######## product_accumulator_flat ########
Figure 1. Placed standard cells (product_accumulator_flat).
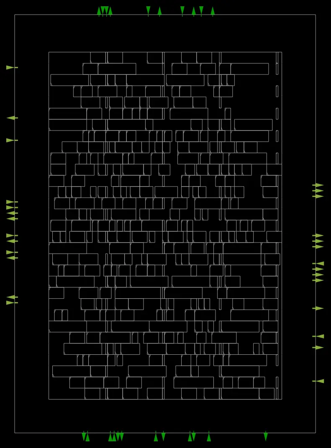

===== src/rtl/product_acc_pkg.sv =====
// Shared types and constants for the product accumulator slice.
// Build option: define PRODUCT_ACC_SAT_EN for saturating accumulation.
`timescale 1ns/1ps
package product_acc_pkg;

  localparam int PW_DEF    = 16;
  localparam int ACC_W_DEF = 24;

  typedef enum logic [1:0] {
    IDLE = 2'd0,
    ACC  = 2'd1,
    DONE = 2'd2
  } state_e;

  // Minimum bit count to represent (value-1); never returns 0.
  function automatic int clog2(input int value);
    int bits;
    int rem;
    bits = 0;
    rem  = value - 1;
    while (rem > 0) begin
      bits++;
      rem = rem >> 1;
    end
    return (bits == 0) ? 1 : bits;
  endfunction

endpackage


===== src/rtl/product_accumulator_if.sv =====
// Product input and burst-sum output handshakes of the product accumulator.
`timescale 1ns/1ps
interface product_accumulator_if
  import product_acc_pkg::*;
#(
  parameter int PW    = PW_DEF,
  parameter int ACC_W = ACC_W_DEF
);

  logic             prod_valid;
  logic             prod_ready;
  logic [PW-1:0]    prod_data;
  logic             sum_valid;
  logic             sum_ready;
  logic [ACC_W-1:0] sum_data;
  logic             sum_ovf;

  // master: the producer/consumer side; slave: the accumulator itself.
  modport master (
    output prod_valid, prod_data, sum_ready,
    input  prod_ready, sum_valid, sum_data, sum_ovf
  );

  modport slave (
    input  prod_valid, prod_data, sum_ready,
    output prod_ready, sum_valid, sum_data, sum_ovf
  );

endinterface


===== src/rtl/product_acc_add.sv =====
// Combinational ACC_W-bit accumulate adder with carry-out.
// Build option: PRODUCT_ACC_SAT_EN clamps the sum to all-ones on carry.
`timescale 1ns/1ps
module product_acc_add
  import product_acc_pkg::*;
#(
  parameter int PW    = PW_DEF,
  parameter int ACC_W = ACC_W_DEF
) (
  input  logic [ACC_W-1:0] acc,
  input  logic [PW-1:0]    prod,
  output logic [ACC_W-1:0] sum,
  output logic             carry
);

  logic [ACC_W:0] full;

  assign full  = {1'b0, acc} + (ACC_W+1)'(prod);
  assign carry = full[ACC_W];

`ifdef PRODUCT_ACC_SAT_EN
  // Once clamped, all-ones plus any non-zero product carries again, so the
  // value stays pinned for the rest of the burst.
  assign sum = carry ? {ACC_W{1'b1}} : full[ACC_W-1:0];
`else
  assign sum = full[ACC_W-1:0];
`endif

endmodule


===== src/rtl/product_accumulator.sv =====
// Sums bursts of LEN unsigned products and presents each total with a sticky
// overflow flag. Build option: PRODUCT_ACC_SAT_EN (saturate instead of wrap).
`timescale 1ns/1ps
module product_accumulator
  import product_acc_pkg::*;
#(
  parameter int PW    = PW_DEF,
  parameter int ACC_W = ACC_W_DEF,
  parameter int LEN   = 4
) (
  input  logic                  clk,
  input  logic                  rst_n,
  input  logic                  clr,
  product_accumulator_if.slave  bus,
  output logic                  busy
);

  localparam int               CNT_W = clog2(LEN + 1);
  localparam logic [CNT_W-1:0] LAST  = CNT_W'(LEN - 1);

  state_e           state_q, state_d;
  logic [ACC_W-1:0] acc_q, acc_d;
  logic [CNT_W-1:0] cnt_q, cnt_d;
  logic             ovf_q, ovf_d;
  logic [ACC_W-1:0] add_sum;
  logic             add_carry;
  logic             accept;
  logic             consume;

  assign accept  = bus.prod_valid & bus.prod_ready;
  assign consume = bus.sum_valid & bus.sum_ready;

  product_acc_add #(
    .PW    (PW),
    .ACC_W (ACC_W)
  ) u_add (
    .acc   (acc_q),
    .prod  (bus.prod_data),
    .sum   (add_sum),
    .carry (add_carry)
  );

  // NOTE: every variable gets its hold value first so no path leaves it
  // unassigned; otherwise synthesis infers a latch.
  always_comb begin
    state_d = state_q;
    acc_d   = acc_q;
    cnt_d   = cnt_q;
    ovf_d   = ovf_q;

    if (clr) begin
      state_d = IDLE;
      acc_d   = '0;
      cnt_d   = '0;
      ovf_d   = 1'b0;
    end else begin
      case (state_q)
        IDLE: begin
          if (accept) begin
            acc_d   = ACC_W'(bus.prod_data);
            cnt_d   = CNT_W'(1);
            ovf_d   = 1'b0;
            state_d = (LEN == 1) ? DONE : ACC;
          end
        end

        ACC: begin
          if (accept) begin
            acc_d = add_sum;
            ovf_d = ovf_q | add_carry;
            cnt_d = cnt_q + CNT_W'(1);
            if (cnt_q == LAST) begin
              state_d = DONE;
            end
          end
        end

        DONE: begin
          if (consume) begin
            state_d = IDLE;
            acc_d   = '0;
            cnt_d   = '0;
            ovf_d   = 1'b0;
          end
        end

        default: begin
          state_d = IDLE;
          acc_d   = '0;
          cnt_d   = '0;
          ovf_d   = 1'b0;
        end
      endcase
    end
  end

  // NOTE: sequential state uses non-blocking assignments so all registers
  // update from the same pre-edge values.
  // Handshake flags are registered from the next state so they switch in
  // step with the FSM and never decode combinationally.
  always_ff @(posedge clk or negedge rst_n) begin
    if (!rst_n) begin
      state_q        <= IDLE;
      acc_q          <= '0;
      cnt_q          <= '0;
      ovf_q          <= 1'b0;
      bus.sum_valid  <= 1'b0;
      bus.prod_ready <= 1'b1;
      busy           <= 1'b0;
    end else begin
      state_q        <= state_d;
      acc_q          <= acc_d;
      cnt_q          <= cnt_d;
      ovf_q          <= ovf_d;
      bus.sum_valid  <= (state_d == DONE);
      bus.prod_ready <= (state_d != DONE);
      busy           <= (state_d != IDLE);
    end
  end

  // The accumulator register doubles as the result register: it is frozen in
  // DONE until the consumer takes the sum.
  assign bus.sum_data = acc_q;
  assign bus.sum_ovf  = ovf_q;

endmodule


===== src/flat_wrapper.sv =====
// flat-port wrapper written by rule: the top's interface ports become plain ports
module product_accumulator_flat import product_acc_pkg::*;
#(
  parameter int PW    = PW_DEF,
  parameter int ACC_W = ACC_W_DEF,
  parameter int LEN   = 4
)
  (clk, rst_n, clr, busy, bus_prod_valid, bus_prod_data, bus_sum_ready, bus_prod_ready, bus_sum_valid, bus_sum_data, bus_sum_ovf);
  product_accumulator_if #(.PW(PW), .ACC_W(ACC_W)) bus_i ();
  input  logic clk;
  input  logic rst_n;
  input  logic clr;
  output logic busy;
  input wire logic [$bits(bus_i.prod_valid)-1:0] bus_prod_valid;
  input wire logic [$bits(bus_i.prod_data)-1:0] bus_prod_data;
  input wire logic [$bits(bus_i.sum_ready)-1:0] bus_sum_ready;
  output wire logic [$bits(bus_i.prod_ready)-1:0] bus_prod_ready;
  output wire logic [$bits(bus_i.sum_valid)-1:0] bus_sum_valid;
  output wire logic [$bits(bus_i.sum_data)-1:0] bus_sum_data;
  output wire logic [$bits(bus_i.sum_ovf)-1:0] bus_sum_ovf;
  assign bus_i.prod_valid = bus_prod_valid;
  assign bus_i.prod_data = bus_prod_data;
  assign bus_i.sum_ready = bus_sum_ready;
  assign bus_prod_ready = bus_i.prod_ready;
  assign bus_sum_valid = bus_i.sum_valid;
  assign bus_sum_data = bus_i.sum_data;
  assign bus_sum_ovf = bus_i.sum_ovf;
  product_accumulator #(.PW(PW), .ACC_W(ACC_W), .LEN(LEN)) u_core (.clk(clk), .rst_n(rst_n), .clr(clr), .bus(bus_i), .busy(busy));
endmodule

===== config.mk =====
export PLATFORM = sky130hd
export DESIGN_NAME = product_accumulator_flat
export DESIGN_NICKNAME = d
export VERILOG_FILES = /design/src/rtl/product_acc_pkg.sv /design/src/rtl/product_accumulator_if.sv /design/src/rtl/product_acc_add.sv /design/src/rtl/product_accumulator.sv /design/src/flat_wrapper.sv
export SDC_FILE = /design/constraint.sdc
export NUM_CORES = 1
export LEC_CHECK = 0
export CAP_MARGIN = 10
export CORE_ASPECT_RATIO = 1.5
export CORE_MARGIN = 8
export CORE_UTILIZATION = 50
export DETAILED_ROUTE_END_ITERATION = 10
export PLACE_DENSITY_LB_ADDON = 0.12
export SYNTH_ARGS = -nofsm -noshare
export SYNTH_HDL_FRONTEND = slang
export SYNTH_SLANG_ARGS = --single-unit

===== constraint.sdc =====
create_clock -name clk -period 6.85 [get_ports clk]
set_input_delay 1.37 -clock clk [delete_from_list [all_inputs] [get_ports clk]]
set_output_delay 1.37 -clock clk [all_outputs]
set_load 0.01 [all_outputs]

######## op_dispatcher ########
[src/rtl/op_dispatch_pkg.sv]
// op_dispatch_pkg: shared op codes, FSM state encoding and default width
// for the op_dispatcher block and its timeout helper.
package op_dispatch_pkg;

  localparam int DATA_W_DEF = 64;

  localparam logic [1:0] OP_ADD = 2'd0;
  localparam logic [1:0] OP_SUB = 2'd1;
  localparam logic [1:0] OP_MUL = 2'd2;
  localparam logic [1:0] OP_DIV = 2'd3;

  typedef enum logic [2:0] {
    IDLE      = 3'd0,
    START     = 3'd1,
    WAIT_BUSY = 3'd2,
    WAIT_DONE = 3'd3,
    RESP      = 3'd4
  } state_t;

endpackage

[src/rtl/dispatch_timer.sv]
// dispatch_timer: watchdog counter for the dispatcher wait states.
// Only instantiated when DISPATCH_TIMEOUT_EN is defined.
// expired flags the cycle whose closing edge brings the count to LIMIT.
module dispatch_timer #(
  parameter int LIMIT = 255,
  parameter int CNT_W = ($clog2(LIMIT + 1) > 8) ? $clog2(LIMIT + 1) : 8
) (
  input  logic clk,
  input  logic rst_n,
  input  logic clear,
  input  logic run,
  output logic expired
);

  logic [CNT_W-1:0] cnt;

  // Restart on entry to a wait state, count every cycle spent waiting.
  always_ff @(posedge clk or negedge rst_n) begin
    if (!rst_n) begin
      cnt <= '0;
    end else if (clear) begin
      cnt <= '0;
    end else if (run) begin
      cnt <= cnt + 1'b1;
    end
  end

  assign expired = run && (cnt == CNT_W'(LIMIT - 1));

endmodule

[src/rtl/op_dispatcher.sv]
// op_dispatcher: accepts one operation request, pulses the selected unit's
// start, tracks that unit's working flag and returns its result.
// Optional macro DISPATCH_TIMEOUT_EN adds a watchdog that aborts a stuck
// unit with rsp_err=1 after TIMEOUT_CYCLES cycles in a wait state.
module op_dispatcher
  import op_dispatch_pkg::*;
#(
  parameter int DATA_W         = DATA_W_DEF,
  parameter int TIMEOUT_CYCLES = 255
) (
  input  logic                  clk,
  input  logic                  rst_n,
  input  logic                  req_valid,
  output logic                  req_ready,
  input  logic [1:0]            req_op,
  input  logic [DATA_W-1:0]     req_a,
  input  logic [DATA_W-1:0]     req_b,
  output logic [3:0]            unit_start,
  output logic [DATA_W-1:0]     unit_a,
  output logic [DATA_W-1:0]     unit_b,
  input  logic [3:0]            unit_working,
  input  logic [4*DATA_W-1:0]   unit_result,
  output logic                  rsp_valid,
  input  logic                  rsp_ready,
  output logic [DATA_W-1:0]     rsp_result,
  output logic [1:0]            rsp_op,
  output logic                  rsp_err
);

  state_t                  state;
  logic [1:0]              op_q;
  logic [3:0][DATA_W-1:0]  slices;
  logic                    working_sel;
  logic                    timeout;

  assign slices      = unit_result;
  assign working_sel = unit_working[op_q];
  assign rsp_op      = op_q;

`ifdef DISPATCH_TIMEOUT_EN
  logic expired;
  logic in_wait;
  logic enter_wait;
  logic progress;
  logic err_q;

  assign in_wait    = (state == WAIT_BUSY) || (state == WAIT_DONE);
  assign enter_wait = (state == START) || ((state == WAIT_BUSY) && working_sel);
  assign progress   = ((state == WAIT_BUSY) && working_sel) ||
                      ((state == WAIT_DONE) && !working_sel);

  dispatch_timer #(.LIMIT(TIMEOUT_CYCLES)) u_timer (
    .clk     (clk),
    .rst_n   (rst_n),
    .clear   (enter_wait),
    .run     (in_wait),
    .expired (expired)
  );

  // A unit that makes progress on the expiring cycle still wins.
  assign timeout = expired && !progress;

  // Error flag is set by an abort and cleared by a normal completion.
  always_ff @(posedge clk or negedge rst_n) begin
    if (!rst_n) begin
      err_q <= 1'b0;
    end else if (timeout) begin
      err_q <= 1'b1;
    end else if ((state == WAIT_DONE) && !working_sel) begin
      err_q <= 1'b0;
    end
  end

  assign rsp_err = err_q;
`else
  assign timeout = 1'b0;
  assign rsp_err = 1'b0;
`endif

  // Main sequencer with registered handshake and unit-side outputs.
  always_ff @(posedge clk or negedge rst_n) begin
    if (!rst_n) begin
      state      <= IDLE;
      req_ready  <= 1'b1;
      unit_start <= '0;
      unit_a     <= '0;
      unit_b     <= '0;
      op_q       <= '0;
      rsp_valid  <= 1'b0;
      rsp_result <= '0;
    end else begin
      unit_start <= '0;
      case (state)
        IDLE: begin
          if (req_valid) begin
            op_q       <= req_op;
            unit_a     <= req_a;
            unit_b     <= req_b;
            unit_start <= 4'b0001 << req_op;
            req_ready  <= 1'b0;
            state      <= START;
          end
        end
        START: begin
          state <= WAIT_BUSY;
        end
        WAIT_BUSY: begin
          if (working_sel) begin
            state <= WAIT_DONE;
          end else if (timeout) begin
            rsp_result <= '0;
            rsp_valid  <= 1'b1;
            state      <= RESP;
          end
        end
        WAIT_DONE: begin
          if (!working_sel) begin
            rsp_result <= slices[op_q];
            rsp_valid  <= 1'b1;
            state      <= RESP;
          end else if (timeout) begin
            rsp_result <= '0;
            rsp_valid  <= 1'b1;
            state      <= RESP;
          end
        end
        RESP: begin
          if (rsp_ready) begin
            rsp_valid <= 1'b0;
            req_ready <= 1'b1;
            state     <= IDLE;
          end
        end
        default: begin
          req_ready <= 1'b1;
          rsp_valid <= 1'b0;
          state     <= IDLE;
        end
      endcase
    end
  end

endmodule
[config.mk]
export PLATFORM = sky130hd
export DESIGN_NAME = op_dispatcher
export DESIGN_NICKNAME = d
export VERILOG_FILES = /design/src/rtl/op_dispatch_pkg.sv /design/src/rtl/dispatch_timer.sv /design/src/rtl/op_dispatcher.sv
export SDC_FILE = /design/constraint.sdc
export NUM_CORES = 1
export LEC_CHECK = 0
export CAP_MARGIN = 15
export CORE_AREA = 2 2 228 230
export CTS_CLUSTER_SIZE = 30
export DETAILED_ROUTE_END_ITERATION = 8
export DIE_AREA = 0 0 230 232
export GPL_TIMING_DRIVEN = 0
export PLACE_DENSITY_LB_ADDON = 0.3
export SETUP_SLACK_MARGIN = 0.05
export SLEW_MARGIN = 20
export SYNTH_ARGS = -nofsm -noshare
export SYNTH_HDL_FRONTEND = slang
export SYNTH_SLANG_ARGS = --single-unit
[constraint.sdc]
create_clock -name clk -period 5.8 [get_ports clk]
set_input_delay 1.74 -clock clk [delete_from_list [all_inputs] [get_ports clk]]
set_output_delay 1.74 -clock clk [all_outputs]
set_load 0.02 [all_outputs]
Figure 2. Signal wires on met4 (op_dispatcher).
The bar under the picture is 50 µm long. Supply wires on this layer in gray.
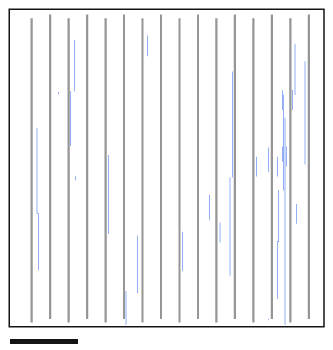
18 nets have wire on it. The layer carries 1070 µm of wire. The longest straight run is 152 µm.

Figure 3. Placed standard cells (op_dispatcher).
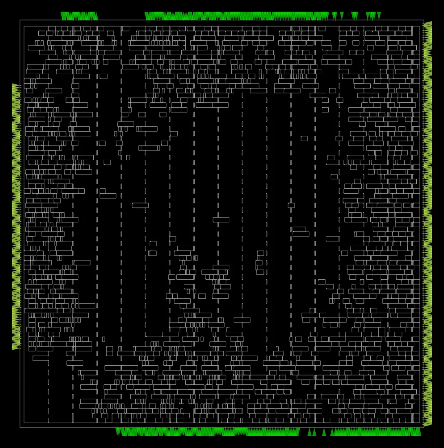
num rows: 83
filler cell count: 5130
Post-Route Utilization: 33.7%

==> GITHUB_STEP_SUMMARY, op_dispatcher <==
### Flow metrics

| Metric | Value |
|---|---|
| Max Freq | `0.284 GHz` |
| Met2 capacity usage during global routing | `about 30%` |
| Initial antenna violation count | `22` |
| Final worst setup slack | `between 2000 and 2500 ps` |
| Vias per cell | `4.04` |
| Flop pwr share | `27.8%` |
| Worst-path cell chain | `clkdlybuf4s50_1` |
| Crit Path Max Fanout | `5` |
| Tap cells | `680` |
| GR Layer Usage met1 | `17.7%` |
| Post-route ant nets | `0` |
| Area post-placement | `16200 µm²` |
| Worst Hold Class | `flip-flop to flip-flop` |
| Non-clk buf share | `37.1%` |
| Yosys reg bits | `around 200` |
| Outcome | `complete, no violations` |
| Layout cell share with drive strength beyond 1 | `14.6%` |
| Logic family by area | `multiplexers` |
| Pre-antenna DRT Iters | `4` |
| Post-CTS setup buffers | `0` |
| Regs by FF count | `rsp_result x64, unit_a x64, unit_b x64` |
| Inverters | `1` |
| Delay-heaviest family, CP | `buffers and inverters` |
| Slowest stage delay, CP | `700 ps` |
| Mapped Cells | `802` |
| Sequential Area | `5080 µm²` |
| Late-Pin Clk Latency | `a little under 600 ps` |
| Setup TNS | `0 ps` |
| Post-synth cell types | `32` |
| Clock power frac | `19.0%` |
| GP Congestion | `0.846` |
| Area of the core | `50900 µm²` |
| CTS tree | `done` |
| Cycle use final | `60.7%` |
| Relative slew slack | `46.2%` |
| CP max-delay cell | `clkdlybuf4s50_1` |
| Largest cell class | `buffers` |
==> op_dispatcher: path summary, 6_finish.rpt <==
path	to	slack, ps	cells after the start
min reg2reg	unit_b[44]$_DFFE_PN0P_	470	2
max reg2reg	unit_b[26]$_DFFE_PN0P_	3450	6
max in group asynchronous	unit_b[6]$_DFFE_PN0P_	3900	2
min in group asynchronous	rsp_result[51]$_DFFE_PN0P_	1090	1
max	rsp_op[1]	2280	1
min	unit_b[44]$_DFFE_PN0P_	470	2
Figure 4. Routed clock nets over the placement (product_accumulator_flat).
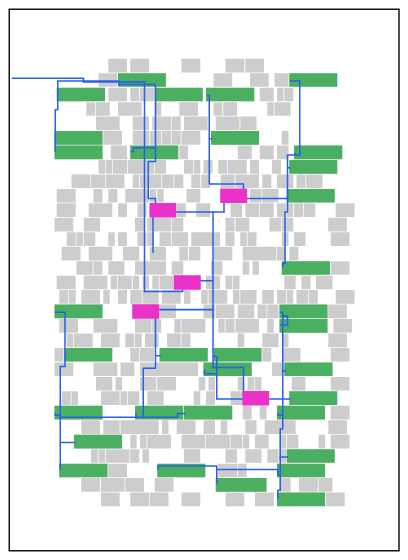
Key: clock wires = blue [length 486 µm]; flip-flops = green [count 33]; cells driving clock nets = magenta [count 5]
Position of the flops: widely spread. There are 6 routed clock nets.

Notes on Figure 1 above:
area of the core: 4770 µm²
filler cell count: 428
tap cells: 66
Layout Cells excl Fill: 389

==> GITHUB_STEP_SUMMARY, product_accumulator_flat <==
### Flow metrics

| Metric | Value |
|---|---|
| CTS tree | `done` |
| Post-CTS setup buffers | `0` |
| Clk pwr | `0.189 mW` |
| Setup TNS | `0 ps` |
| Post-synthesis net count | `315` |
| Antenna diodes | `0` |
| Top-count cell post-synth | `nand2_1` |
| Total combinational power | `about 0.18 mW` |
| Multi-Input Combinational | `224` |
| Largest cells by area after synthesis | `dfrtp_1, ha_1, nand2_1` |
| Clock power frac | `31.9%` |
| Vias per cell | `5.85` |
| First-pass GRT wire length | `10900 µm` |
| Die height | `102 µm` |
| Slowest stage delay, CP | `480 ps` |
| Logic area | `1530 µm²` |
| Outcome | `complete, no violations` |
| Post-route ant nets | `0` |
| Flip-flops with a built-in enable | `0` |
| Startpoint types | `input pin` |
| GP Congestion | `about 0.90` |
| Critical Path End Type | `flip-flop` |
| Flop Count | `33` |
| Power Sequential | `0.220 mW` |
| Comb/total area | `49.8%` |
| WP buf/inv | `2` |
| Met3 WL post-DR | `291 µm` |
| Late-Pin Clk Latency | `290 ps` |
| Non-clk bufs | `49` |
| Max-slew violation count | `0` |
| Yosys xor share | `3.59%` |
| M1 wire length | `between 2000 and 3000 µm` |
product_accumulator_flat: registers in the layout, indices dropped and copies added, names as in the netlist:
name	flops
u_core.busy	1
u_core.cnt_q	3
u_core.bus.sum_data	24
u_core.state_q	2
u_core.bus.sum_valid	1
u_core.bus.prod_ready	1
u_core.bus.sum_ovf	1
product_accumulator_flat: metrics by stage:
step	power, mW	instances	area (µm²)	worst slack [ps]
after CTS	0.596	389	3080	3250
after detailed placement	0.406	381	2960	2930
final	0.593	389	3080	3250
after global routing	0.625	389	3080	3100
after global placement	0.404	381	2960	2990
after floorplan	0.341	275	2440	3600

==> screenshots <==
Register map, names as in the netlist.
shot_01.png
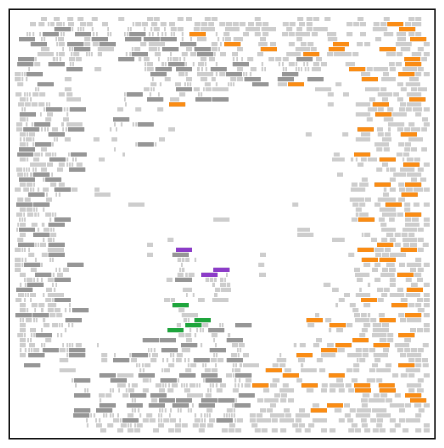
shot_02.png
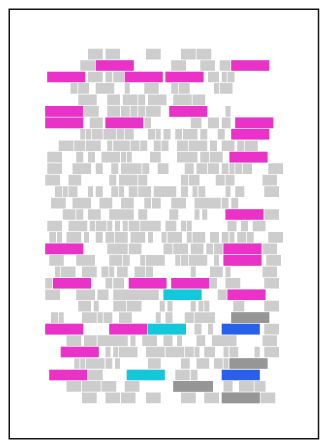
shot_01.png is op_dispatcher.
shot_02.png is product_accumulator_flat.
The one with the most cells is shot_01.png.
The one with the most sequential cells is shot_01.png.

Key to shot_01.png:
Key: unit_start = green [placed flops 4, where bottom middle]; rsp_result = orange [placed flops 64]; state = purple [placed flops 3]
Another 132 sequential cells are not colored.


######## alu_md_unit ########
Figure 5. Routed clock nets over the placement (alu_md_unit).
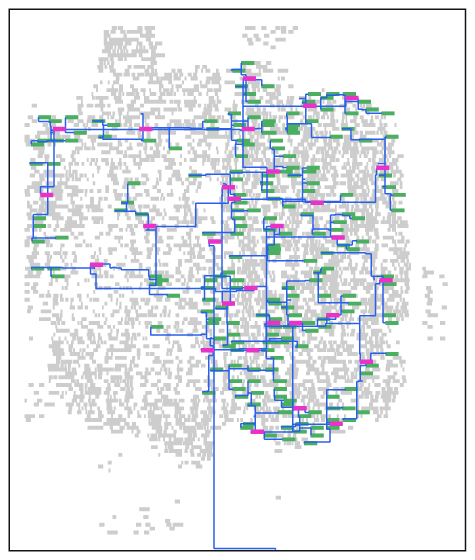

### src/rtl/alu_md_unit_pkg.sv
// alu_md_unit_pkg: operation encodings, MIPS funct/opcode values and the control decode
package alu_md_unit_pkg;

  typedef enum logic [4:0] {
    ALU_OP_ADD, ALU_OP_SUB, ALU_OP_SLL, ALU_OP_SRL, ALU_OP_SRA,
    ALU_OP_AND, ALU_OP_OR, ALU_OP_XOR, ALU_OP_NOR, ALU_OP_SLT,
    ALU_OP_MULT, ALU_OP_MULTU, ALU_OP_DIV, ALU_OP_DIVU,
    ALU_OP_MFHI, ALU_OP_MFLO, ALU_OP_NONE
  } alu_op_e;

  localparam logic [5:0] FUNCT_SLL   = 6'h00;
  localparam logic [5:0] FUNCT_SRL   = 6'h02;
  localparam logic [5:0] FUNCT_SRA   = 6'h03;
  localparam logic [5:0] FUNCT_MFHI  = 6'h10;
  localparam logic [5:0] FUNCT_MFLO  = 6'h12;
  localparam logic [5:0] FUNCT_MULT  = 6'h18;
  localparam logic [5:0] FUNCT_MULTU = 6'h19;
  localparam logic [5:0] FUNCT_DIV   = 6'h1a;
  localparam logic [5:0] FUNCT_DIVU  = 6'h1b;
  localparam logic [5:0] FUNCT_ADD   = 6'h20;
  localparam logic [5:0] FUNCT_SUB   = 6'h22;
  localparam logic [5:0] FUNCT_AND   = 6'h24;
  localparam logic [5:0] FUNCT_OR    = 6'h25;
  localparam logic [5:0] FUNCT_XOR   = 6'h26;
  localparam logic [5:0] FUNCT_NOR   = 6'h27;
  localparam logic [5:0] FUNCT_SLT   = 6'h2a;

  localparam logic [5:0] OPC_ADDI = 6'h08;
  localparam logic [5:0] OPC_SLTI = 6'h0a;
  localparam logic [5:0] OPC_ANDI = 6'h0c;
  localparam logic [5:0] OPC_ORI  = 6'h0d;
  localparam logic [5:0] OPC_XORI = 6'h0e;

  function automatic alu_op_e alu_decode(input logic [1:0] alu_class, input logic [5:0] funct,
                                         input logic [5:0] op_code);
    alu_op_e op;
    op = ALU_OP_NONE;
    case (alu_class)
      2'b00: op = ALU_OP_ADD;
      2'b01: op = ALU_OP_SUB;
      2'b10:
        case (funct)
          FUNCT_ADD:   op = ALU_OP_ADD;
          FUNCT_SUB:   op = ALU_OP_SUB;
          FUNCT_SLL:   op = ALU_OP_SLL;
          FUNCT_SRL:   op = ALU_OP_SRL;
          FUNCT_SRA:   op = ALU_OP_SRA;
          FUNCT_AND:   op = ALU_OP_AND;
          FUNCT_OR:    op = ALU_OP_OR;
          FUNCT_XOR:   op = ALU_OP_XOR;
          FUNCT_NOR:   op = ALU_OP_NOR;
          FUNCT_SLT:   op = ALU_OP_SLT;
          FUNCT_MULT:  op = ALU_OP_MULT;
          FUNCT_MULTU: op = ALU_OP_MULTU;
          FUNCT_DIV:   op = ALU_OP_DIV;
          FUNCT_DIVU:  op = ALU_OP_DIVU;
          FUNCT_MFHI:  op = ALU_OP_MFHI;
          FUNCT_MFLO:  op = ALU_OP_MFLO;
          default:     op = ALU_OP_NONE;
        endcase
      default:
        case (op_code)
          OPC_ADDI: op = ALU_OP_ADD;
          OPC_SLTI: op = ALU_OP_SLT;
          OPC_ANDI: op = ALU_OP_AND;
          OPC_ORI:  op = ALU_OP_OR;
          OPC_XORI: op = ALU_OP_XOR;
          default:  op = ALU_OP_NONE;
        endcase
    endcase
    return op;
  endfunction

  function automatic logic is_iterative(input alu_op_e op);
    return op inside {ALU_OP_MULT, ALU_OP_MULTU, ALU_OP_DIV, ALU_OP_DIVU};
  endfunction

endpackage

### src/rtl/alu_md_unit_iter_muldiv.sv
// iter_muldiv: shared shift-add multiplier / restoring divider, one step per cycle on magnitudes
module iter_muldiv #(
  parameter int WIDTH = 32
) (
  input  logic             clk,
  input  logic             rstb,
  input  logic             start,
  input  logic             is_div,
  input  logic             is_signed,
  input  logic [WIDTH-1:0] a,
  input  logic [WIDTH-1:0] b,
  output logic             done,
  output logic [WIDTH-1:0] hi_res,
  output logic [WIDTH-1:0] lo_res
);
  localparam int CW = $clog2(WIDTH);
  logic [WIDTH-1:0] hi_acc, lo_acc, b_r, nh, nl;
  logic [WIDTH:0] sum, rs, diff;
  logic [2*WIDTH-1:0] prod;
  logic [CW-1:0] cnt;
  logic busy, div_r, neg_q, neg_r, dz;
  // hi_acc is the partial product (mult) or partial remainder (div); lo_acc shifts multiplier/quotient
  assign sum = {1'b0, hi_acc} + (lo_acc[0] ? {1'b0, b_r} : '0);
  assign rs = {hi_acc, lo_acc[WIDTH-1]};
  assign diff = rs - {1'b0, b_r};
  assign nh = div_r ? (diff[WIDTH] ? rs[WIDTH-1:0] : diff[WIDTH-1:0]) : sum[WIDTH:1];
  assign nl = div_r ? {lo_acc[WIDTH-2:0], ~diff[WIDTH]} : {sum[0], lo_acc[WIDTH-1:1]};
  assign prod = neg_q ? -{nh, nl} : {nh, nl};
  assign done = busy && cnt == CW'(WIDTH - 1);
  // results are sign-corrected from the final step's values, ready in the done cycle
  assign hi_res = div_r ? (neg_r ? -nh : nh) : prod[2*WIDTH-1:WIDTH];
  assign lo_res = div_r ? (dz ? '1 : neg_q ? -nl : nl) : prod[WIDTH-1:0];
  always_ff @(posedge clk or negedge rstb) begin
    if (!rstb) begin
      hi_acc <= '0;
      lo_acc <= '0;
      b_r <= '0;
      cnt <= '0;
      busy <= 1'b0;
      div_r <= 1'b0;
      neg_q <= 1'b0;
      neg_r <= 1'b0;
      dz <= 1'b0;
    end else if (start) begin
      hi_acc <= '0;
      lo_acc <= (is_signed && a[WIDTH-1]) ? -a : a;
      b_r <= (is_signed && b[WIDTH-1]) ? -b : b;
      cnt <= '0;
      busy <= 1'b1;
      div_r <= is_div;
      neg_q <= is_signed && (a[WIDTH-1] ^ b[WIDTH-1]);
      neg_r <= is_signed && a[WIDTH-1];
      dz <= b == '0;
    end else if (busy) begin
      hi_acc <= nh;
      lo_acc <= nl;
      cnt <= cnt + 1'b1;
      busy <= !done;
    end
  end
endmodule

### src/rtl/alu_md_unit.sv
// alu_md_unit: MIPS-style ALU with single-cycle ops plus iterative MULT/DIV into HI/LO
module alu_md_unit
  import alu_md_unit_pkg::*;
#(
  parameter int WIDTH = 32
) (
  input  logic             clk,
  input  logic             rstb,
  input  logic             in_valid,
  output logic             in_ready,
  input  logic [1:0]       ALUOp,
  input  logic [5:0]       funct,
  input  logic [5:0]       op_code,
  input  logic [4:0]       shamt,
  input  logic [WIDTH-1:0] x,
  input  logic [WIDTH-1:0] y,
  output logic             out_valid,
  output logic [WIDTH-1:0] result,
  output logic             zero,
  output logic [WIDTH-1:0] hi,
  output logic [WIDTH-1:0] lo
);
  typedef enum logic [1:0] {IDLE, MUL, DIV, DONE} state_e;
  state_e state, state_nx;
  alu_op_e op;
  logic accept, iter, op_div, op_signed, md_done;
  logic [WIDTH-1:0] alu_res, md_hi, md_lo;
  logic [31:0] sh;
  assign op = alu_decode(ALUOp, funct, op_code);
  assign in_ready = state == IDLE;
  assign accept = in_valid && in_ready;
  assign iter = is_iterative(op);
  assign op_div = op inside {ALU_OP_DIV, ALU_OP_DIVU};
  assign op_signed = op inside {ALU_OP_MULT, ALU_OP_DIV};
  assign sh = {27'b0, shamt} % 32'(WIDTH);
  assign zero = out_valid && result == '0;
  always_comb begin
    alu_res = '0;
    case (op)
      ALU_OP_ADD:  alu_res = x + y;
      ALU_OP_SUB:  alu_res = x - y;
      ALU_OP_SLL:  alu_res = x << sh;
      ALU_OP_SRL:  alu_res = x >> sh;
      ALU_OP_SRA:  alu_res = $signed(x) >>> sh;
      ALU_OP_AND:  alu_res = x & y;
      ALU_OP_OR:   alu_res = x | y;
      ALU_OP_XOR:  alu_res = x ^ y;
      ALU_OP_NOR:  alu_res = ~(x | y);
      ALU_OP_SLT:  alu_res = WIDTH'($signed(x) < $signed(y));
      ALU_OP_MFHI: alu_res = hi;
      ALU_OP_MFLO: alu_res = lo;
      default:     alu_res = '0;
    endcase
  end
  iter_muldiv #(.WIDTH(WIDTH)) u_md (
    .clk(clk),
    .rstb(rstb),
    .start(accept && iter),
    .is_div(op_div),
    .is_signed(op_signed),
    .a(x),
    .b(y),
    .done(md_done),
    .hi_res(md_hi),
    .lo_res(md_lo)
  );
  always_comb begin
    state_nx = state;
    case (state)
      IDLE:     state_nx = (accept && iter) ? (op_div ? DIV : MUL) : IDLE;
      MUL, DIV: state_nx = md_done ? DONE : state;
      default:  state_nx = IDLE;
    endcase
  end
  always_ff @(posedge clk or negedge rstb) begin
    if (!rstb) begin
      state <= IDLE;
      out_valid <= 1'b0;
      result <= '0;
      hi <= '0;
      lo <= '0;
    end else begin
      state <= state_nx;
      out_valid <= 1'b0;
      if (accept && !iter) begin
        result <= alu_res;
        out_valid <= 1'b1;
      end
      if (md_done) begin
        hi <= md_hi;
        lo <= md_lo;
        result <= md_lo;
        out_valid <= 1'b1;
      end
    end
  end
endmodule

### config.mk
export PLATFORM = sky130hd
export DESIGN_NAME = alu_md_unit
export DESIGN_NICKNAME = d
export VERILOG_FILES = /design/src/rtl/alu_md_unit_pkg.sv /design/src/rtl/alu_md_unit_iter_muldiv.sv /design/src/rtl/alu_md_unit.sv
export SDC_FILE = /design/constraint.sdc
export NUM_CORES = 1
export LEC_CHECK = 0
export CORE_ASPECT_RATIO = 1.2
export CORE_MARGIN = 10
export CORE_UTILIZATION = 25
export DETAILED_ROUTE_END_ITERATION = 8
export SYNTH_ARGS = -nofsm -noshare
export SYNTH_HDL_FRONTEND = slang
export SYNTH_HIERARCHICAL = 1
export SYNTH_SLANG_ARGS = --single-unit
export TNS_END_PERCENT = 10
### constraint.sdc
create_clock -name clk -period 4.37 [get_ports clk]
set_input_delay 0.437 -clock clk [delete_from_list [all_inputs] [get_ports clk]]
set_output_delay 0.437 -clock clk [all_outputs]
set_load 0.1 [all_outputs]
######## ir_buffer_loader ########
## config.mk

```make
export PLATFORM = sky130hd
export DESIGN_NAME = ir_buffer_loader
export DESIGN_NICKNAME = d
export VERILOG_FILES = /design/src/rtl/ir_buffer_loader.sv
export SDC_FILE = /design/constraint.sdc
export NUM_CORES = 1
export LEC_CHECK = 0
export CORE_AREA = 4 4 346 348
export DETAILED_ROUTE_END_ITERATION = 8
export DIE_AREA = 0 0 350 352
export PLACE_DENSITY = 0.63
export SLEW_MARGIN = 10
export SYNTH_ARGS = -nofsm -noshare
export SYNTH_HDL_FRONTEND = slang
export SYNTH_SLANG_ARGS = --single-unit
```

## constraint.sdc

```tcl
create_clock -name clk -period 3.9 [get_ports clk]
set_input_delay 0.585 -clock clk [delete_from_list [all_inputs] [get_ports clk]]
set_output_delay 0.585 -clock clk [all_outputs]
set_load 0.005 [all_outputs]
```

## src/rtl/ir_buffer_loader.sv

```systemverilog
// ir_buffer_loader: loads a block of instruction words from memory into a
// local register array on i_start, then serves 1-cycle random (i_ir_en) and
// sequential (i_ir_next) fetches. Reload is allowed from WORK.
// Optional parity storage/check is enabled by defining IR_BUFFER_PARITY_EN.
`timescale 1ns/1ps
module ir_buffer_loader #(
  parameter int DATA_WIDTH     = 16,
  parameter int IR_ADDR_WIDTH  = 6,
  parameter int MEM_ADDR_WIDTH = 16
) (
  input  logic                      clk,
  input  logic                      rst,
  input  logic                      i_start,
  input  logic [MEM_ADDR_WIDTH-1:0] i_base_addr,
  input  logic [IR_ADDR_WIDTH:0]    i_load_len,
  output logic                      o_mem_req,
  output logic [MEM_ADDR_WIDTH-1:0] o_mem_addr,
  input  logic                      i_mem_ack,
  input  logic [DATA_WIDTH-1:0]     i_mem_data,
  output logic                      o_busy,
  output logic                      o_ready,
  input  logic                      i_ir_en,
  input  logic [IR_ADDR_WIDTH-1:0]  i_ir_addr,
  input  logic                      i_ir_next,
  output logic [IR_ADDR_WIDTH-1:0]  o_ir_addr,
  output logic [DATA_WIDTH-1:0]     o_ir_data,
  output logic                      o_ir_valid,
  output logic                      o_ir_err,
  output logic                      o_parity_err
);

  localparam int DEPTH = 2 ** IR_ADDR_WIDTH;
  localparam int CW    = IR_ADDR_WIDTH + 1;

  typedef enum logic [1:0] {IDLE, LOAD, WORK} state_t;

  state_t                    state, state_next;
  logic [CW-1:0]             len_q;
  logic [CW-1:0]             wr_cnt;
  logic [CW-1:0]             count;
  logic [MEM_ADDR_WIDTH-1:0] mem_addr;
  logic [IR_ADDR_WIDTH-1:0]  ptr;
  logic [DATA_WIDTH-1:0]     mem [DEPTH];

  logic                      start_ok;
  logic                      ack_ok;
  logic                      last_word;
  logic                      fetch_ok;
  logic                      rand_hit;
  logic                      seq_hit;
  logic                      ptr_wrap;
  logic [IR_ADDR_WIDTH-1:0]  wr_idx;

  // A start only counts outside LOAD; acks only count while requesting.
  assign start_ok  = i_start && (state != LOAD);
  assign ack_ok    = i_mem_ack && (state == LOAD);
  assign last_word = (wr_cnt == (len_q - CW'(1)));
  assign wr_idx    = wr_cnt[IR_ADDR_WIDTH-1:0];
  // Fetches issued in the same cycle as a (re)start are dropped.
  assign fetch_ok  = (state != LOAD) && !i_start;
  assign rand_hit  = ({1'b0, i_ir_addr} < count);
  assign seq_hit   = (count != '0);
  assign ptr_wrap  = (({1'b0, ptr} + CW'(1)) == count);

  assign o_mem_addr = mem_addr;
  assign o_ir_addr  = ptr;

  // State register; async reset aborts any load in progress.
  always_ff @(posedge clk or posedge rst) begin
    if (rst) state <= IDLE;
    else     state <= state_next;
  end

  // Next-state and state-decoded handshake/status outputs.
  always_comb begin
    state_next = state;
    o_mem_req  = 1'b0;
    o_busy     = 1'b0;
    o_ready    = 1'b0;
    case (state)
      IDLE: begin
        if (i_start) state_next = (i_load_len == '0) ? WORK : LOAD;
      end
      LOAD: begin
        o_mem_req = 1'b1;
        o_busy    = 1'b1;
        if (i_mem_ack && last_word) state_next = WORK;
      end
      WORK: begin
        o_ready = 1'b1;
        if (i_start) state_next = (i_load_len == '0) ? WORK : LOAD;
      end
      default: state_next = IDLE;
    endcase
  end

  // Load bookkeeping (length, write index, address) and the sequential pointer.
  always_ff @(posedge clk or posedge rst) begin
    if (rst) begin
      len_q    <= '0;
      wr_cnt   <= '0;
      count    <= '0;
      mem_addr <= '0;
      ptr      <= '0;
    end else if (start_ok) begin
      len_q  <= i_load_len;
      wr_cnt <= '0;
      count  <= '0;
      ptr    <= '0;
      if (i_load_len != '0) mem_addr <= i_base_addr;
    end else if (ack_ok) begin
      wr_cnt   <= last_word ? '0 : wr_cnt + CW'(1);
      mem_addr <= mem_addr + MEM_ADDR_WIDTH'(1);
      if (last_word) count <= len_q;
    end else if (fetch_ok && !i_ir_en && i_ir_next && seq_hit) begin
      ptr <= ptr_wrap ? '0 : ptr + IR_ADDR_WIDTH'(1);
    end
  end

  // Instruction array; contents are deliberately not reset.
  always_ff @(posedge clk) begin
    if (ack_ok) mem[wr_idx] <= i_mem_data;
  end

  // Fetch port: random read has priority over sequential read; data holds between fetches.
  always_ff @(posedge clk or posedge rst) begin
    if (rst) begin
      o_ir_data  <= '0;
      o_ir_valid <= 1'b0;
      o_ir_err   <= 1'b0;
    end else begin
      o_ir_valid <= 1'b0;
      o_ir_err   <= 1'b0;
      if (fetch_ok && i_ir_en) begin
        o_ir_valid <= 1'b1;
        if (rand_hit) begin
          o_ir_data <= mem[i_ir_addr];
        end else begin
          o_ir_data <= '0;
          o_ir_err  <= 1'b1;
        end
      end else if (fetch_ok && i_ir_next) begin
        o_ir_valid <= 1'b1;
        if (seq_hit) begin
          o_ir_data <= mem[ptr];
        end else begin
          o_ir_data <= '0;
          o_ir_err  <= 1'b1;
        end
      end
    end
  end

`ifdef IR_BUFFER_PARITY_EN
  logic par_mem [DEPTH];

  // Even-parity bit captured alongside each loaded word.
  always_ff @(posedge clk) begin
    if (ack_ok) par_mem[wr_idx] <= ^i_mem_data;
  end

  // Parity flag accompanies in-range fetches only.
  always_ff @(posedge clk or posedge rst) begin
    if (rst) begin
      o_parity_err <= 1'b0;
    end else begin
      o_parity_err <= 1'b0;
      if (fetch_ok && i_ir_en) begin
        if (rand_hit) o_parity_err <= ((^mem[i_ir_addr]) != par_mem[i_ir_addr]);
      end else if (fetch_ok && i_ir_next && seq_hit) begin
        o_parity_err <= ((^mem[ptr]) != par_mem[ptr]);
      end
    end
  end
`else
  assign o_parity_err = 1'b0;
`endif

endmodule
```

Figure 6. Placed standard cells (alu_md_unit).
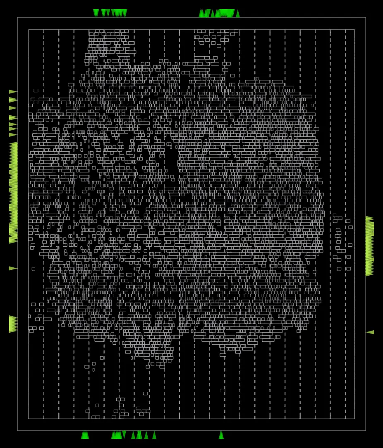
Post-Route Utilization: 33.5%
area of the core: 106000 µm²
fraction of area in registers: 14.4%
Layout Cells excl Fill: 5558
filler cell count: 11254

Notes on Figure 5 above:
Key: clock wires = blue [length 4180 µm]; cells driving clock nets = magenta [count 29]; flip-flops = green [count 205]
There are 30 routed clock nets.

==> GITHUB_STEP_SUMMARY, alu_md_unit <==
### Flow metrics

| Metric | Value |
|---|---|
| Final worst setup slack | `-148 ps` |
| Num rows | `131` |
| Area fraction in compound gates after synthesis | `27.6%` |
| Failing checks | `setup timing` |
| WL per Instance | `~27 µm` |
| Vias per cell | `around 5.7` |
| Highest metal used | `met5` |
| Max-capacitance violation count | `0` |
| RSZ-0062 raised after global routing | `true` |
| Max Freq | `0.221 GHz` |
| WP buf/inv | `3` |
| Outcome | `finished, violations left` |
| Final Setup Violations | `10` |
| Setup crit start | `u_md/hi_acc[19]$_DFFE_PN0P_` |
| Final wirelength | `~150000 µm` |
| Combinational share of power | `67.7%` |
| Post-route cell area | `35700 µm²` |
==> alu_md_unit: area by class of cell <==
class                           instances  area [µm²]  area share, %
Multi-Input combinational cell       2943       20500           57.5
Clock inverter                         13         208          0.583
Tap cell                             1396        1750           4.90
Clock buffer                           40         837           2.35
Timing Repair Buffer                  783        6580           18.5
Antenna cell                            6        15.0         0.0421
Sequential cell                       205        5140           14.4
Inverter                              172         646           1.81
==> alu_md_unit: state kept, by name, summed over array words and instances, names as in the netlist, 2 cells and up <==
register and cells:
u_md/lo_acc 32, state 2, u_md/b_r 32, result 32
u_md/cnt 5, lo 32, hi 32, u_md/hi_acc 32
Figure 7. Wiring heat map (ir_buffer_loader).
The bar under the picture is 100 µm long. 35 x 35 tiles, from dark purple (low) to yellow (high), scaled to the fullest tile. Values are wire area over tile area, all layers added.
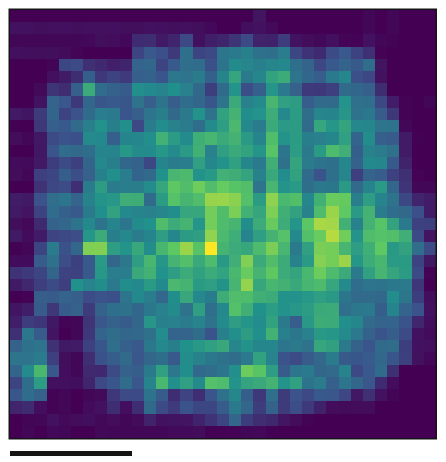
The densest ninth of the die: middle. The fullest tile reaches 0.71. The mean over all tiles is 0.23. 16% of the tiles are nearly empty. 24% of the tiles are over half the peak.

==> GITHUB_STEP_SUMMARY, ir_buffer_loader <==
### Flow metrics

| Metric | Value |
|---|---|
| Outcome | `complete, no violations` |
| Initial antenna violation count | `10` |
| GR peak layer | `met2` |
| Comb/total area | `30.2%` |
| Yosys adder share | `0.221%` |
| Multi-Input Combinational | `about 1500` |
| Gr usage total | `26.7%` |
| Final hold violation count | `0` |
| M1 wire length | `63400 µm` |
| Synthesized area per cell | `17.7 µm²` |
| Sw Ratio | `26.3%` |
| Final Skew | `roughly 30 ps` |
| Mapped Cells | `slightly below 3000` |
| Flip-flops with a built-in enable | `1024` |
| GP Congestion | `0.933` |
| Yosys warns | `0` |
| Initial drt markers | `between 4000 and 5000` |
| Critical path endpoint | `o_ir_addr[0]` |
| Post-CTS setup buffers | `0` |
| Worst EP required | `about 3300 ps` |
| Tap cells | `approximately 1500` |
| Hold slack | `77.5 ps` |
| CTS tree | `done` |
| Worst hold path startpoint | `i_mem_data[10]` |
| Area fraction in compound gates after synthesis | `around 6.1%` |
| Non-clk buf share | `4.84%` |
| R2r endpoint | `o_ir_data[13]$_DFFE_PP0P_` |
| Non-clk bufs | `317` |
| I/O Pins | `95` |
| Antenna diodes | `1` |
| Net switching power | `around 7.3 mW` |
| Final Net Count | `3164` |
| Logic area | `17600 µm²` |
| Yosys chip area | `51100 µm²` |
| Post-route ant nets | `0` |
| GR Layer Usage met1 | `a little under two fifths` |
| Inverters | `38` |
| Via count | `31400` |
| Fin crit period | `about 3400 ps` |
| Power Sequential | `roughly 14 mW` |
| Basic Gates by Area | `3.65%` |
| Pre-Place Util | `between 40% and 50%` |
| WL per Instance | `about 35 µm` |
ir_buffer_loader: registers in the layout, indices dropped and copies added (netlist names):
register,flops
o_ir_addr,6
len_q,7
o_ir_err,1
mem,1024
o_ir_data,16
state,2
wr_cnt,7
o_ir_valid,1
o_mem_addr,16
count,7
ir_buffer_loader: through the flow:
step	util, %	total power, mW	instance area (µm²)
6_report	50.2	27.9	58300
5_1_grt	50.2	28.9	58300
4_1_cts	50.2	28.1	58300
3_5_place_dp	47.2	17.9	54800
3_3_place_gp	47.2	17.8	54800
2_1_floorplan	-	16.1	51100

==> notes/layouts.md <==
Pictures saved along the way, in no particular order.

Signal wires on met4.
The bar under the picture is 100 µm long. Supply wires on this layer in gray.
image #1
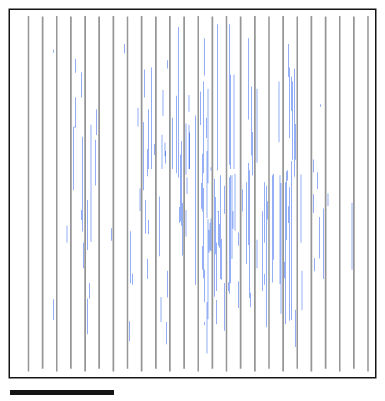
image #2
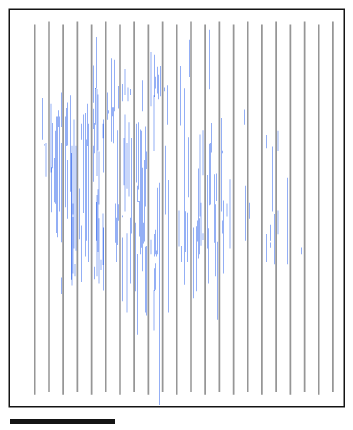
image #2: alu_md_unit
image #1: ir_buffer_loader


######## dds_ctrl ########
Figure 8. Routed clock nets over the placement (dds_ctrl).
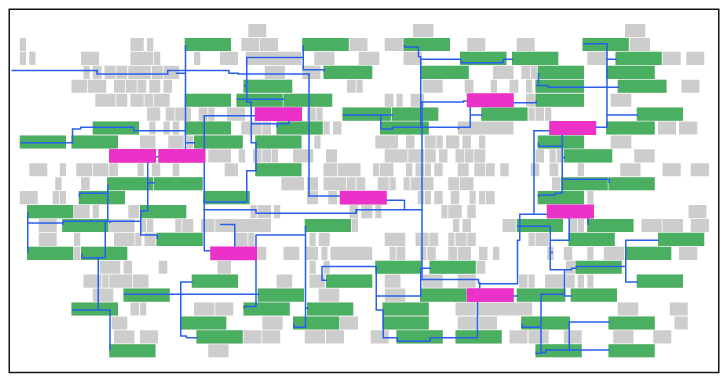

`src/rtl/dds_ctrl_pkg.sv`:
```
// rtl/dds_ctrl_pkg.sv - shared DDS definitions: wave codes, step count, frequency table, FSM states
//
// Purpose: single source of truth for the DDS control slice. Holds the
// 1-2-5 frequency table, the waveform codes, the controller state encoding
// and the tuning-word rounding helper used by both the ROM and the reset value.
// Ports: none (package).

package dds_ctrl_pkg;

  localparam int NUM_STEPS = 16;

  typedef enum logic [1:0] {
    WAVE_SINE   = 2'd0,
    WAVE_TRI    = 2'd1,
    WAVE_SAW    = 2'd2,
    WAVE_SQUARE = 2'd3
  } wave_e;

  typedef enum logic [1:0] {
    ST_IDLE   = 2'd0,
    ST_CALC   = 2'd1,
    ST_LOOKUP = 2'd2,
    ST_LOAD   = 2'd3
  } state_e;

  // 100 Hz .. 10 MHz in a 1-2-5 progression.
  localparam logic [63:0] FREQ_HZ [NUM_STEPS] = '{
    64'd100,     64'd200,     64'd500,
    64'd1000,    64'd2000,    64'd5000,
    64'd10000,   64'd20000,   64'd50000,
    64'd100000,  64'd200000,  64'd500000,
    64'd1000000, 64'd2000000, 64'd5000000,
    64'd10000000
  };

  // Round-to-nearest of f * 2^acc_w / clk. 64-bit headroom covers 10 MHz at 32 bits.
  function automatic logic [63:0] tuning_word(input logic [63:0] f_hz,
                                              input logic [63:0] clk_hz,
                                              input int          acc_w);
    return ((f_hz << acc_w) + (clk_hz >> 1)) / clk_hz;
  endfunction

endpackage

```
`src/rtl/dds_freq_lut.sv`:
```
// rtl/dds_freq_lut.sv - combinational tuning-word ROM indexed by frequency step
//
// Purpose: maps a 4-bit frequency index to the phase-increment word for the
// configured sample clock. All entries are elaboration-time constants.
// Ports:
//   idx_i  [3:0]        frequency index 0..15
//   word_o [ACC_W-1:0]  tuning word for that index

module dds_freq_lut
  import dds_ctrl_pkg::*;
#(
  parameter int unsigned CLK_HZ = 72000000,
  parameter int          ACC_W  = 32
) (
  input  logic [3:0]       idx_i,
  output logic [ACC_W-1:0] word_o
);

  logic [ACC_W-1:0] rom [NUM_STEPS];

  for (genvar k = 0; k < NUM_STEPS; k++) begin : g_rom
    localparam logic [63:0] TW = tuning_word(FREQ_HZ[k], 64'(CLK_HZ), ACC_W);
    assign rom[k] = TW[ACC_W-1:0];
  end

  assign word_o = rom[idx_i];

endmodule

```
`src/rtl/dds_ctrl.sv`:
```
// rtl/dds_ctrl.sv - button-driven DDS frequency/waveform controller
//
// Purpose: turns debounced Up/Down/Mode pulses into a registered tuning word,
// waveform code and frequency index, with a one-cycle Update strobe when the
// outputs change. Pulses seen while a request is in flight are held one-deep.
// Ports:
//   Fg_CLK            sample clock
//   RESETn            asynchronous active-low reset
//   BtnUp/BtnDown     one-cycle pulses, step frequency index up/down (saturating)
//   BtnMode           one-cycle pulse, advance waveform (wrapping)
//   PhaseInc [ACC_W]  tuning word
//   WaveSel  [2]      0 sine, 1 triangle, 2 saw, 3 square
//   FreqIdx  [4]      current frequency index
//   Update            high for the one cycle new outputs first appear

module dds_ctrl
  import dds_ctrl_pkg::*;
#(
  parameter int unsigned CLK_HZ  = 72000000,
  parameter int          ACC_W   = 32,
  parameter int          DEF_IDX = 3
) (
  input  logic             Fg_CLK,
  input  logic             RESETn,
  input  logic             BtnUp,
  input  logic             BtnDown,
  input  logic             BtnMode,
  output logic [ACC_W-1:0] PhaseInc,
  output logic [1:0]       WaveSel,
  output logic [3:0]       FreqIdx,
  output logic             Update
);

  localparam logic [3:0]  MAX_IDX  = 4'(NUM_STEPS - 1);
  localparam logic [3:0]  RST_IDX  = 4'(DEF_IDX);
  localparam logic [63:0] RST_TW   = tuning_word(FREQ_HZ[DEF_IDX], 64'(CLK_HZ), ACC_W);
  localparam logic [ACC_W-1:0] RST_WORD = RST_TW[ACC_W-1:0];

  // Request vectors are {mode, down, up}.
  state_e           state_q, state_d;
  logic [2:0]       pend_q, pend_d;
  logic [2:0]       req_q, req_d;
  logic [3:0]       nidx_q, nidx_d;
  wave_e            nwave_q, nwave_d;
  logic [ACC_W-1:0] word_q, word_d;
  logic [ACC_W-1:0] phase_q, phase_d;
  wave_e            wave_q, wave_d;
  logic [3:0]       idx_q, idx_d;
  logic             update_q, update_d;

  logic [2:0]       live;
  logic [2:0]       req_in;
  logic [ACC_W-1:0] lut_word;

  assign live   = {BtnMode, BtnDown, BtnUp};
  assign req_in = live | pend_q;

  dds_freq_lut #(
    .CLK_HZ (CLK_HZ),
    .ACC_W  (ACC_W)
  ) u_lut (
    .idx_i  (nidx_q),
    .word_o (lut_word)
  );

  always_comb begin
    state_d  = state_q;
    pend_d   = pend_q;
    req_d    = req_q;
    nidx_d   = nidx_q;
    nwave_d  = nwave_q;
    word_d   = word_q;
    phase_d  = phase_q;
    wave_d   = wave_q;
    idx_d    = idx_q;
    update_d = 1'b0;

    // Anything arriving while busy is remembered; repeats simply merge.
    if (state_q != ST_IDLE) begin
      pend_d = pend_q | live;
    end

    unique case (state_q)
      ST_IDLE: begin
        if (req_in != 3'b000) begin
          req_d   = req_in;
          pend_d  = 3'b000;
          state_d = ST_CALC;
        end
      end
      ST_CALC: begin
        nidx_d = idx_q;
        // Up and Down together cancel; each saturates at its end of the table.
        if (req_q[0] && !req_q[1] && (idx_q != MAX_IDX)) begin
          nidx_d = idx_q + 4'd1;
        end else if (req_q[1] && !req_q[0] && (idx_q != 4'd0)) begin
          nidx_d = idx_q - 4'd1;
        end
        nwave_d = wave_q;
        if (req_q[2]) begin
          nwave_d = (wave_q == WAVE_SQUARE) ? WAVE_SINE : wave_e'(wave_q + 2'd1);
        end
        // A request that changes nothing finishes silently.
        if ((nidx_d == idx_q) && (nwave_d == wave_q)) begin
          state_d = ST_IDLE;
        end else begin
          state_d = ST_LOOKUP;
        end
      end
      ST_LOOKUP: begin
        word_d  = lut_word;
        state_d = ST_LOAD;
      end
      ST_LOAD: begin
        // All three outputs move together from staged registers.
        phase_d  = word_q;
        wave_d   = nwave_q;
        idx_d    = nidx_q;
        update_d = 1'b1;
        state_d  = ST_IDLE;
      end
      default: state_d = ST_IDLE;
    endcase
  end

  always_ff @(posedge Fg_CLK or negedge RESETn) begin
    if (!RESETn) begin
      state_q  <= ST_IDLE;
      pend_q   <= 3'b000;
      req_q    <= 3'b000;
      nidx_q   <= RST_IDX;
      nwave_q  <= WAVE_SINE;
      word_q   <= RST_WORD;
      phase_q  <= RST_WORD;
      wave_q   <= WAVE_SINE;
      idx_q    <= RST_IDX;
      update_q <= 1'b0;
    end else begin
      state_q  <= state_d;
      pend_q   <= pend_d;
      req_q    <= req_d;
      nidx_q   <= nidx_d;
      nwave_q  <= nwave_d;
      word_q   <= word_d;
      phase_q  <= phase_d;
      wave_q   <= wave_d;
      idx_q    <= idx_d;
      update_q <= update_d;
    end
  end

  assign PhaseInc = phase_q;
  assign WaveSel  = wave_q;
  assign FreqIdx  = idx_q;
  assign Update   = update_q;

endmodule

```
`config.mk`:
```
export PLATFORM = sky130hd
export DESIGN_NAME = dds_ctrl
export DESIGN_NICKNAME = d
export VERILOG_FILES = /design/src/rtl/dds_ctrl_pkg.sv /design/src/rtl/dds_freq_lut.sv /design/src/rtl/dds_ctrl.sv
export SDC_FILE = /design/constraint.sdc
export NUM_CORES = 1
export LEC_CHECK = 0
export CELL_PAD_IN_SITES_DETAIL_PLACEMENT = 0
export CELL_PAD_IN_SITES_GLOBAL_PLACEMENT = 1
export CORE_ASPECT_RATIO = 0.5
export CORE_MARGIN = 1.5
export CORE_UTILIZATION = 40
export CTS_CLUSTER_SIZE = 25
export DETAILED_ROUTE_END_ITERATION = 10
export PLACE_DENSITY_LB_ADDON = 0.1
export SETUP_SLACK_MARGIN = 0.15
export SYNTH_ARGS = -nofsm -noshare
export SYNTH_HDL_FRONTEND = slang
export SYNTH_SLANG_ARGS = --single-unit
```
`constraint.sdc`:
```
create_clock -name Fg_CLK -period 4 [get_ports Fg_CLK]
set_input_delay 0.6 -clock Fg_CLK [delete_from_list [all_inputs] [get_ports Fg_CLK]]
set_output_delay 0.6 -clock Fg_CLK [all_outputs]
set_load 0.03 [all_outputs]
```
######## vga_sync_gen ########
**src/rtl/vga_sync_gen.sv**
```systemverilog
// vga_sync_gen: VGA raster timing from clk_50 with a registered divide-by-2 pixel strobe.
// Decodes come from the next counter values, so every output matches the current pixel_x/pixel_y.
module vga_sync_gen #(
  parameter int   H_ACTIVE = 640,
  parameter int   H_FP     = 16,
  parameter int   H_SYNC   = 96,
  parameter int   H_BP     = 48,
  parameter int   V_ACTIVE = 480,
  parameter int   V_FP     = 10,
  parameter int   V_SYNC   = 2,
  parameter int   V_BP     = 33,
  parameter logic SYNC_POL = 1'b0
) (
  input  logic       clk_50,
  input  logic       rst_n,
  output logic       pix_en,
  output logic       vga_clk,
  output logic [9:0] pixel_x,
  output logic [9:0] pixel_y,
  output logic       in_display_area,
  output logic       vga_hs,
  output logic       vga_vs,
  output logic       line_start,
  output logic       frame_start
);
  localparam int H_TOTAL = H_ACTIVE + H_FP + H_SYNC + H_BP;
  localparam int V_TOTAL = V_ACTIVE + V_FP + V_SYNC + V_BP;
  localparam logic [9:0] X_LAST = 10'(H_TOTAL - 1);
  localparam logic [9:0] Y_LAST = 10'(V_TOTAL - 1);
  localparam logic [9:0] X_ACT  = 10'(H_ACTIVE);
  localparam logic [9:0] Y_ACT  = 10'(V_ACTIVE);
  localparam logic [9:0] HS_ON  = 10'(H_ACTIVE + H_FP);
  localparam logic [9:0] HS_OFF = 10'(H_ACTIVE + H_FP + H_SYNC);
  localparam logic [9:0] VS_ON  = 10'(V_ACTIVE + V_FP);
  localparam logic [9:0] VS_OFF = 10'(V_ACTIVE + V_FP + V_SYNC);
  logic       x_wrap;
  logic [9:0] x_nxt, y_nxt;
  always_comb begin
    x_wrap = pix_en && pixel_x == X_LAST;
    x_nxt  = x_wrap ? '0 : pixel_x + 10'(pix_en);
    y_nxt  = x_wrap ? (pixel_y == Y_LAST ? '0 : pixel_y + 10'd1) : pixel_y;
  end
  // Reset parks the raster on its last position so the first advance lands on (0,0).
  always_ff @(posedge clk_50 or negedge rst_n)
    if (!rst_n) begin
      pix_en          <= 1'b0;
      vga_clk         <= 1'b0;
      pixel_x         <= X_LAST;
      pixel_y         <= Y_LAST;
      in_display_area <= 1'b0;
      vga_hs          <= ~SYNC_POL;
      vga_vs          <= ~SYNC_POL;
      line_start      <= 1'b0;
      frame_start     <= 1'b0;
    end else begin
      pix_en          <= ~pix_en;
      vga_clk         <= ~pix_en;
      pixel_x         <= x_nxt;
      pixel_y         <= y_nxt;
      in_display_area <= x_nxt < X_ACT && y_nxt < Y_ACT;
      vga_hs          <= (x_nxt >= HS_ON && x_nxt < HS_OFF) ? SYNC_POL : ~SYNC_POL;
      vga_vs          <= (y_nxt >= VS_ON && y_nxt < VS_OFF) ? SYNC_POL : ~SYNC_POL;
      line_start      <= x_nxt == '0;
      frame_start     <= x_nxt == '0 && y_nxt == '0;
    end
endmodule

```
**config.mk**
```make
export PLATFORM = sky130hd
export DESIGN_NAME = vga_sync_gen
export DESIGN_NICKNAME = d
export VERILOG_FILES = /design/src/rtl/vga_sync_gen.sv
export SDC_FILE = /design/constraint.sdc
export NUM_CORES = 1
export LEC_CHECK = 0
export ABC_AREA = 1
export CORE_MARGIN = 3
export CORE_UTILIZATION = 43
export DETAILED_ROUTE_END_ITERATION = 10
export GPL_TIMING_DRIVEN = 0
export PLACE_DENSITY_LB_ADDON = 0.12
export SLEW_MARGIN = 5
export SYNTH_ARGS = -nofsm -noshare
export SYNTH_HDL_FRONTEND = slang
export SYNTH_SLANG_ARGS = --single-unit
```
**constraint.sdc**
```tcl
create_clock -name clk_50 -period 1.8 [get_ports clk_50]
set_input_delay 0.54 -clock clk_50 [delete_from_list [all_inputs] [get_ports clk_50]]
set_output_delay 0.54 -clock clk_50 [all_outputs]
set_load 0.01 [all_outputs]
```
######## line_raster_engine ########
--- src/rtl/line_raster_engine.sv ---
// Bresenham line rasteriser fed by a first-word-fall-through endpoint fifo.
// Pops x0,y0,x1,y1 for each line and emits one pixel per accepted handshake.
module line_raster_engine #(
    parameter int COORD_W = 11
) (
    input  logic               i_clk,
    input  logic               i_reset,
    input  logic [COORD_W-1:0] i_fifo_data,
    input  logic               i_fifo_empty,
    output logic               o_fifo_read,
    output logic [COORD_W-1:0] o_pix_x,
    output logic [COORD_W-1:0] o_pix_y,
    output logic               o_pix_valid,
    input  logic               i_pix_ready,
    output logic               o_busy,
    output logic               o_done
);

    localparam int ERR_W = COORD_W + 2;
    localparam int E2_W  = COORD_W + 3;
    localparam logic signed [ERR_W-1:0] ERR_ZERO = '0;

    typedef enum logic [2:0] {
        IDLE,
        FETCH,
        SETUP,
        DRAW,
        DONE
    } state_t;

    state_t state;
    state_t state_next;

    logic [1:0]                cnt;
    logic [COORD_W-1:0]        x0;
    logic [COORD_W-1:0]        y0;
    logic [COORD_W-1:0]        x1;
    logic [COORD_W-1:0]        y1;
    logic [COORD_W-1:0]        cur_x;
    logic [COORD_W-1:0]        cur_y;
    logic signed [ERR_W-1:0]   dx;
    logic signed [ERR_W-1:0]   dy;
    logic signed [ERR_W-1:0]   err;
    logic signed [ERR_W-1:0]   err_next;
    logic signed [ERR_W-1:0]   diff_x;
    logic signed [ERR_W-1:0]   diff_y;
    logic signed [1:0]         sx;
    logic signed [1:0]         sy;
    logic signed [E2_W-1:0]    e2;
    logic signed [E2_W-1:0]    dx_ext;
    logic signed [E2_W-1:0]    dy_ext;
    logic                      step_x;
    logic                      step_y;
    logic                      accept;
    logic                      at_end;

    function automatic logic signed [ERR_W-1:0] coord_diff(
        input logic [COORD_W-1:0] a,
        input logic [COORD_W-1:0] b
    );
        return $signed({2'b00, a}) - $signed({2'b00, b});
    endfunction

    function automatic logic signed [ERR_W-1:0] abs_val(
        input logic signed [ERR_W-1:0] v
    );
        return (v < 0) ? -v : v;
    endfunction

    // Apply a +1/-1 step; modular add is safe since the walk never leaves the endpoint box.
    function automatic logic [COORD_W-1:0] coord_step(
        input logic [COORD_W-1:0] c,
        input logic signed [1:0]  s
    );
        return c + {{(COORD_W-2){s[1]}}, s};
    endfunction

    assign o_fifo_read = i_reset && !i_fifo_empty && ((state == IDLE) || (state == FETCH));
    assign o_pix_valid = (state == DRAW);
    assign o_pix_x     = cur_x;
    assign o_pix_y     = cur_y;
    assign o_busy      = (state != IDLE);
    assign o_done      = (state == DONE);

    assign accept = (state == DRAW) && i_pix_ready;
    assign at_end = (cur_x == x1) && (cur_y == y1);

    assign diff_x = coord_diff(x1, x0);
    assign diff_y = coord_diff(y1, y0);

    // Both step decisions look at the error term from before this cycle's update.
    assign e2     = {err, 1'b0};
    assign dx_ext = {dx[ERR_W-1], dx};
    assign dy_ext = {dy[ERR_W-1], dy};
    assign step_x = (e2 >= dy_ext);
    assign step_y = (e2 <= dx_ext);
    assign err_next = err + (step_x ? dy : ERR_ZERO) + (step_y ? dx : ERR_ZERO);

    always_ff @(posedge i_clk) begin
        if (!i_reset) begin
            state <= IDLE;
        end else begin
            state <= state_next;
        end
    end

    always_comb begin
        state_next = state;
        case (state)
            IDLE:    if (o_fifo_read) state_next = FETCH;
            FETCH:   if (o_fifo_read && (cnt == 2'd3)) state_next = SETUP;
            SETUP:   state_next = DRAW;
            DRAW:    if (accept && at_end) state_next = DONE;
            DONE:    state_next = IDLE;
            default: state_next = IDLE;
        endcase
    end

    always_ff @(posedge i_clk) begin
        if (!i_reset) begin
            cnt   <= 2'd0;
            x0    <= '0;
            y0    <= '0;
            x1    <= '0;
            y1    <= '0;
            cur_x <= '0;
            cur_y <= '0;
            dx    <= '0;
            dy    <= '0;
            err   <= '0;
            sx    <= '0;
            sy    <= '0;
        end else begin
            // Word counter wraps back to 0 after y1, ready for the next line.
            if (o_fifo_read) begin
                case (cnt)
                    2'd0: x0 <= i_fifo_data;
                    2'd1: y0 <= i_fifo_data;
                    2'd2: x1 <= i_fifo_data;
                    2'd3: y1 <= i_fifo_data;
                endcase
                cnt <= cnt + 2'd1;
            end

            if (state == SETUP) begin
                dx    <= abs_val(diff_x);
                dy    <= -abs_val(diff_y);
                err   <= abs_val(diff_x) - abs_val(diff_y);
                sx    <= (x0 < x1) ? 2'sd1 : -2'sd1;
                sy    <= (y0 < y1) ? 2'sd1 : -2'sd1;
                cur_x <= x0;
                cur_y <= y0;
            end

            if (accept && !at_end) begin
                if (step_x) cur_x <= coord_step(cur_x, sx);
                if (step_y) cur_y <= coord_step(cur_y, sy);
                err <= err_next;
            end
        end
    end

endmodule

--- config.mk ---
export PLATFORM = sky130hd
export DESIGN_NAME = line_raster_engine
export DESIGN_NICKNAME = d
export VERILOG_FILES = /design/src/rtl/line_raster_engine.sv
export SDC_FILE = /design/constraint.sdc
export NUM_CORES = 1
export LEC_CHECK = 0
export CELL_PAD_IN_SITES_DETAIL_PLACEMENT = 0
export CELL_PAD_IN_SITES_GLOBAL_PLACEMENT = 1
export CORE_ASPECT_RATIO = 0.7
export CORE_MARGIN = 4
export CORE_UTILIZATION = 53
export DETAILED_ROUTE_END_ITERATION = 7
export DONT_BUFFER_PORTS = 1
export PLACE_DENSITY = 0.95
export SYNTH_ARGS = -nofsm -noshare
export SYNTH_HDL_FRONTEND = slang
export SYNTH_SLANG_ARGS = --single-unit
--- constraint.sdc ---
create_clock -name i_clk -period 11.95 [get_ports i_clk]
set_clock_uncertainty 0.2 [all_clocks]
set_input_delay 2.9875 -clock i_clk [delete_from_list [all_inputs] [get_ports i_clk]]
set_output_delay 2.9875 -clock i_clk [all_outputs]
set_load 0.05 [all_outputs]

## Gallery

Wiring heat map.
(a)
The bar under the picture is 50 µm long. 28 x 14 tiles, from dark purple (low) to yellow (high), scaled to the fullest tile. Values are wire area over tile area, all layers added.
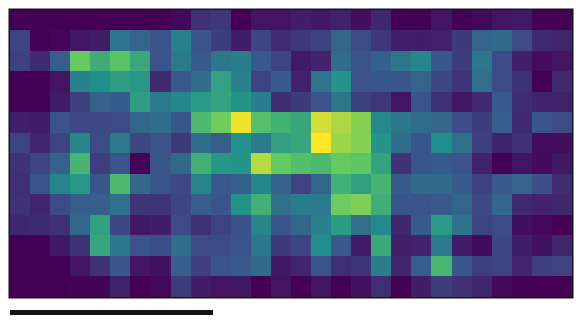
(b)
The bar under the picture is 50 µm long. 33 x 24 tiles, from dark purple (low) to yellow (high), scaled to the fullest tile. Values are wire area over tile area, all layers added.
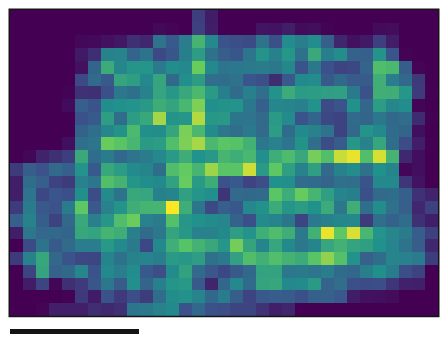
(c)
The bar under the picture is 20 µm long. 14 x 14 tiles, from dark purple (low) to yellow (high), scaled to the fullest tile. Values are wire area over tile area, all layers added.
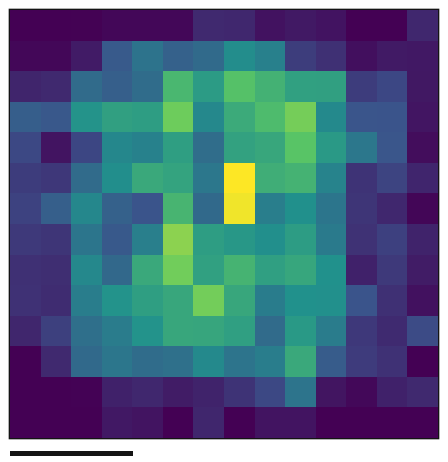
dds_ctrl -> (a)
line_raster_engine -> (b)
vga_sync_gen -> (c)
The one with the smallest die is (c).
The one with the largest die is (b).

Figure 9. Placed standard cells (line_raster_engine).
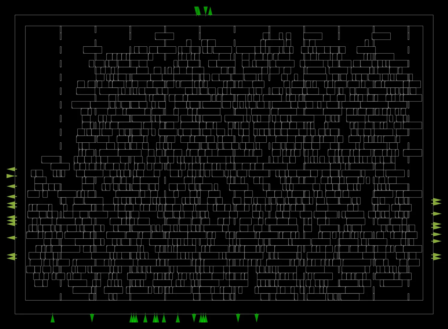
tap cells: 231
fraction of area in registers: 22.5%
num rows: 40
area of the core: 17200 µm²

==> GITHUB_STEP_SUMMARY, line_raster_engine <==
### Flow metrics

| Metric | Value |
|---|---|
| Outcome | `complete, no violations` |
| R2r endpoint | `err[12]$_SDFFE_PN0P_` |
| I/O Pins | `just over 40` |
| Fraction of registers with async set or reset after synthesis | `0%` |
| Vias in the first global route | `7821` |
| Worst Hold Class | `flip-flop to flip-flop` |
| Area post-placement | `9430 µm²` |
| Root Buffer | `clkbuf_16` |
| Initial drt markers | `796` |
| Pre-Place Util | `roughly 54%` |
| Critical path endpoint | `o_fifo_read` |
| Die height | `119 µm` |
| Final wirelength | `between 20000 and 30000 µm` |
| Number of logged tool warnings | `29` |
| HPWL Detailed | `19100 µm` |
| Post-synthesis cell area | `9260 µm²` |
| Top cell excl fill/tap | `nand2_1` |
| Post-CTS setup buffers | `0` |
| Seq share, synth | `24.4%` |
| Top-count cell post-synth | `nand2_1` |
| Comb/total area | `64.5%` |
| Worst-path cell chain | `nor4_2 -> buf_4` |
| Largest net degree at the start of global routing | `about 100` |
| Fin crit period | `approximately 7000 ps` |
| Top-area cell share | `24.4%` |
| Post_cts resized | `0` |
| GR Layer Usage met1 | `39.4%` |
| Yosys warns | `0` |
| Metal2 WL | `10300 µm` |
| Post-synth cell types | `76` |
| Die Area | `between 15000 and 20000 µm²` |
| Post-route ant nets | `0` |
| Arrival @ worst endpoint | `3630 ps` |
| VDD IR-drop max | `~110 µV` |
| Met3 WL post-DR | `2100 µm` |
-- line_raster_engine: worst reg2reg max path: cells and delay by family, from the launching register on --
kind | cells | cell delay [ps]
compound gates | 12 | 2880
simple gates | 4 | 550
flops | 1 | 360
xor+xnor | 1 | 180
fa+ha+maj | 3 | 1000
buf+inv | 2 | 350
-- line_raster_engine: state kept, by name (all words and copies together), names as in the netlist --
name,count
dy,13
x0,11
sx,2
state,3
o_pix_x,11
o_pix_y,11
x1,11
err,13
sy,1
dx,13
y0,11
y1,11
cnt,2
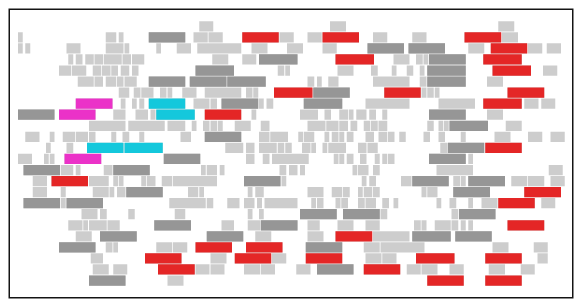
Figure 10: dds_ctrl, register map, names as in the netlist.
Key: req_q = magenta [placed flops 3]; nidx_q = cyan [placed flops 4, where left middle]; PhaseInc = red [placed flops 29]
Another 43 sequential cells are not colored.

Notes on Figure 8 above:
Key: cells driving clock nets = magenta [count 9]; flip-flops = green [count 79]; clock wires = blue [length 1020 µm]
There are 10 routed clock nets.

==> GITHUB_STEP_SUMMARY, dds_ctrl <==
### Flow metrics

| Metric | Value |
|---|---|
| Metal2 WL | `between 3000 and 4000 µm` |
| Die Area | `9770 µm²` |
| Delay-heaviest family, CP | `buffers and inverters` |
| Setup Slack @ Placement | `1890 ps` |
| WL per Instance | `roughly 15 µm` |
| Post-synth cell types | `47` |
| Comb/total area | `roughly 34%` |
| Worst EP required | `3400 ps` |
| Post-route cell area | `~4500 µm²` |
| Initial antenna violation count | `0` |
| Outcome | `complete, no violations` |
| Combinational share of power | `41.3%` |
| First-pass GRT wire length | `13100 µm` |
| Reg2reg start | `nidx_q[0]$_DFFE_PN1N_` |
| Number of H-tree levels | `3` |
| Fin crit period | `2230 ps` |
| CTS tree | `done` |
| Final Skew | `7.93 ps` |
| Cell count in the Yosys report | `338` |
| Yosys adder share | `3.42%` |
| M1 wire length | `3980 µm` |
| Top-count cell post-synth | `dfrtp_1` |
| Final Setup Violations | `0` |
| Top cells by count, synth | `dfrtp_1, nand2_1, o21ai_0` |
| Arrival @ worst endpoint | `between 1500 and 2000 ps` |
| Area post-placement | `4120 µm²` |
| Largest cell class | `sequential cells` |
| Top cell excl fill/tap | `dfrtp_1` |
| Layout Cells excl Fill | `approximately 490` |
| Synthesized area per cell | `10.8 µm²` |
| Non-clk buf share | `9.36%` |
| Filler cell count | `between 700 and 800` |
| Final hold violation count | `0` |
| Drt drc | `0` |
| Critical Path End Type | `output pin` |
| Top-area cell share | `43.0%` |
[dds_ctrl: power by group through the flow]
| stage | logic (mW) | registers, mW | clock network, mW |
|---|---|---|---|
| floorplan | 0.988 | 1.64 | 0 |
| global placement | 1.72 | 1.45 | 0 |
| detailed placement | 1.74 | 1.47 | 0 |
| CTS | 1.75 | 1.46 | 1.02 |
| global route | 1.90 | 1.51 | 1.07 |
| finish | 1.73 | 1.45 | 1.00 |
Figure 11. The metal 1 layer (vga_sync_gen).
The bar under the picture is 20 µm long. Supply wires on this layer in gray.
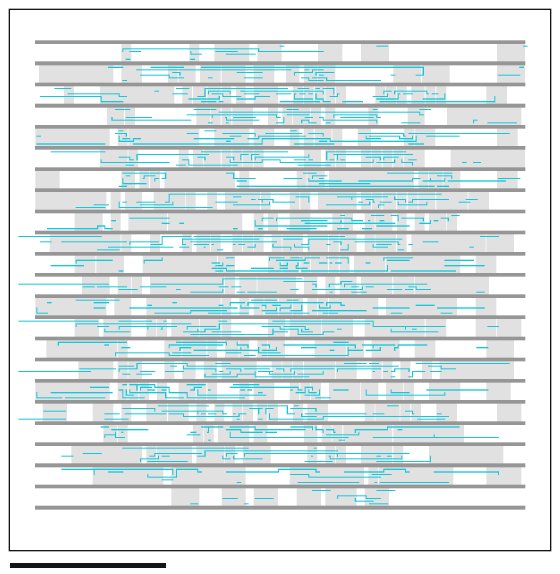
The layer holds 50% of the routed length. The longest straight run is 35.0 µm. The wires run mostly horizontal.

==> GITHUB_STEP_SUMMARY, vga_sync_gen <==
### Flow metrics

| Metric | Value |
|---|---|
| Outcome | `finished, violations left` |
| Failing checks | `setup timing` |
| Number of H-tree levels | `1` |
| Net switching power | `0.204 mW` |
| Final worst setup slack | `-58.8 ps` |
| Power Sequential | `0.585 mW` |
| Crit path kind | `flip-flop to flip-flop` |
| Largest net degree at the start of global routing | `27` |
| Final wirelength | `4410 µm` |
| Layout area overhead | `44.4%` |
| Relative slew slack | `between 20% and 30%` |
| Main flop type | `dfrtp_1` |
| Layout Cells excl Fill | `357` |
| Flop pwr share | `53.7%` |
| I/O Pins | `29` |
| Root Buffer | `clkbuf_8` |
| Clock power frac | `45.1%` |
| Post-route cell area | `about 2500 µm²` |
| Final Setup Violations | `3` |
| Arrival @ worst endpoint | `between 2000 and 2500 ps` |
| Metal2 WL | `~2000 µm` |
| Highest metal used | `met4` |
| Top-count cell post-synth | `nand2_1` |
==> vga_sync_gen: state kept, by name, indices dropped and copies added (netlist names) <==
register / flops
vga_vs: 1
pixel_y: 10
in_display_area: 1
vga_clk: 1
line_start: 1
frame_start: 1
pixel_x: 10
vga_hs: 1
==> vga_sync_gen: cell families after synthesis <==
logic type | share of synthesized area [%]
adder cells (fa/ha/maj) | 2.89
AND-OR/OR-AND | 2.17
buffers and inverters | 11.1
flip-flops | 38.5
AND/OR/NAND/NOR | 44.9
XOR/XNOR | 0.507

######## mmio_uart_rx ########
==> config.mk <==
export PLATFORM = sky130hd
export DESIGN_NAME = mmio_uart_rx
export DESIGN_NICKNAME = d
export VERILOG_FILES = /design/src/rtl/mmio_uart_rx.sv
export SDC_FILE = /design/constraint.sdc
export NUM_CORES = 1
export LEC_CHECK = 0
export ABC_AREA = 1
export CAP_MARGIN = 20
export CORE_ASPECT_RATIO = 2
export CORE_MARGIN = 8
export CORE_UTILIZATION = 58
export CTS_BUF_LIST = sky130_fd_sc_hd__clkbuf_2
export DETAILED_ROUTE_END_ITERATION = 7
export HOLD_SLACK_MARGIN = 0.03
export PLACE_DENSITY = 0.89
export SYNTH_ARGS = -nofsm -noshare
export SYNTH_HDL_FRONTEND = slang
export SYNTH_SLANG_ARGS = --single-unit
==> constraint.sdc <==
create_clock -name clk -period 2.8 [get_ports clk]
set_input_delay 0.28 -clock clk [delete_from_list [all_inputs] [get_ports clk]]
set_output_delay 0.28 -clock clk [all_outputs]
set_load 0.01 [all_outputs]
==> src/rtl/mmio_uart_rx.sv <==
// mmio_uart_rx -- memory-mapped 8N1 UART receiver with a receive FIFO.
//
// The serial input is double-synchronised and sampled by a start/data/stop
// FSM. Bytes with a valid stop bit are pushed into a DEPTH-entry FIFO. The
// CPU reads them and a status word over the two-state MMIO handshake.
//
// Ports:
//   clk         core clock, rising edge
//   reset       synchronous, active-high reset
//   uart_rx     asynchronous serial input, idle high
//   req_ready   request can be accepted this cycle
//   req_valid   request present
//   req_addr    byte address; only bit 2 is decoded (0 = DATA, 1 = STATUS)
//   req_wen     1 = write, 0 = read
//   req_wdata   write data (STATUS bit1 clears overrun, bit2 clears frame_err)
//   resp_valid  one-cycle response strobe, one cycle after acceptance
//   resp_rdata  read data captured at acceptance; 0 for writes
module mmio_uart_rx #(
    parameter int unsigned FMAX_MHz = 27,
    parameter int unsigned BAUD     = 115200,
    parameter int unsigned DEPTH    = 16
) (
    input  logic        clk,
    input  logic        reset,
    input  logic        uart_rx,
    output logic        req_ready,
    input  logic        req_valid,
    input  logic [31:0] req_addr,
    input  logic        req_wen,
    input  logic [31:0] req_wdata,
    output logic        resp_valid,
    output logic [31:0] resp_rdata
);

    localparam int unsigned CPB   = (FMAX_MHz * 1_000_000) / BAUD;
    localparam int unsigned CW    = $clog2(CPB + 1);
    localparam int unsigned AW    = $clog2(DEPTH);
    localparam int unsigned CNT_W = AW + 1;

    typedef enum logic [1:0] {RX_IDLE, RX_START, RX_DATA, RX_STOP} rx_state_t;
    typedef enum logic {BUS_READY, BUS_RESP} bus_state_t;

    // Input synchroniser
    logic r_rx_meta;
    logic r_rx_sync;

    // Receive FSM
    rx_state_t       r_rx_state;
    logic [CW-1:0]   r_cnt;
    logic [2:0]      r_bit_idx;
    logic [7:0]      r_shift;

    // FIFO
    logic [7:0]       r_mem [DEPTH];
    logic [AW-1:0]    r_wptr;
    logic [AW-1:0]    r_rptr;
    logic [CNT_W-1:0] r_count;

    // Flags and bus
    logic        r_overrun;
    logic        r_frame_err;
    bus_state_t  r_bus_state;
    logic        r_req_ready;
    logic        r_resp_valid;
    logic [31:0] r_resp_rdata;

    logic        w_expire;
    logic        w_push;
    logic        w_frame_err_set;
    logic        w_accept;
    logic        w_pop;
    logic        w_full;
    logic        w_push_ok;
    logic        w_overrun_set;
    logic        w_clr_overrun;
    logic        w_clr_frame_err;
    logic [31:0] w_rdata;
    logic        w_unused_bits;

    assign req_ready  = r_req_ready;
    assign resp_valid = r_resp_valid;
    assign resp_rdata = r_resp_rdata;

    assign w_unused_bits = &{1'b0, req_addr[31:3], req_addr[1:0],
                             req_wdata[31:3], req_wdata[0]};

    // Counter expiry: a load of N acts N cycles later.
    assign w_expire        = (r_cnt == CW'(1));
    assign w_push          = (r_rx_state == RX_STOP) && w_expire && r_rx_sync;
    assign w_frame_err_set = (r_rx_state == RX_STOP) && w_expire && !r_rx_sync;

    assign w_accept        = req_valid && r_req_ready;
    assign w_pop           = w_accept && !req_wen && !req_addr[2] && (r_count != '0);
    assign w_full          = (r_count == CNT_W'(DEPTH));
    // A pop in the same cycle frees the slot the push needs.
    assign w_push_ok       = w_push && (!w_full || w_pop);
    assign w_overrun_set   = w_push && !w_push_ok;
    assign w_clr_overrun   = w_accept && req_wen && req_addr[2] && req_wdata[1];
    assign w_clr_frame_err = w_accept && req_wen && req_addr[2] && req_wdata[2];

    always_comb begin
        w_rdata = '0;
        if (!req_wen) begin
            if (!req_addr[2]) begin
                if (r_count != '0) begin
                    w_rdata = {1'b1, 23'b0, r_mem[r_rptr]};
                end
            end else begin
                w_rdata[0]            = (r_count != '0);
                w_rdata[1]            = r_overrun;
                w_rdata[2]            = r_frame_err;
                w_rdata[8 +: CNT_W]   = r_count;
            end
        end
    end

    always_ff @(posedge clk) begin
        if (reset) begin
            r_rx_meta <= 1'b1;
            r_rx_sync <= 1'b1;
        end else begin
            r_rx_meta <= uart_rx;
            r_rx_sync <= r_rx_meta;
        end
    end

    always_ff @(posedge clk) begin
        if (reset) begin
            r_rx_state <= RX_IDLE;
            r_cnt      <= '0;
            r_bit_idx  <= '0;
            r_shift    <= '0;
        end else begin
            case (r_rx_state)
                RX_IDLE: begin
                    if (!r_rx_sync) begin
                        r_cnt      <= CW'(CPB / 2);
                        r_rx_state <= RX_START;
                    end
                end
                RX_START: begin
                    if (w_expire) begin
                        if (!r_rx_sync) begin
                            r_cnt      <= CW'(CPB);
                            r_bit_idx  <= '0;
                            r_rx_state <= RX_DATA;
                        end else begin
                            r_rx_state <= RX_IDLE;
                        end
                    end else begin
                        r_cnt <= r_cnt - CW'(1);
                    end
                end
                RX_DATA: begin
                    if (w_expire) begin
                        r_shift <= {r_rx_sync, r_shift[7:1]};
                        r_cnt   <= CW'(CPB);
                        if (r_bit_idx == 3'd7) begin
                            r_rx_state <= RX_STOP;
                        end else begin
                            r_bit_idx <= r_bit_idx + 3'd1;
                        end
                    end else begin
                        r_cnt <= r_cnt - CW'(1);
                    end
                end
                RX_STOP: begin
                    // Re-arm at mid-stop-bit so back-to-back frames are caught.
                    if (w_expire) begin
                        r_rx_state <= RX_IDLE;
                    end else begin
                        r_cnt <= r_cnt - CW'(1);
                    end
                end
                default: r_rx_state <= RX_IDLE;
            endcase
        end
    end

    always_ff @(posedge clk) begin
        if (w_push_ok) begin
            r_mem[r_wptr] <= r_shift;
        end
    end

    always_ff @(posedge clk) begin
        if (reset) begin
            r_wptr      <= '0;
            r_rptr      <= '0;
            r_count     <= '0;
            r_overrun   <= 1'b0;
            r_frame_err <= 1'b0;
        end else begin
            if (w_push_ok) begin
                r_wptr <= r_wptr + AW'(1);
            end
            if (w_pop) begin
                r_rptr <= r_rptr + AW'(1);
            end
            if (w_push_ok && !w_pop) begin
                r_count <= r_count + CNT_W'(1);
            end else if (w_pop && !w_push_ok) begin
                r_count <= r_count - CNT_W'(1);
            end
            // Set wins over a simultaneous clear.
            if (w_overrun_set) begin
                r_overrun <= 1'b1;
            end else if (w_clr_overrun) begin
                r_overrun <= 1'b0;
            end
            if (w_frame_err_set) begin
                r_frame_err <= 1'b1;
            end else if (w_clr_frame_err) begin
                r_frame_err <= 1'b0;
            end
        end
    end

    always_ff @(posedge clk) begin
        if (reset) begin
            r_bus_state  <= BUS_READY;
            r_req_ready  <= 1'b1;
            r_resp_valid <= 1'b0;
            r_resp_rdata <= '0;
        end else begin
            case (r_bus_state)
                BUS_READY: begin
                    if (w_accept) begin
                        r_resp_rdata <= w_rdata;
                        r_resp_valid <= 1'b1;
                        r_req_ready  <= 1'b0;
                        r_bus_state  <= BUS_RESP;
                    end
                end
                BUS_RESP: begin
                    r_resp_valid <= 1'b0;
                    r_req_ready  <= 1'b1;
                    r_bus_state  <= BUS_READY;
                end
                default: r_bus_state <= BUS_READY;
            endcase
        end
    end

endmodule

######## adc_gate_sequencer_flat ########
===== src/rtl/adc_gate_sequencer_if.sv =====
// adc_gate_sequencer_if
//   AXI4-Stream bundle used for the raw ADC input and the gated output.
//   tdata  : sample word (8 samples x 16 bits at the default width)
//   tvalid : source qualifier
//   tready : sink acceptance
//   Modports:
//     master : drives tdata/tvalid, observes tready
//     slave  : observes tdata/tvalid, drives tready
interface adc_gate_sequencer_if #(
    parameter int DATA_WIDTH = 128
);
    logic [DATA_WIDTH-1:0] tdata;
    logic                  tvalid;
    logic                  tready;

    modport master (output tdata, output tvalid, input tready);
    modport slave  (input tdata, input tvalid, output tready);
endinterface


===== src/rtl/adc_gate_sequencer.sv =====
// adc_gate_sequencer
//   Capture-triggered gate sequencer for a free-running ADC stream.
//   A rising edge on capture_i (accepted only in IDLE) walks the FSM through
//   PRE -> GATE -> POST -> RST. The stream is passed through while GATE is
//   active and zeroed otherwise; RST drives a reset to the downstream biquads.
//
//   Ports:
//     aclk, aresetn        clock, asynchronous active-low reset
//     capture_i            capture request (level, edge-detected)
//     pre_dly_i            cycles from capture edge to gate open
//     gate_len_i           cycles the gate is open
//     post_dly_i           cycles from gate close to filter reset
//     rst_len_i            cycles the filter reset is held
//     s_axis (slave)       raw ADC stream
//     m_axis (master)      gated stream, 1-cycle latency
//     gate_o               gate open indicator
//     bq_rst_o             synchronous reset to downstream biquad8 wrappers
//     busy_o               sequence in progress
//     state_dbg_o          current FSM state (IDLE=0 PRE=1 GATE=2 POST=3 RST=4)
//
//   Stream handshake: the ADC domain is free running and cannot stall, so
//   out of reset m_axis.tvalid and s_axis.tready are held at 1 and the
//   opposite side's s_axis.tvalid / m_axis.tready are not consulted; every
//   cycle carries exactly one word in each direction.
module adc_gate_sequencer #(
    parameter int DATA_WIDTH = 128,
    parameter int CNT_BITS   = 16
) (
    input  logic                  aclk,
    input  logic                  aresetn,
    input  logic                  capture_i,
    input  logic [CNT_BITS-1:0]   pre_dly_i,
    input  logic [CNT_BITS-1:0]   gate_len_i,
    input  logic [CNT_BITS-1:0]   post_dly_i,
    input  logic [CNT_BITS-1:0]   rst_len_i,
    adc_gate_sequencer_if.slave   s_axis,
    adc_gate_sequencer_if.master  m_axis,
    output logic                  gate_o,
    output logic                  bq_rst_o,
    output logic                  busy_o,
    output logic [2:0]            state_dbg_o
);

    typedef enum logic [2:0] {
        ST_IDLE = 3'd0,
        ST_PRE  = 3'd1,
        ST_GATE = 3'd2,
        ST_POST = 3'd3,
        ST_RST  = 3'd4
    } state_t;

    typedef struct packed {
        state_t              st;
        logic [CNT_BITS-1:0] cnt;
    } step_t;

    state_t                state_q, state_d;
    logic [CNT_BITS-1:0]   cnt_q, cnt_d;
    logic [CNT_BITS-1:0]   pre_q, pre_d;
    logic [CNT_BITS-1:0]   gate_q, gate_d;
    logic [CNT_BITS-1:0]   post_q, post_d;
    logic [CNT_BITS-1:0]   rlen_q, rlen_d;
    logic                  cap_q;
    logic                  armed_q;
    logic                  valid_q;
    logic [DATA_WIDTH-1:0] tdata_q, tdata_d;
    logic                  accept;
    step_t                 nxt;

    // Returns the first state at or after 'from' whose length is non-zero,
    // with its counter preloaded to length-1. Zero-length states are skipped
    // in zero cycles; if nothing remains the sequence ends in IDLE.
    // 'from' is a raw 3-bit code so RST+1 can mean "past the last state".
    function automatic step_t pick(
        input logic [2:0]          from,
        input logic [CNT_BITS-1:0] p,
        input logic [CNT_BITS-1:0] g,
        input logic [CNT_BITS-1:0] o,
        input logic [CNT_BITS-1:0] r
    );
        step_t s;
        s.st  = ST_IDLE;
        s.cnt = '0;
        if (from <= 3'(ST_PRE) && p != '0) begin
            s.st  = ST_PRE;
            s.cnt = p - 1'b1;
        end else if (from <= 3'(ST_GATE) && g != '0) begin
            s.st  = ST_GATE;
            s.cnt = g - 1'b1;
        end else if (from <= 3'(ST_POST) && o != '0) begin
            s.st  = ST_POST;
            s.cnt = o - 1'b1;
        end else if (from <= 3'(ST_RST) && r != '0) begin
            s.st  = ST_RST;
            s.cnt = r - 1'b1;
        end
        return s;
    endfunction

    // armed_q blocks a capture that is already high when reset releases:
    // a 0 sample must be seen before any edge counts.
    assign accept = capture_i & ~cap_q & armed_q;

    always_comb begin
        state_d = state_q;
        cnt_d   = cnt_q;
        pre_d   = pre_q;
        gate_d  = gate_q;
        post_d  = post_q;
        rlen_d  = rlen_q;
        nxt     = '{st: ST_IDLE, cnt: '0};

        if (state_q == ST_IDLE) begin
            if (accept) begin
                pre_d   = pre_dly_i;
                gate_d  = gate_len_i;
                post_d  = post_dly_i;
                rlen_d  = rst_len_i;
                nxt     = pick(3'(ST_PRE), pre_dly_i, gate_len_i, post_dly_i, rst_len_i);
                state_d = nxt.st;
                cnt_d   = nxt.cnt;
            end
        end else if (cnt_q == '0) begin
            nxt     = pick(3'(state_q) + 3'd1, pre_q, gate_q, post_q, rlen_q);
            state_d = nxt.st;
            cnt_d   = nxt.cnt;
        end else begin
            cnt_d = cnt_q - 1'b1;
        end
    end

    // Output word is captured alongside the gate state of the same cycle,
    // so m_axis.tdata lags gate_o by exactly one cycle.
    always_comb begin
        tdata_d = '0;
        if (state_q == ST_GATE) begin
            tdata_d = s_axis.tdata;
        end
    end

    always_ff @(posedge aclk or negedge aresetn) begin
        if (!aresetn) begin
            state_q <= ST_IDLE;
            cnt_q   <= '0;
            pre_q   <= '0;
            gate_q  <= '0;
            post_q  <= '0;
            rlen_q  <= '0;
            cap_q   <= 1'b0;
            armed_q <= 1'b0;
            valid_q <= 1'b0;
            tdata_q <= '0;
        end else begin
            state_q <= state_d;
            cnt_q   <= cnt_d;
            pre_q   <= pre_d;
            gate_q  <= gate_d;
            post_q  <= post_d;
            rlen_q  <= rlen_d;
            cap_q   <= capture_i;
            armed_q <= armed_q | ~capture_i;
            valid_q <= 1'b1;
            tdata_q <= tdata_d;
        end
    end

    assign gate_o        = (state_q == ST_GATE);
    assign bq_rst_o      = (state_q == ST_RST);
    assign busy_o        = (state_q != ST_IDLE);
    assign state_dbg_o   = state_q;
    assign m_axis.tdata  = tdata_q;
    assign m_axis.tvalid = valid_q;
    assign s_axis.tready = valid_q;

    logic unused_handshake;
    assign unused_handshake = s_axis.tvalid ^ m_axis.tready;

endmodule


===== src/flat_wrapper.sv =====
// flat-port wrapper written by rule: the top's interface ports become plain ports
module adc_gate_sequencer_flat 
#(
    parameter int DATA_WIDTH = 128,
    parameter int CNT_BITS   = 16
)
  (aclk, aresetn, capture_i, pre_dly_i, gate_len_i, post_dly_i, rst_len_i, gate_o, bq_rst_o, busy_o, state_dbg_o, s_axis_tdata, s_axis_tvalid, s_axis_tready, m_axis_tdata, m_axis_tvalid, m_axis_tready);
  adc_gate_sequencer_if #(.DATA_WIDTH(DATA_WIDTH)) s_axis_i ();
  adc_gate_sequencer_if #(.DATA_WIDTH(DATA_WIDTH)) m_axis_i ();
  input  logic aclk;
  input  logic aresetn;
  input  logic capture_i;
  input  logic [CNT_BITS-1:0] pre_dly_i;
  input  logic [CNT_BITS-1:0] gate_len_i;
  input  logic [CNT_BITS-1:0] post_dly_i;
  input  logic [CNT_BITS-1:0] rst_len_i;
  output logic gate_o;
  output logic bq_rst_o;
  output logic busy_o;
  output logic [2:0] state_dbg_o;
  input wire logic [$bits(s_axis_i.tdata)-1:0] s_axis_tdata;
  input wire logic [$bits(s_axis_i.tvalid)-1:0] s_axis_tvalid;
  output wire logic [$bits(s_axis_i.tready)-1:0] s_axis_tready;
  output wire logic [$bits(m_axis_i.tdata)-1:0] m_axis_tdata;
  output wire logic [$bits(m_axis_i.tvalid)-1:0] m_axis_tvalid;
  input wire logic [$bits(m_axis_i.tready)-1:0] m_axis_tready;
  assign s_axis_i.tdata = s_axis_tdata;
  assign s_axis_i.tvalid = s_axis_tvalid;
  assign s_axis_tready = s_axis_i.tready;
  assign m_axis_tdata = m_axis_i.tdata;
  assign m_axis_tvalid = m_axis_i.tvalid;
  assign m_axis_i.tready = m_axis_tready;
  adc_gate_sequencer #(.DATA_WIDTH(DATA_WIDTH), .CNT_BITS(CNT_BITS)) u_core (.aclk(aclk), .aresetn(aresetn), .capture_i(capture_i), .pre_dly_i(pre_dly_i), .gate_len_i(gate_len_i), .post_dly_i(post_dly_i), .rst_len_i(rst_len_i), .s_axis(s_axis_i), .m_axis(m_axis_i), .gate_o(gate_o), .bq_rst_o(bq_rst_o), .busy_o(busy_o), .state_dbg_o(state_dbg_o));
endmodule

===== config.mk =====
export PLATFORM = sky130hd
export DESIGN_NAME = adc_gate_sequencer_flat
export DESIGN_NICKNAME = d
export VERILOG_FILES = /design/src/rtl/adc_gate_sequencer_if.sv /design/src/rtl/adc_gate_sequencer.sv /design/src/flat_wrapper.sv
export SDC_FILE = /design/constraint.sdc
export NUM_CORES = 1
export LEC_CHECK = 0
export CAP_MARGIN = 25
export CORE_ASPECT_RATIO = 1.25
export CORE_MARGIN = 5
export CORE_UTILIZATION = 40
export DETAILED_ROUTE_END_ITERATION = 6
export PLACE_DENSITY = 0.78
export SYNTH_ARGS = -nofsm -noshare
export SYNTH_HDL_FRONTEND = slang
export SYNTH_SLANG_ARGS = --single-unit

===== constraint.sdc =====
create_clock -name aclk -period 3.2 [get_ports aclk]
set_input_delay 0.48 -clock aclk [delete_from_list [all_inputs] [get_ports aclk]]
set_output_delay 0.48 -clock aclk [all_outputs]
set_load 0.01 [all_outputs]

Figure 12. Placed standard cells (adc_gate_sequencer_flat).
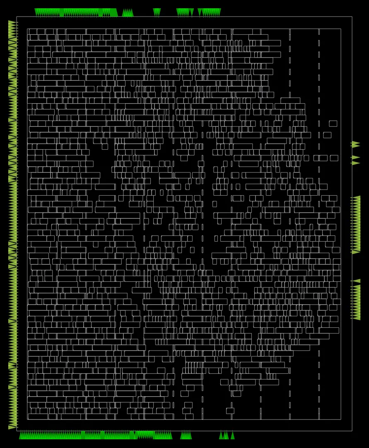
filler cell count: 2371
area of the core: 27500 µm²

==> GITHUB_STEP_SUMMARY, adc_gate_sequencer_flat <==
### Flow metrics

| Metric | Value |
|---|---|
| Num rows | `68` |
| Hold buffer count at CTS | `1` |
| Basic Gates by Area | `27.9%` |
| Final Net Count | `1799` |
| Largest cell class | `multi-input combinational cells` |
| P_int | `approximately 4.8 mW` |
| Yosys warns | `0` |
| Critical path endpoint | `u_core.cnt_q[14]$_DFFE_PN0P_` |
| Initial drt markers | `769` |
| Synthesized area per cell | `approximately 9.2 µm²` |
| Max-slew violation count | `0` |
| Critical Path End Type | `flip-flop` |
| Cycle use final | `between 90% and 100%` |
| CTS tree | `done` |
| Reg2reg start | `u_core.rlen_q[0]$_DFFE_PN0P_` |
| Worst-path cell chain | `inv_1 -> ha_1 -> or4b_2 -> or2_2 -> nor3_1 -> xnor2_1 -> o22ai_1 -> o21ai_0 -> nand3_1` |
| WP buf/inv | `1` |
| Max Freq | `0.329 GHz` |
| Cells on worst reg2reg path | `9` |
| Via count | `10733` |
| Layout Cells excl Fill | `1952` |
| Gr usage total | `28.4%` |
| Top-area cell share | `about half` |
| Seq share, synth | `48.3%` |
| Pre-Place Util | `roughly two fifths` |
| Largest net degree at the start of global routing | `128` |
| Vias per cell | `5.50` |
| Cell count in the Yosys report | `1204` |
| GP Congestion | `1.04` |
| Post-synth cell types | `71` |
| WL per Instance | `approximately 23 µm` |
| Mapped Cells | `1204` |
| RSZ-0062 raised after global routing | `false` |
| Yosys adder share | `2.37%` |
| Clock power frac | `48.1%` |
| Outcome | `complete, no violations` |
| Clock-cell share | `5.29%` |
| Max FFs per register | `roughly 130` |
| Setup Slack @ Placement | `between 5 and 6 ps` |
==> adc_gate_sequencer_flat: metal layers <==
| metal | wire length (µm) | up-vias | GRT usage (%) |
|---|---|---|---|
| li1 | - | 4858 | - |
| met1 | 15600 | 5178 | 31.1 |
| met2 | 21700 | 574 | 47.2 |
| met3 | 5830 | 119 | 13.0 |
| met4 | 2620 | 4 | 13.2 |
| met5 | 21 | - | 0 |
Figure 13. Register map, names as in the netlist (mmio_uart_rx).
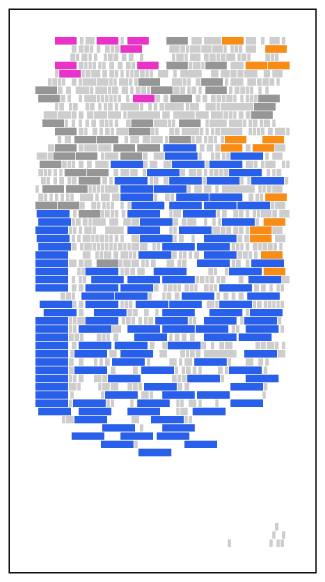
Key: resp_rdata = orange [placed flops 14]; r_mem = blue [placed flops 128]; r_cnt = magenta [placed flops 8]

Figure 14. Placed standard cells (mmio_uart_rx).
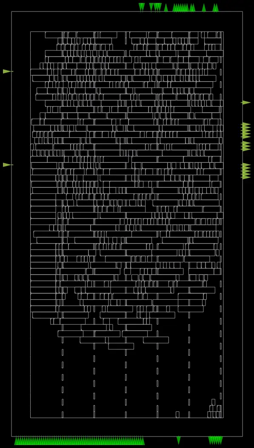
fraction of area in registers: 55.8%
Post-Route Utilization: 63.5%
filler cell count: 1056
num rows: 62
area of the core: 14200 µm²

==> GITHUB_STEP_SUMMARY, mmio_uart_rx <==
### Flow metrics

| Metric | Value |
|---|---|
| Outcome | `complete, no violations` |
| Largest cells by area after synthesis | `edfxtp_1, dfxtp_1, nand2_1` |
| Top-area cell share | `46.1%` |
| Logic area | `2690 µm²` |
| First-pass GRT wire length | `28800 µm` |
| Flip-flops with a built-in enable | `128` |
| Die height | `186 µm` |
| Pre-Place Util | `58.8%` |
| Mapped Cells | `834` |
| Setup TNS | `0 ps` |
| CTS tree | `done` |
| Highest metal used | `met4` |
| Number of H-tree levels | `4` |
| Yosys xor share | `0.525%` |
| Net switching power | `1.39 mW` |
| Final worst setup slack | `207 ps` |
| Multi-Input Combinational | `525` |
| Area fraction in compound gates after synthesis | `approximately 8.6%` |
| Setup crit start | `r_cnt[1]$_SDFFE_PP0P_` |
| Tap cells | `192` |
| LEAKAGE | `3.42 nW` |
| Clock power frac | `between 20 and 30%` |
| Flop Count | `187` |
| Sw Ratio | `26.8%` |
| Vias per cell | `5.50` |
| Post-route cell area | `9010 µm²` |
| IO Port Bufs | `23` |
| Top cells by count, synth | `nand2_1, edfxtp_1, nor2_1` |
| Setup Slack @ Placement | `around 170 ps` |
| R2r endpoint | `r_count[4]$_SDFFE_PP0P_` |
| GP Congestion | `0.848` |
| WL per Instance | `16.4 µm` |
| Initial antenna violation count | `1` |
| Yosys reg bits | `187` |
| Final Setup Violations | `0` |
| Top Layout Cells | `nand2_1, edfxtp_1, nor2_1, inv_1` |
| Pre-antenna DRT Iters | `6` |
| Worst-case hold path end point | `r_rx_meta$_SDFF_PP1_` |
| I/O Pins | `103` |
| Arrival @ worst endpoint | `about 3300 ps` |
| HPWL Detailed | `11500 µm` |
| Largest net degree at the start of global routing | `88` |
| P_int | `3.80 mW` |
| Fraction of registers with async set or reset after synthesis | `0%` |
mmio_uart_rx: registers in the layout, indices dropped and copies added (netlist names), named ones only:
| register | count |
|---|---|
| resp_rdata | 14 |
| r_shift | 8 |
| r_rx_state | 1 |
| resp_valid | 1 |
| r_rx_sync | 1 |
| r_rx_meta | 1 |
| r_bit_idx | 3 |
| r_count | 5 |
| r_frame_err | 1 |
| r_mem | 128 |
| r_wptr | 4 |
| r_rptr | 4 |
| r_bus_state | 1 |
| r_overrun | 1 |
| req_ready | 1 |
| r_cnt | 8 |

######## tick_period_meter ########
Figure 15. Register map, names as in the netlist (tick_period_meter).
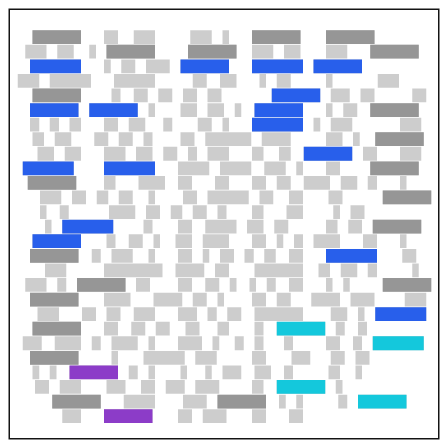

--- config.mk ---
export PLATFORM = sky130hd
export DESIGN_NAME = tick_period_meter
export DESIGN_NICKNAME = d
export VERILOG_FILES = /design/src/rtl/tpm_pkg.sv /design/src/rtl/tpm_edge_det.sv /design/src/rtl/tick_period_meter.sv
export SDC_FILE = /design/constraint.sdc
export NUM_CORES = 1
export LEC_CHECK = 0
export CAP_MARGIN = 20
export CELL_PAD_IN_SITES_DETAIL_PLACEMENT = 2
export CELL_PAD_IN_SITES_GLOBAL_PLACEMENT = 2
export CORE_UTILIZATION = 37
export CTS_CLUSTER_DIAMETER = 40
export DETAILED_ROUTE_END_ITERATION = 12
export DONT_BUFFER_PORTS = 1
export PLACE_DENSITY = 0.74
export SLEW_MARGIN = 20
export SYNTH_ARGS = -nofsm -noshare
export SYNTH_HDL_FRONTEND = slang
export SYNTH_HIERARCHICAL = 1
export SYNTH_SLANG_ARGS = --single-unit
--- constraint.sdc ---
create_clock -name mclk -period 2 [get_ports mclk]
set_input_delay 0.4 -clock mclk [delete_from_list [all_inputs] [get_ports mclk]]
set_output_delay 0.4 -clock mclk [all_outputs]
set_load 0.01 [all_outputs]
--- src/rtl/tpm_pkg.sv ---
// Shared definitions for the tick period meter: state encoding, default
// parameter values and the period tolerance check.
package tpm_pkg;

  // Measurement state encoding
  typedef logic [1:0] state_t;
  localparam state_t IDLE    = 2'd0;
  localparam state_t MEASURE = 2'd1;
  localparam state_t LOCKED  = 2'd2;

  // Default configuration
  localparam int DEF_CNT_W      = 16;
  localparam int DEF_NOM_PERIOD = 10;
  localparam int DEF_TOL        = 0;
  localparam int DEF_LOCK_COUNT = 4;
  localparam int DEF_TIMEOUT    = 1023;

  // True when cnt lies inside [nom-tol, nom+tol]. Bounds are computed one bit
  // wider than the operands and the lower bound clamps at zero, so a tolerance
  // larger than the nominal period cannot wrap around.
  function automatic logic period_match(input logic [31:0] cnt,
                                        input logic [31:0] nom,
                                        input logic [31:0] tol);
    logic [32:0] lo;
    logic [32:0] hi;
    lo = (tol > nom) ? 33'd0 : ({1'b0, nom} - {1'b0, tol});
    hi = {1'b0, nom} + {1'b0, tol};
    return ({1'b0, cnt} >= lo) && ({1'b0, cnt} <= hi);
  endfunction

endpackage

--- src/rtl/tpm_edge_det.sv ---
// Registered rising-edge detector. The history flop resets low, so an input
// already high on the first sample after reset is reported as an edge, and a
// level held high yields exactly one edge.
module tpm_edge_det (
  input  logic mclk,
  input  logic rst,
  input  logic din,
  output logic rise
);

  logic din_q;

  // Remember the previous sample of din
  always_ff @(posedge mclk or posedge rst) begin
    if (rst) din_q <= 1'b0;
    else     din_q <= din;
  end

  assign rise = din & ~din_q;

endmodule

--- src/rtl/tick_period_meter.sv ---
// Tick period meter: measures the mclk-cycle interval between rising edges of
// tick_in, reports each period, declares lock after LOCK_COUNT consecutive
// in-tolerance periods and strobes on mismatch (while locked) or timeout.
// Optional build macro TICK_PERIOD_METER_MINMAX_EN adds period_min/period_max
// tracking outputs.
module tick_period_meter
  import tpm_pkg::*;
#(
  parameter int CNT_W      = DEF_CNT_W,
  parameter int NOM_PERIOD = DEF_NOM_PERIOD,
  parameter int TOL        = DEF_TOL,
  parameter int LOCK_COUNT = DEF_LOCK_COUNT,
  parameter int TIMEOUT    = DEF_TIMEOUT
) (
  input  logic             mclk,
  input  logic             rst,
  input  logic             tick_in,
  output logic [CNT_W-1:0] period,
  output logic             period_valid,
  output logic             locked,
  output logic             mismatch,
  output logic             timeout_err
`ifdef TICK_PERIOD_METER_MINMAX_EN
  ,
  output logic [CNT_W-1:0] period_min,
  output logic [CNT_W-1:0] period_max
`endif
);

  localparam logic [CNT_W-1:0] CNT_MAX   = '1;
  localparam logic [CNT_W-1:0] CNT_ONE   = CNT_W'(1);
  localparam logic [CNT_W-1:0] TIMEOUT_V = CNT_W'(TIMEOUT);
  localparam logic [3:0]       LOCK_V    = 4'(LOCK_COUNT);

  logic             rise;
  state_t           state;
  logic [CNT_W-1:0] cnt;
  logic [3:0]       match_cnt;
  logic [3:0]       match_next;
  logic             is_match;
  logic             timeout_hit;
  logic             capture;

  tpm_edge_det u_edge_det (
    .mclk (mclk),
    .rst  (rst),
    .din  (tick_in),
    .rise (rise)
  );

  assign is_match    = period_match(32'(cnt), 32'(NOM_PERIOD), 32'(TOL));
  assign match_next  = match_cnt + 4'd1;
  assign capture     = rise && (state != IDLE);
  // An edge arriving on the timeout cycle takes priority over the timeout
  assign timeout_hit = (state != IDLE) && !rise && (cnt == TIMEOUT_V);

  // Measurement state machine, interval counter, period capture and strobes
  always_ff @(posedge mclk or posedge rst) begin
    if (rst) begin
      state        <= IDLE;
      cnt          <= '0;
      match_cnt    <= '0;
      period       <= '0;
      period_valid <= 1'b0;
      locked       <= 1'b0;
      mismatch     <= 1'b0;
      timeout_err  <= 1'b0;
    end else begin
      period_valid <= 1'b0;
      mismatch     <= 1'b0;
      timeout_err  <= 1'b0;
      case (state)
        IDLE: begin
          cnt <= '0;
          if (rise) begin
            state     <= MEASURE;
            cnt       <= CNT_ONE;
            match_cnt <= '0;
          end
        end
        MEASURE, LOCKED: begin
          if (rise) begin
            cnt          <= CNT_ONE;
            period       <= cnt;
            period_valid <= 1'b1;
            if (state == MEASURE) begin
              if (is_match) begin
                match_cnt <= match_next;
                if (match_next == LOCK_V) begin
                  state  <= LOCKED;
                  locked <= 1'b1;
                end
              end else begin
                match_cnt <= '0;
              end
            end else if (!is_match) begin
              mismatch  <= 1'b1;
              locked    <= 1'b0;
              match_cnt <= '0;
              state     <= MEASURE;
            end
          end else if (timeout_hit) begin
            timeout_err <= 1'b1;
            locked      <= 1'b0;
            match_cnt   <= '0;
            cnt         <= '0;
            state       <= IDLE;
          end else if (cnt != CNT_MAX) begin
            cnt <= cnt + CNT_ONE;
          end
        end
        default: begin
          state <= IDLE;
          cnt   <= '0;
        end
      endcase
    end
  end

`ifdef TICK_PERIOD_METER_MINMAX_EN
  // Running extremes of captured periods; the reset values make the first
  // capture load both, and a timeout starts a fresh window
  always_ff @(posedge mclk or posedge rst) begin
    if (rst) begin
      period_min <= '1;
      period_max <= '0;
    end else if (timeout_hit) begin
      period_min <= '1;
      period_max <= '0;
    end else if (capture) begin
      if (cnt < period_min) period_min <= cnt;
      if (cnt > period_max) period_max <= cnt;
    end
  end
`endif

endmodule

######## inst_fetch_arbiter_flat ########
--- src/rtl/fetch_arb_pkg.sv ---
// fetch_arb_pkg: shared FSM encoding, way indices and default widths for the fetch arbiter.
package fetch_arb_pkg;
  typedef enum logic [1:0] {IDLE, BUSY0, BUSY1, DRAIN} state_t;
  localparam logic WAY0 = 1'b0;
  localparam logic WAY1 = 1'b1;
  localparam int ADDR_W_DEF = 32;
  localparam int DATA_W_DEF = 32;
endpackage

--- src/rtl/inst_fetch_arbiter_if.sv ---
// inst_fetch_arbiter_if: fetch-unit and I-memory signals of the arbiter; master is the arbiter side.
interface inst_fetch_arbiter_if
  import fetch_arb_pkg::*;
#(
  parameter int ADDR_W = ADDR_W_DEF,
  parameter int DATA_W = DATA_W_DEF
);
  logic              jumpFlag_i;
  logic              w0_request_i;
  logic [ADDR_W-1:0] w0_instAddr_i;
  logic              w0_dataOk_o;
  logic [DATA_W-1:0] w0_inst_o;
  logic              w1_request_i;
  logic [ADDR_W-1:0] w1_instAddr_i;
  logic              w1_dataOk_o;
  logic [DATA_W-1:0] w1_inst_o;
  logic              mem_request_o;
  logic [ADDR_W-1:0] mem_instAddr_o;
  logic              mem_dataOk_i;
  logic [DATA_W-1:0] mem_inst_i;
  logic              err_o;
  modport master (
    input  jumpFlag_i, w0_request_i, w0_instAddr_i, w1_request_i, w1_instAddr_i,
    input  mem_dataOk_i, mem_inst_i,
    output w0_dataOk_o, w0_inst_o, w1_dataOk_o, w1_inst_o,
    output mem_request_o, mem_instAddr_o, err_o
  );
  modport slave (
    output jumpFlag_i, w0_request_i, w0_instAddr_i, w1_request_i, w1_instAddr_i,
    output mem_dataOk_i, mem_inst_i,
    input  w0_dataOk_o, w0_inst_o, w1_dataOk_o, w1_inst_o,
    input  mem_request_o, mem_instAddr_o, err_o
  );
endinterface

--- src/rtl/fetch_arb_rr_pick2.sv ---
// fetch_arb_rr_pick2: two-way round-robin picker; a lone requester wins, a tie goes to the way not granted last.
module fetch_arb_rr_pick2
  import fetch_arb_pkg::*;
(
  input  logic [1:0] i_req,
  input  logic       i_last,
  output logic [1:0] o_grant
);
  always_comb begin
    o_grant = (&i_req) ? ((i_last == WAY0) ? 2'b10 : 2'b01) : i_req;
  end
endmodule

--- src/rtl/inst_fetch_arbiter.sv ---
// inst_fetch_arbiter: shares one I-memory port between two fetch ways, one transaction in flight.
// Optional watchdog on BUSY/DRAIN enabled by defining FETCH_ARB_TIMEOUT_EN.
module inst_fetch_arbiter
  import fetch_arb_pkg::*;
#(
  parameter int ADDR_W = ADDR_W_DEF,
  parameter int DATA_W = DATA_W_DEF
`ifdef FETCH_ARB_TIMEOUT_EN
  ,
  parameter int TIMEOUT_CYCLES = 64
`endif
)(
  input  logic                 clk,
  input  logic                 reset,
  inst_fetch_arbiter_if.master bus
);
  state_t            r_state, w_next;
  logic              r_last, r_w0_ok, r_w1_ok;
  logic [ADDR_W-1:0] r_addr;
  logic [DATA_W-1:0] r_w0_inst, r_w1_inst;
  logic [1:0]        w_elig, w_grant;
  logic              w_take, w_busy, w_deliver, w_to;
  // A way whose data pulse is out this cycle is masked so it is not granted twice.
  assign w_elig = {bus.w1_request_i & ~r_w1_ok, bus.w0_request_i & ~r_w0_ok};
  fetch_arb_rr_pick2 u_pick (.i_req(w_elig), .i_last(r_last), .o_grant(w_grant));
  assign w_busy    = (r_state == BUSY0) || (r_state == BUSY1);
  assign w_take    = (r_state == IDLE) && !bus.jumpFlag_i && |w_grant;
  assign w_deliver = w_busy && bus.mem_dataOk_i && !bus.jumpFlag_i;
  always_comb begin
    w_next = r_state;
    if (r_state == IDLE) w_next = w_take ? (w_grant[0] ? BUSY0 : BUSY1) : IDLE;
    else if (bus.mem_dataOk_i || w_to) w_next = IDLE;
    else if (bus.jumpFlag_i) w_next = DRAIN;
  end
  always_ff @(posedge clk or posedge reset) begin
    if (reset) r_state <= IDLE;
    else r_state <= w_next;
  end
  always_ff @(posedge clk or posedge reset) begin
    if (reset) begin
      r_last    <= WAY1;
      r_addr    <= '0;
      r_w0_ok   <= 1'b0;
      r_w1_ok   <= 1'b0;
      r_w0_inst <= '0;
      r_w1_inst <= '0;
    end else begin
      r_w0_ok <= w_deliver && (r_state == BUSY0);
      r_w1_ok <= w_deliver && (r_state == BUSY1);
      if (w_deliver && (r_state == BUSY0)) r_w0_inst <= bus.mem_inst_i;
      if (w_deliver && (r_state == BUSY1)) r_w1_inst <= bus.mem_inst_i;
      if (w_take) begin
        r_last <= w_grant[1] ? WAY1 : WAY0;
        r_addr <= w_grant[0] ? bus.w0_instAddr_i : bus.w1_instAddr_i;
      end
    end
  end
`ifdef FETCH_ARB_TIMEOUT_EN
  localparam int CNT_W = $clog2(TIMEOUT_CYCLES);
  logic [CNT_W-1:0] r_cnt;
  logic             r_err;
  assign w_to = (r_state != IDLE) && (r_cnt == CNT_W'(TIMEOUT_CYCLES - 1));
  // Counter restarts whenever BUSYx or DRAIN is freshly entered.
  always_ff @(posedge clk or posedge reset) begin
    if (reset) begin
      r_cnt <= '0;
      r_err <= 1'b0;
    end else begin
      r_cnt <= (r_state != IDLE && w_next == r_state) ? r_cnt + 1'b1 : '0;
      r_err <= w_to && !bus.mem_dataOk_i;
    end
  end
  assign bus.err_o = r_err;
`else
  assign w_to      = 1'b0;
  assign bus.err_o = 1'b0;
`endif
  assign bus.mem_request_o  = (r_state != IDLE);
  assign bus.mem_instAddr_o = r_addr;
  assign bus.w0_dataOk_o    = r_w0_ok;
  assign bus.w0_inst_o      = r_w0_inst;
  assign bus.w1_dataOk_o    = r_w1_ok;
  assign bus.w1_inst_o      = r_w1_inst;
endmodule

--- src/flat_wrapper.sv ---
// flat-port wrapper written by rule: the top's interface ports become plain ports
module inst_fetch_arbiter_flat import fetch_arb_pkg::*;
#(
  parameter int ADDR_W = ADDR_W_DEF,
  parameter int DATA_W = DATA_W_DEF

)
  (clk, reset, bus_jumpFlag_i, bus_w0_request_i, bus_w0_instAddr_i, bus_w1_request_i, bus_w1_instAddr_i, bus_mem_dataOk_i, bus_mem_inst_i, bus_w0_dataOk_o, bus_w0_inst_o, bus_w1_dataOk_o, bus_w1_inst_o, bus_mem_request_o, bus_mem_instAddr_o, bus_err_o);
  inst_fetch_arbiter_if #(.ADDR_W(ADDR_W), .DATA_W(DATA_W)) bus_i ();
  input  logic clk;
  input  logic reset;
  input wire logic [$bits(bus_i.jumpFlag_i)-1:0] bus_jumpFlag_i;
  input wire logic [$bits(bus_i.w0_request_i)-1:0] bus_w0_request_i;
  input wire logic [$bits(bus_i.w0_instAddr_i)-1:0] bus_w0_instAddr_i;
  input wire logic [$bits(bus_i.w1_request_i)-1:0] bus_w1_request_i;
  input wire logic [$bits(bus_i.w1_instAddr_i)-1:0] bus_w1_instAddr_i;
  input wire logic [$bits(bus_i.mem_dataOk_i)-1:0] bus_mem_dataOk_i;
  input wire logic [$bits(bus_i.mem_inst_i)-1:0] bus_mem_inst_i;
  output wire logic [$bits(bus_i.w0_dataOk_o)-1:0] bus_w0_dataOk_o;
  output wire logic [$bits(bus_i.w0_inst_o)-1:0] bus_w0_inst_o;
  output wire logic [$bits(bus_i.w1_dataOk_o)-1:0] bus_w1_dataOk_o;
  output wire logic [$bits(bus_i.w1_inst_o)-1:0] bus_w1_inst_o;
  output wire logic [$bits(bus_i.mem_request_o)-1:0] bus_mem_request_o;
  output wire logic [$bits(bus_i.mem_instAddr_o)-1:0] bus_mem_instAddr_o;
  output wire logic [$bits(bus_i.err_o)-1:0] bus_err_o;
  assign bus_i.jumpFlag_i = bus_jumpFlag_i;
  assign bus_i.w0_request_i = bus_w0_request_i;
  assign bus_i.w0_instAddr_i = bus_w0_instAddr_i;
  assign bus_i.w1_request_i = bus_w1_request_i;
  assign bus_i.w1_instAddr_i = bus_w1_instAddr_i;
  assign bus_i.mem_dataOk_i = bus_mem_dataOk_i;
  assign bus_i.mem_inst_i = bus_mem_inst_i;
  assign bus_w0_dataOk_o = bus_i.w0_dataOk_o;
  assign bus_w0_inst_o = bus_i.w0_inst_o;
  assign bus_w1_dataOk_o = bus_i.w1_dataOk_o;
  assign bus_w1_inst_o = bus_i.w1_inst_o;
  assign bus_mem_request_o = bus_i.mem_request_o;
  assign bus_mem_instAddr_o = bus_i.mem_instAddr_o;
  assign bus_err_o = bus_i.err_o;
  inst_fetch_arbiter #(.ADDR_W(ADDR_W), .DATA_W(DATA_W)) u_core (.clk(clk), .reset(reset), .bus(bus_i));
endmodule
--- config.mk ---
export PLATFORM = sky130hd
export DESIGN_NAME = inst_fetch_arbiter_flat
export DESIGN_NICKNAME = d
export VERILOG_FILES = /design/src/rtl/fetch_arb_pkg.sv /design/src/rtl/inst_fetch_arbiter_if.sv /design/src/rtl/fetch_arb_rr_pick2.sv /design/src/rtl/inst_fetch_arbiter.sv /design/src/flat_wrapper.sv
export SDC_FILE = /design/constraint.sdc
export NUM_CORES = 1
export LEC_CHECK = 0
export CAP_MARGIN = 20
export CORE_ASPECT_RATIO = 0.8
export CORE_MARGIN = 2
export CORE_UTILIZATION = 35
export DETAILED_ROUTE_END_ITERATION = 16
export PLACE_DENSITY_LB_ADDON = 0.15
export SLEW_MARGIN = 0
export SYNTH_ARGS = -nofsm -noshare
export SYNTH_HDL_FRONTEND = slang
export SYNTH_SLANG_ARGS = --single-unit
--- constraint.sdc ---
create_clock -name clk -period 3 [get_ports clk]
set_input_delay 0.3 -clock clk [delete_from_list [all_inputs] [get_ports clk]]
set_output_delay 0.3 -clock clk [all_outputs]
set_load 0.005 [all_outputs]
Figure 16. Wiring heat map (tick_period_meter).
The bar under the picture is 20 µm long. 16 x 16 tiles, from dark purple (low) to yellow (high), scaled to the fullest tile. Values are wire area over tile area, all layers added.
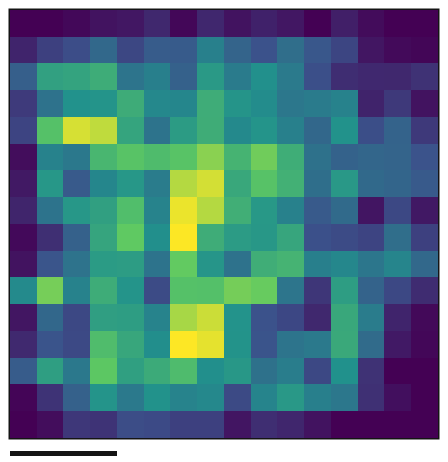
The mean over all tiles is 0.19. The densest ninth of the die: middle. 32% of the tiles are over half the peak.

Notes on Figure 15 above:
Key: cnt = blue [placed flops 16]; match_cnt = cyan [placed flops 4, where bottom right]; state = purple [placed flops 2]
Another 21 sequential cells are not colored.

==> GITHUB_STEP_SUMMARY, tick_period_meter <==
### Flow metrics

| Metric | Value |
|---|---|
| Failing checks | `setup timing` |
| Relative slew slack | `55.6%` |
| Worst EP required | `2200 ps` |
| P_int | `1.98 mW` |
| Post-synth mux share | `approximately a tenth` |
| Sequential Area | `1090 µm²` |
| Clock sinks | `43` |
| Post-route ant nets | `0` |
| CTS tree | `done` |
| Outcome | `finished, violations left` |
| Clock power frac | `22.5%` |
| Worst-path cell chain | `inv_2 -> ha_4 -> nor4b_4 -> nand4b_1 -> nor2_2 -> buf_4 -> nor3_2 -> o211ai_1 -> buf_4 -> mux2i_1` |
| Late-Pin Clk Latency | `300 ps` |
| Comb/total area | `42.2%` |
| Layout Cells excl Fill | `343` |
| Final worst setup slack | `-137 ps` |
| Number of H-tree levels | `2` |
| GR met3 Demand/Resource | `4.91%` |
| Gr usage total | `26.8%` |
| Largest power group | `combinational logic` |
| Flip-flops with a built-in enable | `0` |
| Startpoint types | `flip-flop` |
| Total combinational power | `1.41 mW` |
| Area leader, netlist | `dfrtp_1` |
| Final Setup Violations | `6` |
| Crit path depth | `10` |
| Tap cells | `72` |
| DIE WIDTH | `79.9 µm` |
| Post-Route Utilization | `roughly 54%` |
| Cycle use final | `107%` |
| Met2 capacity usage during global routing | `around half` |
| Vias in the first global route | `between 2000 and 2500` |
| Logic family by area | `simple AND/OR/NAND/NOR gates` |
| Clk pwr | `a little over 0.7 mW` |
| Basic Gates by Area | `22.9%` |
| Net switching power | `between 1 and 1.5 mW` |
| Antenna diodes | `0` |
| Top Layout Cells | `buf_4, dfrtp_1, nand2_1, nor2_1, mux2_2` |
| Non-clk bufs | `57` |
| Combinational share of power | `roughly 45%` |
| Final Net Count | `282` |
-- tick_period_meter: cells in the mapped netlist (2+ instances only) --
cell type	instances
nor2_1	19
clkbuf_1	5
nor4_1	5
inv_1	9
nor4b_1	2
nand2_1	16
mux2i_1	3
o21a_1	2
ha_1	9
or3_1	2
nand3_1	10
buf_2	3
xor2_1	6
or4_1	2
nand4_1	3
and3_1	2
nand3b_1	2
or2_2	3
a21oi_1	2
nand2b_1	2
mux2_2	16
nor3_1	9
o21ai_0	11
dfrtp_1	43
o21ai_1	2
xnor2_1	6
Figure 17. Wiring heat map (inst_fetch_arbiter_flat).
The bar under the picture is 20 µm long. 25 x 20 tiles, from dark purple (low) to yellow (high), scaled to the fullest tile. Values are wire area over tile area, all layers added.
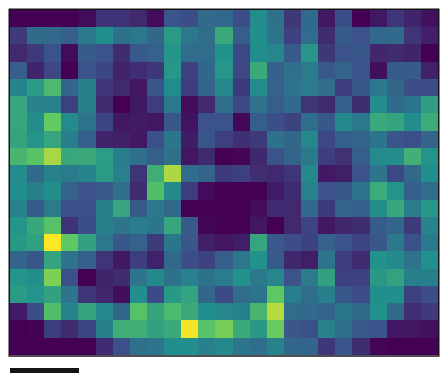
The fullest tile reaches 0.43. The mean over all tiles is 0.14. The emptiest ninth of the die: middle. 6.6% of the tiles are nearly empty. 16% of the tiles are over half the peak.

==> GITHUB_STEP_SUMMARY, inst_fetch_arbiter_flat <==
### Flow metrics

| Metric | Value |
|---|---|
| Metal2 WL | `4790 µm` |
| Area post-placement | `6220 µm²` |
| Clock-cell share | `4.50%` |
| Slowest stage delay, CP | `530 ps` |
| Final wirelength | `10600 µm` |
| Final Skew | `between 6 and 7 ps` |
| Total combinational power | `2.33 mW` |
| Root Buffer | `clkbuf_16` |
| Setup crit start | `u_core.r_state[0]$_DFFE_PP0P_` |
| Post-route cell area | `6510 µm²` |
| Clock sinks | `around 100` |
| VDD IR-drop max | `472 µV` |
| Post_cts resized | `0` |
| Setup Slack @ Placement | `876 ps` |
| Basic Gates by Area | `7.44%` |
| Fraction of registers with async set or reset after synthesis | `100%` |
| First-pass GRT wire length | `16800 µm` |
| Pwr dens | `886 nW/µm²` |
| Tap cells | `148` |
| Reg2reg start | `u_core.r_state[0]$_DFFE_PP0P_` |
| Comb/total area | `21.8%` |
| Delay-heaviest family, CP | `buffers and inverters` |
| Pwr Total | `5.77 mW` |
| Area of the core | `11400 µm²` |
| Inverters | `7` |
| Outcome | `complete, no violations` |
| CTS tree | `done` |
| R2r endpoint | `u_core.bus.w1_inst_o[26]$_DFFE_PP0P_` |
| Top-area cell share | `61.3%` |
| Number of logged tool warnings | `28` |
| Initial drt markers | `approximately 170` |
| Max-slew violation count | `0` |
| GP Congestion | `0.732` |
| Post-route ant nets | `0` |
| Arrival @ worst endpoint | `between 1500 and 2000 ps` |
| Initial antenna violation count | `0` |
| Flop-to-flop setup slack | `1090 ps` |
| I/O Pins | `202` |
| Pre-Place Util | `35.7%` |
| Largest net degree at the start of global routing | `about 59` |
| Top cells by count, synth | `dfrtp_1, mux2_2, a221o_1` |
| Largest cells by area after synthesis | `dfrtp_1, mux2_2, a221o_1` |
| Max-capacitance violation count | `0` |
| Cell count in the Yosys report | `278` |
| Yosys adder share | `0.919%` |
| GR Layer Usage met1 | `23.1%` |
| Yosys xor share | `0%` |
| Crit path depth | `4` |
| Via count | `between 3000 and 4000` |
[inst_fetch_arbiter_flat: cell usage in the layout (no fill, tap or decap), drive strengths merged]
master / instances
clkdlybuf4s50: 200
dfrtp: 100
mux2: 64
a221o: 32
and3: 32
clkbuf: 11
inv: 8
nand2: 5
buf: 5
o21ai: 4
ha: 3
nor2b: 2
and4bb: 2
clkinv: 2
and2b: 1
a21boi: 1
or3b: 1
and3b: 1
nor2: 1
nand2b: 1
conb: 1
bufinv: 1
clkinvlp: 1
dfstp: 1

######## dense_in_frame_packer ########
Figure 18. Signal wires on met4 (dense_in_frame_packer).
The bar under the picture is 200 µm long. Supply wires on this layer in gray.
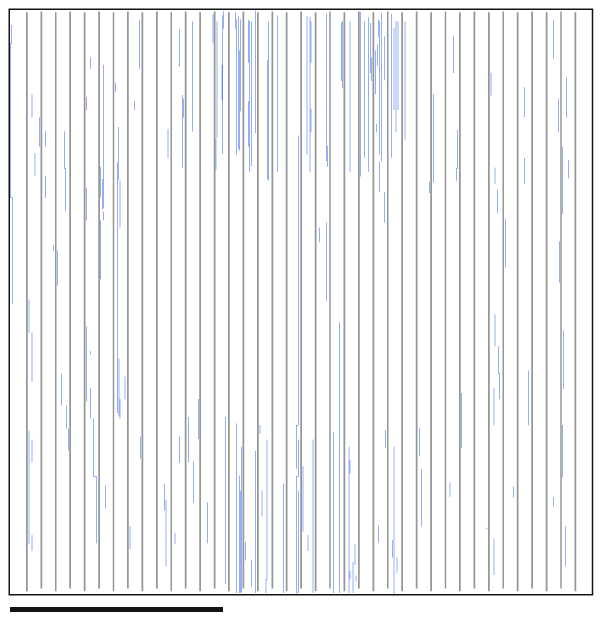

### src/rtl/dense_in_frame_packer.sv
// Double-buffered packer: collects NB_INPUT feature words and presents them as one flat frame.
// Define DENSE_IN_PACKER_FRAME_CNT_EN to add the 16-bit frame_cnt transfer counter output.
module dense_in_frame_packer #(
    parameter int FIXED    = 32,
    parameter int NB_INPUT = 42,
    parameter int CNT_W    = 6
) (
    input  logic                      clk,
    input  logic                      rst_n,
    input  logic                      in_valid,
    output logic                      in_ready,
    input  logic [FIXED-1:0]          in_data,
    input  logic                      in_sof,
    output logic                      out_valid,
    input  logic                      out_ready,
    output logic [NB_INPUT*FIXED-1:0] out_frame,
`ifdef DENSE_IN_PACKER_FRAME_CNT_EN
    output logic [15:0]               frame_cnt,
`endif
    output logic                      sof_err
);

    typedef logic [NB_INPUT-1:0][FIXED-1:0] bank_t;

    localparam logic [CNT_W-1:0] LAST_IDX = CNT_W'(NB_INPUT - 1);

    logic [1:0]       rst_sync_q, rst_sync_d;
    logic             rst_sync_n;
    bank_t            collect_q, collect_d;
    bank_t            out_frame_q, out_frame_d;
    logic [CNT_W-1:0] count_q, count_d;
    logic             collect_full_q, collect_full_d;
    logic             out_valid_q, out_valid_d;
    logic             sof_err_q, sof_err_d;
    logic             accept;
    logic             transfer;

    // Reset asserts immediately but is released only on a clock edge.
    always_comb begin
        rst_sync_d = {rst_sync_q[0], 1'b1};
    end

    always_ff @(posedge clk or negedge rst_n) begin
        if (!rst_n) begin
            rst_sync_q <= '0;
        end else begin
            rst_sync_q <= rst_sync_d;
        end
    end

    assign rst_sync_n = rst_sync_q[1];

    assign in_ready  = !collect_full_q;
    assign accept    = in_valid && in_ready;
    assign transfer  = collect_full_q && (!out_valid_q || out_ready);
    assign out_valid = out_valid_q;
    assign out_frame = out_frame_q;
    assign sof_err   = sof_err_q;

    // Accept and transfer are mutually exclusive: one needs the collect bank empty, the other full.
    always_comb begin
        collect_d      = collect_q;
        out_frame_d    = out_frame_q;
        count_d        = count_q;
        collect_full_d = collect_full_q;
        out_valid_d    = out_valid_q;
        sof_err_d      = 1'b0;

        if (accept) begin
            if (in_sof && (count_q != '0)) begin
                collect_d[0] = in_data;
                count_d      = CNT_W'(1);
                sof_err_d    = 1'b1;
            end else begin
                collect_d[count_q] = in_data;
                if (count_q == LAST_IDX) begin
                    count_d        = '0;
                    collect_full_d = 1'b1;
                end else begin
                    count_d = count_q + 1'b1;
                end
            end
        end

        if (transfer) begin
            out_frame_d    = collect_q;
            out_valid_d    = 1'b1;
            collect_full_d = 1'b0;
        end else if (out_valid_q && out_ready) begin
            out_valid_d = 1'b0;
        end
    end

    always_ff @(posedge clk or negedge rst_sync_n) begin
        if (!rst_sync_n) begin
            collect_q      <= '0;
            out_frame_q    <= '0;
            count_q        <= '0;
            collect_full_q <= 1'b0;
            out_valid_q    <= 1'b0;
            sof_err_q      <= 1'b0;
        end else begin
            collect_q      <= collect_d;
            out_frame_q    <= out_frame_d;
            count_q        <= count_d;
            collect_full_q <= collect_full_d;
            out_valid_q    <= out_valid_d;
            sof_err_q      <= sof_err_d;
        end
    end

`ifdef DENSE_IN_PACKER_FRAME_CNT_EN
    logic [15:0] frame_cnt_q, frame_cnt_d;

    always_comb begin
        frame_cnt_d = frame_cnt_q;
        if (transfer) begin
            frame_cnt_d = frame_cnt_q + 16'd1;
        end
    end

    always_ff @(posedge clk or negedge rst_sync_n) begin
        if (!rst_sync_n) begin
            frame_cnt_q <= '0;
        end else begin
            frame_cnt_q <= frame_cnt_d;
        end
    end

    assign frame_cnt = frame_cnt_q;
`endif

endmodule

### config.mk
export PLATFORM = sky130hd
export DESIGN_NAME = dense_in_frame_packer
export DESIGN_NICKNAME = d
export VERILOG_FILES = /design/src/rtl/dense_in_frame_packer.sv
export SDC_FILE = /design/constraint.sdc
export NUM_CORES = 2
export LEC_CHECK = 0
export CAP_MARGIN = 20
export CELL_PAD_IN_SITES_DETAIL_PLACEMENT = 0
export CELL_PAD_IN_SITES_GLOBAL_PLACEMENT = 1
export CORE_AREA = 2 2 545 547
export DETAILED_ROUTE_END_ITERATION = 7
export DIE_AREA = 0 0 547 549
export GPL_ROUTABILITY_DRIVEN = 0
export HOLD_SLACK_MARGIN = 0.02
export PLACE_DENSITY = 0.64
export SLEW_MARGIN = 10
export SYNTH_ARGS = -nofsm -noshare
export SYNTH_HDL_FRONTEND = slang
export SYNTH_SLANG_ARGS = --single-unit
### constraint.sdc
create_clock -name clk -period 93.6 [get_ports clk]
set_input_delay 18.72 -clock clk [delete_from_list [all_inputs] [get_ports clk]]
set_output_delay 18.72 -clock clk [all_outputs]
set_load 0.005 [all_outputs]
######## ad9516_spi_responder ########
--- src/rtl/ad9516_spi_responder.sv ---
// Behavioural SPI slave standing in for an AD9516 clock chip: decodes 24-bit frames,
// answers readback, and models the 0x018 -> 0x232 update and VCO-cal lock detect.
module ad9516_spi_responder #(
  parameter logic [7:0]  PART_ID    = 8'h41,
  parameter int unsigned LOCK_DELAY = 1000
) (
  input  logic        clk,
  input  logic        rst,
  input  logic        spi_cs_n,
  input  logic        spi_sclk,
  input  logic        spi_sdi,
  output logic        spi_sdo,
  output logic        frame_valid,
  output logic        frame_rw,
  output logic [12:0] frame_addr,
  output logic [7:0]  frame_data,
  output logic        frame_err,
  output logic [7:0]  frame_cnt,
  output logic        update_pulse,
  output logic        ld
);

  localparam logic [15:0] LP_LOCK = 16'(LOCK_DELAY);

  typedef enum logic [1:0] {S_IDLE, S_INSTR, S_DATA, S_WAIT_CS} state_t;

  state_t      r_state, w_state_nxt;
  logic [1:0]  r_cs_sync, r_sclk_sync, r_sdi_sync;
  logic        r_cs_d, r_sclk_d;
  logic        w_cs, w_sclk, w_sdi;
  logic        w_cs_fall, w_cs_rise, w_sclk_rise, w_sclk_fall;
  logic        w_start, w_shift, w_instr_done, w_data_done, w_abort, w_extra;

  logic [4:0]  r_bitcnt;
  logic [14:0] r_shift;
  logic [15:0] r_instr;
  logic [15:0] w_instr;
  logic [7:0]  w_wdata, w_rdback;
  logic [7:0]  r_rd_byte, r_sdo_sr;
  logic        r_sdo_en, r_extra_seen;

  logic        r_frame_valid, r_frame_rw, r_frame_err, r_update, r_ld, r_cal_run;
  logic [12:0] r_frame_addr;
  logic [7:0]  r_frame_data, r_frame_cnt, r_reg18_buf, r_reg18_act;
  logic [15:0] r_cal_cnt;
  logic        w_unused_act;

  // Synchronizers plus one extra stage on cs_n/sclk for edge detection
  always_ff @(posedge clk) begin
    if (rst) begin
      r_cs_sync   <= 2'b11;
      r_sclk_sync <= 2'b00;
      r_sdi_sync  <= 2'b00;
      r_cs_d      <= 1'b1;
      r_sclk_d    <= 1'b0;
    end else begin
      r_cs_sync   <= {r_cs_sync[0], spi_cs_n};
      r_sclk_sync <= {r_sclk_sync[0], spi_sclk};
      r_sdi_sync  <= {r_sdi_sync[0], spi_sdi};
      r_cs_d      <= r_cs_sync[1];
      r_sclk_d    <= r_sclk_sync[1];
    end
  end

  assign w_cs        = r_cs_sync[1];
  assign w_sclk      = r_sclk_sync[1];
  assign w_sdi       = r_sdi_sync[1];
  assign w_cs_fall   = r_cs_d & ~w_cs;
  assign w_cs_rise   = ~r_cs_d & w_cs;
  assign w_sclk_rise = ~r_sclk_d & w_sclk & ~w_cs;
  assign w_sclk_fall = r_sclk_d & ~w_sclk & ~w_cs;

  assign w_instr = {r_shift[14:0], w_sdi};
  assign w_wdata = {r_shift[6:0], w_sdi};

  always_comb begin
    w_rdback = 8'h00;
    if (w_instr[12:0] == 13'h003)      w_rdback = PART_ID;
    else if (w_instr[12:0] == 13'h018) w_rdback = r_reg18_buf;
  end

  always_ff @(posedge clk) begin
    if (rst) r_state <= S_IDLE;
    else     r_state <= w_state_nxt;
  end

  always_comb begin
    w_state_nxt  = r_state;
    w_start      = 1'b0;
    w_shift      = 1'b0;
    w_instr_done = 1'b0;
    w_data_done  = 1'b0;
    w_abort      = 1'b0;
    w_extra      = 1'b0;
    case (r_state)
      S_IDLE: begin
        if (w_cs_fall) begin
          w_start     = 1'b1;
          w_state_nxt = S_INSTR;
        end
      end
      S_INSTR: begin
        if (w_cs_rise) begin
          w_abort     = 1'b1;
          w_state_nxt = S_IDLE;
        end else if (w_sclk_rise) begin
          w_shift = 1'b1;
          if (r_bitcnt == 5'd15) begin
            w_instr_done = 1'b1;
            w_state_nxt  = S_DATA;
          end
        end
      end
      S_DATA: begin
        if (w_cs_rise) begin
          w_abort     = 1'b1;
          w_state_nxt = S_IDLE;
        end else if (w_sclk_rise) begin
          w_shift = 1'b1;
          if (r_bitcnt == 5'd23) begin
            w_data_done = 1'b1;
            w_state_nxt = S_WAIT_CS;
          end
        end
      end
      S_WAIT_CS: begin
        if (w_cs_rise)        w_state_nxt = S_IDLE;
        else if (w_sclk_rise) w_extra     = 1'b1;
      end
      default: w_state_nxt = S_IDLE;
    endcase
  end

  always_ff @(posedge clk) begin
    if (rst) begin
      r_bitcnt      <= '0;
      r_shift       <= '0;
      r_instr       <= '0;
      r_rd_byte     <= '0;
      r_sdo_sr      <= '0;
      r_sdo_en      <= 1'b0;
      r_extra_seen  <= 1'b0;
      r_frame_valid <= 1'b0;
      r_frame_rw    <= 1'b0;
      r_frame_addr  <= '0;
      r_frame_data  <= '0;
      r_frame_err   <= 1'b0;
      r_frame_cnt   <= '0;
      r_update      <= 1'b0;
      r_reg18_buf   <= '0;
      r_reg18_act   <= '0;
      r_cal_cnt     <= '0;
      r_cal_run     <= 1'b0;
      r_ld          <= 1'b0;
    end else begin
      r_frame_valid <= 1'b0;
      r_frame_err   <= 1'b0;
      r_update      <= 1'b0;

      if (r_cal_run) begin
        if (r_cal_cnt == 16'd0) begin
          r_ld      <= 1'b1;
          r_cal_run <= 1'b0;
        end else begin
          r_cal_cnt <= r_cal_cnt - 16'd1;
        end
      end

      if (w_start) begin
        r_bitcnt     <= '0;
        r_extra_seen <= 1'b0;
        r_sdo_en     <= 1'b0;
      end
      if (w_shift) begin
        r_shift  <= {r_shift[13:0], w_sdi};
        r_bitcnt <= r_bitcnt + 5'd1;
      end
      if (w_instr_done) begin
        r_instr   <= w_instr;
        r_rd_byte <= w_rdback;
        if (w_instr[15]) begin
          r_sdo_sr <= w_rdback;
          r_sdo_en <= 1'b1;
        end
      end
      // Hold the MSB through the falling edge that trails the last instruction bit,
      // so the master still sees it on the first data rising edge.
      if (r_sdo_en && r_state == S_DATA && w_sclk_fall && r_bitcnt != 5'd16)
        r_sdo_sr <= {r_sdo_sr[6:0], 1'b0};

      if (w_data_done) begin
        r_frame_valid <= 1'b1;
        r_frame_rw    <= r_instr[15];
        r_frame_addr  <= r_instr[12:0];
        r_frame_data  <= r_instr[15] ? r_rd_byte : w_wdata;
        r_frame_err   <= |r_instr[14:13];
        r_frame_cnt   <= r_frame_cnt + 8'd1;
        r_sdo_en      <= 1'b0;
        if (!r_instr[15]) begin
          if (r_instr[12:0] == 13'h018) r_reg18_buf <= w_wdata;
          if (r_instr[12:0] == 13'h232 && w_wdata[0]) begin
            r_reg18_act <= r_reg18_buf;
            r_update    <= 1'b1;
            if (!r_reg18_act[0] && r_reg18_buf[0]) begin
              r_cal_cnt <= LP_LOCK;
              r_cal_run <= 1'b1;
              r_ld      <= 1'b0;
            end
          end
        end
      end

      if (w_abort) begin
        r_frame_err <= 1'b1;
        r_sdo_en    <= 1'b0;
      end
      if (w_extra && !r_extra_seen) begin
        r_frame_err  <= 1'b1;
        r_extra_seen <= 1'b1;
      end
    end
  end

  assign w_unused_act = ^r_reg18_act[7:1];

  assign spi_sdo      = r_sdo_en & r_sdo_sr[7];
  assign frame_valid  = r_frame_valid;
  assign frame_rw     = r_frame_rw;
  assign frame_addr   = r_frame_addr;
  assign frame_data   = r_frame_data;
  assign frame_err    = r_frame_err;
  assign frame_cnt    = r_frame_cnt;
  assign update_pulse = r_update;
  assign ld           = r_ld;

endmodule

--- config.mk ---
export PLATFORM = sky130hd
export DESIGN_NAME = ad9516_spi_responder
export DESIGN_NICKNAME = d
export VERILOG_FILES = /design/src/rtl/ad9516_spi_responder.sv
export SDC_FILE = /design/constraint.sdc
export NUM_CORES = 1
export LEC_CHECK = 0
export ABC_AREA = 1
export ABC_CLOCK_PERIOD_IN_PS = 3250
export CORE_MARGIN = 1
export CORE_UTILIZATION = 55
export CTS_CLUSTER_DIAMETER = 40
export DETAILED_ROUTE_END_ITERATION = 12
export GPL_TIMING_DRIVEN = 1
export HOLD_SLACK_MARGIN = 0.08
export MAX_ROUTING_LAYER = met4
export PLACE_DENSITY = 0.86
export SYNTH_ARGS = -nofsm -noshare
export SYNTH_HDL_FRONTEND = slang
export SYNTH_SLANG_ARGS = --single-unit
--- constraint.sdc ---
create_clock -name clk -period 3.25 [get_ports clk]
set_input_delay 0.4875 -clock clk [delete_from_list [all_inputs] [get_ports clk]]
set_output_delay 0.4875 -clock clk [all_outputs]
set_load 0.02 [all_outputs]
Figure 19. Placed standard cells (dense_in_frame_packer).
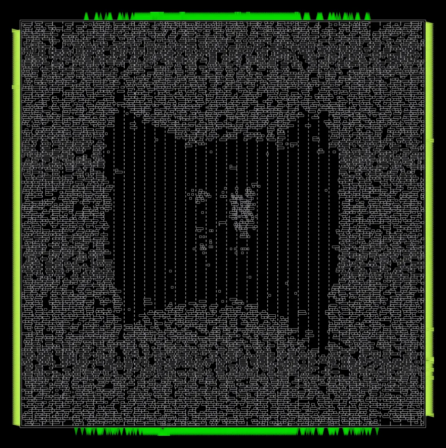
fraction of area in registers: 52.6%
num rows: 200
filler cell count: 26415
Post-Route Utilization: 43.5%
Flop Count: 2699

## Picture notes: Figure 18
The layer carries 10100 µm of wire. The wires run mostly vertical.

==> GITHUB_STEP_SUMMARY, dense_in_frame_packer <==
### Flow metrics

| Metric | Value |
|---|---|
| DIE WIDTH | `547 µm` |
| Largest net degree at the start of global routing | `175` |
| IO Port Bufs | `1383` |
| Top Layout Cells | `dfrtp_1, mux2_2, clkdlybuf4s50_1, clkbuf_16, buf_4` |
| GR peak layer | `met2` |
| VDD IR-drop max | `~23 µV` |
| Crit path kind | `input pin to flip-flop` |
| Top-area cell share | `67.3%` |
| Vias per cell | `4.90` |
| Final hold violation count | `0` |
| GR met3 Demand/Resource | `8.18%` |
| Outcome | `complete, no violations` |
| Area leader, netlist | `dfrtp_1` |
| Fin crit period | `roughly 22000 ps` |
| Final Net Count | `7356` |
| Post-synthesis net count | `5960` |
| HPWL Detailed | `between 200000 and 250000 µm` |
| Max clock buf depth | `4` |
| Yosys xor share | `0%` |
| P_int | `around 2.8 mW` |
| Seq share, synth | `67.3%` |
| Basic Gates by Area | `0.449%` |
| Post-synthesis cell area | `100000 µm²` |
| Final Skew | `between 50 and 60 ps` |
| Combinational share of power | `27.6%` |
| Flip-flops with a built-in enable | `0` |
| Layout cell share with drive strength beyond 1 | `~44%` |
| Clock power frac | `29.8%` |
| Highest metal used | `met4` |
| Metal2 WL | `153000 µm` |
| Setup Slack @ Placement | `70490 ps` |
| Drt drc | `0` |
| Crit Path Max Fanout | `66` |
| Top cell excl fill/tap | `dfrtp_1` |
| Flop pwr share | `42.6%` |
| Multi-Input Combinational | `2802` |
==> dense_in_frame_packer: power by group through the flow <==
stage,clock (mW),combinational (mW),sequential [mW]
after global placement,0,1.08,1.68
final,1.18,1.09,1.68
after detailed placement,0,1.10,1.70
after CTS,1.21,1.10,1.68
after global routing,1.26,1.16,1.72
after floorplan,0,0.516,1.71
==> dense_in_frame_packer: cell families (layout without fill, tap and decap cells) <==
logic type / Yosys count / count (layout)
and+or+nand+nor: 93 / 93
AOI/OAI and AO/OA: 17 / 17
DFF: 2699 / 2699
other: 1 / 11
muxes: 2688 / 2688
buffers and inverters: 419 / 2042
adders and majority gates: 3 / 3
Figure 20. Signal wires on met4 (ad9516_spi_responder).
The bar under the picture is 20 µm long. Supply wires on this layer in gray.
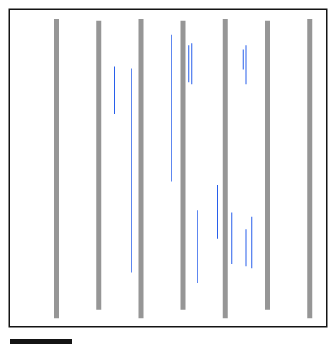
The layer holds 2.0% of the routed length. The layer carries 254 µm of wire. The wires run mostly vertical. 11 nets have wire on it. The longest straight run is 65.3 µm.

Figure 21. Wiring heat map (ad9516_spi_responder).
The bar under the picture is 20 µm long. 20 x 20 tiles, from dark purple (low) to yellow (high), scaled to the fullest tile. Values are wire area over tile area, all layers added.
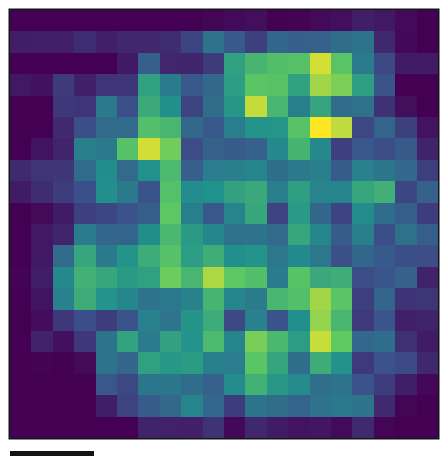
The densest ninth of the die: middle. 14% of the tiles are nearly empty. The mean over all tiles is 0.20. 23% of the tiles are over half the peak. The fullest tile reaches 0.63.

==> GITHUB_STEP_SUMMARY, ad9516_spi_responder <==
### Flow metrics

| Metric | Value |
|---|---|
| Combinational share of power | `6.2%` |
| Post-synth cell types | `33` |
| Critical path endpoint | `r_reg18_act[0]$_SDFFE_PP0P_` |
| WP buf/inv | `0` |
| Number of logged tool warnings | `31` |
| Vias per cell | `~5.5` |
| Non-clk bufs | `between 40 and 50` |
| Sequential Area | `2480 µm²` |
| Outcome | `complete, no violations` |
| Logic area | `2460 µm²` |
| CP max-delay cell | `nor2_1` |
| Main flop type | `dfxtp_1` |
| Yosys reg bits | `124` |
| Total grt overflow | `0` |
| Seq share, synth | `45.5%` |
| CTS Buf Count | `17` |
| Most used cell, CP | `nand2_1` |
| Filler cell count | `760` |
| Total combinational power | `around 0.22 mW` |
| Yosys warns | `0` |
| Arrival @ worst endpoint | `2840 ps` |
| P_int | `2.65 mW` |
| Top cell excl fill/tap | `nand2_1` |
ad9516_spi_responder: metrics by stage:
| step | hold WS (ps) | instance area (µm²) |
|---|---|---|
| after detailed placement | 397 | 5910 |
| after global routing | 438 | 6470 |
| after floorplan | 388 | 5460 |
| after global placement | 391 | 5910 |
| after CTS | 412 | 6470 |
| final | 412 | 6470 |
ad9516_spi_responder: layer usage:
metal / global-route usage (%) / up-vias / routed length, µm
met5: - / - / 0
met2: 43.7 / 209 / 5970
met4: 12.0 / 0 / 254
li1: - / 2535 / -
met3: 6.90 / 29 / 838
met1: 33.1 / 2382 / 5550

==> layout pictures side by side <==
Register map, names as in the netlist.
Plate I
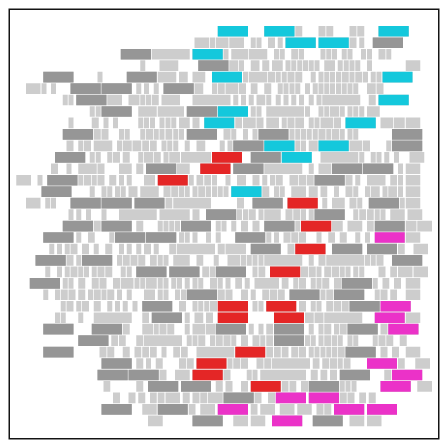
Plate II
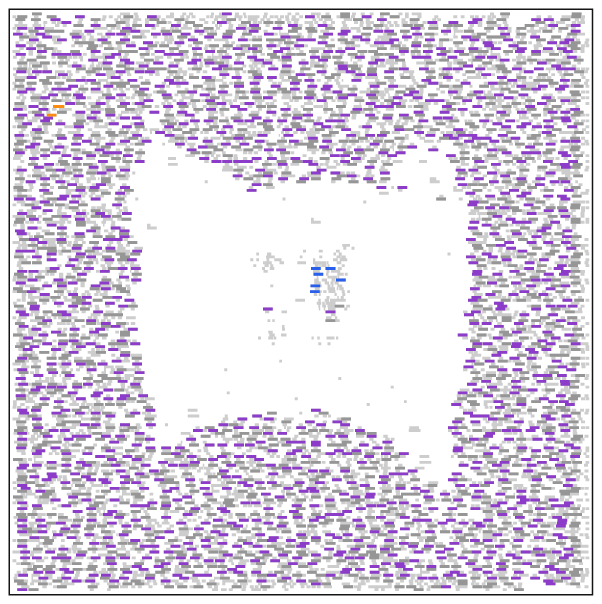
Of these, most sequential cells: Plate II
Of these, most cells: Plate II
- Plate II = dense_in_frame_packer
- Plate I = ad9516_spi_responder

Key to Plate I:
Key: r_cal_cnt = cyan [placed flops 16]; r_shift = red [placed flops 15]; frame_addr = magenta [placed flops 13, where bottom right]
Another 80 sequential cells are not colored.


######## alu_ctrl ########
===== config.mk =====
export PLATFORM = sky130hd
export DESIGN_NAME = alu_ctrl
export DESIGN_NICKNAME = d
export VERILOG_FILES = /design/src/rtl/alu_ctrl.sv
export SDC_FILE = /design/constraint.sdc
export NUM_CORES = 1
export LEC_CHECK = 0
export CORE_UTILIZATION = 44
export CTS_BUF_LIST = sky130_fd_sc_hd__clkbuf_2 sky130_fd_sc_hd__clkbuf_4 sky130_fd_sc_hd__clkbuf_8
export DETAILED_ROUTE_END_ITERATION = 12
export HOLD_SLACK_MARGIN = 0.03
export MAX_ROUTING_LAYER = met4
export PLACE_DENSITY = 0.82
export SLEW_MARGIN = 20
export SYNTH_ARGS = -nofsm -noshare
export SYNTH_HDL_FRONTEND = slang
export SYNTH_SLANG_ARGS = --single-unit

===== constraint.sdc =====
create_clock -name i_clk -period 1.38 [get_ports i_clk]
set_clock_uncertainty 0.05 [all_clocks]
set_input_delay 0.276 -clock i_clk [delete_from_list [all_inputs] [get_ports i_clk]]
set_output_delay 0.276 -clock i_clk [all_outputs]
set_load 0.05 [all_outputs]

===== src/rtl/alu_ctrl.sv =====
// Frame sequencer for the ALU. It collects operand A, operand B and an opcode, presents them to the ALU, and returns the result.
// Optional feature: define ALU_CTRL_OPCHECK_EN to reject unsupported opcodes with an error pulse.
module alu_ctrl #(
  parameter int DATA_WIDTH     = 8,
  parameter int MODE_WIDTH     = 6,
  parameter int TIMEOUT_CYCLES = 1000
) (
  input  logic                  i_clk,
  input  logic                  i_reset,
  input  logic [DATA_WIDTH-1:0] i_rx_data,
  input  logic                  i_rx_valid,
  output logic                  o_rx_ready,
  output logic [DATA_WIDTH-1:0] o_alu_a,
  output logic [DATA_WIDTH-1:0] o_alu_b,
  output logic [MODE_WIDTH-1:0] o_alu_mode,
  input  logic [DATA_WIDTH-1:0] i_alu_result,
  output logic [DATA_WIDTH-1:0] o_tx_data,
  output logic                  o_tx_valid,
  input  logic                  i_tx_ready,
  output logic                  o_err,
  output logic                  o_busy
);

  typedef enum logic [2:0] {GET_A, GET_B, GET_OP, EXEC, SEND} state_t;

  // The counter only has to reach TIMEOUT_CYCLES-1, because expiry is taken on the following edge.
  localparam int CW = (TIMEOUT_CYCLES > 1) ? $clog2(TIMEOUT_CYCLES) : 1;
  localparam logic [CW-1:0] TO_LAST = CW'(TIMEOUT_CYCLES - 1);

  state_t        state, next_state;
  logic [CW-1:0] count;
  logic          rx_fire;
  logic          waiting;
  logic          timeout_fire;
  logic          op_bad;

  assign rx_fire      = i_rx_valid & o_rx_ready;
  assign waiting      = (state == GET_B) || (state == GET_OP);
  // A word handshake on the expiry edge takes priority over the timeout.
  assign timeout_fire = (TIMEOUT_CYCLES > 0) && waiting && !rx_fire && (count == TO_LAST);

`ifdef ALU_CTRL_OPCHECK_EN
  function automatic logic op_supported(input logic [MODE_WIDTH-1:0] op);
    return op inside {MODE_WIDTH'(8'h20), MODE_WIDTH'(8'h22), MODE_WIDTH'(8'h24),
                      MODE_WIDTH'(8'h25), MODE_WIDTH'(8'h26), MODE_WIDTH'(8'h27),
                      MODE_WIDTH'(8'h03), MODE_WIDTH'(8'h02)};
  endfunction
  assign op_bad = !op_supported(i_rx_data[MODE_WIDTH-1:0]);
`else
  assign op_bad = 1'b0;
`endif

  // NOTE: sequential state uses non-blocking assignments so every register samples pre-edge values.
  always_ff @(posedge i_clk or posedge i_reset) begin
    if (i_reset) state <= GET_A;
    else         state <= next_state;
  end

  always_comb begin
    // NOTE: default assignment first so no path leaves next_state unassigned (no latch).
    next_state = state;
    unique case (state)
      GET_A:  if (rx_fire) next_state = GET_B;
      GET_B: begin
        if (rx_fire)           next_state = GET_OP;
        else if (timeout_fire) next_state = GET_A;
      end
      GET_OP: begin
        if (rx_fire)           next_state = op_bad ? GET_A : EXEC;
        else if (timeout_fire) next_state = GET_A;
      end
      EXEC:   next_state = SEND;
      SEND:   if (i_tx_ready) next_state = GET_A;
      default: next_state = GET_A;
    endcase
  end

  always_comb begin
    o_rx_ready = (state == GET_A) || waiting;
    o_busy     = (state != GET_A);
  end

  always_ff @(posedge i_clk or posedge i_reset) begin
    if (i_reset) begin
      o_alu_a    <= '0;
      o_alu_b    <= '0;
      o_alu_mode <= '0;
      o_tx_data  <= '0;
      o_tx_valid <= 1'b0;
      o_err      <= 1'b0;
      count      <= '0;
    end else begin
      o_err <= timeout_fire || ((state == GET_OP) && rx_fire && op_bad);

      if (waiting && !rx_fire && !timeout_fire) count <= count + 1'b1;
      else                                      count <= '0;

      if (rx_fire) begin
        case (state)
          GET_A:   o_alu_a    <= i_rx_data;
          GET_B:   o_alu_b    <= i_rx_data;
          GET_OP:  o_alu_mode <= i_rx_data[MODE_WIDTH-1:0];
          default: ;
        endcase
      end

      if (state == EXEC) begin
        o_tx_data  <= i_alu_result;
        o_tx_valid <= 1'b1;
      end else if ((state == SEND) && i_tx_ready) begin
        o_tx_valid <= 1'b0;
      end
    end
  end

endmodule


######## nibble_serial_cmp ########
File: src/rtl/nibble_serial_cmp.sv
// Nibble-serial unsigned magnitude comparator, MSB nibble first, registered L/E/G result.
// Optional build macro NIBBLE_CMP_EARLY_EXIT_EN finishes as soon as the result is decided.
module nibble_serial_cmp #(
    parameter int WIDTH = 16
) (
    input  logic             clk,
    input  logic             rst_n,
    input  logic             start,
    input  logic [WIDTH-1:0] a,
    input  logic [WIDTH-1:0] b,
    output logic             busy,
    output logic             done,
    output logic             lt,
    output logic             eq,
    output logic             gt
);
    localparam int NIBBLES = WIDTH / 4;
    localparam int IDXW    = (NIBBLES > 1) ? $clog2(NIBBLES) : 1;

    typedef enum logic {
        IDLE = 1'b0,
        RUN  = 1'b1
    } state_t;

    // Handshake: start is taken on any edge where the block is IDLE (busy low);
    // done pulses for one cycle and lt/eq/gt are valid from then until the next done.
    state_t            state_q, state_d;
    logic [WIDTH-1:0]  a_q, a_d;
    logic [WIDTH-1:0]  b_q, b_d;
    logic [IDXW-1:0]   idx_q, idx_d;
    logic [2:0]        acc_q, acc_d;
    logic [2:0]        res_q, res_d;
    logic              done_q, done_d;

    logic [3:0]        n_a;
    logic [3:0]        n_b;
    logic [2:0]        step;
    logic              finish;

    // Operands shift left each step so the nibble under test is always on top.
    assign n_a  = a_q[WIDTH-1 -: 4];
    assign n_b  = b_q[WIDTH-1 -: 4];
    assign step = acc_q[1] ? {n_a < n_b, n_a == n_b, n_a > n_b} : acc_q;

`ifdef NIBBLE_CMP_EARLY_EXIT_EN
    assign finish = (idx_q == '0) || (acc_q[1] && (n_a != n_b));
`else
    assign finish = (idx_q == '0);
`endif

    always_comb begin
        state_d = state_q;
        a_d     = a_q;
        b_d     = b_q;
        idx_d   = idx_q;
        acc_d   = acc_q;
        res_d   = res_q;
        done_d  = 1'b0;
        unique case (state_q)
            IDLE: begin
                if (start) begin
                    a_d     = a;
                    b_d     = b;
                    idx_d   = IDXW'(NIBBLES - 1);
                    acc_d   = 3'b010;
                    state_d = RUN;
                end
            end
            RUN: begin
                a_d   = a_q << 4;
                b_d   = b_q << 4;
                acc_d = step;
                idx_d = idx_q - IDXW'(1);
                if (finish) begin
                    res_d   = step;
                    done_d  = 1'b1;
                    state_d = IDLE;
                end
            end
            default: state_d = IDLE;
        endcase
    end

    always_ff @(posedge clk or negedge rst_n) begin
        if (!rst_n) begin
            state_q <= IDLE;
            a_q     <= '0;
            b_q     <= '0;
            idx_q   <= '0;
            acc_q   <= '0;
            res_q   <= '0;
            done_q  <= 1'b0;
        end else begin
            state_q <= state_d;
            a_q     <= a_d;
            b_q     <= b_d;
            idx_q   <= idx_d;
            acc_q   <= acc_d;
            res_q   <= res_d;
            done_q  <= done_d;
        end
    end

    assign busy = (state_q == RUN);
    assign done = done_q;
    assign lt   = res_q[2];
    assign eq   = res_q[1];
    assign gt   = res_q[0];

endmodule
File: config.mk
export PLATFORM = sky130hd
export DESIGN_NAME = nibble_serial_cmp
export DESIGN_NICKNAME = d
export VERILOG_FILES = /design/src/rtl/nibble_serial_cmp.sv
export SDC_FILE = /design/constraint.sdc
export NUM_CORES = 1
export LEC_CHECK = 0
export ABC_AREA = 1
export CORE_MARGIN = 2
export CORE_UTILIZATION = 40
export DETAILED_ROUTE_END_ITERATION = 8
export PLACE_DENSITY = 0.75
export SLEW_MARGIN = 20
export SYNTH_ARGS = -nofsm -noshare
export SYNTH_HDL_FRONTEND = slang
export SYNTH_SLANG_ARGS = --single-unit
export TNS_END_PERCENT = 5
File: constraint.sdc
create_clock -name clk -period 1.5 [get_ports clk]
set_clock_uncertainty 0.15 [all_clocks]
set_input_delay 0.45 -clock clk [delete_from_list [all_inputs] [get_ports clk]]
set_output_delay 0.45 -clock clk [all_outputs]
set_load 0.01 [all_outputs]
######## ui_setting_ctrl ########
## config.mk

```make
export PLATFORM = sky130hd
export DESIGN_NAME = ui_setting_ctrl
export DESIGN_NICKNAME = d
export VERILOG_FILES = /design/src/rtl/ui_setting_ctrl.sv
export SDC_FILE = /design/constraint.sdc
export NUM_CORES = 1
export LEC_CHECK = 0
export CAP_MARGIN = 20
export CORE_ASPECT_RATIO = 0.75
export CORE_MARGIN = 3
export CORE_UTILIZATION = 50
export CTS_CLUSTER_DIAMETER = 50
export DETAILED_ROUTE_END_ITERATION = 12
export PLACE_DENSITY = 0.82
export SETUP_SLACK_MARGIN = 0.02
export SLEW_MARGIN = 20
export SYNTH_ARGS = -nofsm -noshare
export SYNTH_HDL_FRONTEND = slang
export SYNTH_SLANG_ARGS = --single-unit
export TNS_END_PERCENT = 20
```

## constraint.sdc

```tcl
create_clock -name Clock -period 2.4 [get_ports Clock]
set_clock_uncertainty 0.1 [all_clocks]
set_input_delay 0.6 -clock Clock [delete_from_list [all_inputs] [get_ports Clock]]
set_output_delay 0.6 -clock Clock [all_outputs]
set_load 0.01 [all_outputs]
```

## src/rtl/ui_setting_ctrl.sv

```systemverilog
// Front-panel settings controller: menu FSM editing display mode, gain and decay, plus a freeze toggle.
// Optional frame-timed menu exit is built when UI_MENU_TIMEOUT_EN is defined.
module ui_setting_ctrl #(
  parameter int unsigned TIMEOUT_FRAMES = 180,
  parameter int unsigned GAIN_INIT      = 3,
  parameter int unsigned GAIN_MAX       = 7,
  parameter int unsigned DECAY_INIT     = 8,
  parameter int unsigned DECAY_MAX      = 15
) (
  input  logic       Clock,
  input  logic       ResetN,
  input  logic       Frame,
  input  logic [3:0] Push,
  output logic [1:0] DispMode,
  output logic [2:0] Gain,
  output logic [3:0] Decay,
  output logic       Freeze,
  output logic       MenuActive,
  output logic [1:0] MenuItem,
  output logic       SettingChanged
);

  localparam int unsigned MODE_W  = 2;
  localparam int unsigned GAIN_W  = 3;
  localparam int unsigned DECAY_W = 4;
  localparam int unsigned ITEM_W  = 2;

  typedef enum logic [1:0] {
    IDLE       = 2'd0,
    EDIT_MODE  = 2'd1,
    EDIT_GAIN  = 2'd2,
    EDIT_DECAY = 2'd3
  } state_e;

  state_e              state_q, state_d;
  logic [MODE_W-1:0]   disp_q, disp_d;
  logic [GAIN_W-1:0]   gain_q, gain_d;
  logic [DECAY_W-1:0]  decay_q, decay_d;
  logic                freeze_q, freeze_d;
  logic                active_q, active_d;
  logic [ITEM_W-1:0]   item_q, item_d;
  logic                changed_q, changed_d;

  logic press_mode_c;
  logic press_hold_c;
  logic in_edit_c;
  logic step_up_c;
  logic step_dn_c;
  logic timeout_c;

  // MODE masks UP/DOWN; UP and DOWN together cancel
  assign press_mode_c = Push[0];
  assign press_hold_c = Push[3];
  assign in_edit_c    = (state_q != IDLE);
  assign step_up_c    = in_edit_c & ~press_mode_c & Push[1] & ~Push[2];
  assign step_dn_c    = in_edit_c & ~press_mode_c & Push[2] & ~Push[1];

`ifdef UI_MENU_TIMEOUT_EN
  localparam int unsigned CNT_W = $clog2(TIMEOUT_FRAMES + 1);

  logic [CNT_W-1:0] cnt_q, cnt_d;
  logic             reload_c;

  assign reload_c  = (~in_edit_c & press_mode_c) | (in_edit_c & (|Push[2:0]));
  assign timeout_c = in_edit_c & Frame & ~(|Push[2:0]) & (cnt_q <= CNT_W'(1));

  // Inactivity counter: any navigation/edit press reloads, frames count down
  always_comb begin
    cnt_d = cnt_q;
    if (reload_c) begin
      cnt_d = CNT_W'(TIMEOUT_FRAMES);
    end else if (in_edit_c && Frame && (cnt_q != '0)) begin
      cnt_d = cnt_q - CNT_W'(1);
    end
  end

  always_ff @(posedge Clock or negedge ResetN) begin
    if (!ResetN) begin
      cnt_q <= '0;
    end else begin
      cnt_q <= cnt_d;
    end
  end
`else
  logic unused_frame;

  assign unused_frame = Frame | (TIMEOUT_FRAMES == 0);
  assign timeout_c    = 1'b0;
`endif

  // State register
  always_ff @(posedge Clock or negedge ResetN) begin
    if (!ResetN) begin
      state_q <= IDLE;
    end else begin
      state_q <= state_d;
    end
  end

  // Next-state: MODE steps the menu ring, timeout drops back to IDLE
  always_comb begin
    state_d = state_q;
    if (press_mode_c) begin
      case (state_q)
        IDLE:       state_d = EDIT_MODE;
        EDIT_MODE:  state_d = EDIT_GAIN;
        EDIT_GAIN:  state_d = EDIT_DECAY;
        EDIT_DECAY: state_d = IDLE;
        default:    state_d = IDLE;
      endcase
    end else if (timeout_c) begin
      state_d = IDLE;
    end
  end

  // Output/next-value logic for the registered settings and menu indicators
  always_comb begin
    disp_d   = disp_q;
    gain_d   = gain_q;
    decay_d  = decay_q;
    freeze_d = freeze_q ^ press_hold_c;
    active_d = (state_d != IDLE);
    item_d   = '0;

    case (state_q)
      EDIT_MODE: begin
        if (step_up_c) begin
          disp_d = (disp_q >= MODE_W'(2)) ? '0 : disp_q + MODE_W'(1);
        end else if (step_dn_c) begin
          disp_d = (disp_q == '0) ? MODE_W'(2) : disp_q - MODE_W'(1);
        end
      end
      EDIT_GAIN: begin
        if (step_up_c && (gain_q < GAIN_W'(GAIN_MAX))) begin
          gain_d = gain_q + GAIN_W'(1);
        end else if (step_dn_c && (gain_q != '0)) begin
          gain_d = gain_q - GAIN_W'(1);
        end
      end
      EDIT_DECAY: begin
        if (step_up_c && (decay_q < DECAY_W'(DECAY_MAX))) begin
          decay_d = decay_q + DECAY_W'(1);
        end else if (step_dn_c && (decay_q != '0)) begin
          decay_d = decay_q - DECAY_W'(1);
        end
      end
      default: ;
    endcase

    case (state_d)
      EDIT_GAIN:  item_d = ITEM_W'(1);
      EDIT_DECAY: item_d = ITEM_W'(2);
      default:    item_d = '0;
    endcase

    changed_d = (disp_d != disp_q) | (gain_d != gain_q) |
                (decay_d != decay_q) | (freeze_d != freeze_q);
  end

  // Registered outputs
  always_ff @(posedge Clock or negedge ResetN) begin
    if (!ResetN) begin
      disp_q    <= '0;
      gain_q    <= GAIN_W'(GAIN_INIT);
      decay_q   <= DECAY_W'(DECAY_INIT);
      freeze_q  <= 1'b0;
      active_q  <= 1'b0;
      item_q    <= '0;
      changed_q <= 1'b0;
    end else begin
      disp_q    <= disp_d;
      gain_q    <= gain_d;
      decay_q   <= decay_d;
      freeze_q  <= freeze_d;
      active_q  <= active_d;
      item_q    <= item_d;
      changed_q <= changed_d;
    end
  end

  assign DispMode       = disp_q;
  assign Gain           = gain_q;
  assign Decay          = decay_q;
  assign Freeze         = freeze_q;
  assign MenuActive     = active_q;
  assign MenuItem       = item_q;
  assign SettingChanged = changed_q;

endmodule

```

######## sr_seq_ctrl ########
===== src/rtl/sr_pkg.sv =====
// Shared definitions for the shift-register sequencer: mode codes driven on
// sr_shift and the controller's state type.
package sr_pkg;

   localparam int SR_MODE_W = 2;

   localparam logic [SR_MODE_W-1:0] SR_LOAD = 2'b00;
   localparam logic [SR_MODE_W-1:0] SR_SHL  = 2'b01;
   localparam logic [SR_MODE_W-1:0] SR_SHR  = 2'b10;
   localparam logic [SR_MODE_W-1:0] SR_HOLD = 2'b11;

   typedef enum logic [1:0] {
      ST_IDLE  = 2'd0,
      ST_LOAD  = 2'd1,
      ST_SHIFT = 2'd2,
      ST_DONE  = 2'd3
   } state_t;

endpackage : sr_pkg


===== src/rtl/sr_seq_ctrl.sv =====
// Sequencer for an external shift register: load, shift by amt, present result.
// Optional op_count output enabled with `define SR_SEQ_CTRL_STATS_EN.
module sr_seq_ctrl
   import sr_pkg::*;
#(
   parameter int DW = 8,
   parameter int AW = 3
) (
   input  logic                 clk,
   input  logic                 rst_n,
   input  logic                 in_valid,
   output logic                 in_ready,
   input  logic [DW-1:0]        in_data,
   input  logic                 in_dir,
   input  logic [AW-1:0]        in_amt,
   output logic [SR_MODE_W-1:0] sr_shift,
   output logic [DW-1:0]        sr_d,
   input  logic [DW-1:0]        sr_q,
   output logic                 out_valid,
   input  logic                 out_ready,
   output logic [DW-1:0]        out_data,
   output logic                 busy
`ifdef SR_SEQ_CTRL_STATS_EN
   ,output logic [15:0]         op_count
`endif
);

   state_t        r_state;
   state_t        w_next_state;
   logic [DW-1:0] r_data;
   logic          r_dir;
   logic [AW-1:0] r_cnt;
   logic          r_out_valid;
   logic [DW-1:0] r_out_data;

   // NOTE: sequential state uses non-blocking assignments so every flop samples pre-edge values.
   always_ff @(posedge clk or negedge rst_n) begin
      if (!rst_n) r_state <= ST_IDLE;
      else        r_state <= w_next_state;
   end

   // NOTE: every output of this block gets a default first, so no path can infer a latch.
   always_comb begin
      w_next_state = r_state;
      sr_shift     = SR_HOLD;
      sr_d         = '0;
      in_ready     = 1'b0;
      busy         = 1'b1;
      case (r_state)
         ST_IDLE: begin
            in_ready = 1'b1;
            busy     = 1'b0;
            if (in_valid) w_next_state = ST_LOAD;
         end
         ST_LOAD: begin
            sr_shift     = SR_LOAD;
            sr_d         = r_data;
            w_next_state = (r_cnt != '0) ? ST_SHIFT : ST_DONE;
         end
         ST_SHIFT: begin
            sr_shift = r_dir ? SR_SHR : SR_SHL;
            if (r_cnt == AW'(1)) w_next_state = ST_DONE;
         end
         ST_DONE: begin
            if (r_out_valid && out_ready) w_next_state = ST_IDLE;
         end
         default: w_next_state = ST_IDLE;
      endcase
   end

   // The result is captured one cycle into DONE, so out_data is a flop that
   // cannot move while the consumer stalls.
   always_ff @(posedge clk or negedge rst_n) begin
      if (!rst_n) begin
         r_data      <= '0;
         r_dir       <= 1'b0;
         r_cnt       <= '0;
         r_out_valid <= 1'b0;
         r_out_data  <= '0;
      end else begin
         case (r_state)
            ST_IDLE: begin
               if (in_valid) begin
                  r_data <= in_data;
                  r_dir  <= in_dir;
                  r_cnt  <= in_amt;
               end
            end
            ST_SHIFT: r_cnt <= r_cnt - AW'(1);
            ST_DONE: begin
               if (!r_out_valid) begin
                  r_out_valid <= 1'b1;
                  r_out_data  <= sr_q;
               end else if (out_ready) begin
                  r_out_valid <= 1'b0;
               end
            end
            default: ;
         endcase
      end
   end

   assign out_valid = r_out_valid;
   assign out_data  = r_out_data;

`ifdef SR_SEQ_CTRL_STATS_EN
   logic [15:0] r_op_count;

   always_ff @(posedge clk or negedge rst_n) begin
      if (!rst_n)
         r_op_count <= '0;
      else if (r_state == ST_DONE && r_out_valid && out_ready)
         r_op_count <= r_op_count + 16'd1;
   end

   assign op_count = r_op_count;
`endif

endmodule : sr_seq_ctrl


===== config.mk =====
export PLATFORM = sky130hd
export DESIGN_NAME = sr_seq_ctrl
export DESIGN_NICKNAME = d
export VERILOG_FILES = /design/src/rtl/sr_pkg.sv /design/src/rtl/sr_seq_ctrl.sv
export SDC_FILE = /design/constraint.sdc
export NUM_CORES = 1
export LEC_CHECK = 0
export ABC_AREA = 0
export CAP_MARGIN = 0
export CORE_MARGIN = 2
export CORE_UTILIZATION = 43
export DETAILED_ROUTE_END_ITERATION = 8
export HOLD_SLACK_MARGIN = 0.15
export PLACE_DENSITY = 0.79
export SETUP_SLACK_MARGIN = 0.1
export SYNTH_ARGS = -nofsm -noshare
export SYNTH_HDL_FRONTEND = slang
export SYNTH_SLANG_ARGS = --single-unit

===== constraint.sdc =====
create_clock -name clk -period 1.9 [get_ports clk]
set_input_delay 0.19 -clock clk [delete_from_list [all_inputs] [get_ports clk]]
set_output_delay 0.19 -clock clk [all_outputs]
set_load 0.01 [all_outputs]


==> notes/layouts.md <==
Pictures saved along the way, in no particular order.

Cell sizes after repair.
The bar under the picture is 20 µm long.
picture 1
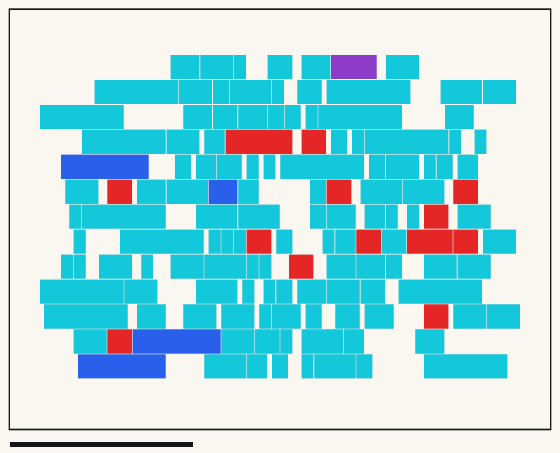
picture 2
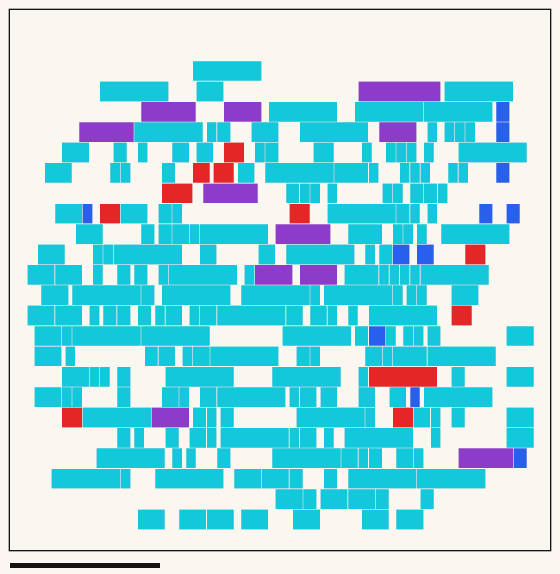
picture 3
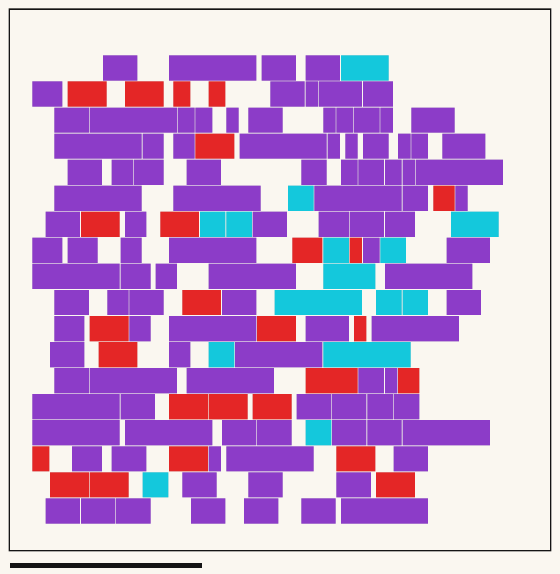
| from | picture |
|---|---|
| sr_seq_ctrl | picture 3 |
| ui_setting_ctrl | picture 1 |
| nibble_serial_cmp | picture 2 |
The one with the largest die is picture 2.
The one with the most cells is picture 2.

Key to picture 1:
Key: drive 1 or less = cyan [cells 118, share 87%]; drive 2 = blue [cells 4, share 2.9%]; drive 3 to 4 = red [cells 13, share 9.6%]; drive 6 and up = purple [cells 1, share 0.74%]

Figure 22. Wiring heat map (nibble_serial_cmp).
The bar under the picture is 20 µm long. 14 x 14 tiles, from dark purple (low) to yellow (high), scaled to the fullest tile. Values are wire area over tile area, all layers added.
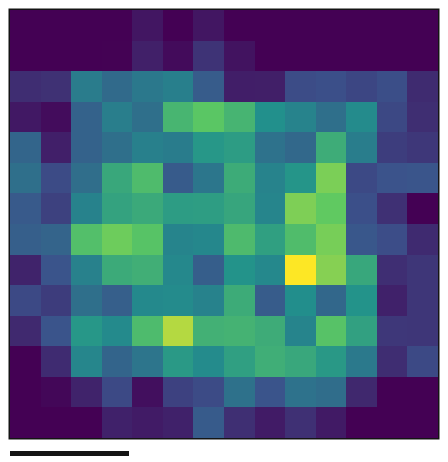
17% of the tiles are nearly empty. The densest ninth of the die: middle. The fullest tile reaches 0.40. The mean over all tiles is 0.13.

==> GITHUB_STEP_SUMMARY, nibble_serial_cmp <==
### Flow metrics

| Metric | Value |
|---|---|
| Final wirelength | `4040 µm` |
| Logic family by area | `simple AND/OR/NAND/NOR gates` |
| Drt drc | `0` |
| R2r endpoint | `acc_q[0]$_DFFE_PN0P_` |
| Flip-flops with a built-in enable | `0` |
| Delay-heaviest family, CP | `buffers and inverters` |
| GR met3 Demand/Resource | `5.14%` |
| Largest cells by area after synthesis | `dfrtp_1, nor2_1, o22ai_1` |
| Critical Path End Type | `flip-flop` |
| Post-synthesis cell area | `approximately 1900 µm²` |
| Area post-placement | `2380 µm²` |
| Startpoint types | `input pin` |
| Critical path endpoint | `b_q[12]$_DFFE_PN0P_` |
| P_int | `2.90 mW` |
| DIE WIDTH | `72.1 µm` |
| Final worst setup slack | `81.5 ps` |
| Vias in the first global route | `1576` |
| RSZ-0062 raised after global routing | `false` |
| Flop Count | `42` |
| Main flop type | `dfrtp_1` |
| Top cells by count, synth | `nor2_1, dfrtp_1, nand2_1, nor3_1, o22ai_1` |
| Number of logged tool warnings | `26` |
| I/O Pins | `40` |
| Pre-Place Util | `42.0%` |
| Relative slew slack | `85.4%` |
| Area leader, netlist | `dfrtp_1` |
| Outcome | `complete, no violations` |
| Worst-margin pin slew | `between 200 and 250 ps` |
| Mapped Cells | `206` |
| Layout Cells excl Fill | `307` |
-- nibble_serial_cmp: power groups by stage --
stage	combinational [mW]	clock [mW]	sequential [mW]
4_1_cts	1.65	0.912	1.86
2_1_floorplan	1.14	0	1.82
3_5_place_dp	1.68	0	1.87
3_3_place_gp	1.62	0	1.86
6_report	1.73	0.890	1.87
5_1_grt	1.98	0.958	1.92
-- nibble_serial_cmp: sequential cells by signal, indices dropped and copies added, names as in the netlist --
register,cells
a_q,16
acc_q,3
b_q,16
busy,1
done,1
idx_q,2
res_q,3
Figure 23. Routed clock nets over the placement (ui_setting_ctrl).
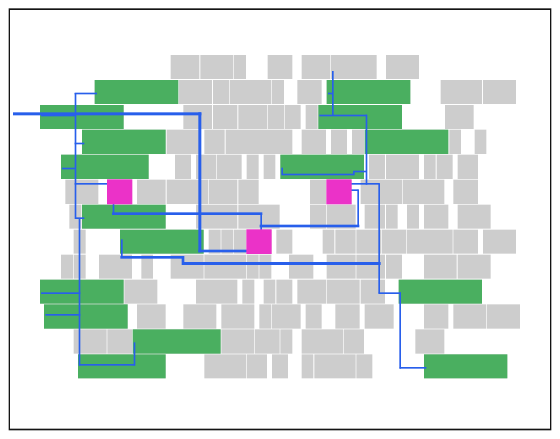
Key: clock wires = blue [length 229 µm]; cells driving clock nets = magenta [count 3]; flip-flops = green [count 16]
There are 4 routed clock nets.

==> GITHUB_STEP_SUMMARY, ui_setting_ctrl <==
### Flow metrics

| Metric | Value |
|---|---|
| Flop Count | `16` |
| Area leader, netlist | `dfrtp_1` |
| Initial drt markers | `22` |
| Total grt overflow | `0` |
| Yosys chip area | `1050 µm²` |
| Mapped Cells | `approximately 110` |
| Outcome | `complete, no violations` |
| Multi-Input Combinational | `74` |
| WL per Instance | `approximately 14 µm` |
| Fraction of registers with async set or reset after synthesis | `100%` |
| Vias per cell | `approximately 5.6` |
| Logic area | `566 µm²` |
| Main flop type | `dfrtp_1` |
| Post-route ant nets | `0` |
| Met2 capacity usage during global routing | `between 30% and 40%` |
| Antenna diodes | `0` |
| GR met3 Demand/Resource | `7.65%` |
| Fin crit period | `2200 ps` |
| Post-synthesis net count | `126` |
| Max-slew violation count | `0` |
| Filler cell count | `141` |
| Flip-flops with a built-in enable | `0` |
| Final Net Count | `156` |
| Hold buffer count at CTS | `0` |
| Die Area | `~2700 µm²` |
| Worst-margin pin slew | `552 ps` |
| Cells on worst reg2reg path | `7` |
| Critical Path End Type | `flip-flop` |
| Number of logged tool warnings | `35` |
| Area of the core | `1850 µm²` |
| Clock buffer cells | `4` |
| Met3 WL post-DR | `164 µm` |
| Largest cell class | `multi-input combinational cells` |
| Synthesized area per cell | `a little under 10 µm²` |
| Root Buffer | `clkbuf_4` |
| Die height | `45.7 µm` |
| Pre-antenna DRT Iters | `4` |
| P_int | `0.959 mW` |
| Clock-cell share | `between 2 and 3%` |
| Post-synth cell types | `37` |
| Top cells by count, synth | `inv_1, dfrtp_1, ha_1` |
| Clock sinks | `16` |
| Tap cells | `22` |
| HPWL Detailed | `1740 µm` |
| RSZ-0062 raised after global routing | `false` |
| Inverters | `15` |
| Flop-to-flop setup slack | `260 ps` |
| Yosys reg bits | `16` |
| DIE WIDTH | `58.9 µm` |
| Power Sequential | `around 0.56 mW` |
| Worst-path cell chain | `clkdlybuf4s50_1 -> or4b_1 -> buf_4 -> nor2_1 -> o211ai_1 -> a22o_1` |
| Clock power frac | `11.1%` |
| Arrival @ worst endpoint | `approximately 2300 ps` |
==> ui_setting_ctrl: through the flow <==
| step | area (µm²) | TNS [ps] | hold WS [ps] |
|---|---|---|---|
| 2_1_floorplan | 1050 | 0 | 204 |
| 3_3_place_gp | 1300 | -257 | 353 |
| 3_5_place_dp | 1300 | -494 | 362 |
| 4_1_cts | 1340 | 0 | 376 |
| 5_1_grt | 1340 | 0 | 402 |
| 6_report | 1340 | 0 | 367 |
==> ui_setting_ctrl: critical path: cells and delay by family <==
family / cells / cell delay, ps
AND-OR/OR-AND: 2 / 350
buffers and inverters: 2 / 720
AND/OR/NAND/NOR: 2 / 630
Figure 24. Placed standard cells (alu_ctrl).
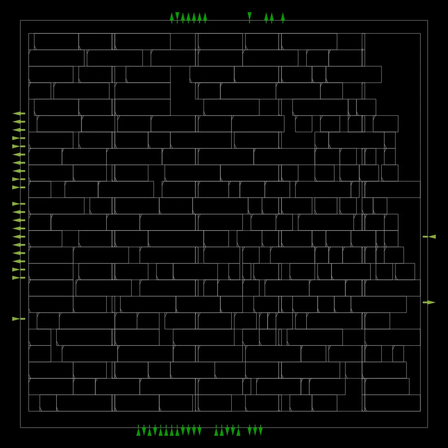
Flop Count: 45
filler cell count: 162
fraction of area in registers: 32.6%

==> GITHUB_STEP_SUMMARY, alu_ctrl <==
### Flow metrics

| Metric | Value |
|---|---|
| Fin crit period | `1640 ps` |
| Critical path endpoint | `o_busy` |
| Final worst setup slack | `-262 ps` |
| Seq share, synth | `between 50% and 60%` |
| Post-route cell area | `3460 µm²` |
| Met3 WL post-DR | `210 µm` |
| GR Layer Usage met1 | `31.8%` |
| Late-Pin Clk Latency | `300 ps` |
| Vias per cell | `5.51` |
| Top-area cell share | `59.8%` |
| Post-route ant nets | `0` |
| Post-CTS setup buffers | `10` |
| Clock sinks | `~45` |
| Area post-placement | `slightly below 3000 µm²` |
| Yosys warns | `0` |
| Drt drc | `0` |
| LEAKAGE | `roughly 1.6 nW` |
| GR met3 Demand/Resource | `6.25%` |
| Post-synth cell types | `27` |
| Num rows | `23` |
| Top cell excl fill/tap | `dfrtp_1` |
| Relative slew slack | `72.9%` |
| Pre-Place Util | `around 46%` |
| Cycle use final | `119%` |
| Basic Gates by Area | `12.9%` |
| Setup crit start | `state[1]$_DFFE_PP0P_` |
| Die height | `67.4 µm` |
| Failing checks | `setup timing` |
| Slowest stage delay, CP | `400 ps` |
| DIE WIDTH | `67.4 µm` |
| Layout cell share with drive strength beyond 1 | `a little under three fifths` |
| Yosys adder share | `0.664%` |
| R2r endpoint | `o_alu_a[7]$_DFFE_PP0P_` |
| Hold buffer count at CTS | `0` |
| Combinational share of power | `between 60% and 70%` |
| Yosys reg bits | `45` |
| Outcome | `finished, violations left` |
| Area fraction in compound gates after synthesis | `about 3.8%` |
| Dpl cells | `256` |
| Largest net degree at the start of global routing | `46` |
| First-pass GRT wire length | `8920 µm` |
| Post-synth mux share | `17.9%` |
| Area of the core | `between 4000 and 5000 µm²` |
| Worst-margin pin slew | `slightly above 400 ps` |
| Post_cts resized | `a little over 60` |
| Clock power frac | `8.8%` |
| Flop pwr share | `25.6%` |
| Clock transition at path regs | `90 ps` |
| Clk pwr | `between 0.8 and 0.9 mW` |
| Layout Cells excl Fill | `between 200 and 300` |
| Sw Ratio | `41.8%` |
| Final Setup Violations | `44` |
| Flip-flops with a built-in enable | `0` |
| Antenna diodes | `0` |
| Pwr Total | `9.82 mW` |
| Net switching power | `4.10 mW` |
| Largest power group | `combinational logic` |
| CTS tree | `done` |
| I/O Pins | `roughly 54` |
| Crit path depth | `3` |
| CP max-delay cell | `dfrtp_1` |
[alu_ctrl: registers in the layout, summed over array words and instances (netlist names)]
register / count
o_tx_data: 8
count: 10
o_err: 1
o_tx_valid: 1
o_alu_mode: 6
o_alu_a: 8
state: 3
o_alu_b: 8
[alu_ctrl: area by class of cell]
cell class / count / area (µm²)
multi-input cells: 90 / 955
inverters: 3 / 15.0
repair buffers: 82 / 1210
well taps: 50 / 62.6
flip-flops and latches: 45 / 1130
clock buffers: 7 / 90.1
fillers: 162 / 599
Figure 25. Routed clock nets over the placement (sr_seq_ctrl).
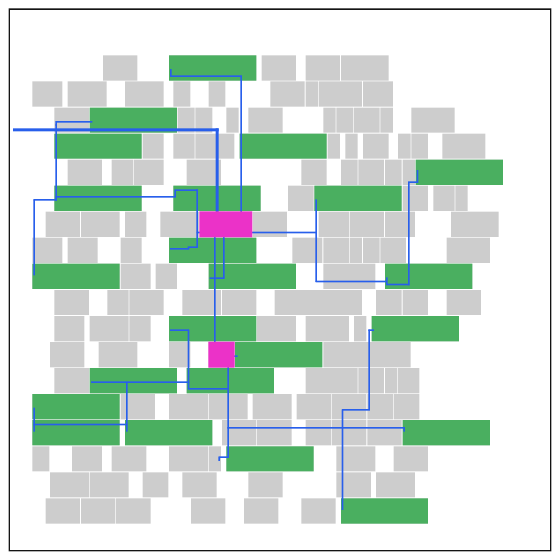
Key: cells driving clock nets = magenta [count 3]; flip-flops = green [count 23]; clock wires = blue [length 264 µm]
There are 4 routed clock nets.

Figure 26. Wiring heat map (sr_seq_ctrl).
The bar under the picture is 20 µm long. 11 x 11 tiles, from dark purple (low) to yellow (high), scaled to the fullest tile. Values are wire area over tile area, all layers added.
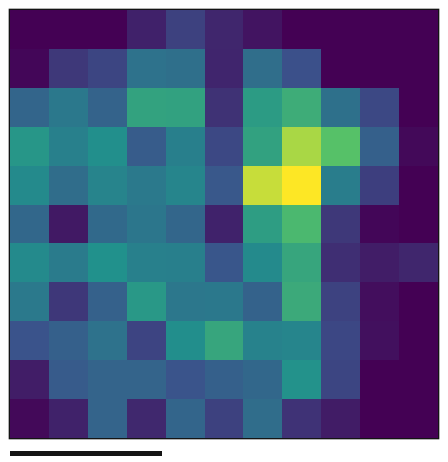
The mean over all tiles is 0.13. The fullest tile reaches 0.46. 15% of the tiles are over half the peak. The emptiest ninth of the die: bottom right. 17% of the tiles are nearly empty.

==> GITHUB_STEP_SUMMARY, sr_seq_ctrl <==
### Flow metrics

| Metric | Value |
|---|---|
| Met3 WL post-DR | `around 130 µm` |
| Dpl cells | `170` |
| Post-synth mux share | `17.5%` |
| Die height | `56.4 µm` |
| Area fraction in compound gates after synthesis | `9.01%` |
| R2r endpoint | `r_state[0]$_DFFE_PN0P_` |
| Late-Pin Clk Latency | `around 300 ps` |
| Area leader, netlist | `dfrtp_1` |
| Relative slew slack | `69.4%` |
| IO Port Bufs | `44` |
| Hold buffer count at CTS | `0` |
| Critical path endpoint | `in_ready` |
| Crit Path Max Fanout | `11` |
| Pwr Total | `2.76 mW` |
| Setup crit start | `r_state[0]$_DFFE_PN0P_` |
| Post-CTS setup buffers | `4` |
| Worst-path cell chain | `inv_2 -> ha_4 -> clkdlybuf4s50_1` |
| GR peak layer | `met2` |
| Pwr dens | `1600 nW/µm²` |
| Total combinational power | `1.64 mW` |
| Top cell excl fill/tap | `clkdlybuf4s50_1` |
| Clock transition at path regs | `between 100 and 150 ps` |
| Flip-flops with a built-in enable | `0` |
| Worst-margin pin slew | `459 ps` |
| Logic family by area | `multiplexers` |
| Final hold violation count | `0` |
| Fin crit period | `1780 ps` |
| GR Layer Usage met1 | `between 20% and 30%` |
| P_int | `1.76 mW` |
| Seq share, synth | `48.8%` |
| Via count | `917` |
| First-pass GRT wire length | `4570 µm` |
| GP Congestion | `0.757` |
| CTS Buf Count | `3` |
| CP max-delay cell | `clkdlybuf4s50_1` |
| Outcome | `complete, no violations` |
| Final Setup Violations | `0` |
| Largest net degree at the start of global routing | `24` |
| Basic Gates by Area | `13.0%` |
| Max Freq | `around 0.56 GHz` |
| Critical Path End Type | `output pin` |
==> sr_seq_ctrl: stage by stage <==
| step | instance area, µm² | utilization (%) | setup slack, ps | hold slack (ps) |
|---|---|---|---|---|
| finish | 1720 | 67.7 | 121 | 224 |
| global route | 1720 | 67.7 | 57.6 | 247 |
| CTS | 1730 | 67.8 | 47.1 | 233 |
| detailed placement | 1650 | 64.9 | 68.4 | 490 |
| global placement | 1650 | 64.9 | 155 | 480 |
| floorplan | 1180 | - | 235 | -106 |

######## la_spmem_adapter_flat ########
Figure 27. Routed clock nets over the placement (la_spmem_adapter_flat).
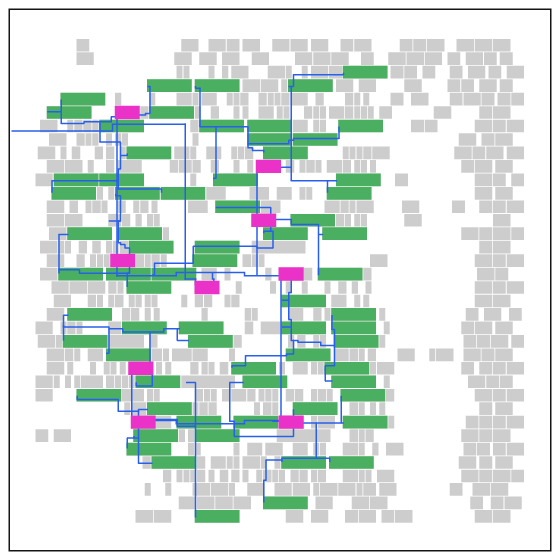

`src/rtl/la_spmem_if.sv`:
```
// Bundles the request, response and memory-side signals of the single-port memory adapter.
// The slave modport is the adapter's view; the master modport is the client/memory side.
interface la_spmem_if #(
    parameter int DW = 32,
    parameter int AW = 10
);
    logic          req_valid;
    logic          req_ready;
    logic          req_write;
    logic [AW-1:0] req_addr;
    logic [DW-1:0] req_wdata;
    logic [DW-1:0] req_wmask;

    logic          rsp_valid;
    logic          rsp_ready;
    logic [DW-1:0] rsp_rdata;

    logic          mem_ce;
    logic          mem_we;
    logic [AW-1:0] mem_addr;
    logic [DW-1:0] mem_din;
    logic [DW-1:0] mem_wmask;
    logic [DW-1:0] mem_dout;

    modport slave (
        input  req_valid, req_write, req_addr, req_wdata, req_wmask,
        input  rsp_ready, mem_dout,
        output req_ready, rsp_valid, rsp_rdata,
        output mem_ce, mem_we, mem_addr, mem_din, mem_wmask
    );

    modport master (
        output req_valid, req_write, req_addr, req_wdata, req_wmask,
        output rsp_ready, mem_dout,
        input  req_ready, rsp_valid, rsp_rdata,
        input  mem_ce, mem_we, mem_addr, mem_din, mem_wmask
    );
endinterface

```
`src/rtl/la_spmem_adapter.sv`:
```
// Valid/ready front end for a single-port synchronous RAM with one-cycle read latency.
// Read data is always captured into a 2-entry skid FIFO, so back-pressure never loses a read.
module la_spmem_adapter #(
    parameter int DW = 32,
    parameter int AW = 10
) (
    input  logic        clk,
    input  logic        reset,
    la_spmem_if.slave   bus
);
    logic          accept;
    logic          pop;
    logic          inflight_reg;
    logic          inflight_next;
    logic [1:0]    occ_reg;
    logic [1:0]    occ_next;
    logic [1:0]    pending;
    logic          wptr_reg;
    logic          rptr_reg;
    logic [DW-1:0] entry_reg [2];

    assign accept = bus.req_valid & bus.req_ready;
    assign pop    = bus.rsp_valid & bus.rsp_ready;

    // Reads in the RAM pipeline count against FIFO space so a capture always finds a free slot.
    assign pending       = occ_reg + {1'b0, inflight_reg};
    assign bus.req_ready = ~reset & ((pending < 2'd2) | pop);

    assign bus.mem_ce    = accept;
    assign bus.mem_we    = accept & bus.req_write;
    assign bus.mem_addr  = bus.req_addr;
    assign bus.mem_din   = bus.req_wdata;
    assign bus.mem_wmask = bus.req_wmask;

    assign bus.rsp_valid = (occ_reg != 2'd0);
    assign bus.rsp_rdata = bus.rsp_valid ? entry_reg[rptr_reg] : '0;

    always_comb begin
        inflight_next = accept & ~bus.req_write;
        occ_next      = occ_reg + {1'b0, inflight_reg} - {1'b0, pop};
    end

    always_ff @(posedge clk or posedge reset) begin
        if (reset) begin
            inflight_reg <= 1'b0;
            occ_reg      <= 2'd0;
            wptr_reg     <= 1'b0;
            rptr_reg     <= 1'b0;
        end else begin
            inflight_reg <= inflight_next;
            occ_reg      <= occ_next;
            if (inflight_reg) begin
                wptr_reg <= ~wptr_reg;
            end
            if (pop) begin
                rptr_reg <= ~rptr_reg;
            end
        end
    end

    for (genvar gi = 0; gi < 2; gi++) begin : gen_entry
        always_ff @(posedge clk or posedge reset) begin
            if (reset) begin
                entry_reg[gi] <= '0;
            end else if (inflight_reg && (wptr_reg == 1'(gi))) begin
                entry_reg[gi] <= bus.mem_dout;
            end
        end
    end
endmodule

```
`src/flat_wrapper.sv`:
```
// flat-port wrapper written by rule: the top's interface ports become plain ports
module la_spmem_adapter_flat 
#(
    parameter int DW = 32,
    parameter int AW = 10
)
  (clk, reset, bus_req_valid, bus_req_write, bus_req_addr, bus_req_wdata, bus_req_wmask, bus_rsp_ready, bus_mem_dout, bus_req_ready, bus_rsp_valid, bus_rsp_rdata, bus_mem_ce, bus_mem_we, bus_mem_addr, bus_mem_din, bus_mem_wmask);
  la_spmem_if #(.DW(DW), .AW(AW)) bus_i ();
  input  logic clk;
  input  logic reset;
  input wire logic [$bits(bus_i.req_valid)-1:0] bus_req_valid;
  input wire logic [$bits(bus_i.req_write)-1:0] bus_req_write;
  input wire logic [$bits(bus_i.req_addr)-1:0] bus_req_addr;
  input wire logic [$bits(bus_i.req_wdata)-1:0] bus_req_wdata;
  input wire logic [$bits(bus_i.req_wmask)-1:0] bus_req_wmask;
  input wire logic [$bits(bus_i.rsp_ready)-1:0] bus_rsp_ready;
  input wire logic [$bits(bus_i.mem_dout)-1:0] bus_mem_dout;
  output wire logic [$bits(bus_i.req_ready)-1:0] bus_req_ready;
  output wire logic [$bits(bus_i.rsp_valid)-1:0] bus_rsp_valid;
  output wire logic [$bits(bus_i.rsp_rdata)-1:0] bus_rsp_rdata;
  output wire logic [$bits(bus_i.mem_ce)-1:0] bus_mem_ce;
  output wire logic [$bits(bus_i.mem_we)-1:0] bus_mem_we;
  output wire logic [$bits(bus_i.mem_addr)-1:0] bus_mem_addr;
  output wire logic [$bits(bus_i.mem_din)-1:0] bus_mem_din;
  output wire logic [$bits(bus_i.mem_wmask)-1:0] bus_mem_wmask;
  assign bus_i.req_valid = bus_req_valid;
  assign bus_i.req_write = bus_req_write;
  assign bus_i.req_addr = bus_req_addr;
  assign bus_i.req_wdata = bus_req_wdata;
  assign bus_i.req_wmask = bus_req_wmask;
  assign bus_i.rsp_ready = bus_rsp_ready;
  assign bus_i.mem_dout = bus_mem_dout;
  assign bus_req_ready = bus_i.req_ready;
  assign bus_rsp_valid = bus_i.rsp_valid;
  assign bus_rsp_rdata = bus_i.rsp_rdata;
  assign bus_mem_ce = bus_i.mem_ce;
  assign bus_mem_we = bus_i.mem_we;
  assign bus_mem_addr = bus_i.mem_addr;
  assign bus_mem_din = bus_i.mem_din;
  assign bus_mem_wmask = bus_i.mem_wmask;
  la_spmem_adapter #(.DW(DW), .AW(AW)) u_core (.clk(clk), .reset(reset), .bus(bus_i));
endmodule
```
`config.mk`:
```
export PLATFORM = sky130hd
export DESIGN_NAME = la_spmem_adapter_flat
export DESIGN_NICKNAME = d
export VERILOG_FILES = /design/src/rtl/la_spmem_if.sv /design/src/rtl/la_spmem_adapter.sv /design/src/flat_wrapper.sv
export SDC_FILE = /design/constraint.sdc
export NUM_CORES = 1
export LEC_CHECK = 0
export ABC_AREA = 1
export CAP_MARGIN = 20
export CORE_MARGIN = 5
export CORE_UTILIZATION = 38
export CTS_CLUSTER_SIZE = 40
export DETAILED_ROUTE_END_ITERATION = 10
export GPL_TIMING_DRIVEN = 0
export PLACE_DENSITY = 0.81
export SETUP_SLACK_MARGIN = 0.2
export SYNTH_ARGS = -nofsm -noshare
export SYNTH_HDL_FRONTEND = slang
export SYNTH_SLANG_ARGS = --single-unit
```
`constraint.sdc`:
```
create_clock -name clk -period 3.1 [get_ports clk]
set_input_delay 0.31 -clock clk [delete_from_list [all_inputs] [get_ports clk]]
set_output_delay 0.31 -clock clk [all_outputs]
set_load 0.02 [all_outputs]
```
######## ft_tx_sched ########
--- config.mk ---
export PLATFORM = sky130hd
export DESIGN_NAME = ft_tx_sched
export DESIGN_NICKNAME = d
export VERILOG_FILES = /design/src/rtl/ft_tx_sched.sv
export SDC_FILE = /design/constraint.sdc
export NUM_CORES = 1
export LEC_CHECK = 0
export ABC_AREA = 0
export CAP_MARGIN = 20
export CORE_MARGIN = 2
export CORE_UTILIZATION = 25
export CTS_BUF_LIST = sky130_fd_sc_hd__clkbuf_2
export CTS_CLUSTER_DIAMETER = 200
export DETAILED_ROUTE_END_ITERATION = 7
export HOLD_SLACK_MARGIN = 0.08
export SLEW_MARGIN = 20
export SYNTH_ARGS = -nofsm -noshare
export SYNTH_HDL_FRONTEND = slang
export SYNTH_SLANG_ARGS = --single-unit
--- constraint.sdc ---
create_clock -name clk -period 2.44 [get_ports clk]
set_clock_uncertainty 0.2 [all_clocks]
set_input_delay 0.61 -clock clk [delete_from_list [all_inputs] [get_ports clk]]
set_output_delay 0.61 -clock clk [all_outputs]
set_load 0.03 [all_outputs]
--- src/rtl/ft_tx_sched.sv ---
// Round-robin packet scheduler in front of the FT232H TX FIFO write port; frames SYNC, ID, LEN_HI, LEN_LO, payload.
// Define FT_TX_CSUM_EN to append an XOR checksum byte after the payload.
module ft_tx_sched #(
  parameter logic [7:0] SYNC_BYTE = 8'hA5,
  parameter logic [7:0] ID0       = 8'h01,
  parameter logic [7:0] ID1       = 8'h02
) (
  input  logic        clk,
  input  logic        nrst,
  input  logic        s0_req,
  input  logic [15:0] s0_len,
  input  logic [7:0]  s0_data,
  input  logic        s0_valid,
  output logic        s0_ready,
  output logic        s0_gnt,
  input  logic        s1_req,
  input  logic [15:0] s1_len,
  input  logic [7:0]  s1_data,
  input  logic        s1_valid,
  output logic        s1_ready,
  output logic        s1_gnt,
  input  logic        tx_full,
  output logic        tx_wrreq,
  output logic [7:0]  tx_data,
  output logic        busy
);

`ifdef FT_TX_CSUM_EN
  typedef enum logic [2:0] {IDLE, HDR_SYNC, HDR_ID, HDR_LH, HDR_LL, DATA, CSUM} state_t;
`else
  typedef enum logic [2:0] {IDLE, HDR_SYNC, HDR_ID, HDR_LH, HDR_LL, DATA} state_t;
`endif

  state_t            state;
  logic              sel, last_gnt, pick, wr;
  logic [1:0]        gnt, req, vld, rdy;
  logic [1:0][15:0]  len;
  logic [1:0][7:0]   dat;
  logic [15:0]       len_q, rem;
`ifdef FT_TX_CSUM_EN
  logic [7:0]        csum;
`endif

  assign req = {s1_req, s0_req};
  assign vld = {s1_valid, s0_valid};
  assign len = {s1_len, s0_len};
  assign dat = {s1_data, s0_data};
  assign {s1_ready, s0_ready} = rdy;
  assign {s1_gnt, s0_gnt} = gnt;
  assign busy = (state != IDLE);

  // Under contention the source not served last wins; a lone requester always wins.
  assign pick = (&req) ? ~last_gnt : req[1];

  always_comb begin
    wr      = 1'b0;
    rdy     = '0;
    tx_data = 8'h00;
    case (state)
      HDR_SYNC: begin wr = !tx_full; tx_data = SYNC_BYTE; end
      HDR_ID:   begin wr = !tx_full; tx_data = sel ? ID1 : ID0; end
      HDR_LH:   begin wr = !tx_full; tx_data = len_q[15:8]; end
      HDR_LL:   begin wr = !tx_full; tx_data = len_q[7:0]; end
      DATA: begin
        wr       = vld[sel] & !tx_full;
        rdy[sel] = !tx_full;
        tx_data  = dat[sel];
      end
`ifdef FT_TX_CSUM_EN
      CSUM:     begin wr = !tx_full; tx_data = csum; end
`endif
      default: ;
    endcase
  end
  assign tx_wrreq = wr;

  always_ff @(posedge clk or negedge nrst) begin
    if (!nrst) begin
      state    <= IDLE;
      sel      <= 1'b0;
      gnt      <= '0;
      last_gnt <= 1'b1;
      len_q    <= '0;
      rem      <= '0;
`ifdef FT_TX_CSUM_EN
      csum     <= 8'h00;
`endif
    end else begin
      case (state)
        IDLE: if (|req) begin
          sel      <= pick;
          last_gnt <= pick;
          gnt      <= pick ? 2'b10 : 2'b01;
          len_q    <= len[pick];
          rem      <= len[pick];
`ifdef FT_TX_CSUM_EN
          csum     <= 8'h00;
`endif
          state    <= HDR_SYNC;
        end
        HDR_SYNC: if (wr) state <= HDR_ID;
        HDR_ID:   if (wr) state <= HDR_LH;
        HDR_LH:   if (wr) state <= HDR_LL;
        HDR_LL: if (wr) begin
          if (len_q != 16'd0) state <= DATA;
          else begin
`ifdef FT_TX_CSUM_EN
            state <= CSUM;
`else
            state <= IDLE;
            gnt   <= '0;
`endif
          end
        end
        DATA: if (wr) begin
          rem <= rem - 16'd1;
`ifdef FT_TX_CSUM_EN
          csum <= csum ^ dat[sel];
`endif
          if (rem == 16'd1) begin
`ifdef FT_TX_CSUM_EN
            state <= CSUM;
`else
            state <= IDLE;
            gnt   <= '0;
`endif
          end
        end
`ifdef FT_TX_CSUM_EN
        CSUM: if (wr) begin
          state <= IDLE;
          gnt   <= '0;
        end
`endif
        default: begin
          state <= IDLE;
          gnt   <= '0;
        end
      endcase
    end
  end

endmodule

Figure 28. Register map, names as in the netlist (la_spmem_adapter_flat).
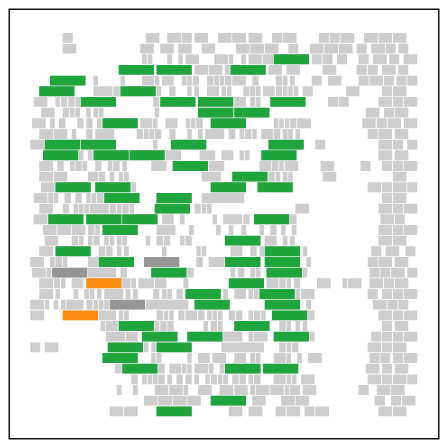
Key: u_core.occ_reg = orange [placed flops 2]; u_core.entry_reg = green [placed flops 64]

## Picture notes: Figure 27
Key: flip-flops = green [count 69]; cells driving clock nets = magenta [count 9]; clock wires = blue [length 827 µm]
There are 10 routed clock nets.

==> GITHUB_STEP_SUMMARY, la_spmem_adapter_flat <==
### Flow metrics

| Metric | Value |
|---|---|
| Top Layout Cells | `clkdlybuf4s50_1, nand2_1, buf_4, dfrtp_1, inv_1` |
| Clock transition at path regs | `approximately 70 ps` |
| Metal2 WL | `6200 µm` |
| Max clock buf depth | `2` |
| Clk pwr | `slightly below 0.9 mW` |
| Final wirelength | `11700 µm` |
| Top-area cell share | `46.2%` |
| Combinational share of power | `52.7%` |
| Critical Path End Type | `output pin` |
| WL per Instance | `15.7 µm` |
| Flop Count | `between 60 and 70` |
| Worst EP required | `2790 ps` |
| Flop-to-flop setup slack | `1620 ps` |
| Final Setup Violations | `0` |
| Worst Hold Class | `input pin to asynchronous set/reset pin` |
| Met2 capacity usage during global routing | `33.6%` |
| Pwr Total | `5.25 mW` |
| Area leader, netlist | `dfrtp_1` |
| Num rows | `36` |
| Crit path depth | `4` |
| Post-CTS setup buffers | `0` |
| Antenna diodes | `0` |
| Clock power frac | `17.0%` |
| Top-count cell post-synth | `nand2_1` |
| Largest net degree at the start of global routing | `39` |
| Post-synth cell types | `17` |
| Post-synthesis cell area | `3730 µm²` |
| P_int | `3.14 mW` |
| Multi-Input Combinational | `between 200 and 250` |
| Hold buffer count at CTS | `0` |
| Pre-antenna DRT Iters | `5` |
| Mapped Cells | `approximately 450` |
| Die height | `109 µm` |
| Final worst setup slack | `492 ps` |
| Inverters | `43` |
| Pre-Place Util | `between 30 and 40%` |
| Crit Path Max Fanout | `10` |
| LEAKAGE | `2.73 nW` |
| Outcome | `complete, no violations` |
| Post_cts resized | `0` |
| Slowest stage delay, CP | `570 ps` |
| Setup crit start | `u_core.occ_reg[1]$_DFF_PP0_` |
| Setup Slack @ Placement | `449 ps` |
| Area post-placement | `5380 µm²` |
| Yosys reg bits | `69` |
| Final hold violation count | `0` |
| Sw Ratio | `about two fifths` |
| Layout cell share with drive strength beyond 1 | `21.0%` |
==> la_spmem_adapter_flat: cells by family (layout without fill, tap and decap cells) <==
logic type / Yosys count / count (layout) / share of synthesized area [%]
adders and majority gates: 2 / 2 / 0.670
xor gates and xnor gates: 2 / 2 / 0.469
and+or+nand+nor: 140 / 140 / 14.2
buffers and inverters: 140 / 303 / 23.0
AOI/OAI and AO/OA: 98 / 98 / 15.4
DFF: 69 / 69 / 46.2
Figure 29. Cell sizes after repair (ft_tx_sched).
The bar under the picture is 20 µm long.
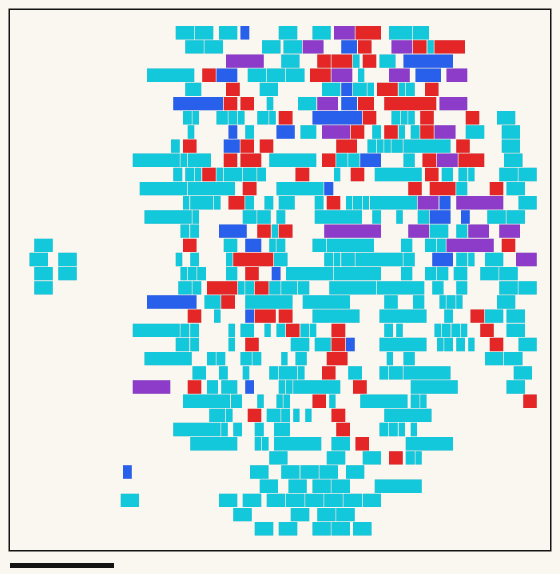
Key: drive 2 = blue [cells 26, share 6.3%]; drive 3 to 4 = red [cells 73, share 18%]; drive 6 and up = purple [cells 21, share 5.0%]; drive 1 or less = cyan [cells 296, share 71%]

==> GITHUB_STEP_SUMMARY, ft_tx_sched <==
### Flow metrics

| Metric | Value |
|---|---|
| Post-synth cell types | `between 50 and 60` |
| Setup crit start | `sel$_DFFE_PN0P_` |
| Setup TNS | `-687 ps` |
| Vias per cell | `4.90` |
| Clk pwr | `~0.42 mW` |
| Layout Cells excl Fill | `549` |
| Antenna diodes | `0` |
| Yosys xor share | `less than 1%` |
| Setup Slack @ Placement | `-263 ps` |
| Max Freq | `approximately 0.39 GHz` |
| Clock sinks | `39` |
| Number of H-tree levels | `2` |
| GR met3 Demand/Resource | `3.21%` |
| Area of the core | `approximately 9700 µm²` |
| Initial antenna violation count | `0` |
| Failing checks | `setup timing` |
| Post-synthesis cell area | `roughly 2500 µm²` |
| Cell count in the Yosys report | `roughly 290` |
| Sw Ratio | `43.9%` |
| Power Sequential | `approximately 1.3 mW` |
| Final wirelength | `8570 µm` |
| Yosys reg bits | `39` |
| Sequential Area | `981 µm²` |
| Layout area overhead | `63.3%` |
| Synthesized area per cell | `8.56 µm²` |
| Crit path kind | `flip-flop to output pin` |
| Vias in the first global route | `2728` |
| P_int | `2.70 mW` |
| Combinational share of power | `64.2%` |
| Top cells by count, synth | `nand2_1, dfrtp_1, o21ai_0` |
| Number of logged tool warnings | `29` |
| Root Buffer | `clkbuf_2` |
| Flop-to-flop setup slack | `40 ps` |
| Flop Count | `39` |
| Pre-antenna DRT Iters | `6` |
| Largest cells by area after synthesis | `dfrtp_1, mux2i_1, o21ai_0` |
| Clock power frac | `8.7%` |
| Fraction of area in registers | `about a quarter` |
| Reg2reg start | `rem[10]$_DFFE_PN0P_` |
| Seq share, synth | `just under 40%` |
| First-pass GRT wire length | `13900 µm` |
| Main flop type | `dfrtp_1` |
| CTS Buf Count | `5` |
| Logic area | `1540 µm²` |
| Cycle use final | `106%` |
| Largest net degree at the start of global routing | `22` |
| Final worst setup slack | `-156 ps` |
| GR peak layer | `met2` |
| M1 wire length | `3680 µm` |
| Logic family by area | `simple AND/OR/NAND/NOR gates` |
| Outcome | `finished, violations left` |
| Final Setup Violations | `10` |
-- ft_tx_sched: through the flow --
step,power [mW],cell area (µm²)
after floorplan,2.76,2480
after global placement,3.75,3610
after detailed placement,3.79,3610
after CTS,4.46,3850
after global routing,5.14,4050
final,4.80,4050
-- ft_tx_sched: state kept, by name, indices dropped and copies added, names as in the netlist --
register and flops:
rem 16, sel 1, gnt 2, state 3
len_q 16, last_gnt 1

## Gallery

Wiring heat map.
panel A
The bar under the picture is 20 µm long. 21 x 21 tiles, from dark purple (low) to yellow (high), scaled to the fullest tile. Values are wire area over tile area, all layers added.
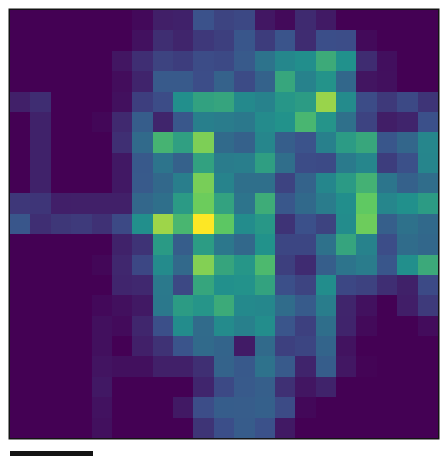
panel B
The bar under the picture is 20 µm long. 22 x 22 tiles, from dark purple (low) to yellow (high), scaled to the fullest tile. Values are wire area over tile area, all layers added.
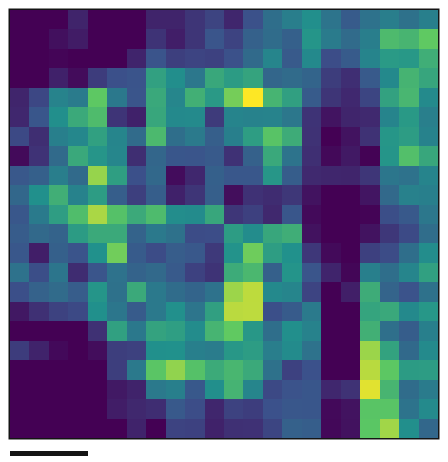
- panel A = ft_tx_sched
- panel B = la_spmem_adapter_flat

Key to panel B:
The mean over all tiles is 0.16. The fullest tile reaches 0.51. 22% of the tiles are over half the peak. 14% of the tiles are nearly empty. The emptiest ninth of the die: bottom left.


######## sha_uart_ctrl_flat ########
## config.mk

```make
export PLATFORM = sky130hd
export DESIGN_NAME = sha_uart_ctrl_flat
export DESIGN_NICKNAME = d
export VERILOG_FILES = /design/src/rtl/sha_uart_pkg.sv /design/src/rtl/sha_uart_ctrl_if.sv /design/src/rtl/sha_pad_word.sv /design/src/rtl/sha_uart_ctrl.sv /design/src/flat_wrapper.sv
export SDC_FILE = /design/constraint.sdc
export NUM_CORES = 1
export LEC_CHECK = 0
export CAP_MARGIN = 20
export CORE_MARGIN = 2
export CORE_UTILIZATION = 45
export CTS_BUF_LIST = sky130_fd_sc_hd__clkbuf_16
export DETAILED_ROUTE_END_ITERATION = 12
export PLACE_DENSITY = 0.69
export SYNTH_ARGS = -nofsm -noshare
export SYNTH_HDL_FRONTEND = slang
export SYNTH_SLANG_ARGS = --single-unit
```

## constraint.sdc

```tcl
create_clock -name CLK -period 4.8 [get_ports CLK]
set_input_delay 0.48 -clock CLK [delete_from_list [all_inputs] [get_ports CLK]]
set_output_delay 0.48 -clock CLK [all_outputs]
set_load 0.01 [all_outputs]
```

## src/rtl/sha_uart_pkg.sv

```systemverilog
// sha_uart_pkg: shared states and constants for the UART-to-SHA-256 block sequencer
package sha_uart_pkg;
    localparam int CLKS_PER_BIT  = 868;
    localparam int TIMEOUT_CLKS  = 20 * CLKS_PER_BIT;
    localparam int MAX_MSG_BYTES = 55;
    localparam int BLOCK_WORDS   = 16;
    localparam int DIGEST_BYTES  = 32;
    localparam logic [7:0] PAD_BYTE = 8'h80;

    typedef enum logic [2:0] {
        S_IDLE,
        S_RECV,
        S_PAD,
        S_START,
        S_WAIT,
        S_TX_LOAD,
        S_TX_WAIT
    } state_t;
endpackage

```

## src/rtl/sha_uart_ctrl_if.sv

```systemverilog
// sha_uart_ctrl_if: UART RX/TX and SHA-core handshake bundle for the sequencer
interface sha_uart_ctrl_if;
    logic         Rx_DV_in;
    logic [7:0]   Rx_Byte_in;
    logic         Sha_Wr_out;
    logic [3:0]   Sha_Addr_out;
    logic [31:0]  Sha_Word_out;
    logic         Sha_Start_out;
    logic         Sha_Done_in;
    logic [255:0] Sha_Digest_in;
    logic         Tx_DV_out;
    logic [7:0]   Tx_Byte_out;
    logic         Tx_Busy_in;
    logic         Tx_Done_in;
    logic         Busy_out;
    logic         Err_out;

    modport master (
        input  Rx_DV_in, Rx_Byte_in, Sha_Done_in, Sha_Digest_in, Tx_Busy_in, Tx_Done_in,
        output Sha_Wr_out, Sha_Addr_out, Sha_Word_out, Sha_Start_out, Tx_DV_out, Tx_Byte_out,
               Busy_out, Err_out
    );

    modport slave (
        output Rx_DV_in, Rx_Byte_in, Sha_Done_in, Sha_Digest_in, Tx_Busy_in, Tx_Done_in,
        input  Sha_Wr_out, Sha_Addr_out, Sha_Word_out, Sha_Start_out, Tx_DV_out, Tx_Byte_out,
               Busy_out, Err_out
    );
endinterface

```

## src/rtl/sha_pad_word.sv

```systemverilog
// sha_pad_word: one big-endian word k of the padded single 512-bit block for an n-byte message
module sha_pad_word
    import sha_uart_pkg::*;
(
    input  logic [7:0]  msg [MAX_MSG_BYTES],
    input  logic [5:0]  n,
    input  logic [3:0]  k,
    output logic [31:0] word
);
    logic [15:0] bit_len;

    assign bit_len = {7'd0, n, 3'd0};

    for (genvar b = 0; b < 4; b++) begin : g_byte
        logic [5:0] i;
        assign i = {k, 2'(b)};
        assign word[31 - 8 * b -: 8] = (i < n)       ? msg[i] :
                                       (i == n)      ? PAD_BYTE :
                                       (i == 6'd62)  ? bit_len[15:8] :
                                       (i == 6'd63)  ? bit_len[7:0] : 8'h00;
    end
endmodule

```

## src/rtl/sha_uart_ctrl.sv

```systemverilog
// sha_uart_ctrl: receives a length-prefixed message over UART, pads it into one SHA-256 block,
// runs the core and streams the 32-byte digest back out. Optional RX_TIMEOUT_EN aborts a
// message whose bytes stop arriving for TIMEOUT_CLKS cycles.
module sha_uart_ctrl
    import sha_uart_pkg::*;
(
    input logic CLK,
    input logic rst_n,
    sha_uart_ctrl_if.master bus
);
    state_t       state;
    logic [5:0]   n;
    logic [5:0]   cnt;
    logic [4:0]   j;
    logic [255:0] digest;
    logic [7:0]   msg [MAX_MSG_BYTES];
    logic [31:0]  pad_word;
`ifdef RX_TIMEOUT_EN
    localparam int IW = $clog2(TIMEOUT_CLKS + 1);
    logic [IW-1:0] idle_cnt;
`endif

    sha_pad_word u_pad (.msg(msg), .n(n), .k(bus.Sha_Addr_out), .word(pad_word));

    assign bus.Sha_Word_out = bus.Sha_Wr_out ? pad_word : 32'd0;
    assign bus.Busy_out     = state != S_IDLE;

    // Message buffer; only bytes below the recorded length are ever read, so no reset needed
    always_ff @(posedge CLK)
        if (state == S_RECV && bus.Rx_DV_in) msg[cnt] <= bus.Rx_Byte_in;

    // Sequencer: length parse, receive, 16-word block write, start, digest wait, byte-wise TX
    always_ff @(posedge CLK or negedge rst_n) begin
        if (!rst_n) begin
            state             <= S_IDLE;
            n                 <= '0;
            cnt               <= '0;
            j                 <= '0;
            digest            <= '0;
            bus.Sha_Wr_out    <= 1'b0;
            bus.Sha_Addr_out  <= '0;
            bus.Sha_Start_out <= 1'b0;
            bus.Tx_DV_out     <= 1'b0;
            bus.Tx_Byte_out   <= '0;
            bus.Err_out       <= 1'b0;
`ifdef RX_TIMEOUT_EN
            idle_cnt          <= '0;
`endif
        end else begin
            bus.Sha_Start_out <= 1'b0;
            bus.Tx_DV_out     <= 1'b0;
`ifdef RX_TIMEOUT_EN
            idle_cnt <= (state != S_RECV || bus.Rx_DV_in) ? '0 : idle_cnt + 1'b1;
`endif
            case (state)
                S_IDLE:
                    if (bus.Rx_DV_in) begin
                        if (bus.Rx_Byte_in <= 8'(MAX_MSG_BYTES)) begin
                            n           <= bus.Rx_Byte_in[5:0];
                            cnt         <= '0;
                            bus.Err_out <= 1'b0;
                            if (bus.Rx_Byte_in == 8'd0) begin
                                state            <= S_PAD;
                                bus.Sha_Wr_out   <= 1'b1;
                                bus.Sha_Addr_out <= '0;
                            end else begin
                                state <= S_RECV;
                            end
                        end else begin
                            bus.Err_out <= 1'b1;
                        end
                    end
                S_RECV:
                    if (bus.Rx_DV_in) begin
                        cnt <= cnt + 6'd1;
                        if (cnt + 6'd1 == n) begin
                            state            <= S_PAD;
                            bus.Sha_Wr_out   <= 1'b1;
                            bus.Sha_Addr_out <= '0;
                        end
                    end
`ifdef RX_TIMEOUT_EN
                    else if (idle_cnt == IW'(TIMEOUT_CLKS)) begin
                        bus.Err_out <= 1'b1;
                        state       <= S_IDLE;
                    end
`endif
                S_PAD:
                    if (bus.Sha_Addr_out == 4'(BLOCK_WORDS - 1)) begin
                        bus.Sha_Wr_out    <= 1'b0;
                        bus.Sha_Addr_out  <= '0;
                        bus.Sha_Start_out <= 1'b1;
                        state             <= S_START;
                    end else begin
                        bus.Sha_Addr_out <= bus.Sha_Addr_out + 4'd1;
                    end
                S_START:
                    state <= S_WAIT;
                S_WAIT:
                    if (bus.Sha_Done_in) begin
                        digest <= bus.Sha_Digest_in;
                        j      <= '0;
                        state  <= S_TX_LOAD;
                    end
                S_TX_LOAD:
                    if (!bus.Tx_Busy_in) begin
                        bus.Tx_DV_out   <= 1'b1;
                        bus.Tx_Byte_out <= digest[{~j, 3'b111} -: 8];
                        state           <= S_TX_WAIT;
                    end
                S_TX_WAIT:
                    if (bus.Tx_Done_in) begin
                        j     <= j + 5'd1;
                        state <= (j == 5'(DIGEST_BYTES - 1)) ? S_IDLE : S_TX_LOAD;
                    end
                default:
                    state <= S_IDLE;
            endcase
        end
    end
endmodule

```

## src/flat_wrapper.sv

```systemverilog
// flat-port wrapper written by rule: the top's interface ports become plain ports
module sha_uart_ctrl_flat import sha_uart_pkg::*;
  (CLK, rst_n, bus_Rx_DV_in, bus_Rx_Byte_in, bus_Sha_Done_in, bus_Sha_Digest_in, bus_Tx_Busy_in, bus_Tx_Done_in, bus_Sha_Wr_out, bus_Sha_Addr_out, bus_Sha_Word_out, bus_Sha_Start_out, bus_Tx_DV_out, bus_Tx_Byte_out, bus_Busy_out, bus_Err_out);
  sha_uart_ctrl_if bus_i ();
  input logic CLK;
  input logic rst_n;
  input wire logic [$bits(bus_i.Rx_DV_in)-1:0] bus_Rx_DV_in;
  input wire logic [$bits(bus_i.Rx_Byte_in)-1:0] bus_Rx_Byte_in;
  input wire logic [$bits(bus_i.Sha_Done_in)-1:0] bus_Sha_Done_in;
  input wire logic [$bits(bus_i.Sha_Digest_in)-1:0] bus_Sha_Digest_in;
  input wire logic [$bits(bus_i.Tx_Busy_in)-1:0] bus_Tx_Busy_in;
  input wire logic [$bits(bus_i.Tx_Done_in)-1:0] bus_Tx_Done_in;
  output wire logic [$bits(bus_i.Sha_Wr_out)-1:0] bus_Sha_Wr_out;
  output wire logic [$bits(bus_i.Sha_Addr_out)-1:0] bus_Sha_Addr_out;
  output wire logic [$bits(bus_i.Sha_Word_out)-1:0] bus_Sha_Word_out;
  output wire logic [$bits(bus_i.Sha_Start_out)-1:0] bus_Sha_Start_out;
  output wire logic [$bits(bus_i.Tx_DV_out)-1:0] bus_Tx_DV_out;
  output wire logic [$bits(bus_i.Tx_Byte_out)-1:0] bus_Tx_Byte_out;
  output wire logic [$bits(bus_i.Busy_out)-1:0] bus_Busy_out;
  output wire logic [$bits(bus_i.Err_out)-1:0] bus_Err_out;
  assign bus_i.Rx_DV_in = bus_Rx_DV_in;
  assign bus_i.Rx_Byte_in = bus_Rx_Byte_in;
  assign bus_i.Sha_Done_in = bus_Sha_Done_in;
  assign bus_i.Sha_Digest_in = bus_Sha_Digest_in;
  assign bus_i.Tx_Busy_in = bus_Tx_Busy_in;
  assign bus_i.Tx_Done_in = bus_Tx_Done_in;
  assign bus_Sha_Wr_out = bus_i.Sha_Wr_out;
  assign bus_Sha_Addr_out = bus_i.Sha_Addr_out;
  assign bus_Sha_Word_out = bus_i.Sha_Word_out;
  assign bus_Sha_Start_out = bus_i.Sha_Start_out;
  assign bus_Tx_DV_out = bus_i.Tx_DV_out;
  assign bus_Tx_Byte_out = bus_i.Tx_Byte_out;
  assign bus_Busy_out = bus_i.Busy_out;
  assign bus_Err_out = bus_i.Err_out;
  sha_uart_ctrl u_core (.CLK(CLK), .rst_n(rst_n), .bus(bus_i));
endmodule
```

######## button_debounce ########
[src/rtl/button_debounce_pkg.sv]
// rtl/button_debounce_pkg.sv - shared state encodings for the button front end and button FSM
package button_debounce_pkg;

    // Debounce FSM states; the downstream button FSM relies on these exact encodings
    typedef enum logic [1:0] {
        ST_IDLE         = 2'd0,
        ST_PRESS_WAIT   = 2'd1,
        ST_PRESSED      = 2'd2,
        ST_RELEASE_WAIT = 2'd3
    } btn_state_t;

endpackage

[src/rtl/button_debounce_sync_2ff.sv]
// rtl/button_debounce_sync_2ff.sv - generic two-flop synchronizer with async active-low reset
module button_debounce_sync_2ff (
    input  logic i_clk,
    input  logic i_reset,
    input  logic i_d,
    output logic o_q
);

    logic r_s1;
    logic r_q;

    // Two-stage capture of an asynchronous input; reset value reads as deasserted
    always_ff @(posedge i_clk or negedge i_reset) begin
        if (!i_reset) begin
            r_s1 <= 1'b0;
            r_q  <= 1'b0;
        end else begin
            r_s1 <= i_d;
            r_q  <= r_s1;
        end
    end

    assign o_q = r_q;

endmodule

[src/rtl/button_debounce.sv]
// rtl/button_debounce.sv - synchronize and debounce a raw button pin; optional long press via BUTTON_DEBOUNCE_LONG_PRESS_EN
module button_debounce
    import button_debounce_pkg::*;
#(
    parameter int DEBOUNCE_CYCLES = 4,
    parameter int CNT_W           = 16,
    parameter int LONG_CYCLES     = 8,
    parameter int LONG_CNT_W      = 24
) (
    input  logic i_clk,
    input  logic i_reset,
    input  logic i_button,
    output logic o_btn_db,
    output logic o_press_pulse,
    output logic o_release_pulse,
    output logic o_long_press
);

    localparam logic [CNT_W-1:0]      CNT_MAX  = CNT_W'(DEBOUNCE_CYCLES - 1);
    localparam logic [LONG_CNT_W-1:0] LONG_MAX = LONG_CNT_W'(LONG_CYCLES - 1);

    logic             w_btn_s;
    btn_state_t       r_state;
    logic [CNT_W-1:0] r_cnt;
    logic             r_btn_db;
    logic             r_press;
    logic             r_release;

    // The pin is only ever observed through this synchronizer
    button_debounce_sync_2ff u_sync (
        .i_clk   (i_clk),
        .i_reset (i_reset),
        .i_d     (i_button),
        .o_q     (w_btn_s)
    );

    // Debounce FSM: a change is accepted only after DEBOUNCE_CYCLES uninterrupted wait cycles
    always_ff @(posedge i_clk or negedge i_reset) begin
        if (!i_reset) begin
            r_state   <= ST_IDLE;
            r_cnt     <= '0;
            r_btn_db  <= 1'b0;
            r_press   <= 1'b0;
            r_release <= 1'b0;
        end else begin
            r_press   <= 1'b0;
            r_release <= 1'b0;
            case (r_state)
                ST_IDLE: begin
                    if (w_btn_s) begin
                        r_state <= ST_PRESS_WAIT;
                        r_cnt   <= '0;
                    end
                end
                ST_PRESS_WAIT: begin
                    if (!w_btn_s) begin
                        r_state <= ST_IDLE;
                        r_cnt   <= '0;
                    end else if (r_cnt == CNT_MAX) begin
                        r_state  <= ST_PRESSED;
                        r_cnt    <= '0;
                        r_btn_db <= 1'b1;
                        r_press  <= 1'b1;
                    end else begin
                        r_cnt <= r_cnt + CNT_W'(1);
                    end
                end
                ST_PRESSED: begin
                    if (!w_btn_s) begin
                        r_state <= ST_RELEASE_WAIT;
                        r_cnt   <= '0;
                    end
                end
                ST_RELEASE_WAIT: begin
                    if (w_btn_s) begin
                        r_state <= ST_PRESSED;
                        r_cnt   <= '0;
                    end else if (r_cnt == CNT_MAX) begin
                        r_state   <= ST_IDLE;
                        r_cnt     <= '0;
                        r_btn_db  <= 1'b0;
                        r_release <= 1'b1;
                    end else begin
                        r_cnt <= r_cnt + CNT_W'(1);
                    end
                end
                default: begin
                    r_state <= ST_IDLE;
                    r_cnt   <= '0;
                end
            endcase
        end
    end

    assign o_btn_db        = r_btn_db;
    assign o_press_pulse   = r_press;
    assign o_release_pulse = r_release;

`ifdef BUTTON_DEBOUNCE_LONG_PRESS_EN
    logic [LONG_CNT_W-1:0] r_long_cnt;
    logic                  r_long_done;
    logic                  r_long;

    // Long-press timer: counts PRESSED cycles, fires once per continuous PRESSED stretch
    always_ff @(posedge i_clk or negedge i_reset) begin
        if (!i_reset) begin
            r_long_cnt  <= '0;
            r_long_done <= 1'b0;
            r_long      <= 1'b0;
        end else begin
            r_long <= 1'b0;
            if (r_state == ST_PRESSED) begin
                if (r_long_cnt == LONG_MAX) begin
                    if (!r_long_done) begin
                        r_long      <= 1'b1;
                        r_long_done <= 1'b1;
                    end
                end else begin
                    r_long_cnt <= r_long_cnt + LONG_CNT_W'(1);
                end
            end else begin
                r_long_cnt  <= '0;
                r_long_done <= 1'b0;
            end
        end
    end

    assign o_long_press = r_long;
`else
    logic w_unused_long;

    // Long-press parameters are intentionally inert without the timer
    assign w_unused_long = ^LONG_MAX;
    assign o_long_press  = 1'b0;
`endif

endmodule

[config.mk]
export PLATFORM = sky130hd
export DESIGN_NAME = button_debounce
export DESIGN_NICKNAME = d
export VERILOG_FILES = /design/src/rtl/button_debounce_pkg.sv /design/src/rtl/button_debounce_sync_2ff.sv /design/src/rtl/button_debounce.sv
export SDC_FILE = /design/constraint.sdc
export NUM_CORES = 1
export LEC_CHECK = 0
export CAP_MARGIN = 10
export CORE_MARGIN = 1.5
export CORE_UTILIZATION = 38
export DETAILED_ROUTE_END_ITERATION = 7
export PLACE_DENSITY_LB_ADDON = 0.05
export SETUP_SLACK_MARGIN = 0.15
export SYNTH_ARGS = -nofsm -noshare
export SYNTH_HDL_FRONTEND = slang
export SYNTH_SLANG_ARGS = --single-unit
[constraint.sdc]
create_clock -name i_clk -period 4.8 [get_ports i_clk]
set_input_delay 1.2 -clock i_clk [delete_from_list [all_inputs] [get_ports i_clk]]
set_output_delay 1.2 -clock i_clk [all_outputs]
set_load 0.005 [all_outputs]
Figure 30. Register map, names as in the netlist (sha_uart_ctrl_flat).
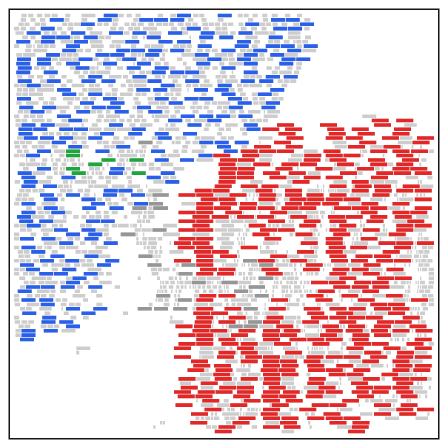
Key: u_core.bus.Tx_Byte_out = green [placed flops 8]; u_core.digest = blue [placed flops 256]; u_core.msg = red [placed flops 440]

Figure 31. Routed clock nets over the placement (sha_uart_ctrl_flat).
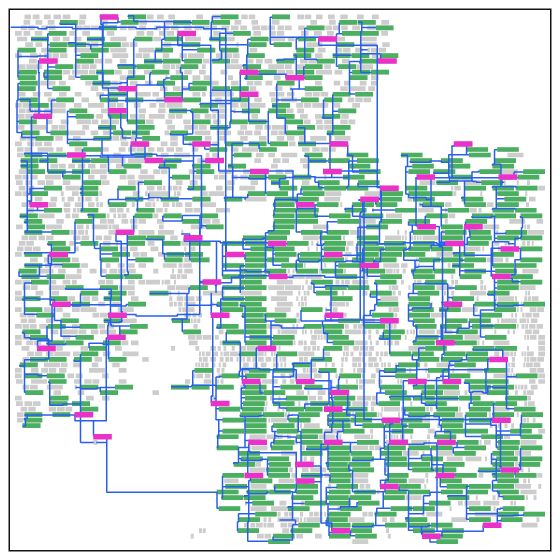
Key: clock wires = blue [length 8510 µm]; cells driving clock nets = magenta [count 76]; flip-flops = green [count 732]
Position of the flops: widely spread. There are 77 routed clock nets.

==> GITHUB_STEP_SUMMARY, sha_uart_ctrl_flat <==
### Flow metrics

| Metric | Value |
|---|---|
| Worst-path cell chain | `ha_1 -> a21o_1 -> a21oi_1 -> o211ai_1 -> a211oi_1 -> clkdlybuf4s50_1` |
| Yosys chip area | `30900 µm²` |
| Root Buffer | `clkbuf_16` |
| Dpl cells | `2927` |
| Tap cells | `882` |
| First-pass GRT wire length | `116000 µm` |
| Post-synthesis net count | `2089` |
| Clock sinks | `732` |
| Cell count in the Yosys report | `around 1800` |
| Cycle use final | `93.0%` |
| RSZ-0062 raised after global routing | `false` |
| Area leader, netlist | `edfxtp_1` |
| Met2 capacity usage during global routing | `36.0%` |
| Cells on worst reg2reg path | `5` |
| Hold Path Cell Cnt | `1` |
| Gr usage total | `22.0%` |
| Flip-flops with a built-in enable | `440` |
| Metal2 WL | `38400 µm` |
| Outcome | `complete, no violations` |
| Drt drc | `0` |
| Top cells by count, synth | `edfxtp_1, dfrtp_1, mux2_1` |
| Post-route ant nets | `0` |
| Fraction of area in registers | `54.9%` |
| Reg2reg start | `u_core.state[1]$_DFFE_PN0P_` |
| CTS tree | `done` |
| Worst EP required | `4320 ps` |
| DIE WIDTH | `266 µm` |
| Worst-margin pin slew | `1030 ps` |
| Max-slew violation count | `0` |
| Setup Slack @ Placement | `983 ps` |
| Crit Path Max Fanout | `17` |
| Combinational share of power | `31.4%` |
| Non-clk buf share | `9.48%` |
| WP buf/inv | `1` |
| Logic family by area | `multiplexers` |
| Flop-to-flop setup slack | `around 1700 ps` |
| Number of logged tool warnings | `31` |
| Final wirelength | `77500 µm` |
| Highest metal used | `met5` |
| Vias in the first global route | `18462` |
==> sha_uart_ctrl_flat: worst register-to-register path, stage by stage, from the launching register on <==
cell and delay [ps]:
dfrtp_1 580, nor2_2 260, nand3_1 220, nor2_1 510, nand3b_1 380, nor2_1 770
==> sha_uart_ctrl_flat: power by group through the flow <==
stage | logic (mW) | clock network (mW) | registers, mW
6_report | 6.60 | 5.79 | 8.63
5_1_grt | 7.15 | 6.15 | 8.78
4_1_cts | 6.67 | 5.91 | 8.63
3_5_place_dp | 6.64 | 0 | 8.74
3_3_place_gp | 6.51 | 0 | 8.67
2_1_floorplan | 4.45 | 0 | 8.23
Figure 32. Routed clock nets over the placement (button_debounce).
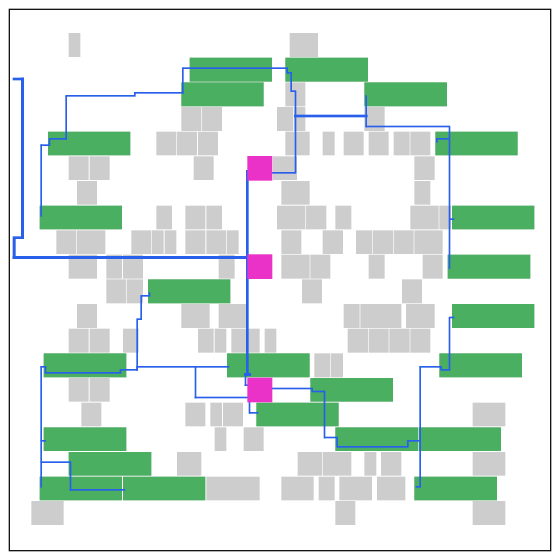
Key: cells driving clock nets = magenta [count 3]; clock wires = blue [length 293 µm]; flip-flops = green [count 23]
Position of the flops: widely spread.

==> GITHUB_STEP_SUMMARY, button_debounce <==
### Flow metrics

| Metric | Value |
|---|---|
| Crit path depth | `1` |
| Worst hold path startpoint | `u_sync.r_s1$_DFF_PN0_` |
| Pre-Place Util | `roughly 40%` |
| Logic family by area | `simple AND/OR/NAND/NOR gates` |
| Synthesized area per cell | `~9.6 µm²` |
| Critical path endpoint | `o_btn_db` |
| Outcome | `complete, no violations` |
| Max Freq | `between 0.4 and 0.5 GHz` |
| Pre-antenna DRT Iters | `4` |
| Yosys xor share | `between 2 and 3%` |
| Flop-to-flop setup slack | `2400 ps` |
| First-pass GRT wire length | `4950 µm` |
| Inverters | `3` |
| Sequential Area | `576 µm²` |
| Initial drt markers | `61` |
| I/O Pins | `7` |
| HPWL Detailed | `1930 µm` |
| Final Net Count | `133` |
| Largest cell class | `multi-input combinational cells` |
| Post-synthesis cell area | `1220 µm²` |
| Max-slew violation count | `0` |
| Crit path kind | `flip-flop to output pin` |
| Max FFs per register | `16` |
| Drt drc | `0` |
| Root Buffer | `clkbuf_4` |
| Clock buffer cells | `3` |
| Hold Path Cell Cnt | `0` |
| Hold slack | `365 ps` |
| Clock transition at path regs | `140 ps` |
| Setup crit start | `o_btn_db$_DFFE_PN0P_` |
| Yosys warns | `0` |
| Startpoint types | `flip-flop` |
| Post-route cell area | `approximately 1300 µm²` |
| Non-clk buf share | `3.82%` |
| Slowest stage delay, CP | `between 500 and 600 ps` |
| WP buf/inv | `1` |
| Clock sinks | `23` |
| Tap cells | `44` |
| Top cell excl fill/tap | `dfrtp_1` |
| Cycle use final | `50.3%` |
| Die height | `59.6 µm` |
## button_debounce: metal layers
metal / global-route usage [%] / routed length [µm] / vias up
met3: 2.18 / 66 / 5
met5: 0 / 0 / -
met2: 26.1 / 1260 / 16
met1: 27.8 / 1420 / 519
li1: - / - / 494
met4: 8.25 / 43 / 0
## button_debounce: power breakdown
group          switching, mW  internal (mW)
Clock                 0.0609         0.0318
Combinational         0.0871         0.0521
Sequential            0.0225          0.212
Total                  0.170          0.296

######## branch_cond_unit ########
`config.mk`:
```
export PLATFORM = sky130hd
export DESIGN_NAME = branch_cond_unit
export DESIGN_NICKNAME = d
export VERILOG_FILES = /design/src/rtl/branch_cond_unit.sv
export SDC_FILE = /design/constraint.sdc
export NUM_CORES = 1
export LEC_CHECK = 0
export ABC_AREA = 1
export CORE_ASPECT_RATIO = 0.5
export CORE_UTILIZATION = 37
export CTS_CLUSTER_DIAMETER = 150
export DETAILED_ROUTE_END_ITERATION = 7
export GPL_TIMING_DRIVEN = 0
export PLACE_DENSITY = 0.86
export SLEW_MARGIN = 20
export SYNTH_ARGS = -nofsm -noshare
export SYNTH_HDL_FRONTEND = slang
export SYNTH_SLANG_ARGS = --single-unit
```
`constraint.sdc`:
```
create_clock -name clk -period 1.3 [get_ports clk]
set_input_delay 0.13 -clock clk [delete_from_list [all_inputs] [get_ports clk]]
set_output_delay 0.13 -clock clk [all_outputs]
set_load 0.02 [all_outputs]
```
`src/rtl/branch_cond_unit.sv`:
```
// branch_cond_unit: holds the architectural ALU flags {N,Z,C,V}, accepts branch
// requests over a valid/ready handshake, evaluates the 4-bit condition code and,
// for a taken branch, emits a one-cycle PC-load pulse with a registered target
// followed by a fixed-length flush of the younger pipeline stages.
//
// Optional feature macro: BRANCH_FLAG_FWD_EN
//   defined   : a flag write coinciding with an accept is bypassed into the
//               condition evaluation (no stall).
//   undefined : br_ready drops while flags_we is high, so the branch waits one
//               cycle and evaluates on the updated flags register.
module branch_cond_unit #(
    parameter int ADDR_W       = 32,
    parameter int FLUSH_CYCLES = 2
) (
    input  logic              clk,
    input  logic              rst,
    input  logic [3:0]        flags_in,
    input  logic              flags_we,
    input  logic              br_valid,
    input  logic [3:0]        br_cond,
    input  logic [ADDR_W-1:0] br_target,
    output logic              br_ready,
    output logic [3:0]        flags_q,
    output logic              resolved,
    output logic              taken,
    output logic              pc_load,
    output logic [ADDR_W-1:0] pc_target,
    output logic              flush
);

    typedef enum logic {
        IDLE  = 1'b0,
        FLUSH = 1'b1
    } state_t;

    localparam logic [3:0] FLUSH_INIT = 4'(FLUSH_CYCLES);

    // Condition-code evaluation against flags {N,Z,C,V}; codes 1011..1111 never take.
    function automatic logic cond_eval(input logic [3:0] cond, input logic [3:0] f);
        logic n, z, c, v, r;
        n = f[3];
        z = f[2];
        c = f[1];
        v = f[0];
        case (cond)
            4'b0000: r = 1'b1;          // AL
            4'b0001: r = z;             // EQ
            4'b0010: r = ~z;            // NE
            4'b0011: r = n;             // LT
            4'b0100: r = ~n;            // GE
            4'b0101: r = ~n & ~z;       // GT
            4'b0110: r = n | z;         // LE
            4'b0111: r = c;             // CS
            4'b1000: r = ~c;            // CC
            4'b1001: r = v;             // VS
            4'b1010: r = ~v;            // VC
            default: r = 1'b0;          // NV
        endcase
        return r;
    endfunction

    state_t              state_q, state_d;
    logic [3:0]          cnt_q, cnt_d;
    logic [3:0]          flags_d;
    logic                resolved_d, taken_d, pc_load_d, flush_d;
    logic [ADDR_W-1:0]   pc_target_d;
    logic [3:0]          eval_flags_s;
    logic                accept_s;
    logic                cond_ok_s;

    // Handshake ready: only in IDLE, never during reset, stalled by a flag write when not bypassing.
    always_comb begin
        br_ready = 1'b0;
        if (rst) begin
            br_ready = 1'b0;
        end else if (state_q == IDLE) begin
`ifdef BRANCH_FLAG_FWD_EN
            br_ready = 1'b1;
`else
            br_ready = ~flags_we;
`endif
        end else begin
            br_ready = 1'b0;
        end
    end

    // Select the flags the condition is evaluated on and decide the outcome.
    always_comb begin
`ifdef BRANCH_FLAG_FWD_EN
        eval_flags_s = flags_we ? flags_in : flags_q;
`else
        eval_flags_s = flags_q;
`endif
        accept_s  = br_valid & br_ready;
        cond_ok_s = cond_eval(br_cond, eval_flags_s);
    end

    // Next-state and registered-output logic for the IDLE/FLUSH controller.
    always_comb begin
        state_d     = state_q;
        cnt_d       = cnt_q;
        flags_d     = flags_q;
        resolved_d  = 1'b0;
        taken_d     = 1'b0;
        pc_load_d   = 1'b0;
        flush_d     = 1'b0;
        pc_target_d = pc_target;
        case (state_q)
            IDLE: begin
                if (flags_we) begin
                    flags_d = flags_in;
                end else begin
                    flags_d = flags_q;
                end
                if (accept_s) begin
                    resolved_d = 1'b1;
                    taken_d    = cond_ok_s;
                    if (cond_ok_s) begin
                        pc_load_d   = 1'b1;
                        pc_target_d = br_target;
                        cnt_d       = FLUSH_INIT;
                        flush_d     = 1'b1;
                        state_d     = FLUSH;
                    end else begin
                        state_d = IDLE;
                    end
                end else begin
                    state_d = IDLE;
                end
            end
            FLUSH: begin
                // Flag writer is squashed here, so flags_we is ignored.
                cnt_d = cnt_q - 4'd1;
                if (cnt_q <= 4'd1) begin
                    state_d = IDLE;
                    flush_d = 1'b0;
                end else begin
                    state_d = FLUSH;
                    flush_d = 1'b1;
                end
            end
            default: begin
                state_d = IDLE;
                cnt_d   = 4'd0;
            end
        endcase
    end

    // State, counter, flags and output registers with asynchronous reset.
    always_ff @(posedge clk or posedge rst) begin
        if (rst) begin
            state_q   <= IDLE;
            cnt_q     <= 4'd0;
            flags_q   <= 4'd0;
            resolved  <= 1'b0;
            taken     <= 1'b0;
            pc_load   <= 1'b0;
            flush     <= 1'b0;
            pc_target <= '0;
        end else begin
            state_q   <= state_d;
            cnt_q     <= cnt_d;
            flags_q   <= flags_d;
            resolved  <= resolved_d;
            taken     <= taken_d;
            pc_load   <= pc_load_d;
            flush     <= flush_d;
            pc_target <= pc_target_d;
        end
    end

endmodule

```
######## mio_lsu_flat ########
--- src/rtl/mio_lsu_if.sv ---
// mio_lsu_if: bundles the CPU request/response handshake and the memory-mapped
// IO bus of the load/store unit.
//   master : CPU/bus environment side (drives requests and bus completions)
//   slave  : load/store unit side (drives responses and bus accesses)
interface mio_lsu_if #(
  parameter int unsigned ADDR_W = 32
) ();
  // CPU request
  logic              req_valid;
  logic              req_ready;
  logic              req_we;
  logic [2:0]        req_len;
  logic [ADDR_W-1:0] req_addr;
  logic [31:0]       req_wdata;
  // CPU response
  logic              stall;
  logic              rsp_valid;
  logic [31:0]       rsp_rdata;
  logic              rsp_err;
  // Memory/IO bus
  logic              mem_req;
  logic              mem_rw;
  logic [ADDR_W-1:0] mem_addr;
  logic [31:0]       mem_wdata;
  logic [3:0]        mem_wea;
  logic              mem_ready;
  logic [31:0]       mem_rdata;

  modport master (
    output req_valid, req_we, req_len, req_addr, req_wdata, mem_ready, mem_rdata,
    input  req_ready, stall, rsp_valid, rsp_rdata, rsp_err,
    input  mem_req, mem_rw, mem_addr, mem_wdata, mem_wea
  );

  modport slave (
    input  req_valid, req_we, req_len, req_addr, req_wdata, mem_ready, mem_rdata,
    output req_ready, stall, rsp_valid, rsp_rdata, rsp_err,
    output mem_req, mem_rw, mem_addr, mem_wdata, mem_wea
  );
endinterface

--- src/rtl/mio_lsu.sv ---
// mio_lsu: single-outstanding load/store unit bridging CPU requests onto a
// handshaked memory/IO bus.
// Ports:
//   clk  - sole clock, rising edge
//   rst  - synchronous reset, active low
//   bus  - mio_lsu_if.slave: req_* in, req_ready/stall/rsp_* out, mem_* bus
// Parameters:
//   ADDR_W  - request/bus address width (> 2)
//   TIMEOUT - max BUS cycles waiting for mem_ready (2..256)
// Configuration:
//   MIO_LSU_TIMEOUT_EN - when defined, a BUS access that sees no mem_ready for
//   TIMEOUT cycles completes with rsp_err; otherwise BUS waits indefinitely.
module mio_lsu #(
  parameter int unsigned ADDR_W  = 32,
  parameter int unsigned TIMEOUT = 16
) (
  input logic          clk,
  input logic          rst,
  mio_lsu_if.slave     bus
);

  typedef enum logic [1:0] {StIdle, StBus, StDone, StErr} state_e;

  state_e            state_q, state_d;
  logic [ADDR_W-1:0] addr_q, addr_d;
  logic              rw_q, rw_d;
  logic [31:0]       wdata_q, wdata_d;
  logic [3:0]        wea_q, wea_d;
  logic [31:0]       rdata_q, rdata_d;
  logic [2:0]        len_q, len_d;
  logic [1:0]        off_q, off_d;
  logic              illegal;
  logic              timeout_hit;

  // Request legality: unknown lengths, unsigned/oversized stores, misalignment.
  always_comb begin
    illegal = 1'b0;
    unique case (bus.req_len)
      3'b000, 3'b100: illegal = 1'b0;
      3'b001, 3'b101: illegal = bus.req_addr[0];
      3'b010:         illegal = (bus.req_addr[1:0] != 2'b00);
      default:        illegal = 1'b1;
    endcase
    if (bus.req_we && bus.req_len[2]) illegal = 1'b1;
  end

`ifdef MIO_LSU_TIMEOUT_EN
  localparam int unsigned CntW = $clog2(TIMEOUT);

  logic [CntW-1:0] cnt_q, cnt_d;

  // IDLE always precedes BUS, so clearing there clears on BUS entry.
  always_comb begin
    cnt_d = cnt_q;
    if (state_q == StIdle) begin
      cnt_d = '0;
    end else if (state_q == StBus && !bus.mem_ready) begin
      cnt_d = cnt_q + 1'b1;
    end
  end

  always_ff @(posedge clk) begin
    if (!rst) begin
      cnt_q <= '0;
    end else begin
      cnt_q <= cnt_d;
    end
  end

  assign timeout_hit = (cnt_q == CntW'(TIMEOUT - 1));
`else
  logic unused_timeout;
  assign unused_timeout = ^TIMEOUT;
  assign timeout_hit    = 1'b0;
`endif

  always_comb begin
    state_d = state_q;
    addr_d  = addr_q;
    rw_d    = rw_q;
    wdata_d = wdata_q;
    wea_d   = wea_q;
    rdata_d = rdata_q;
    len_d   = len_q;
    off_d   = off_q;
    unique case (state_q)
      StIdle: begin
        if (bus.req_valid) begin
          len_d = bus.req_len;
          off_d = bus.req_addr[1:0];
          if (illegal) begin
            state_d = StErr;
          end else begin
            state_d = StBus;
            addr_d  = {bus.req_addr[ADDR_W-1:2], 2'b00};
            rw_d    = bus.req_we;
            wea_d   = 4'b0000;
            wdata_d = 32'h0;
            if (bus.req_we) begin
              unique case (bus.req_len[1:0])
                2'b00: begin
                  wea_d   = 4'b0001 << bus.req_addr[1:0];
                  wdata_d = {4{bus.req_wdata[7:0]}};
                end
                2'b01: begin
                  wea_d   = 4'b0011 << bus.req_addr[1:0];
                  wdata_d = {2{bus.req_wdata[15:0]}};
                end
                default: begin
                  wea_d   = 4'b1111;
                  wdata_d = bus.req_wdata;
                end
              endcase
            end
          end
        end
      end
      StBus: begin
        // mem_ready wins over a timeout in the same cycle.
        if (bus.mem_ready) begin
          rdata_d = bus.mem_rdata;
          state_d = StDone;
        end else if (timeout_hit) begin
          state_d = StErr;
        end
      end
      StDone:  state_d = StIdle;
      StErr:   state_d = StIdle;
      default: state_d = StIdle;
    endcase
  end

  always_ff @(posedge clk) begin
    if (!rst) begin
      state_q <= StIdle;
      addr_q  <= '0;
      rw_q    <= 1'b0;
      wdata_q <= 32'h0;
      wea_q   <= 4'b0000;
      rdata_q <= 32'h0;
      len_q   <= 3'b000;
      off_q   <= 2'b00;
    end else begin
      state_q <= state_d;
      addr_q  <= addr_d;
      rw_q    <= rw_d;
      wdata_q <= wdata_d;
      wea_q   <= wea_d;
      rdata_q <= rdata_d;
      len_q   <= len_d;
      off_q   <= off_d;
    end
  end

  // Load data alignment and extension from the captured bus word.
  logic [31:0] lane;
  logic [31:0] load_data;

  always_comb begin
    lane      = rdata_q >> {off_q, 3'b000};
    load_data = lane;
    unique case (len_q)
      3'b000:  load_data = {{24{lane[7]}}, lane[7:0]};
      3'b001:  load_data = {{16{lane[15]}}, lane[15:0]};
      3'b100:  load_data = {24'h0, lane[7:0]};
      3'b101:  load_data = {16'h0, lane[15:0]};
      default: load_data = rdata_q;
    endcase
  end

  assign bus.req_ready = (state_q == StIdle);
  assign bus.stall     = (state_q == StBus);
  assign bus.mem_req   = (state_q == StBus);
  assign bus.mem_rw    = rw_q;
  assign bus.mem_addr  = addr_q;
  assign bus.mem_wdata = wdata_q;
  assign bus.mem_wea   = wea_q;
  assign bus.rsp_valid = (state_q == StDone) || (state_q == StErr);
  assign bus.rsp_err   = (state_q == StErr);
  assign bus.rsp_rdata = (state_q == StDone && !rw_q) ? load_data : 32'h0;

endmodule

--- src/flat_wrapper.sv ---
// flat-port wrapper written by rule: the top's interface ports become plain ports
module mio_lsu_flat 
#(
  parameter int unsigned ADDR_W  = 32,
  parameter int unsigned TIMEOUT = 16
)
  (clk, rst, bus_req_valid, bus_req_we, bus_req_len, bus_req_addr, bus_req_wdata, bus_mem_ready, bus_mem_rdata, bus_req_ready, bus_stall, bus_rsp_valid, bus_rsp_rdata, bus_rsp_err, bus_mem_req, bus_mem_rw, bus_mem_addr, bus_mem_wdata, bus_mem_wea);
  mio_lsu_if #(.ADDR_W(ADDR_W)) bus_i ();
  input logic clk;
  input logic rst;
  input wire logic [$bits(bus_i.req_valid)-1:0] bus_req_valid;
  input wire logic [$bits(bus_i.req_we)-1:0] bus_req_we;
  input wire logic [$bits(bus_i.req_len)-1:0] bus_req_len;
  input wire logic [$bits(bus_i.req_addr)-1:0] bus_req_addr;
  input wire logic [$bits(bus_i.req_wdata)-1:0] bus_req_wdata;
  input wire logic [$bits(bus_i.mem_ready)-1:0] bus_mem_ready;
  input wire logic [$bits(bus_i.mem_rdata)-1:0] bus_mem_rdata;
  output wire logic [$bits(bus_i.req_ready)-1:0] bus_req_ready;
  output wire logic [$bits(bus_i.stall)-1:0] bus_stall;
  output wire logic [$bits(bus_i.rsp_valid)-1:0] bus_rsp_valid;
  output wire logic [$bits(bus_i.rsp_rdata)-1:0] bus_rsp_rdata;
  output wire logic [$bits(bus_i.rsp_err)-1:0] bus_rsp_err;
  output wire logic [$bits(bus_i.mem_req)-1:0] bus_mem_req;
  output wire logic [$bits(bus_i.mem_rw)-1:0] bus_mem_rw;
  output wire logic [$bits(bus_i.mem_addr)-1:0] bus_mem_addr;
  output wire logic [$bits(bus_i.mem_wdata)-1:0] bus_mem_wdata;
  output wire logic [$bits(bus_i.mem_wea)-1:0] bus_mem_wea;
  assign bus_i.req_valid = bus_req_valid;
  assign bus_i.req_we = bus_req_we;
  assign bus_i.req_len = bus_req_len;
  assign bus_i.req_addr = bus_req_addr;
  assign bus_i.req_wdata = bus_req_wdata;
  assign bus_i.mem_ready = bus_mem_ready;
  assign bus_i.mem_rdata = bus_mem_rdata;
  assign bus_req_ready = bus_i.req_ready;
  assign bus_stall = bus_i.stall;
  assign bus_rsp_valid = bus_i.rsp_valid;
  assign bus_rsp_rdata = bus_i.rsp_rdata;
  assign bus_rsp_err = bus_i.rsp_err;
  assign bus_mem_req = bus_i.mem_req;
  assign bus_mem_rw = bus_i.mem_rw;
  assign bus_mem_addr = bus_i.mem_addr;
  assign bus_mem_wdata = bus_i.mem_wdata;
  assign bus_mem_wea = bus_i.mem_wea;
  mio_lsu #(.ADDR_W(ADDR_W), .TIMEOUT(TIMEOUT)) u_core (.clk(clk), .rst(rst), .bus(bus_i));
endmodule
--- config.mk ---
export PLATFORM = sky130hd
export DESIGN_NAME = mio_lsu_flat
export DESIGN_NICKNAME = d
export VERILOG_FILES = /design/src/rtl/mio_lsu_if.sv /design/src/rtl/mio_lsu.sv /design/src/flat_wrapper.sv
export SDC_FILE = /design/constraint.sdc
export NUM_CORES = 1
export LEC_CHECK = 0
export CAP_MARGIN = 20
export CORE_MARGIN = 4
export CORE_UTILIZATION = 44
export CTS_BUF_LIST = sky130_fd_sc_hd__clkbuf_4
export CTS_CLUSTER_DIAMETER = 40
export DETAILED_ROUTE_END_ITERATION = 10
export PLACE_DENSITY = 0.87
export SYNTH_ARGS = -nofsm -noshare
export SYNTH_HDL_FRONTEND = slang
export SYNTH_SLANG_ARGS = --single-unit
--- constraint.sdc ---
create_clock -name clk -period 2.5 [get_ports clk]
set_input_delay 0.5 -clock clk [delete_from_list [all_inputs] [get_ports clk]]
set_output_delay 0.5 -clock clk [all_outputs]
set_load 0.05 [all_outputs]
Figure 33. Routed clock nets over the placement (mio_lsu_flat).
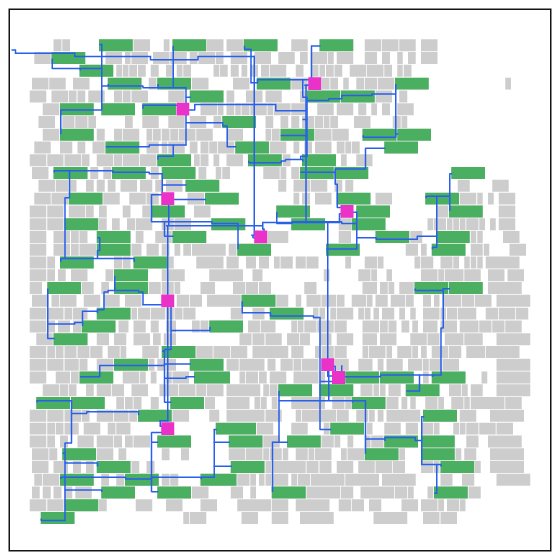
Key: cells driving clock nets = magenta [count 9]; flip-flops = green [count 106]; clock wires = blue [length 1230 µm]
There are 10 routed clock nets. Position of the flops: widely spread.

Figure 34. Signal wires on met4 (mio_lsu_flat).
The bar under the picture is 20 µm long. Supply wires on this layer in gray.
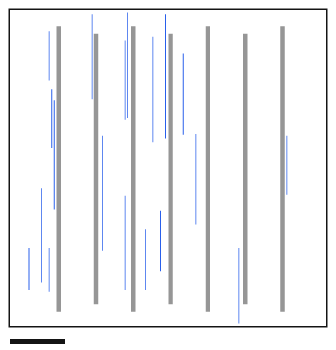
The layer carries 552 µm of wire. The longest straight run is 44.9 µm. The wires run mostly vertical.

==> GITHUB_STEP_SUMMARY, mio_lsu_flat <==
### Flow metrics

| Metric | Value |
|---|---|
| Critical path endpoint | `bus_rsp_rdata[26]` |
| Synthesized area per cell | `between 8 and 9 µm²` |
| Setup Slack @ Placement | `177 ps` |
| Top cells by count, synth | `nand2_1, nand3_1, dfxtp_1` |
| Total combinational power | `0.901 mW` |
| Top Layout Cells | `clkdlybuf4s50_1, nand2_1, nand3_1, dfxtp_1, o21ai_0` |
| CP max-delay cell | `mux4_2` |
| GR Layer Usage met1 | `27.3%` |
| Highest metal used | `met4` |
| Layout Cells excl Fill | `946` |
| Final Net Count | `905` |
| Fraction of registers with async set or reset after synthesis | `0%` |
| Die height | `around 110 µm` |
| Final worst setup slack | `-222 ps` |
| Final hold violation count | `0` |
| Vias per cell | `5.54` |
| P_int | `2.38 mW` |
| Layout area overhead | `52.1%` |
| Pwr Total | `3.51 mW` |
| CTS Buf Count | `9` |
| Worst hold path startpoint | `rst` |
| Mapped Cells | `623` |
| Sw Ratio | `around a third` |
| Largest cells by area after synthesis | `dfxtp_1, nand3_1, nand2_1` |
| Hold slack | `between 400 and 500 ps` |
| Met3 WL post-DR | `1400 µm` |
| Flip-flops with a built-in enable | `0` |
| HPWL Detailed | `12400 µm` |
| Die Area | `13200 µm²` |
| GR peak layer | `met2` |
| Area post-placement | `about 7500 µm²` |
| Pre-antenna DRT Iters | `5` |
| IO Port Bufs | `207` |
| Post_cts resized | `10` |
| Pre-Place Util | `45.6%` |
| DIE WIDTH | `115 µm` |
| Dpl cells | `about 930` |
| Net switching power | `1.13 mW` |
| Flop-to-flop setup slack | `700 ps` |
| Worst EP required | `~2000 ps` |
| Cells on worst reg2reg path | `6` |
| Met2 capacity usage during global routing | `between 40% and 50%` |
| Yosys chip area | `approximately 5000 µm²` |
| Setup TNS | `-4610 ps` |
| Post-synth cell types | `37` |
| Slowest stage delay, CP | `510 ps` |
| Crit path depth | `6` |
| Final Setup Violations | `31` |
| Failing checks | `setup timing` |
| Top-area cell share | `a little over two fifths` |
| Pwr dens | `458 nW/µm²` |
| Via count | `around 5200` |
| Post-CTS setup buffers | `0` |
| Initial antenna violation count | `0` |
| Number of H-tree levels | `3` |
| Clk pwr | `approximately 0.8 mW` |
| Total grt overflow | `0` |
| Post-route ant nets | `0` |
| Logic family by area | `simple AND/OR/NAND/NOR gates` |
| Clock transition at path regs | `160 ps` |
| Outcome | `finished, violations left` |
mio_lsu_flat: area by class of cell:
class                      count  area [µm²]
multi-input combinational    451        2680
fill                         862        3370
timing repair buffer         230        2550
tap                          140         175
clock inverter                 4        28.8
clock buffer                  12        90.1
sequential                   106        2130
inverter                       3        11.3
mio_lsu_flat: state kept, by name, summed over array words and instances, names as in the netlist:
signal / count
u_core.bus.mem_wdata: 32
u_core.bus.mem_rw: 1
u_core.bus.mem_addr: 30
u_core.bus.mem_wea: 4
u_core.rdata_q: 32
u_core.state_q: 2
u_core.off_q: 2
u_core.len_q: 3
Figure 35. Signal wires on met4 (branch_cond_unit).
The bar under the picture is 20 µm long. Supply wires on this layer in gray.
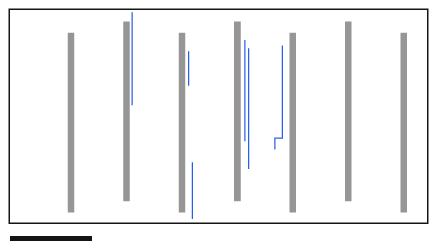
The wires run mostly vertical. 6 nets have wire on it. The longest straight run is 29.2 µm. The layer carries 125 µm of wire.

Figure 36. Placed standard cells (branch_cond_unit).
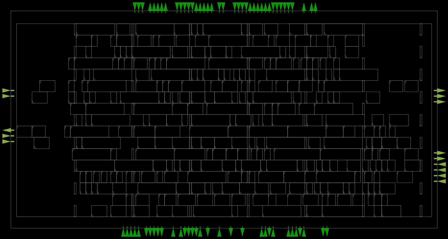
Post-Route Utilization: 65.8%
tap cells: 66

==> GITHUB_STEP_SUMMARY, branch_cond_unit <==
### Flow metrics

| Metric | Value |
|---|---|
| Outcome | `finished, violations left` |
| Failing checks | `setup timing` |
| Reg2reg start | `flags_q[2]$_DFFE_PP0P_` |
| Startpoint types | `flip-flop` |
| Slowest stage delay, CP | `430 ps` |
| GP Congestion | `about 0.75` |
| Power Sequential | `2.35 mW` |
| Layout cell share with drive strength beyond 1 | `16.5%` |
| Final worst setup slack | `-138 ps` |
| Yosys adder share | `under 10%` |
| Clock transition at path regs | `80 ps` |
| Flop-to-flop setup slack | `-140 ps` |
| Initial drt markers | `53` |
| Mapped Cells | `around 210` |
| M1 wire length | `2030 µm` |
| Yosys reg bits | `43` |
| Final wirelength | `5140 µm` |
| Flop pwr share | `38.5%` |
| Pwr Total | `6.11 mW` |
| Hold buffer count at CTS | `0` |
| WL per Instance | `approximately 13 µm` |
| Max FFs per register | `32` |
| Met2 capacity usage during global routing | `36.2%` |
| Dpl cells | `364` |
| Initial antenna violation count | `0` |
| Max-slew violation count | `0` |
| Die Area | `5310 µm²` |
| Clock-cell share | `3.64%` |
| GR met3 Demand/Resource | `~4.6%` |
| Setup crit start | `flags_q[2]$_DFFE_PP0P_` |
| Final Setup Violations | `38` |
| Largest Register | `pc_target` |
| Yosys chip area | `roughly 1900 µm²` |
| Cycle use final | `111%` |
| Number of logged tool warnings | `30` |
| Post-CTS setup buffers | `5` |
| Top Layout Cells | `nand2_1, clkdlybuf4s50_1, dfrtp_1, dlygate4sd2_1, inv_1` |
| Combinational share of power | `roughly 45%` |
| Number of H-tree levels | `2` |
| Worst EP required | `1490 ps` |
| Clk pwr | `1.03 mW` |
| Pre-antenna DRT Iters | `4` |
| Clock sinks | `43` |
| RSZ-0062 raised after global routing | `true` |
| Area fraction in compound gates after synthesis | `between 2 and 2.5%` |
| Flop Count | `43` |
| Area leader, netlist | `dfrtp_1` |
| Final hold violation count | `0` |
| LEAKAGE | `1.64 nW` |
| Post-synthesis cell area | `1850 µm²` |
| Critical path endpoint | `pc_target[18]$_DFFE_PP0P_` |
| Critical Path End Type | `flip-flop` |
| Gr usage total | `20.2%` |
| Post-synth cell types | `23` |
| Die height | `52.0 µm` |
| DIE WIDTH | `102 µm` |
| Worst Hold Class | `input pin to asynchronous set/reset pin` |
| CP max-delay cell | `dfrtp_2` |
| Sw Ratio | `40.5%` |
==> branch_cond_unit: Yosys cell counts (all sizes together) <==
| cell | instances |
|---|---|
| a21oi | 4 |
| and2 | 1 |
| buf | 7 |
| dfrtp | 43 |
| ha | 2 |
| inv | 13 |
| nand2 | 118 |
| nand3 | 9 |
| nand4 | 1 |
| nor2 | 7 |
| nor3 | 1 |
| nor4 | 1 |
| o21ai | 2 |
| o31ai | 1 |
| or2 | 1 |
| xnor2 | 1 |
| xor2 | 1 |


==> notes/layouts.md <==
Pictures saved along the way, in no particular order.

Wiring heat map.
panel A
The bar under the picture is 50 µm long. 23 x 23 tiles, from dark purple (low) to yellow (high), scaled to the fullest tile. Values are wire area over tile area, all layers added.
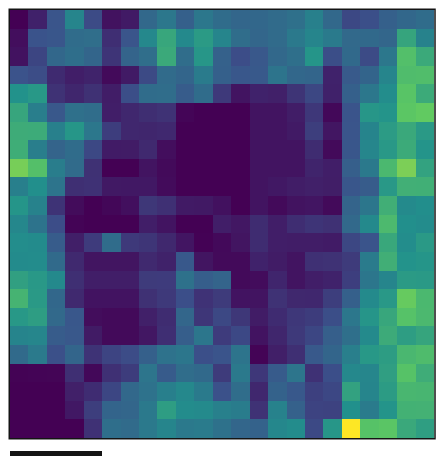
panel B
The bar under the picture is 20 µm long. 20 x 10 tiles, from dark purple (low) to yellow (high), scaled to the fullest tile. Values are wire area over tile area, all layers added.
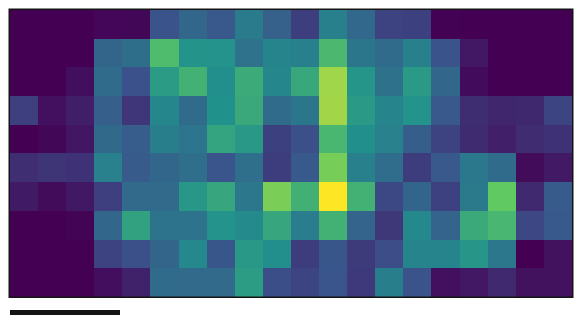
panel C
The bar under the picture is 20 µm long. 13 x 13 tiles, from dark purple (low) to yellow (high), scaled to the fullest tile. Values are wire area over tile area, all layers added.
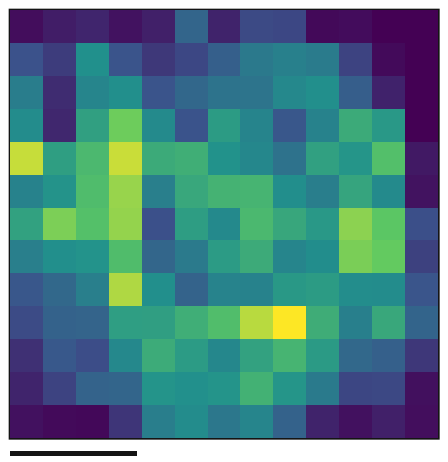
panel D
The bar under the picture is 20 µm long. 12 x 9 tiles, from dark purple (low) to yellow (high), scaled to the fullest tile. Values are wire area over tile area, all layers added.
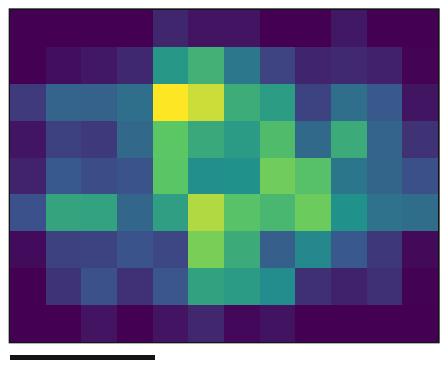
panel E
The bar under the picture is 50 µm long. 32 x 39 tiles, from dark purple (low) to yellow (high), scaled to the fullest tile. Values are wire area over tile area, all layers added.
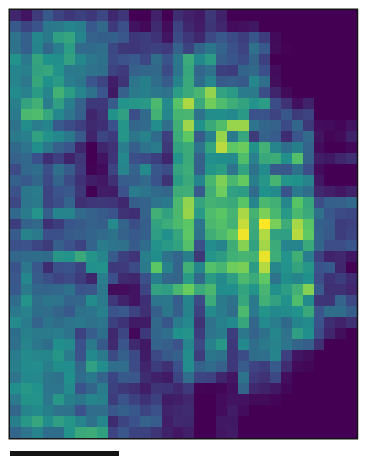
panel F
The bar under the picture is 200 µm long. 27 x 27 tiles, from dark purple (low) to yellow (high), scaled to the fullest tile. Values are wire area over tile area, all layers added.
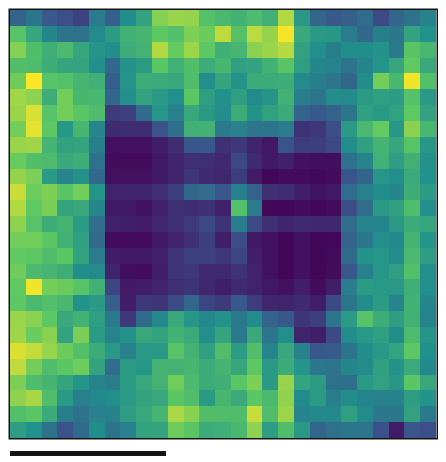
Of these, smallest die: panel D
Of these, largest die: panel F
Panel F is dense_in_frame_packer.
Panel A is op_dispatcher.
Panel E is adc_gate_sequencer_flat.
Panel B is branch_cond_unit.
Panel C is alu_ctrl.
Panel D is ui_setting_ctrl.

Key to panel D:
The fullest tile reaches 0.46. The densest ninth of the die: middle. 23% of the tiles are over half the peak. 18% of the tiles are nearly empty. The mean over all tiles is 0.13.


## Gallery

Routed clock nets over the placement.
(a)
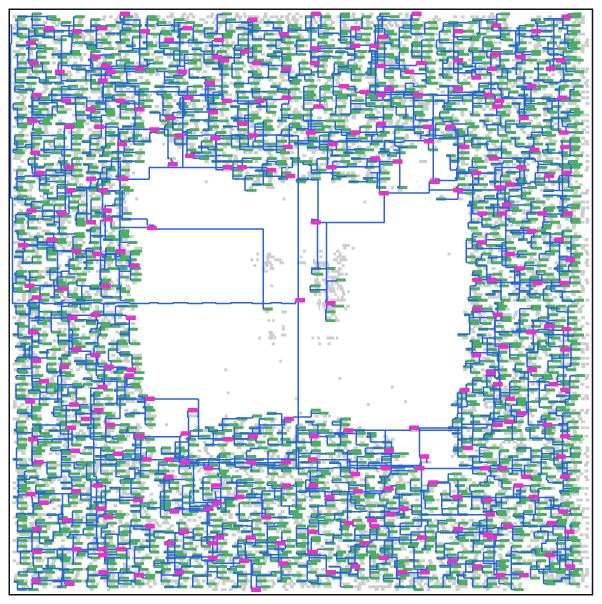
(b)
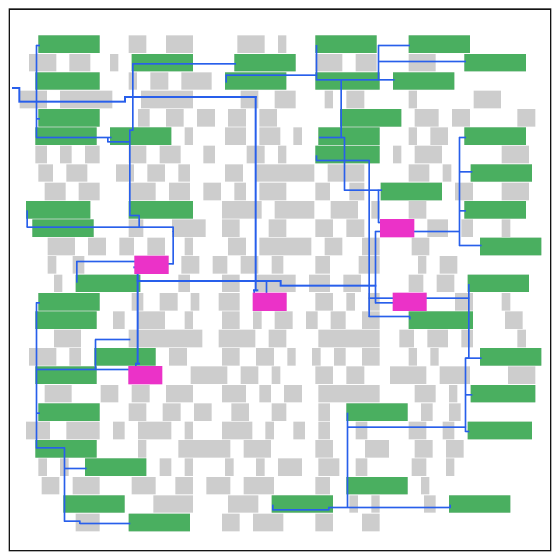
(c)
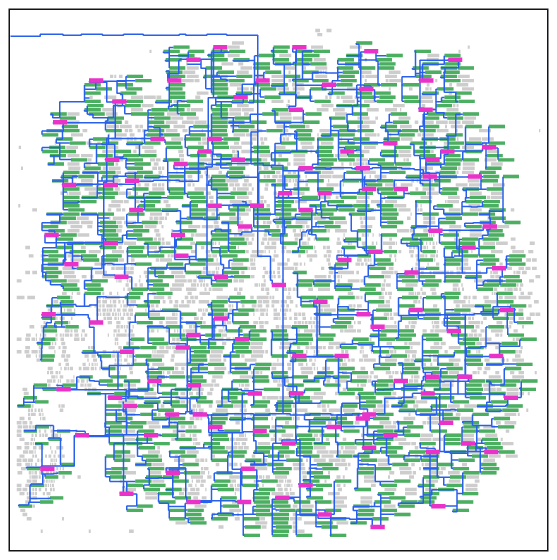
(d)
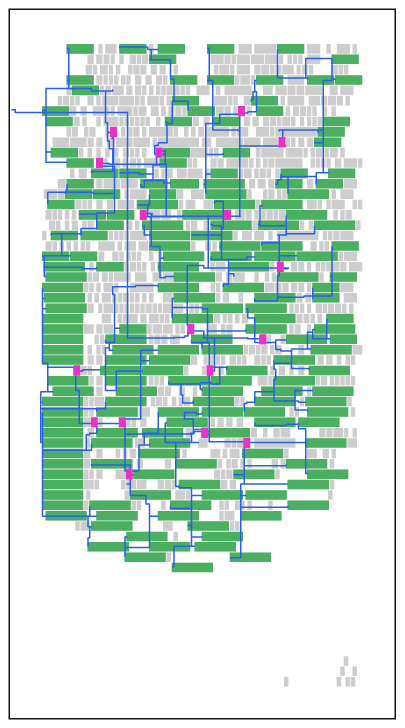
(e)
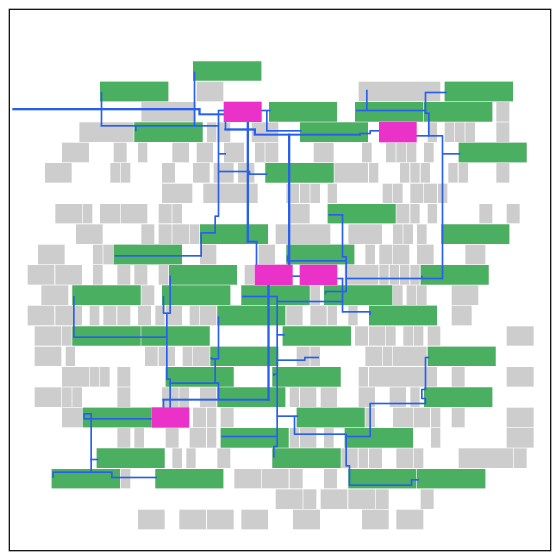
(f)
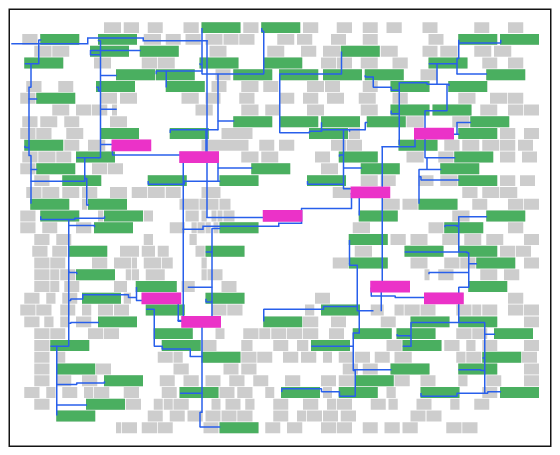
(f) is inst_fetch_arbiter_flat.
(a) is dense_in_frame_packer.
(c) is ir_buffer_loader.
(b) is tick_period_meter.
(d) is mmio_uart_rx.
(e) is nibble_serial_cmp.
Of these, most sequential cells: (a)

Power figures rest on the tool's default switching activity, not on a simulated workload.
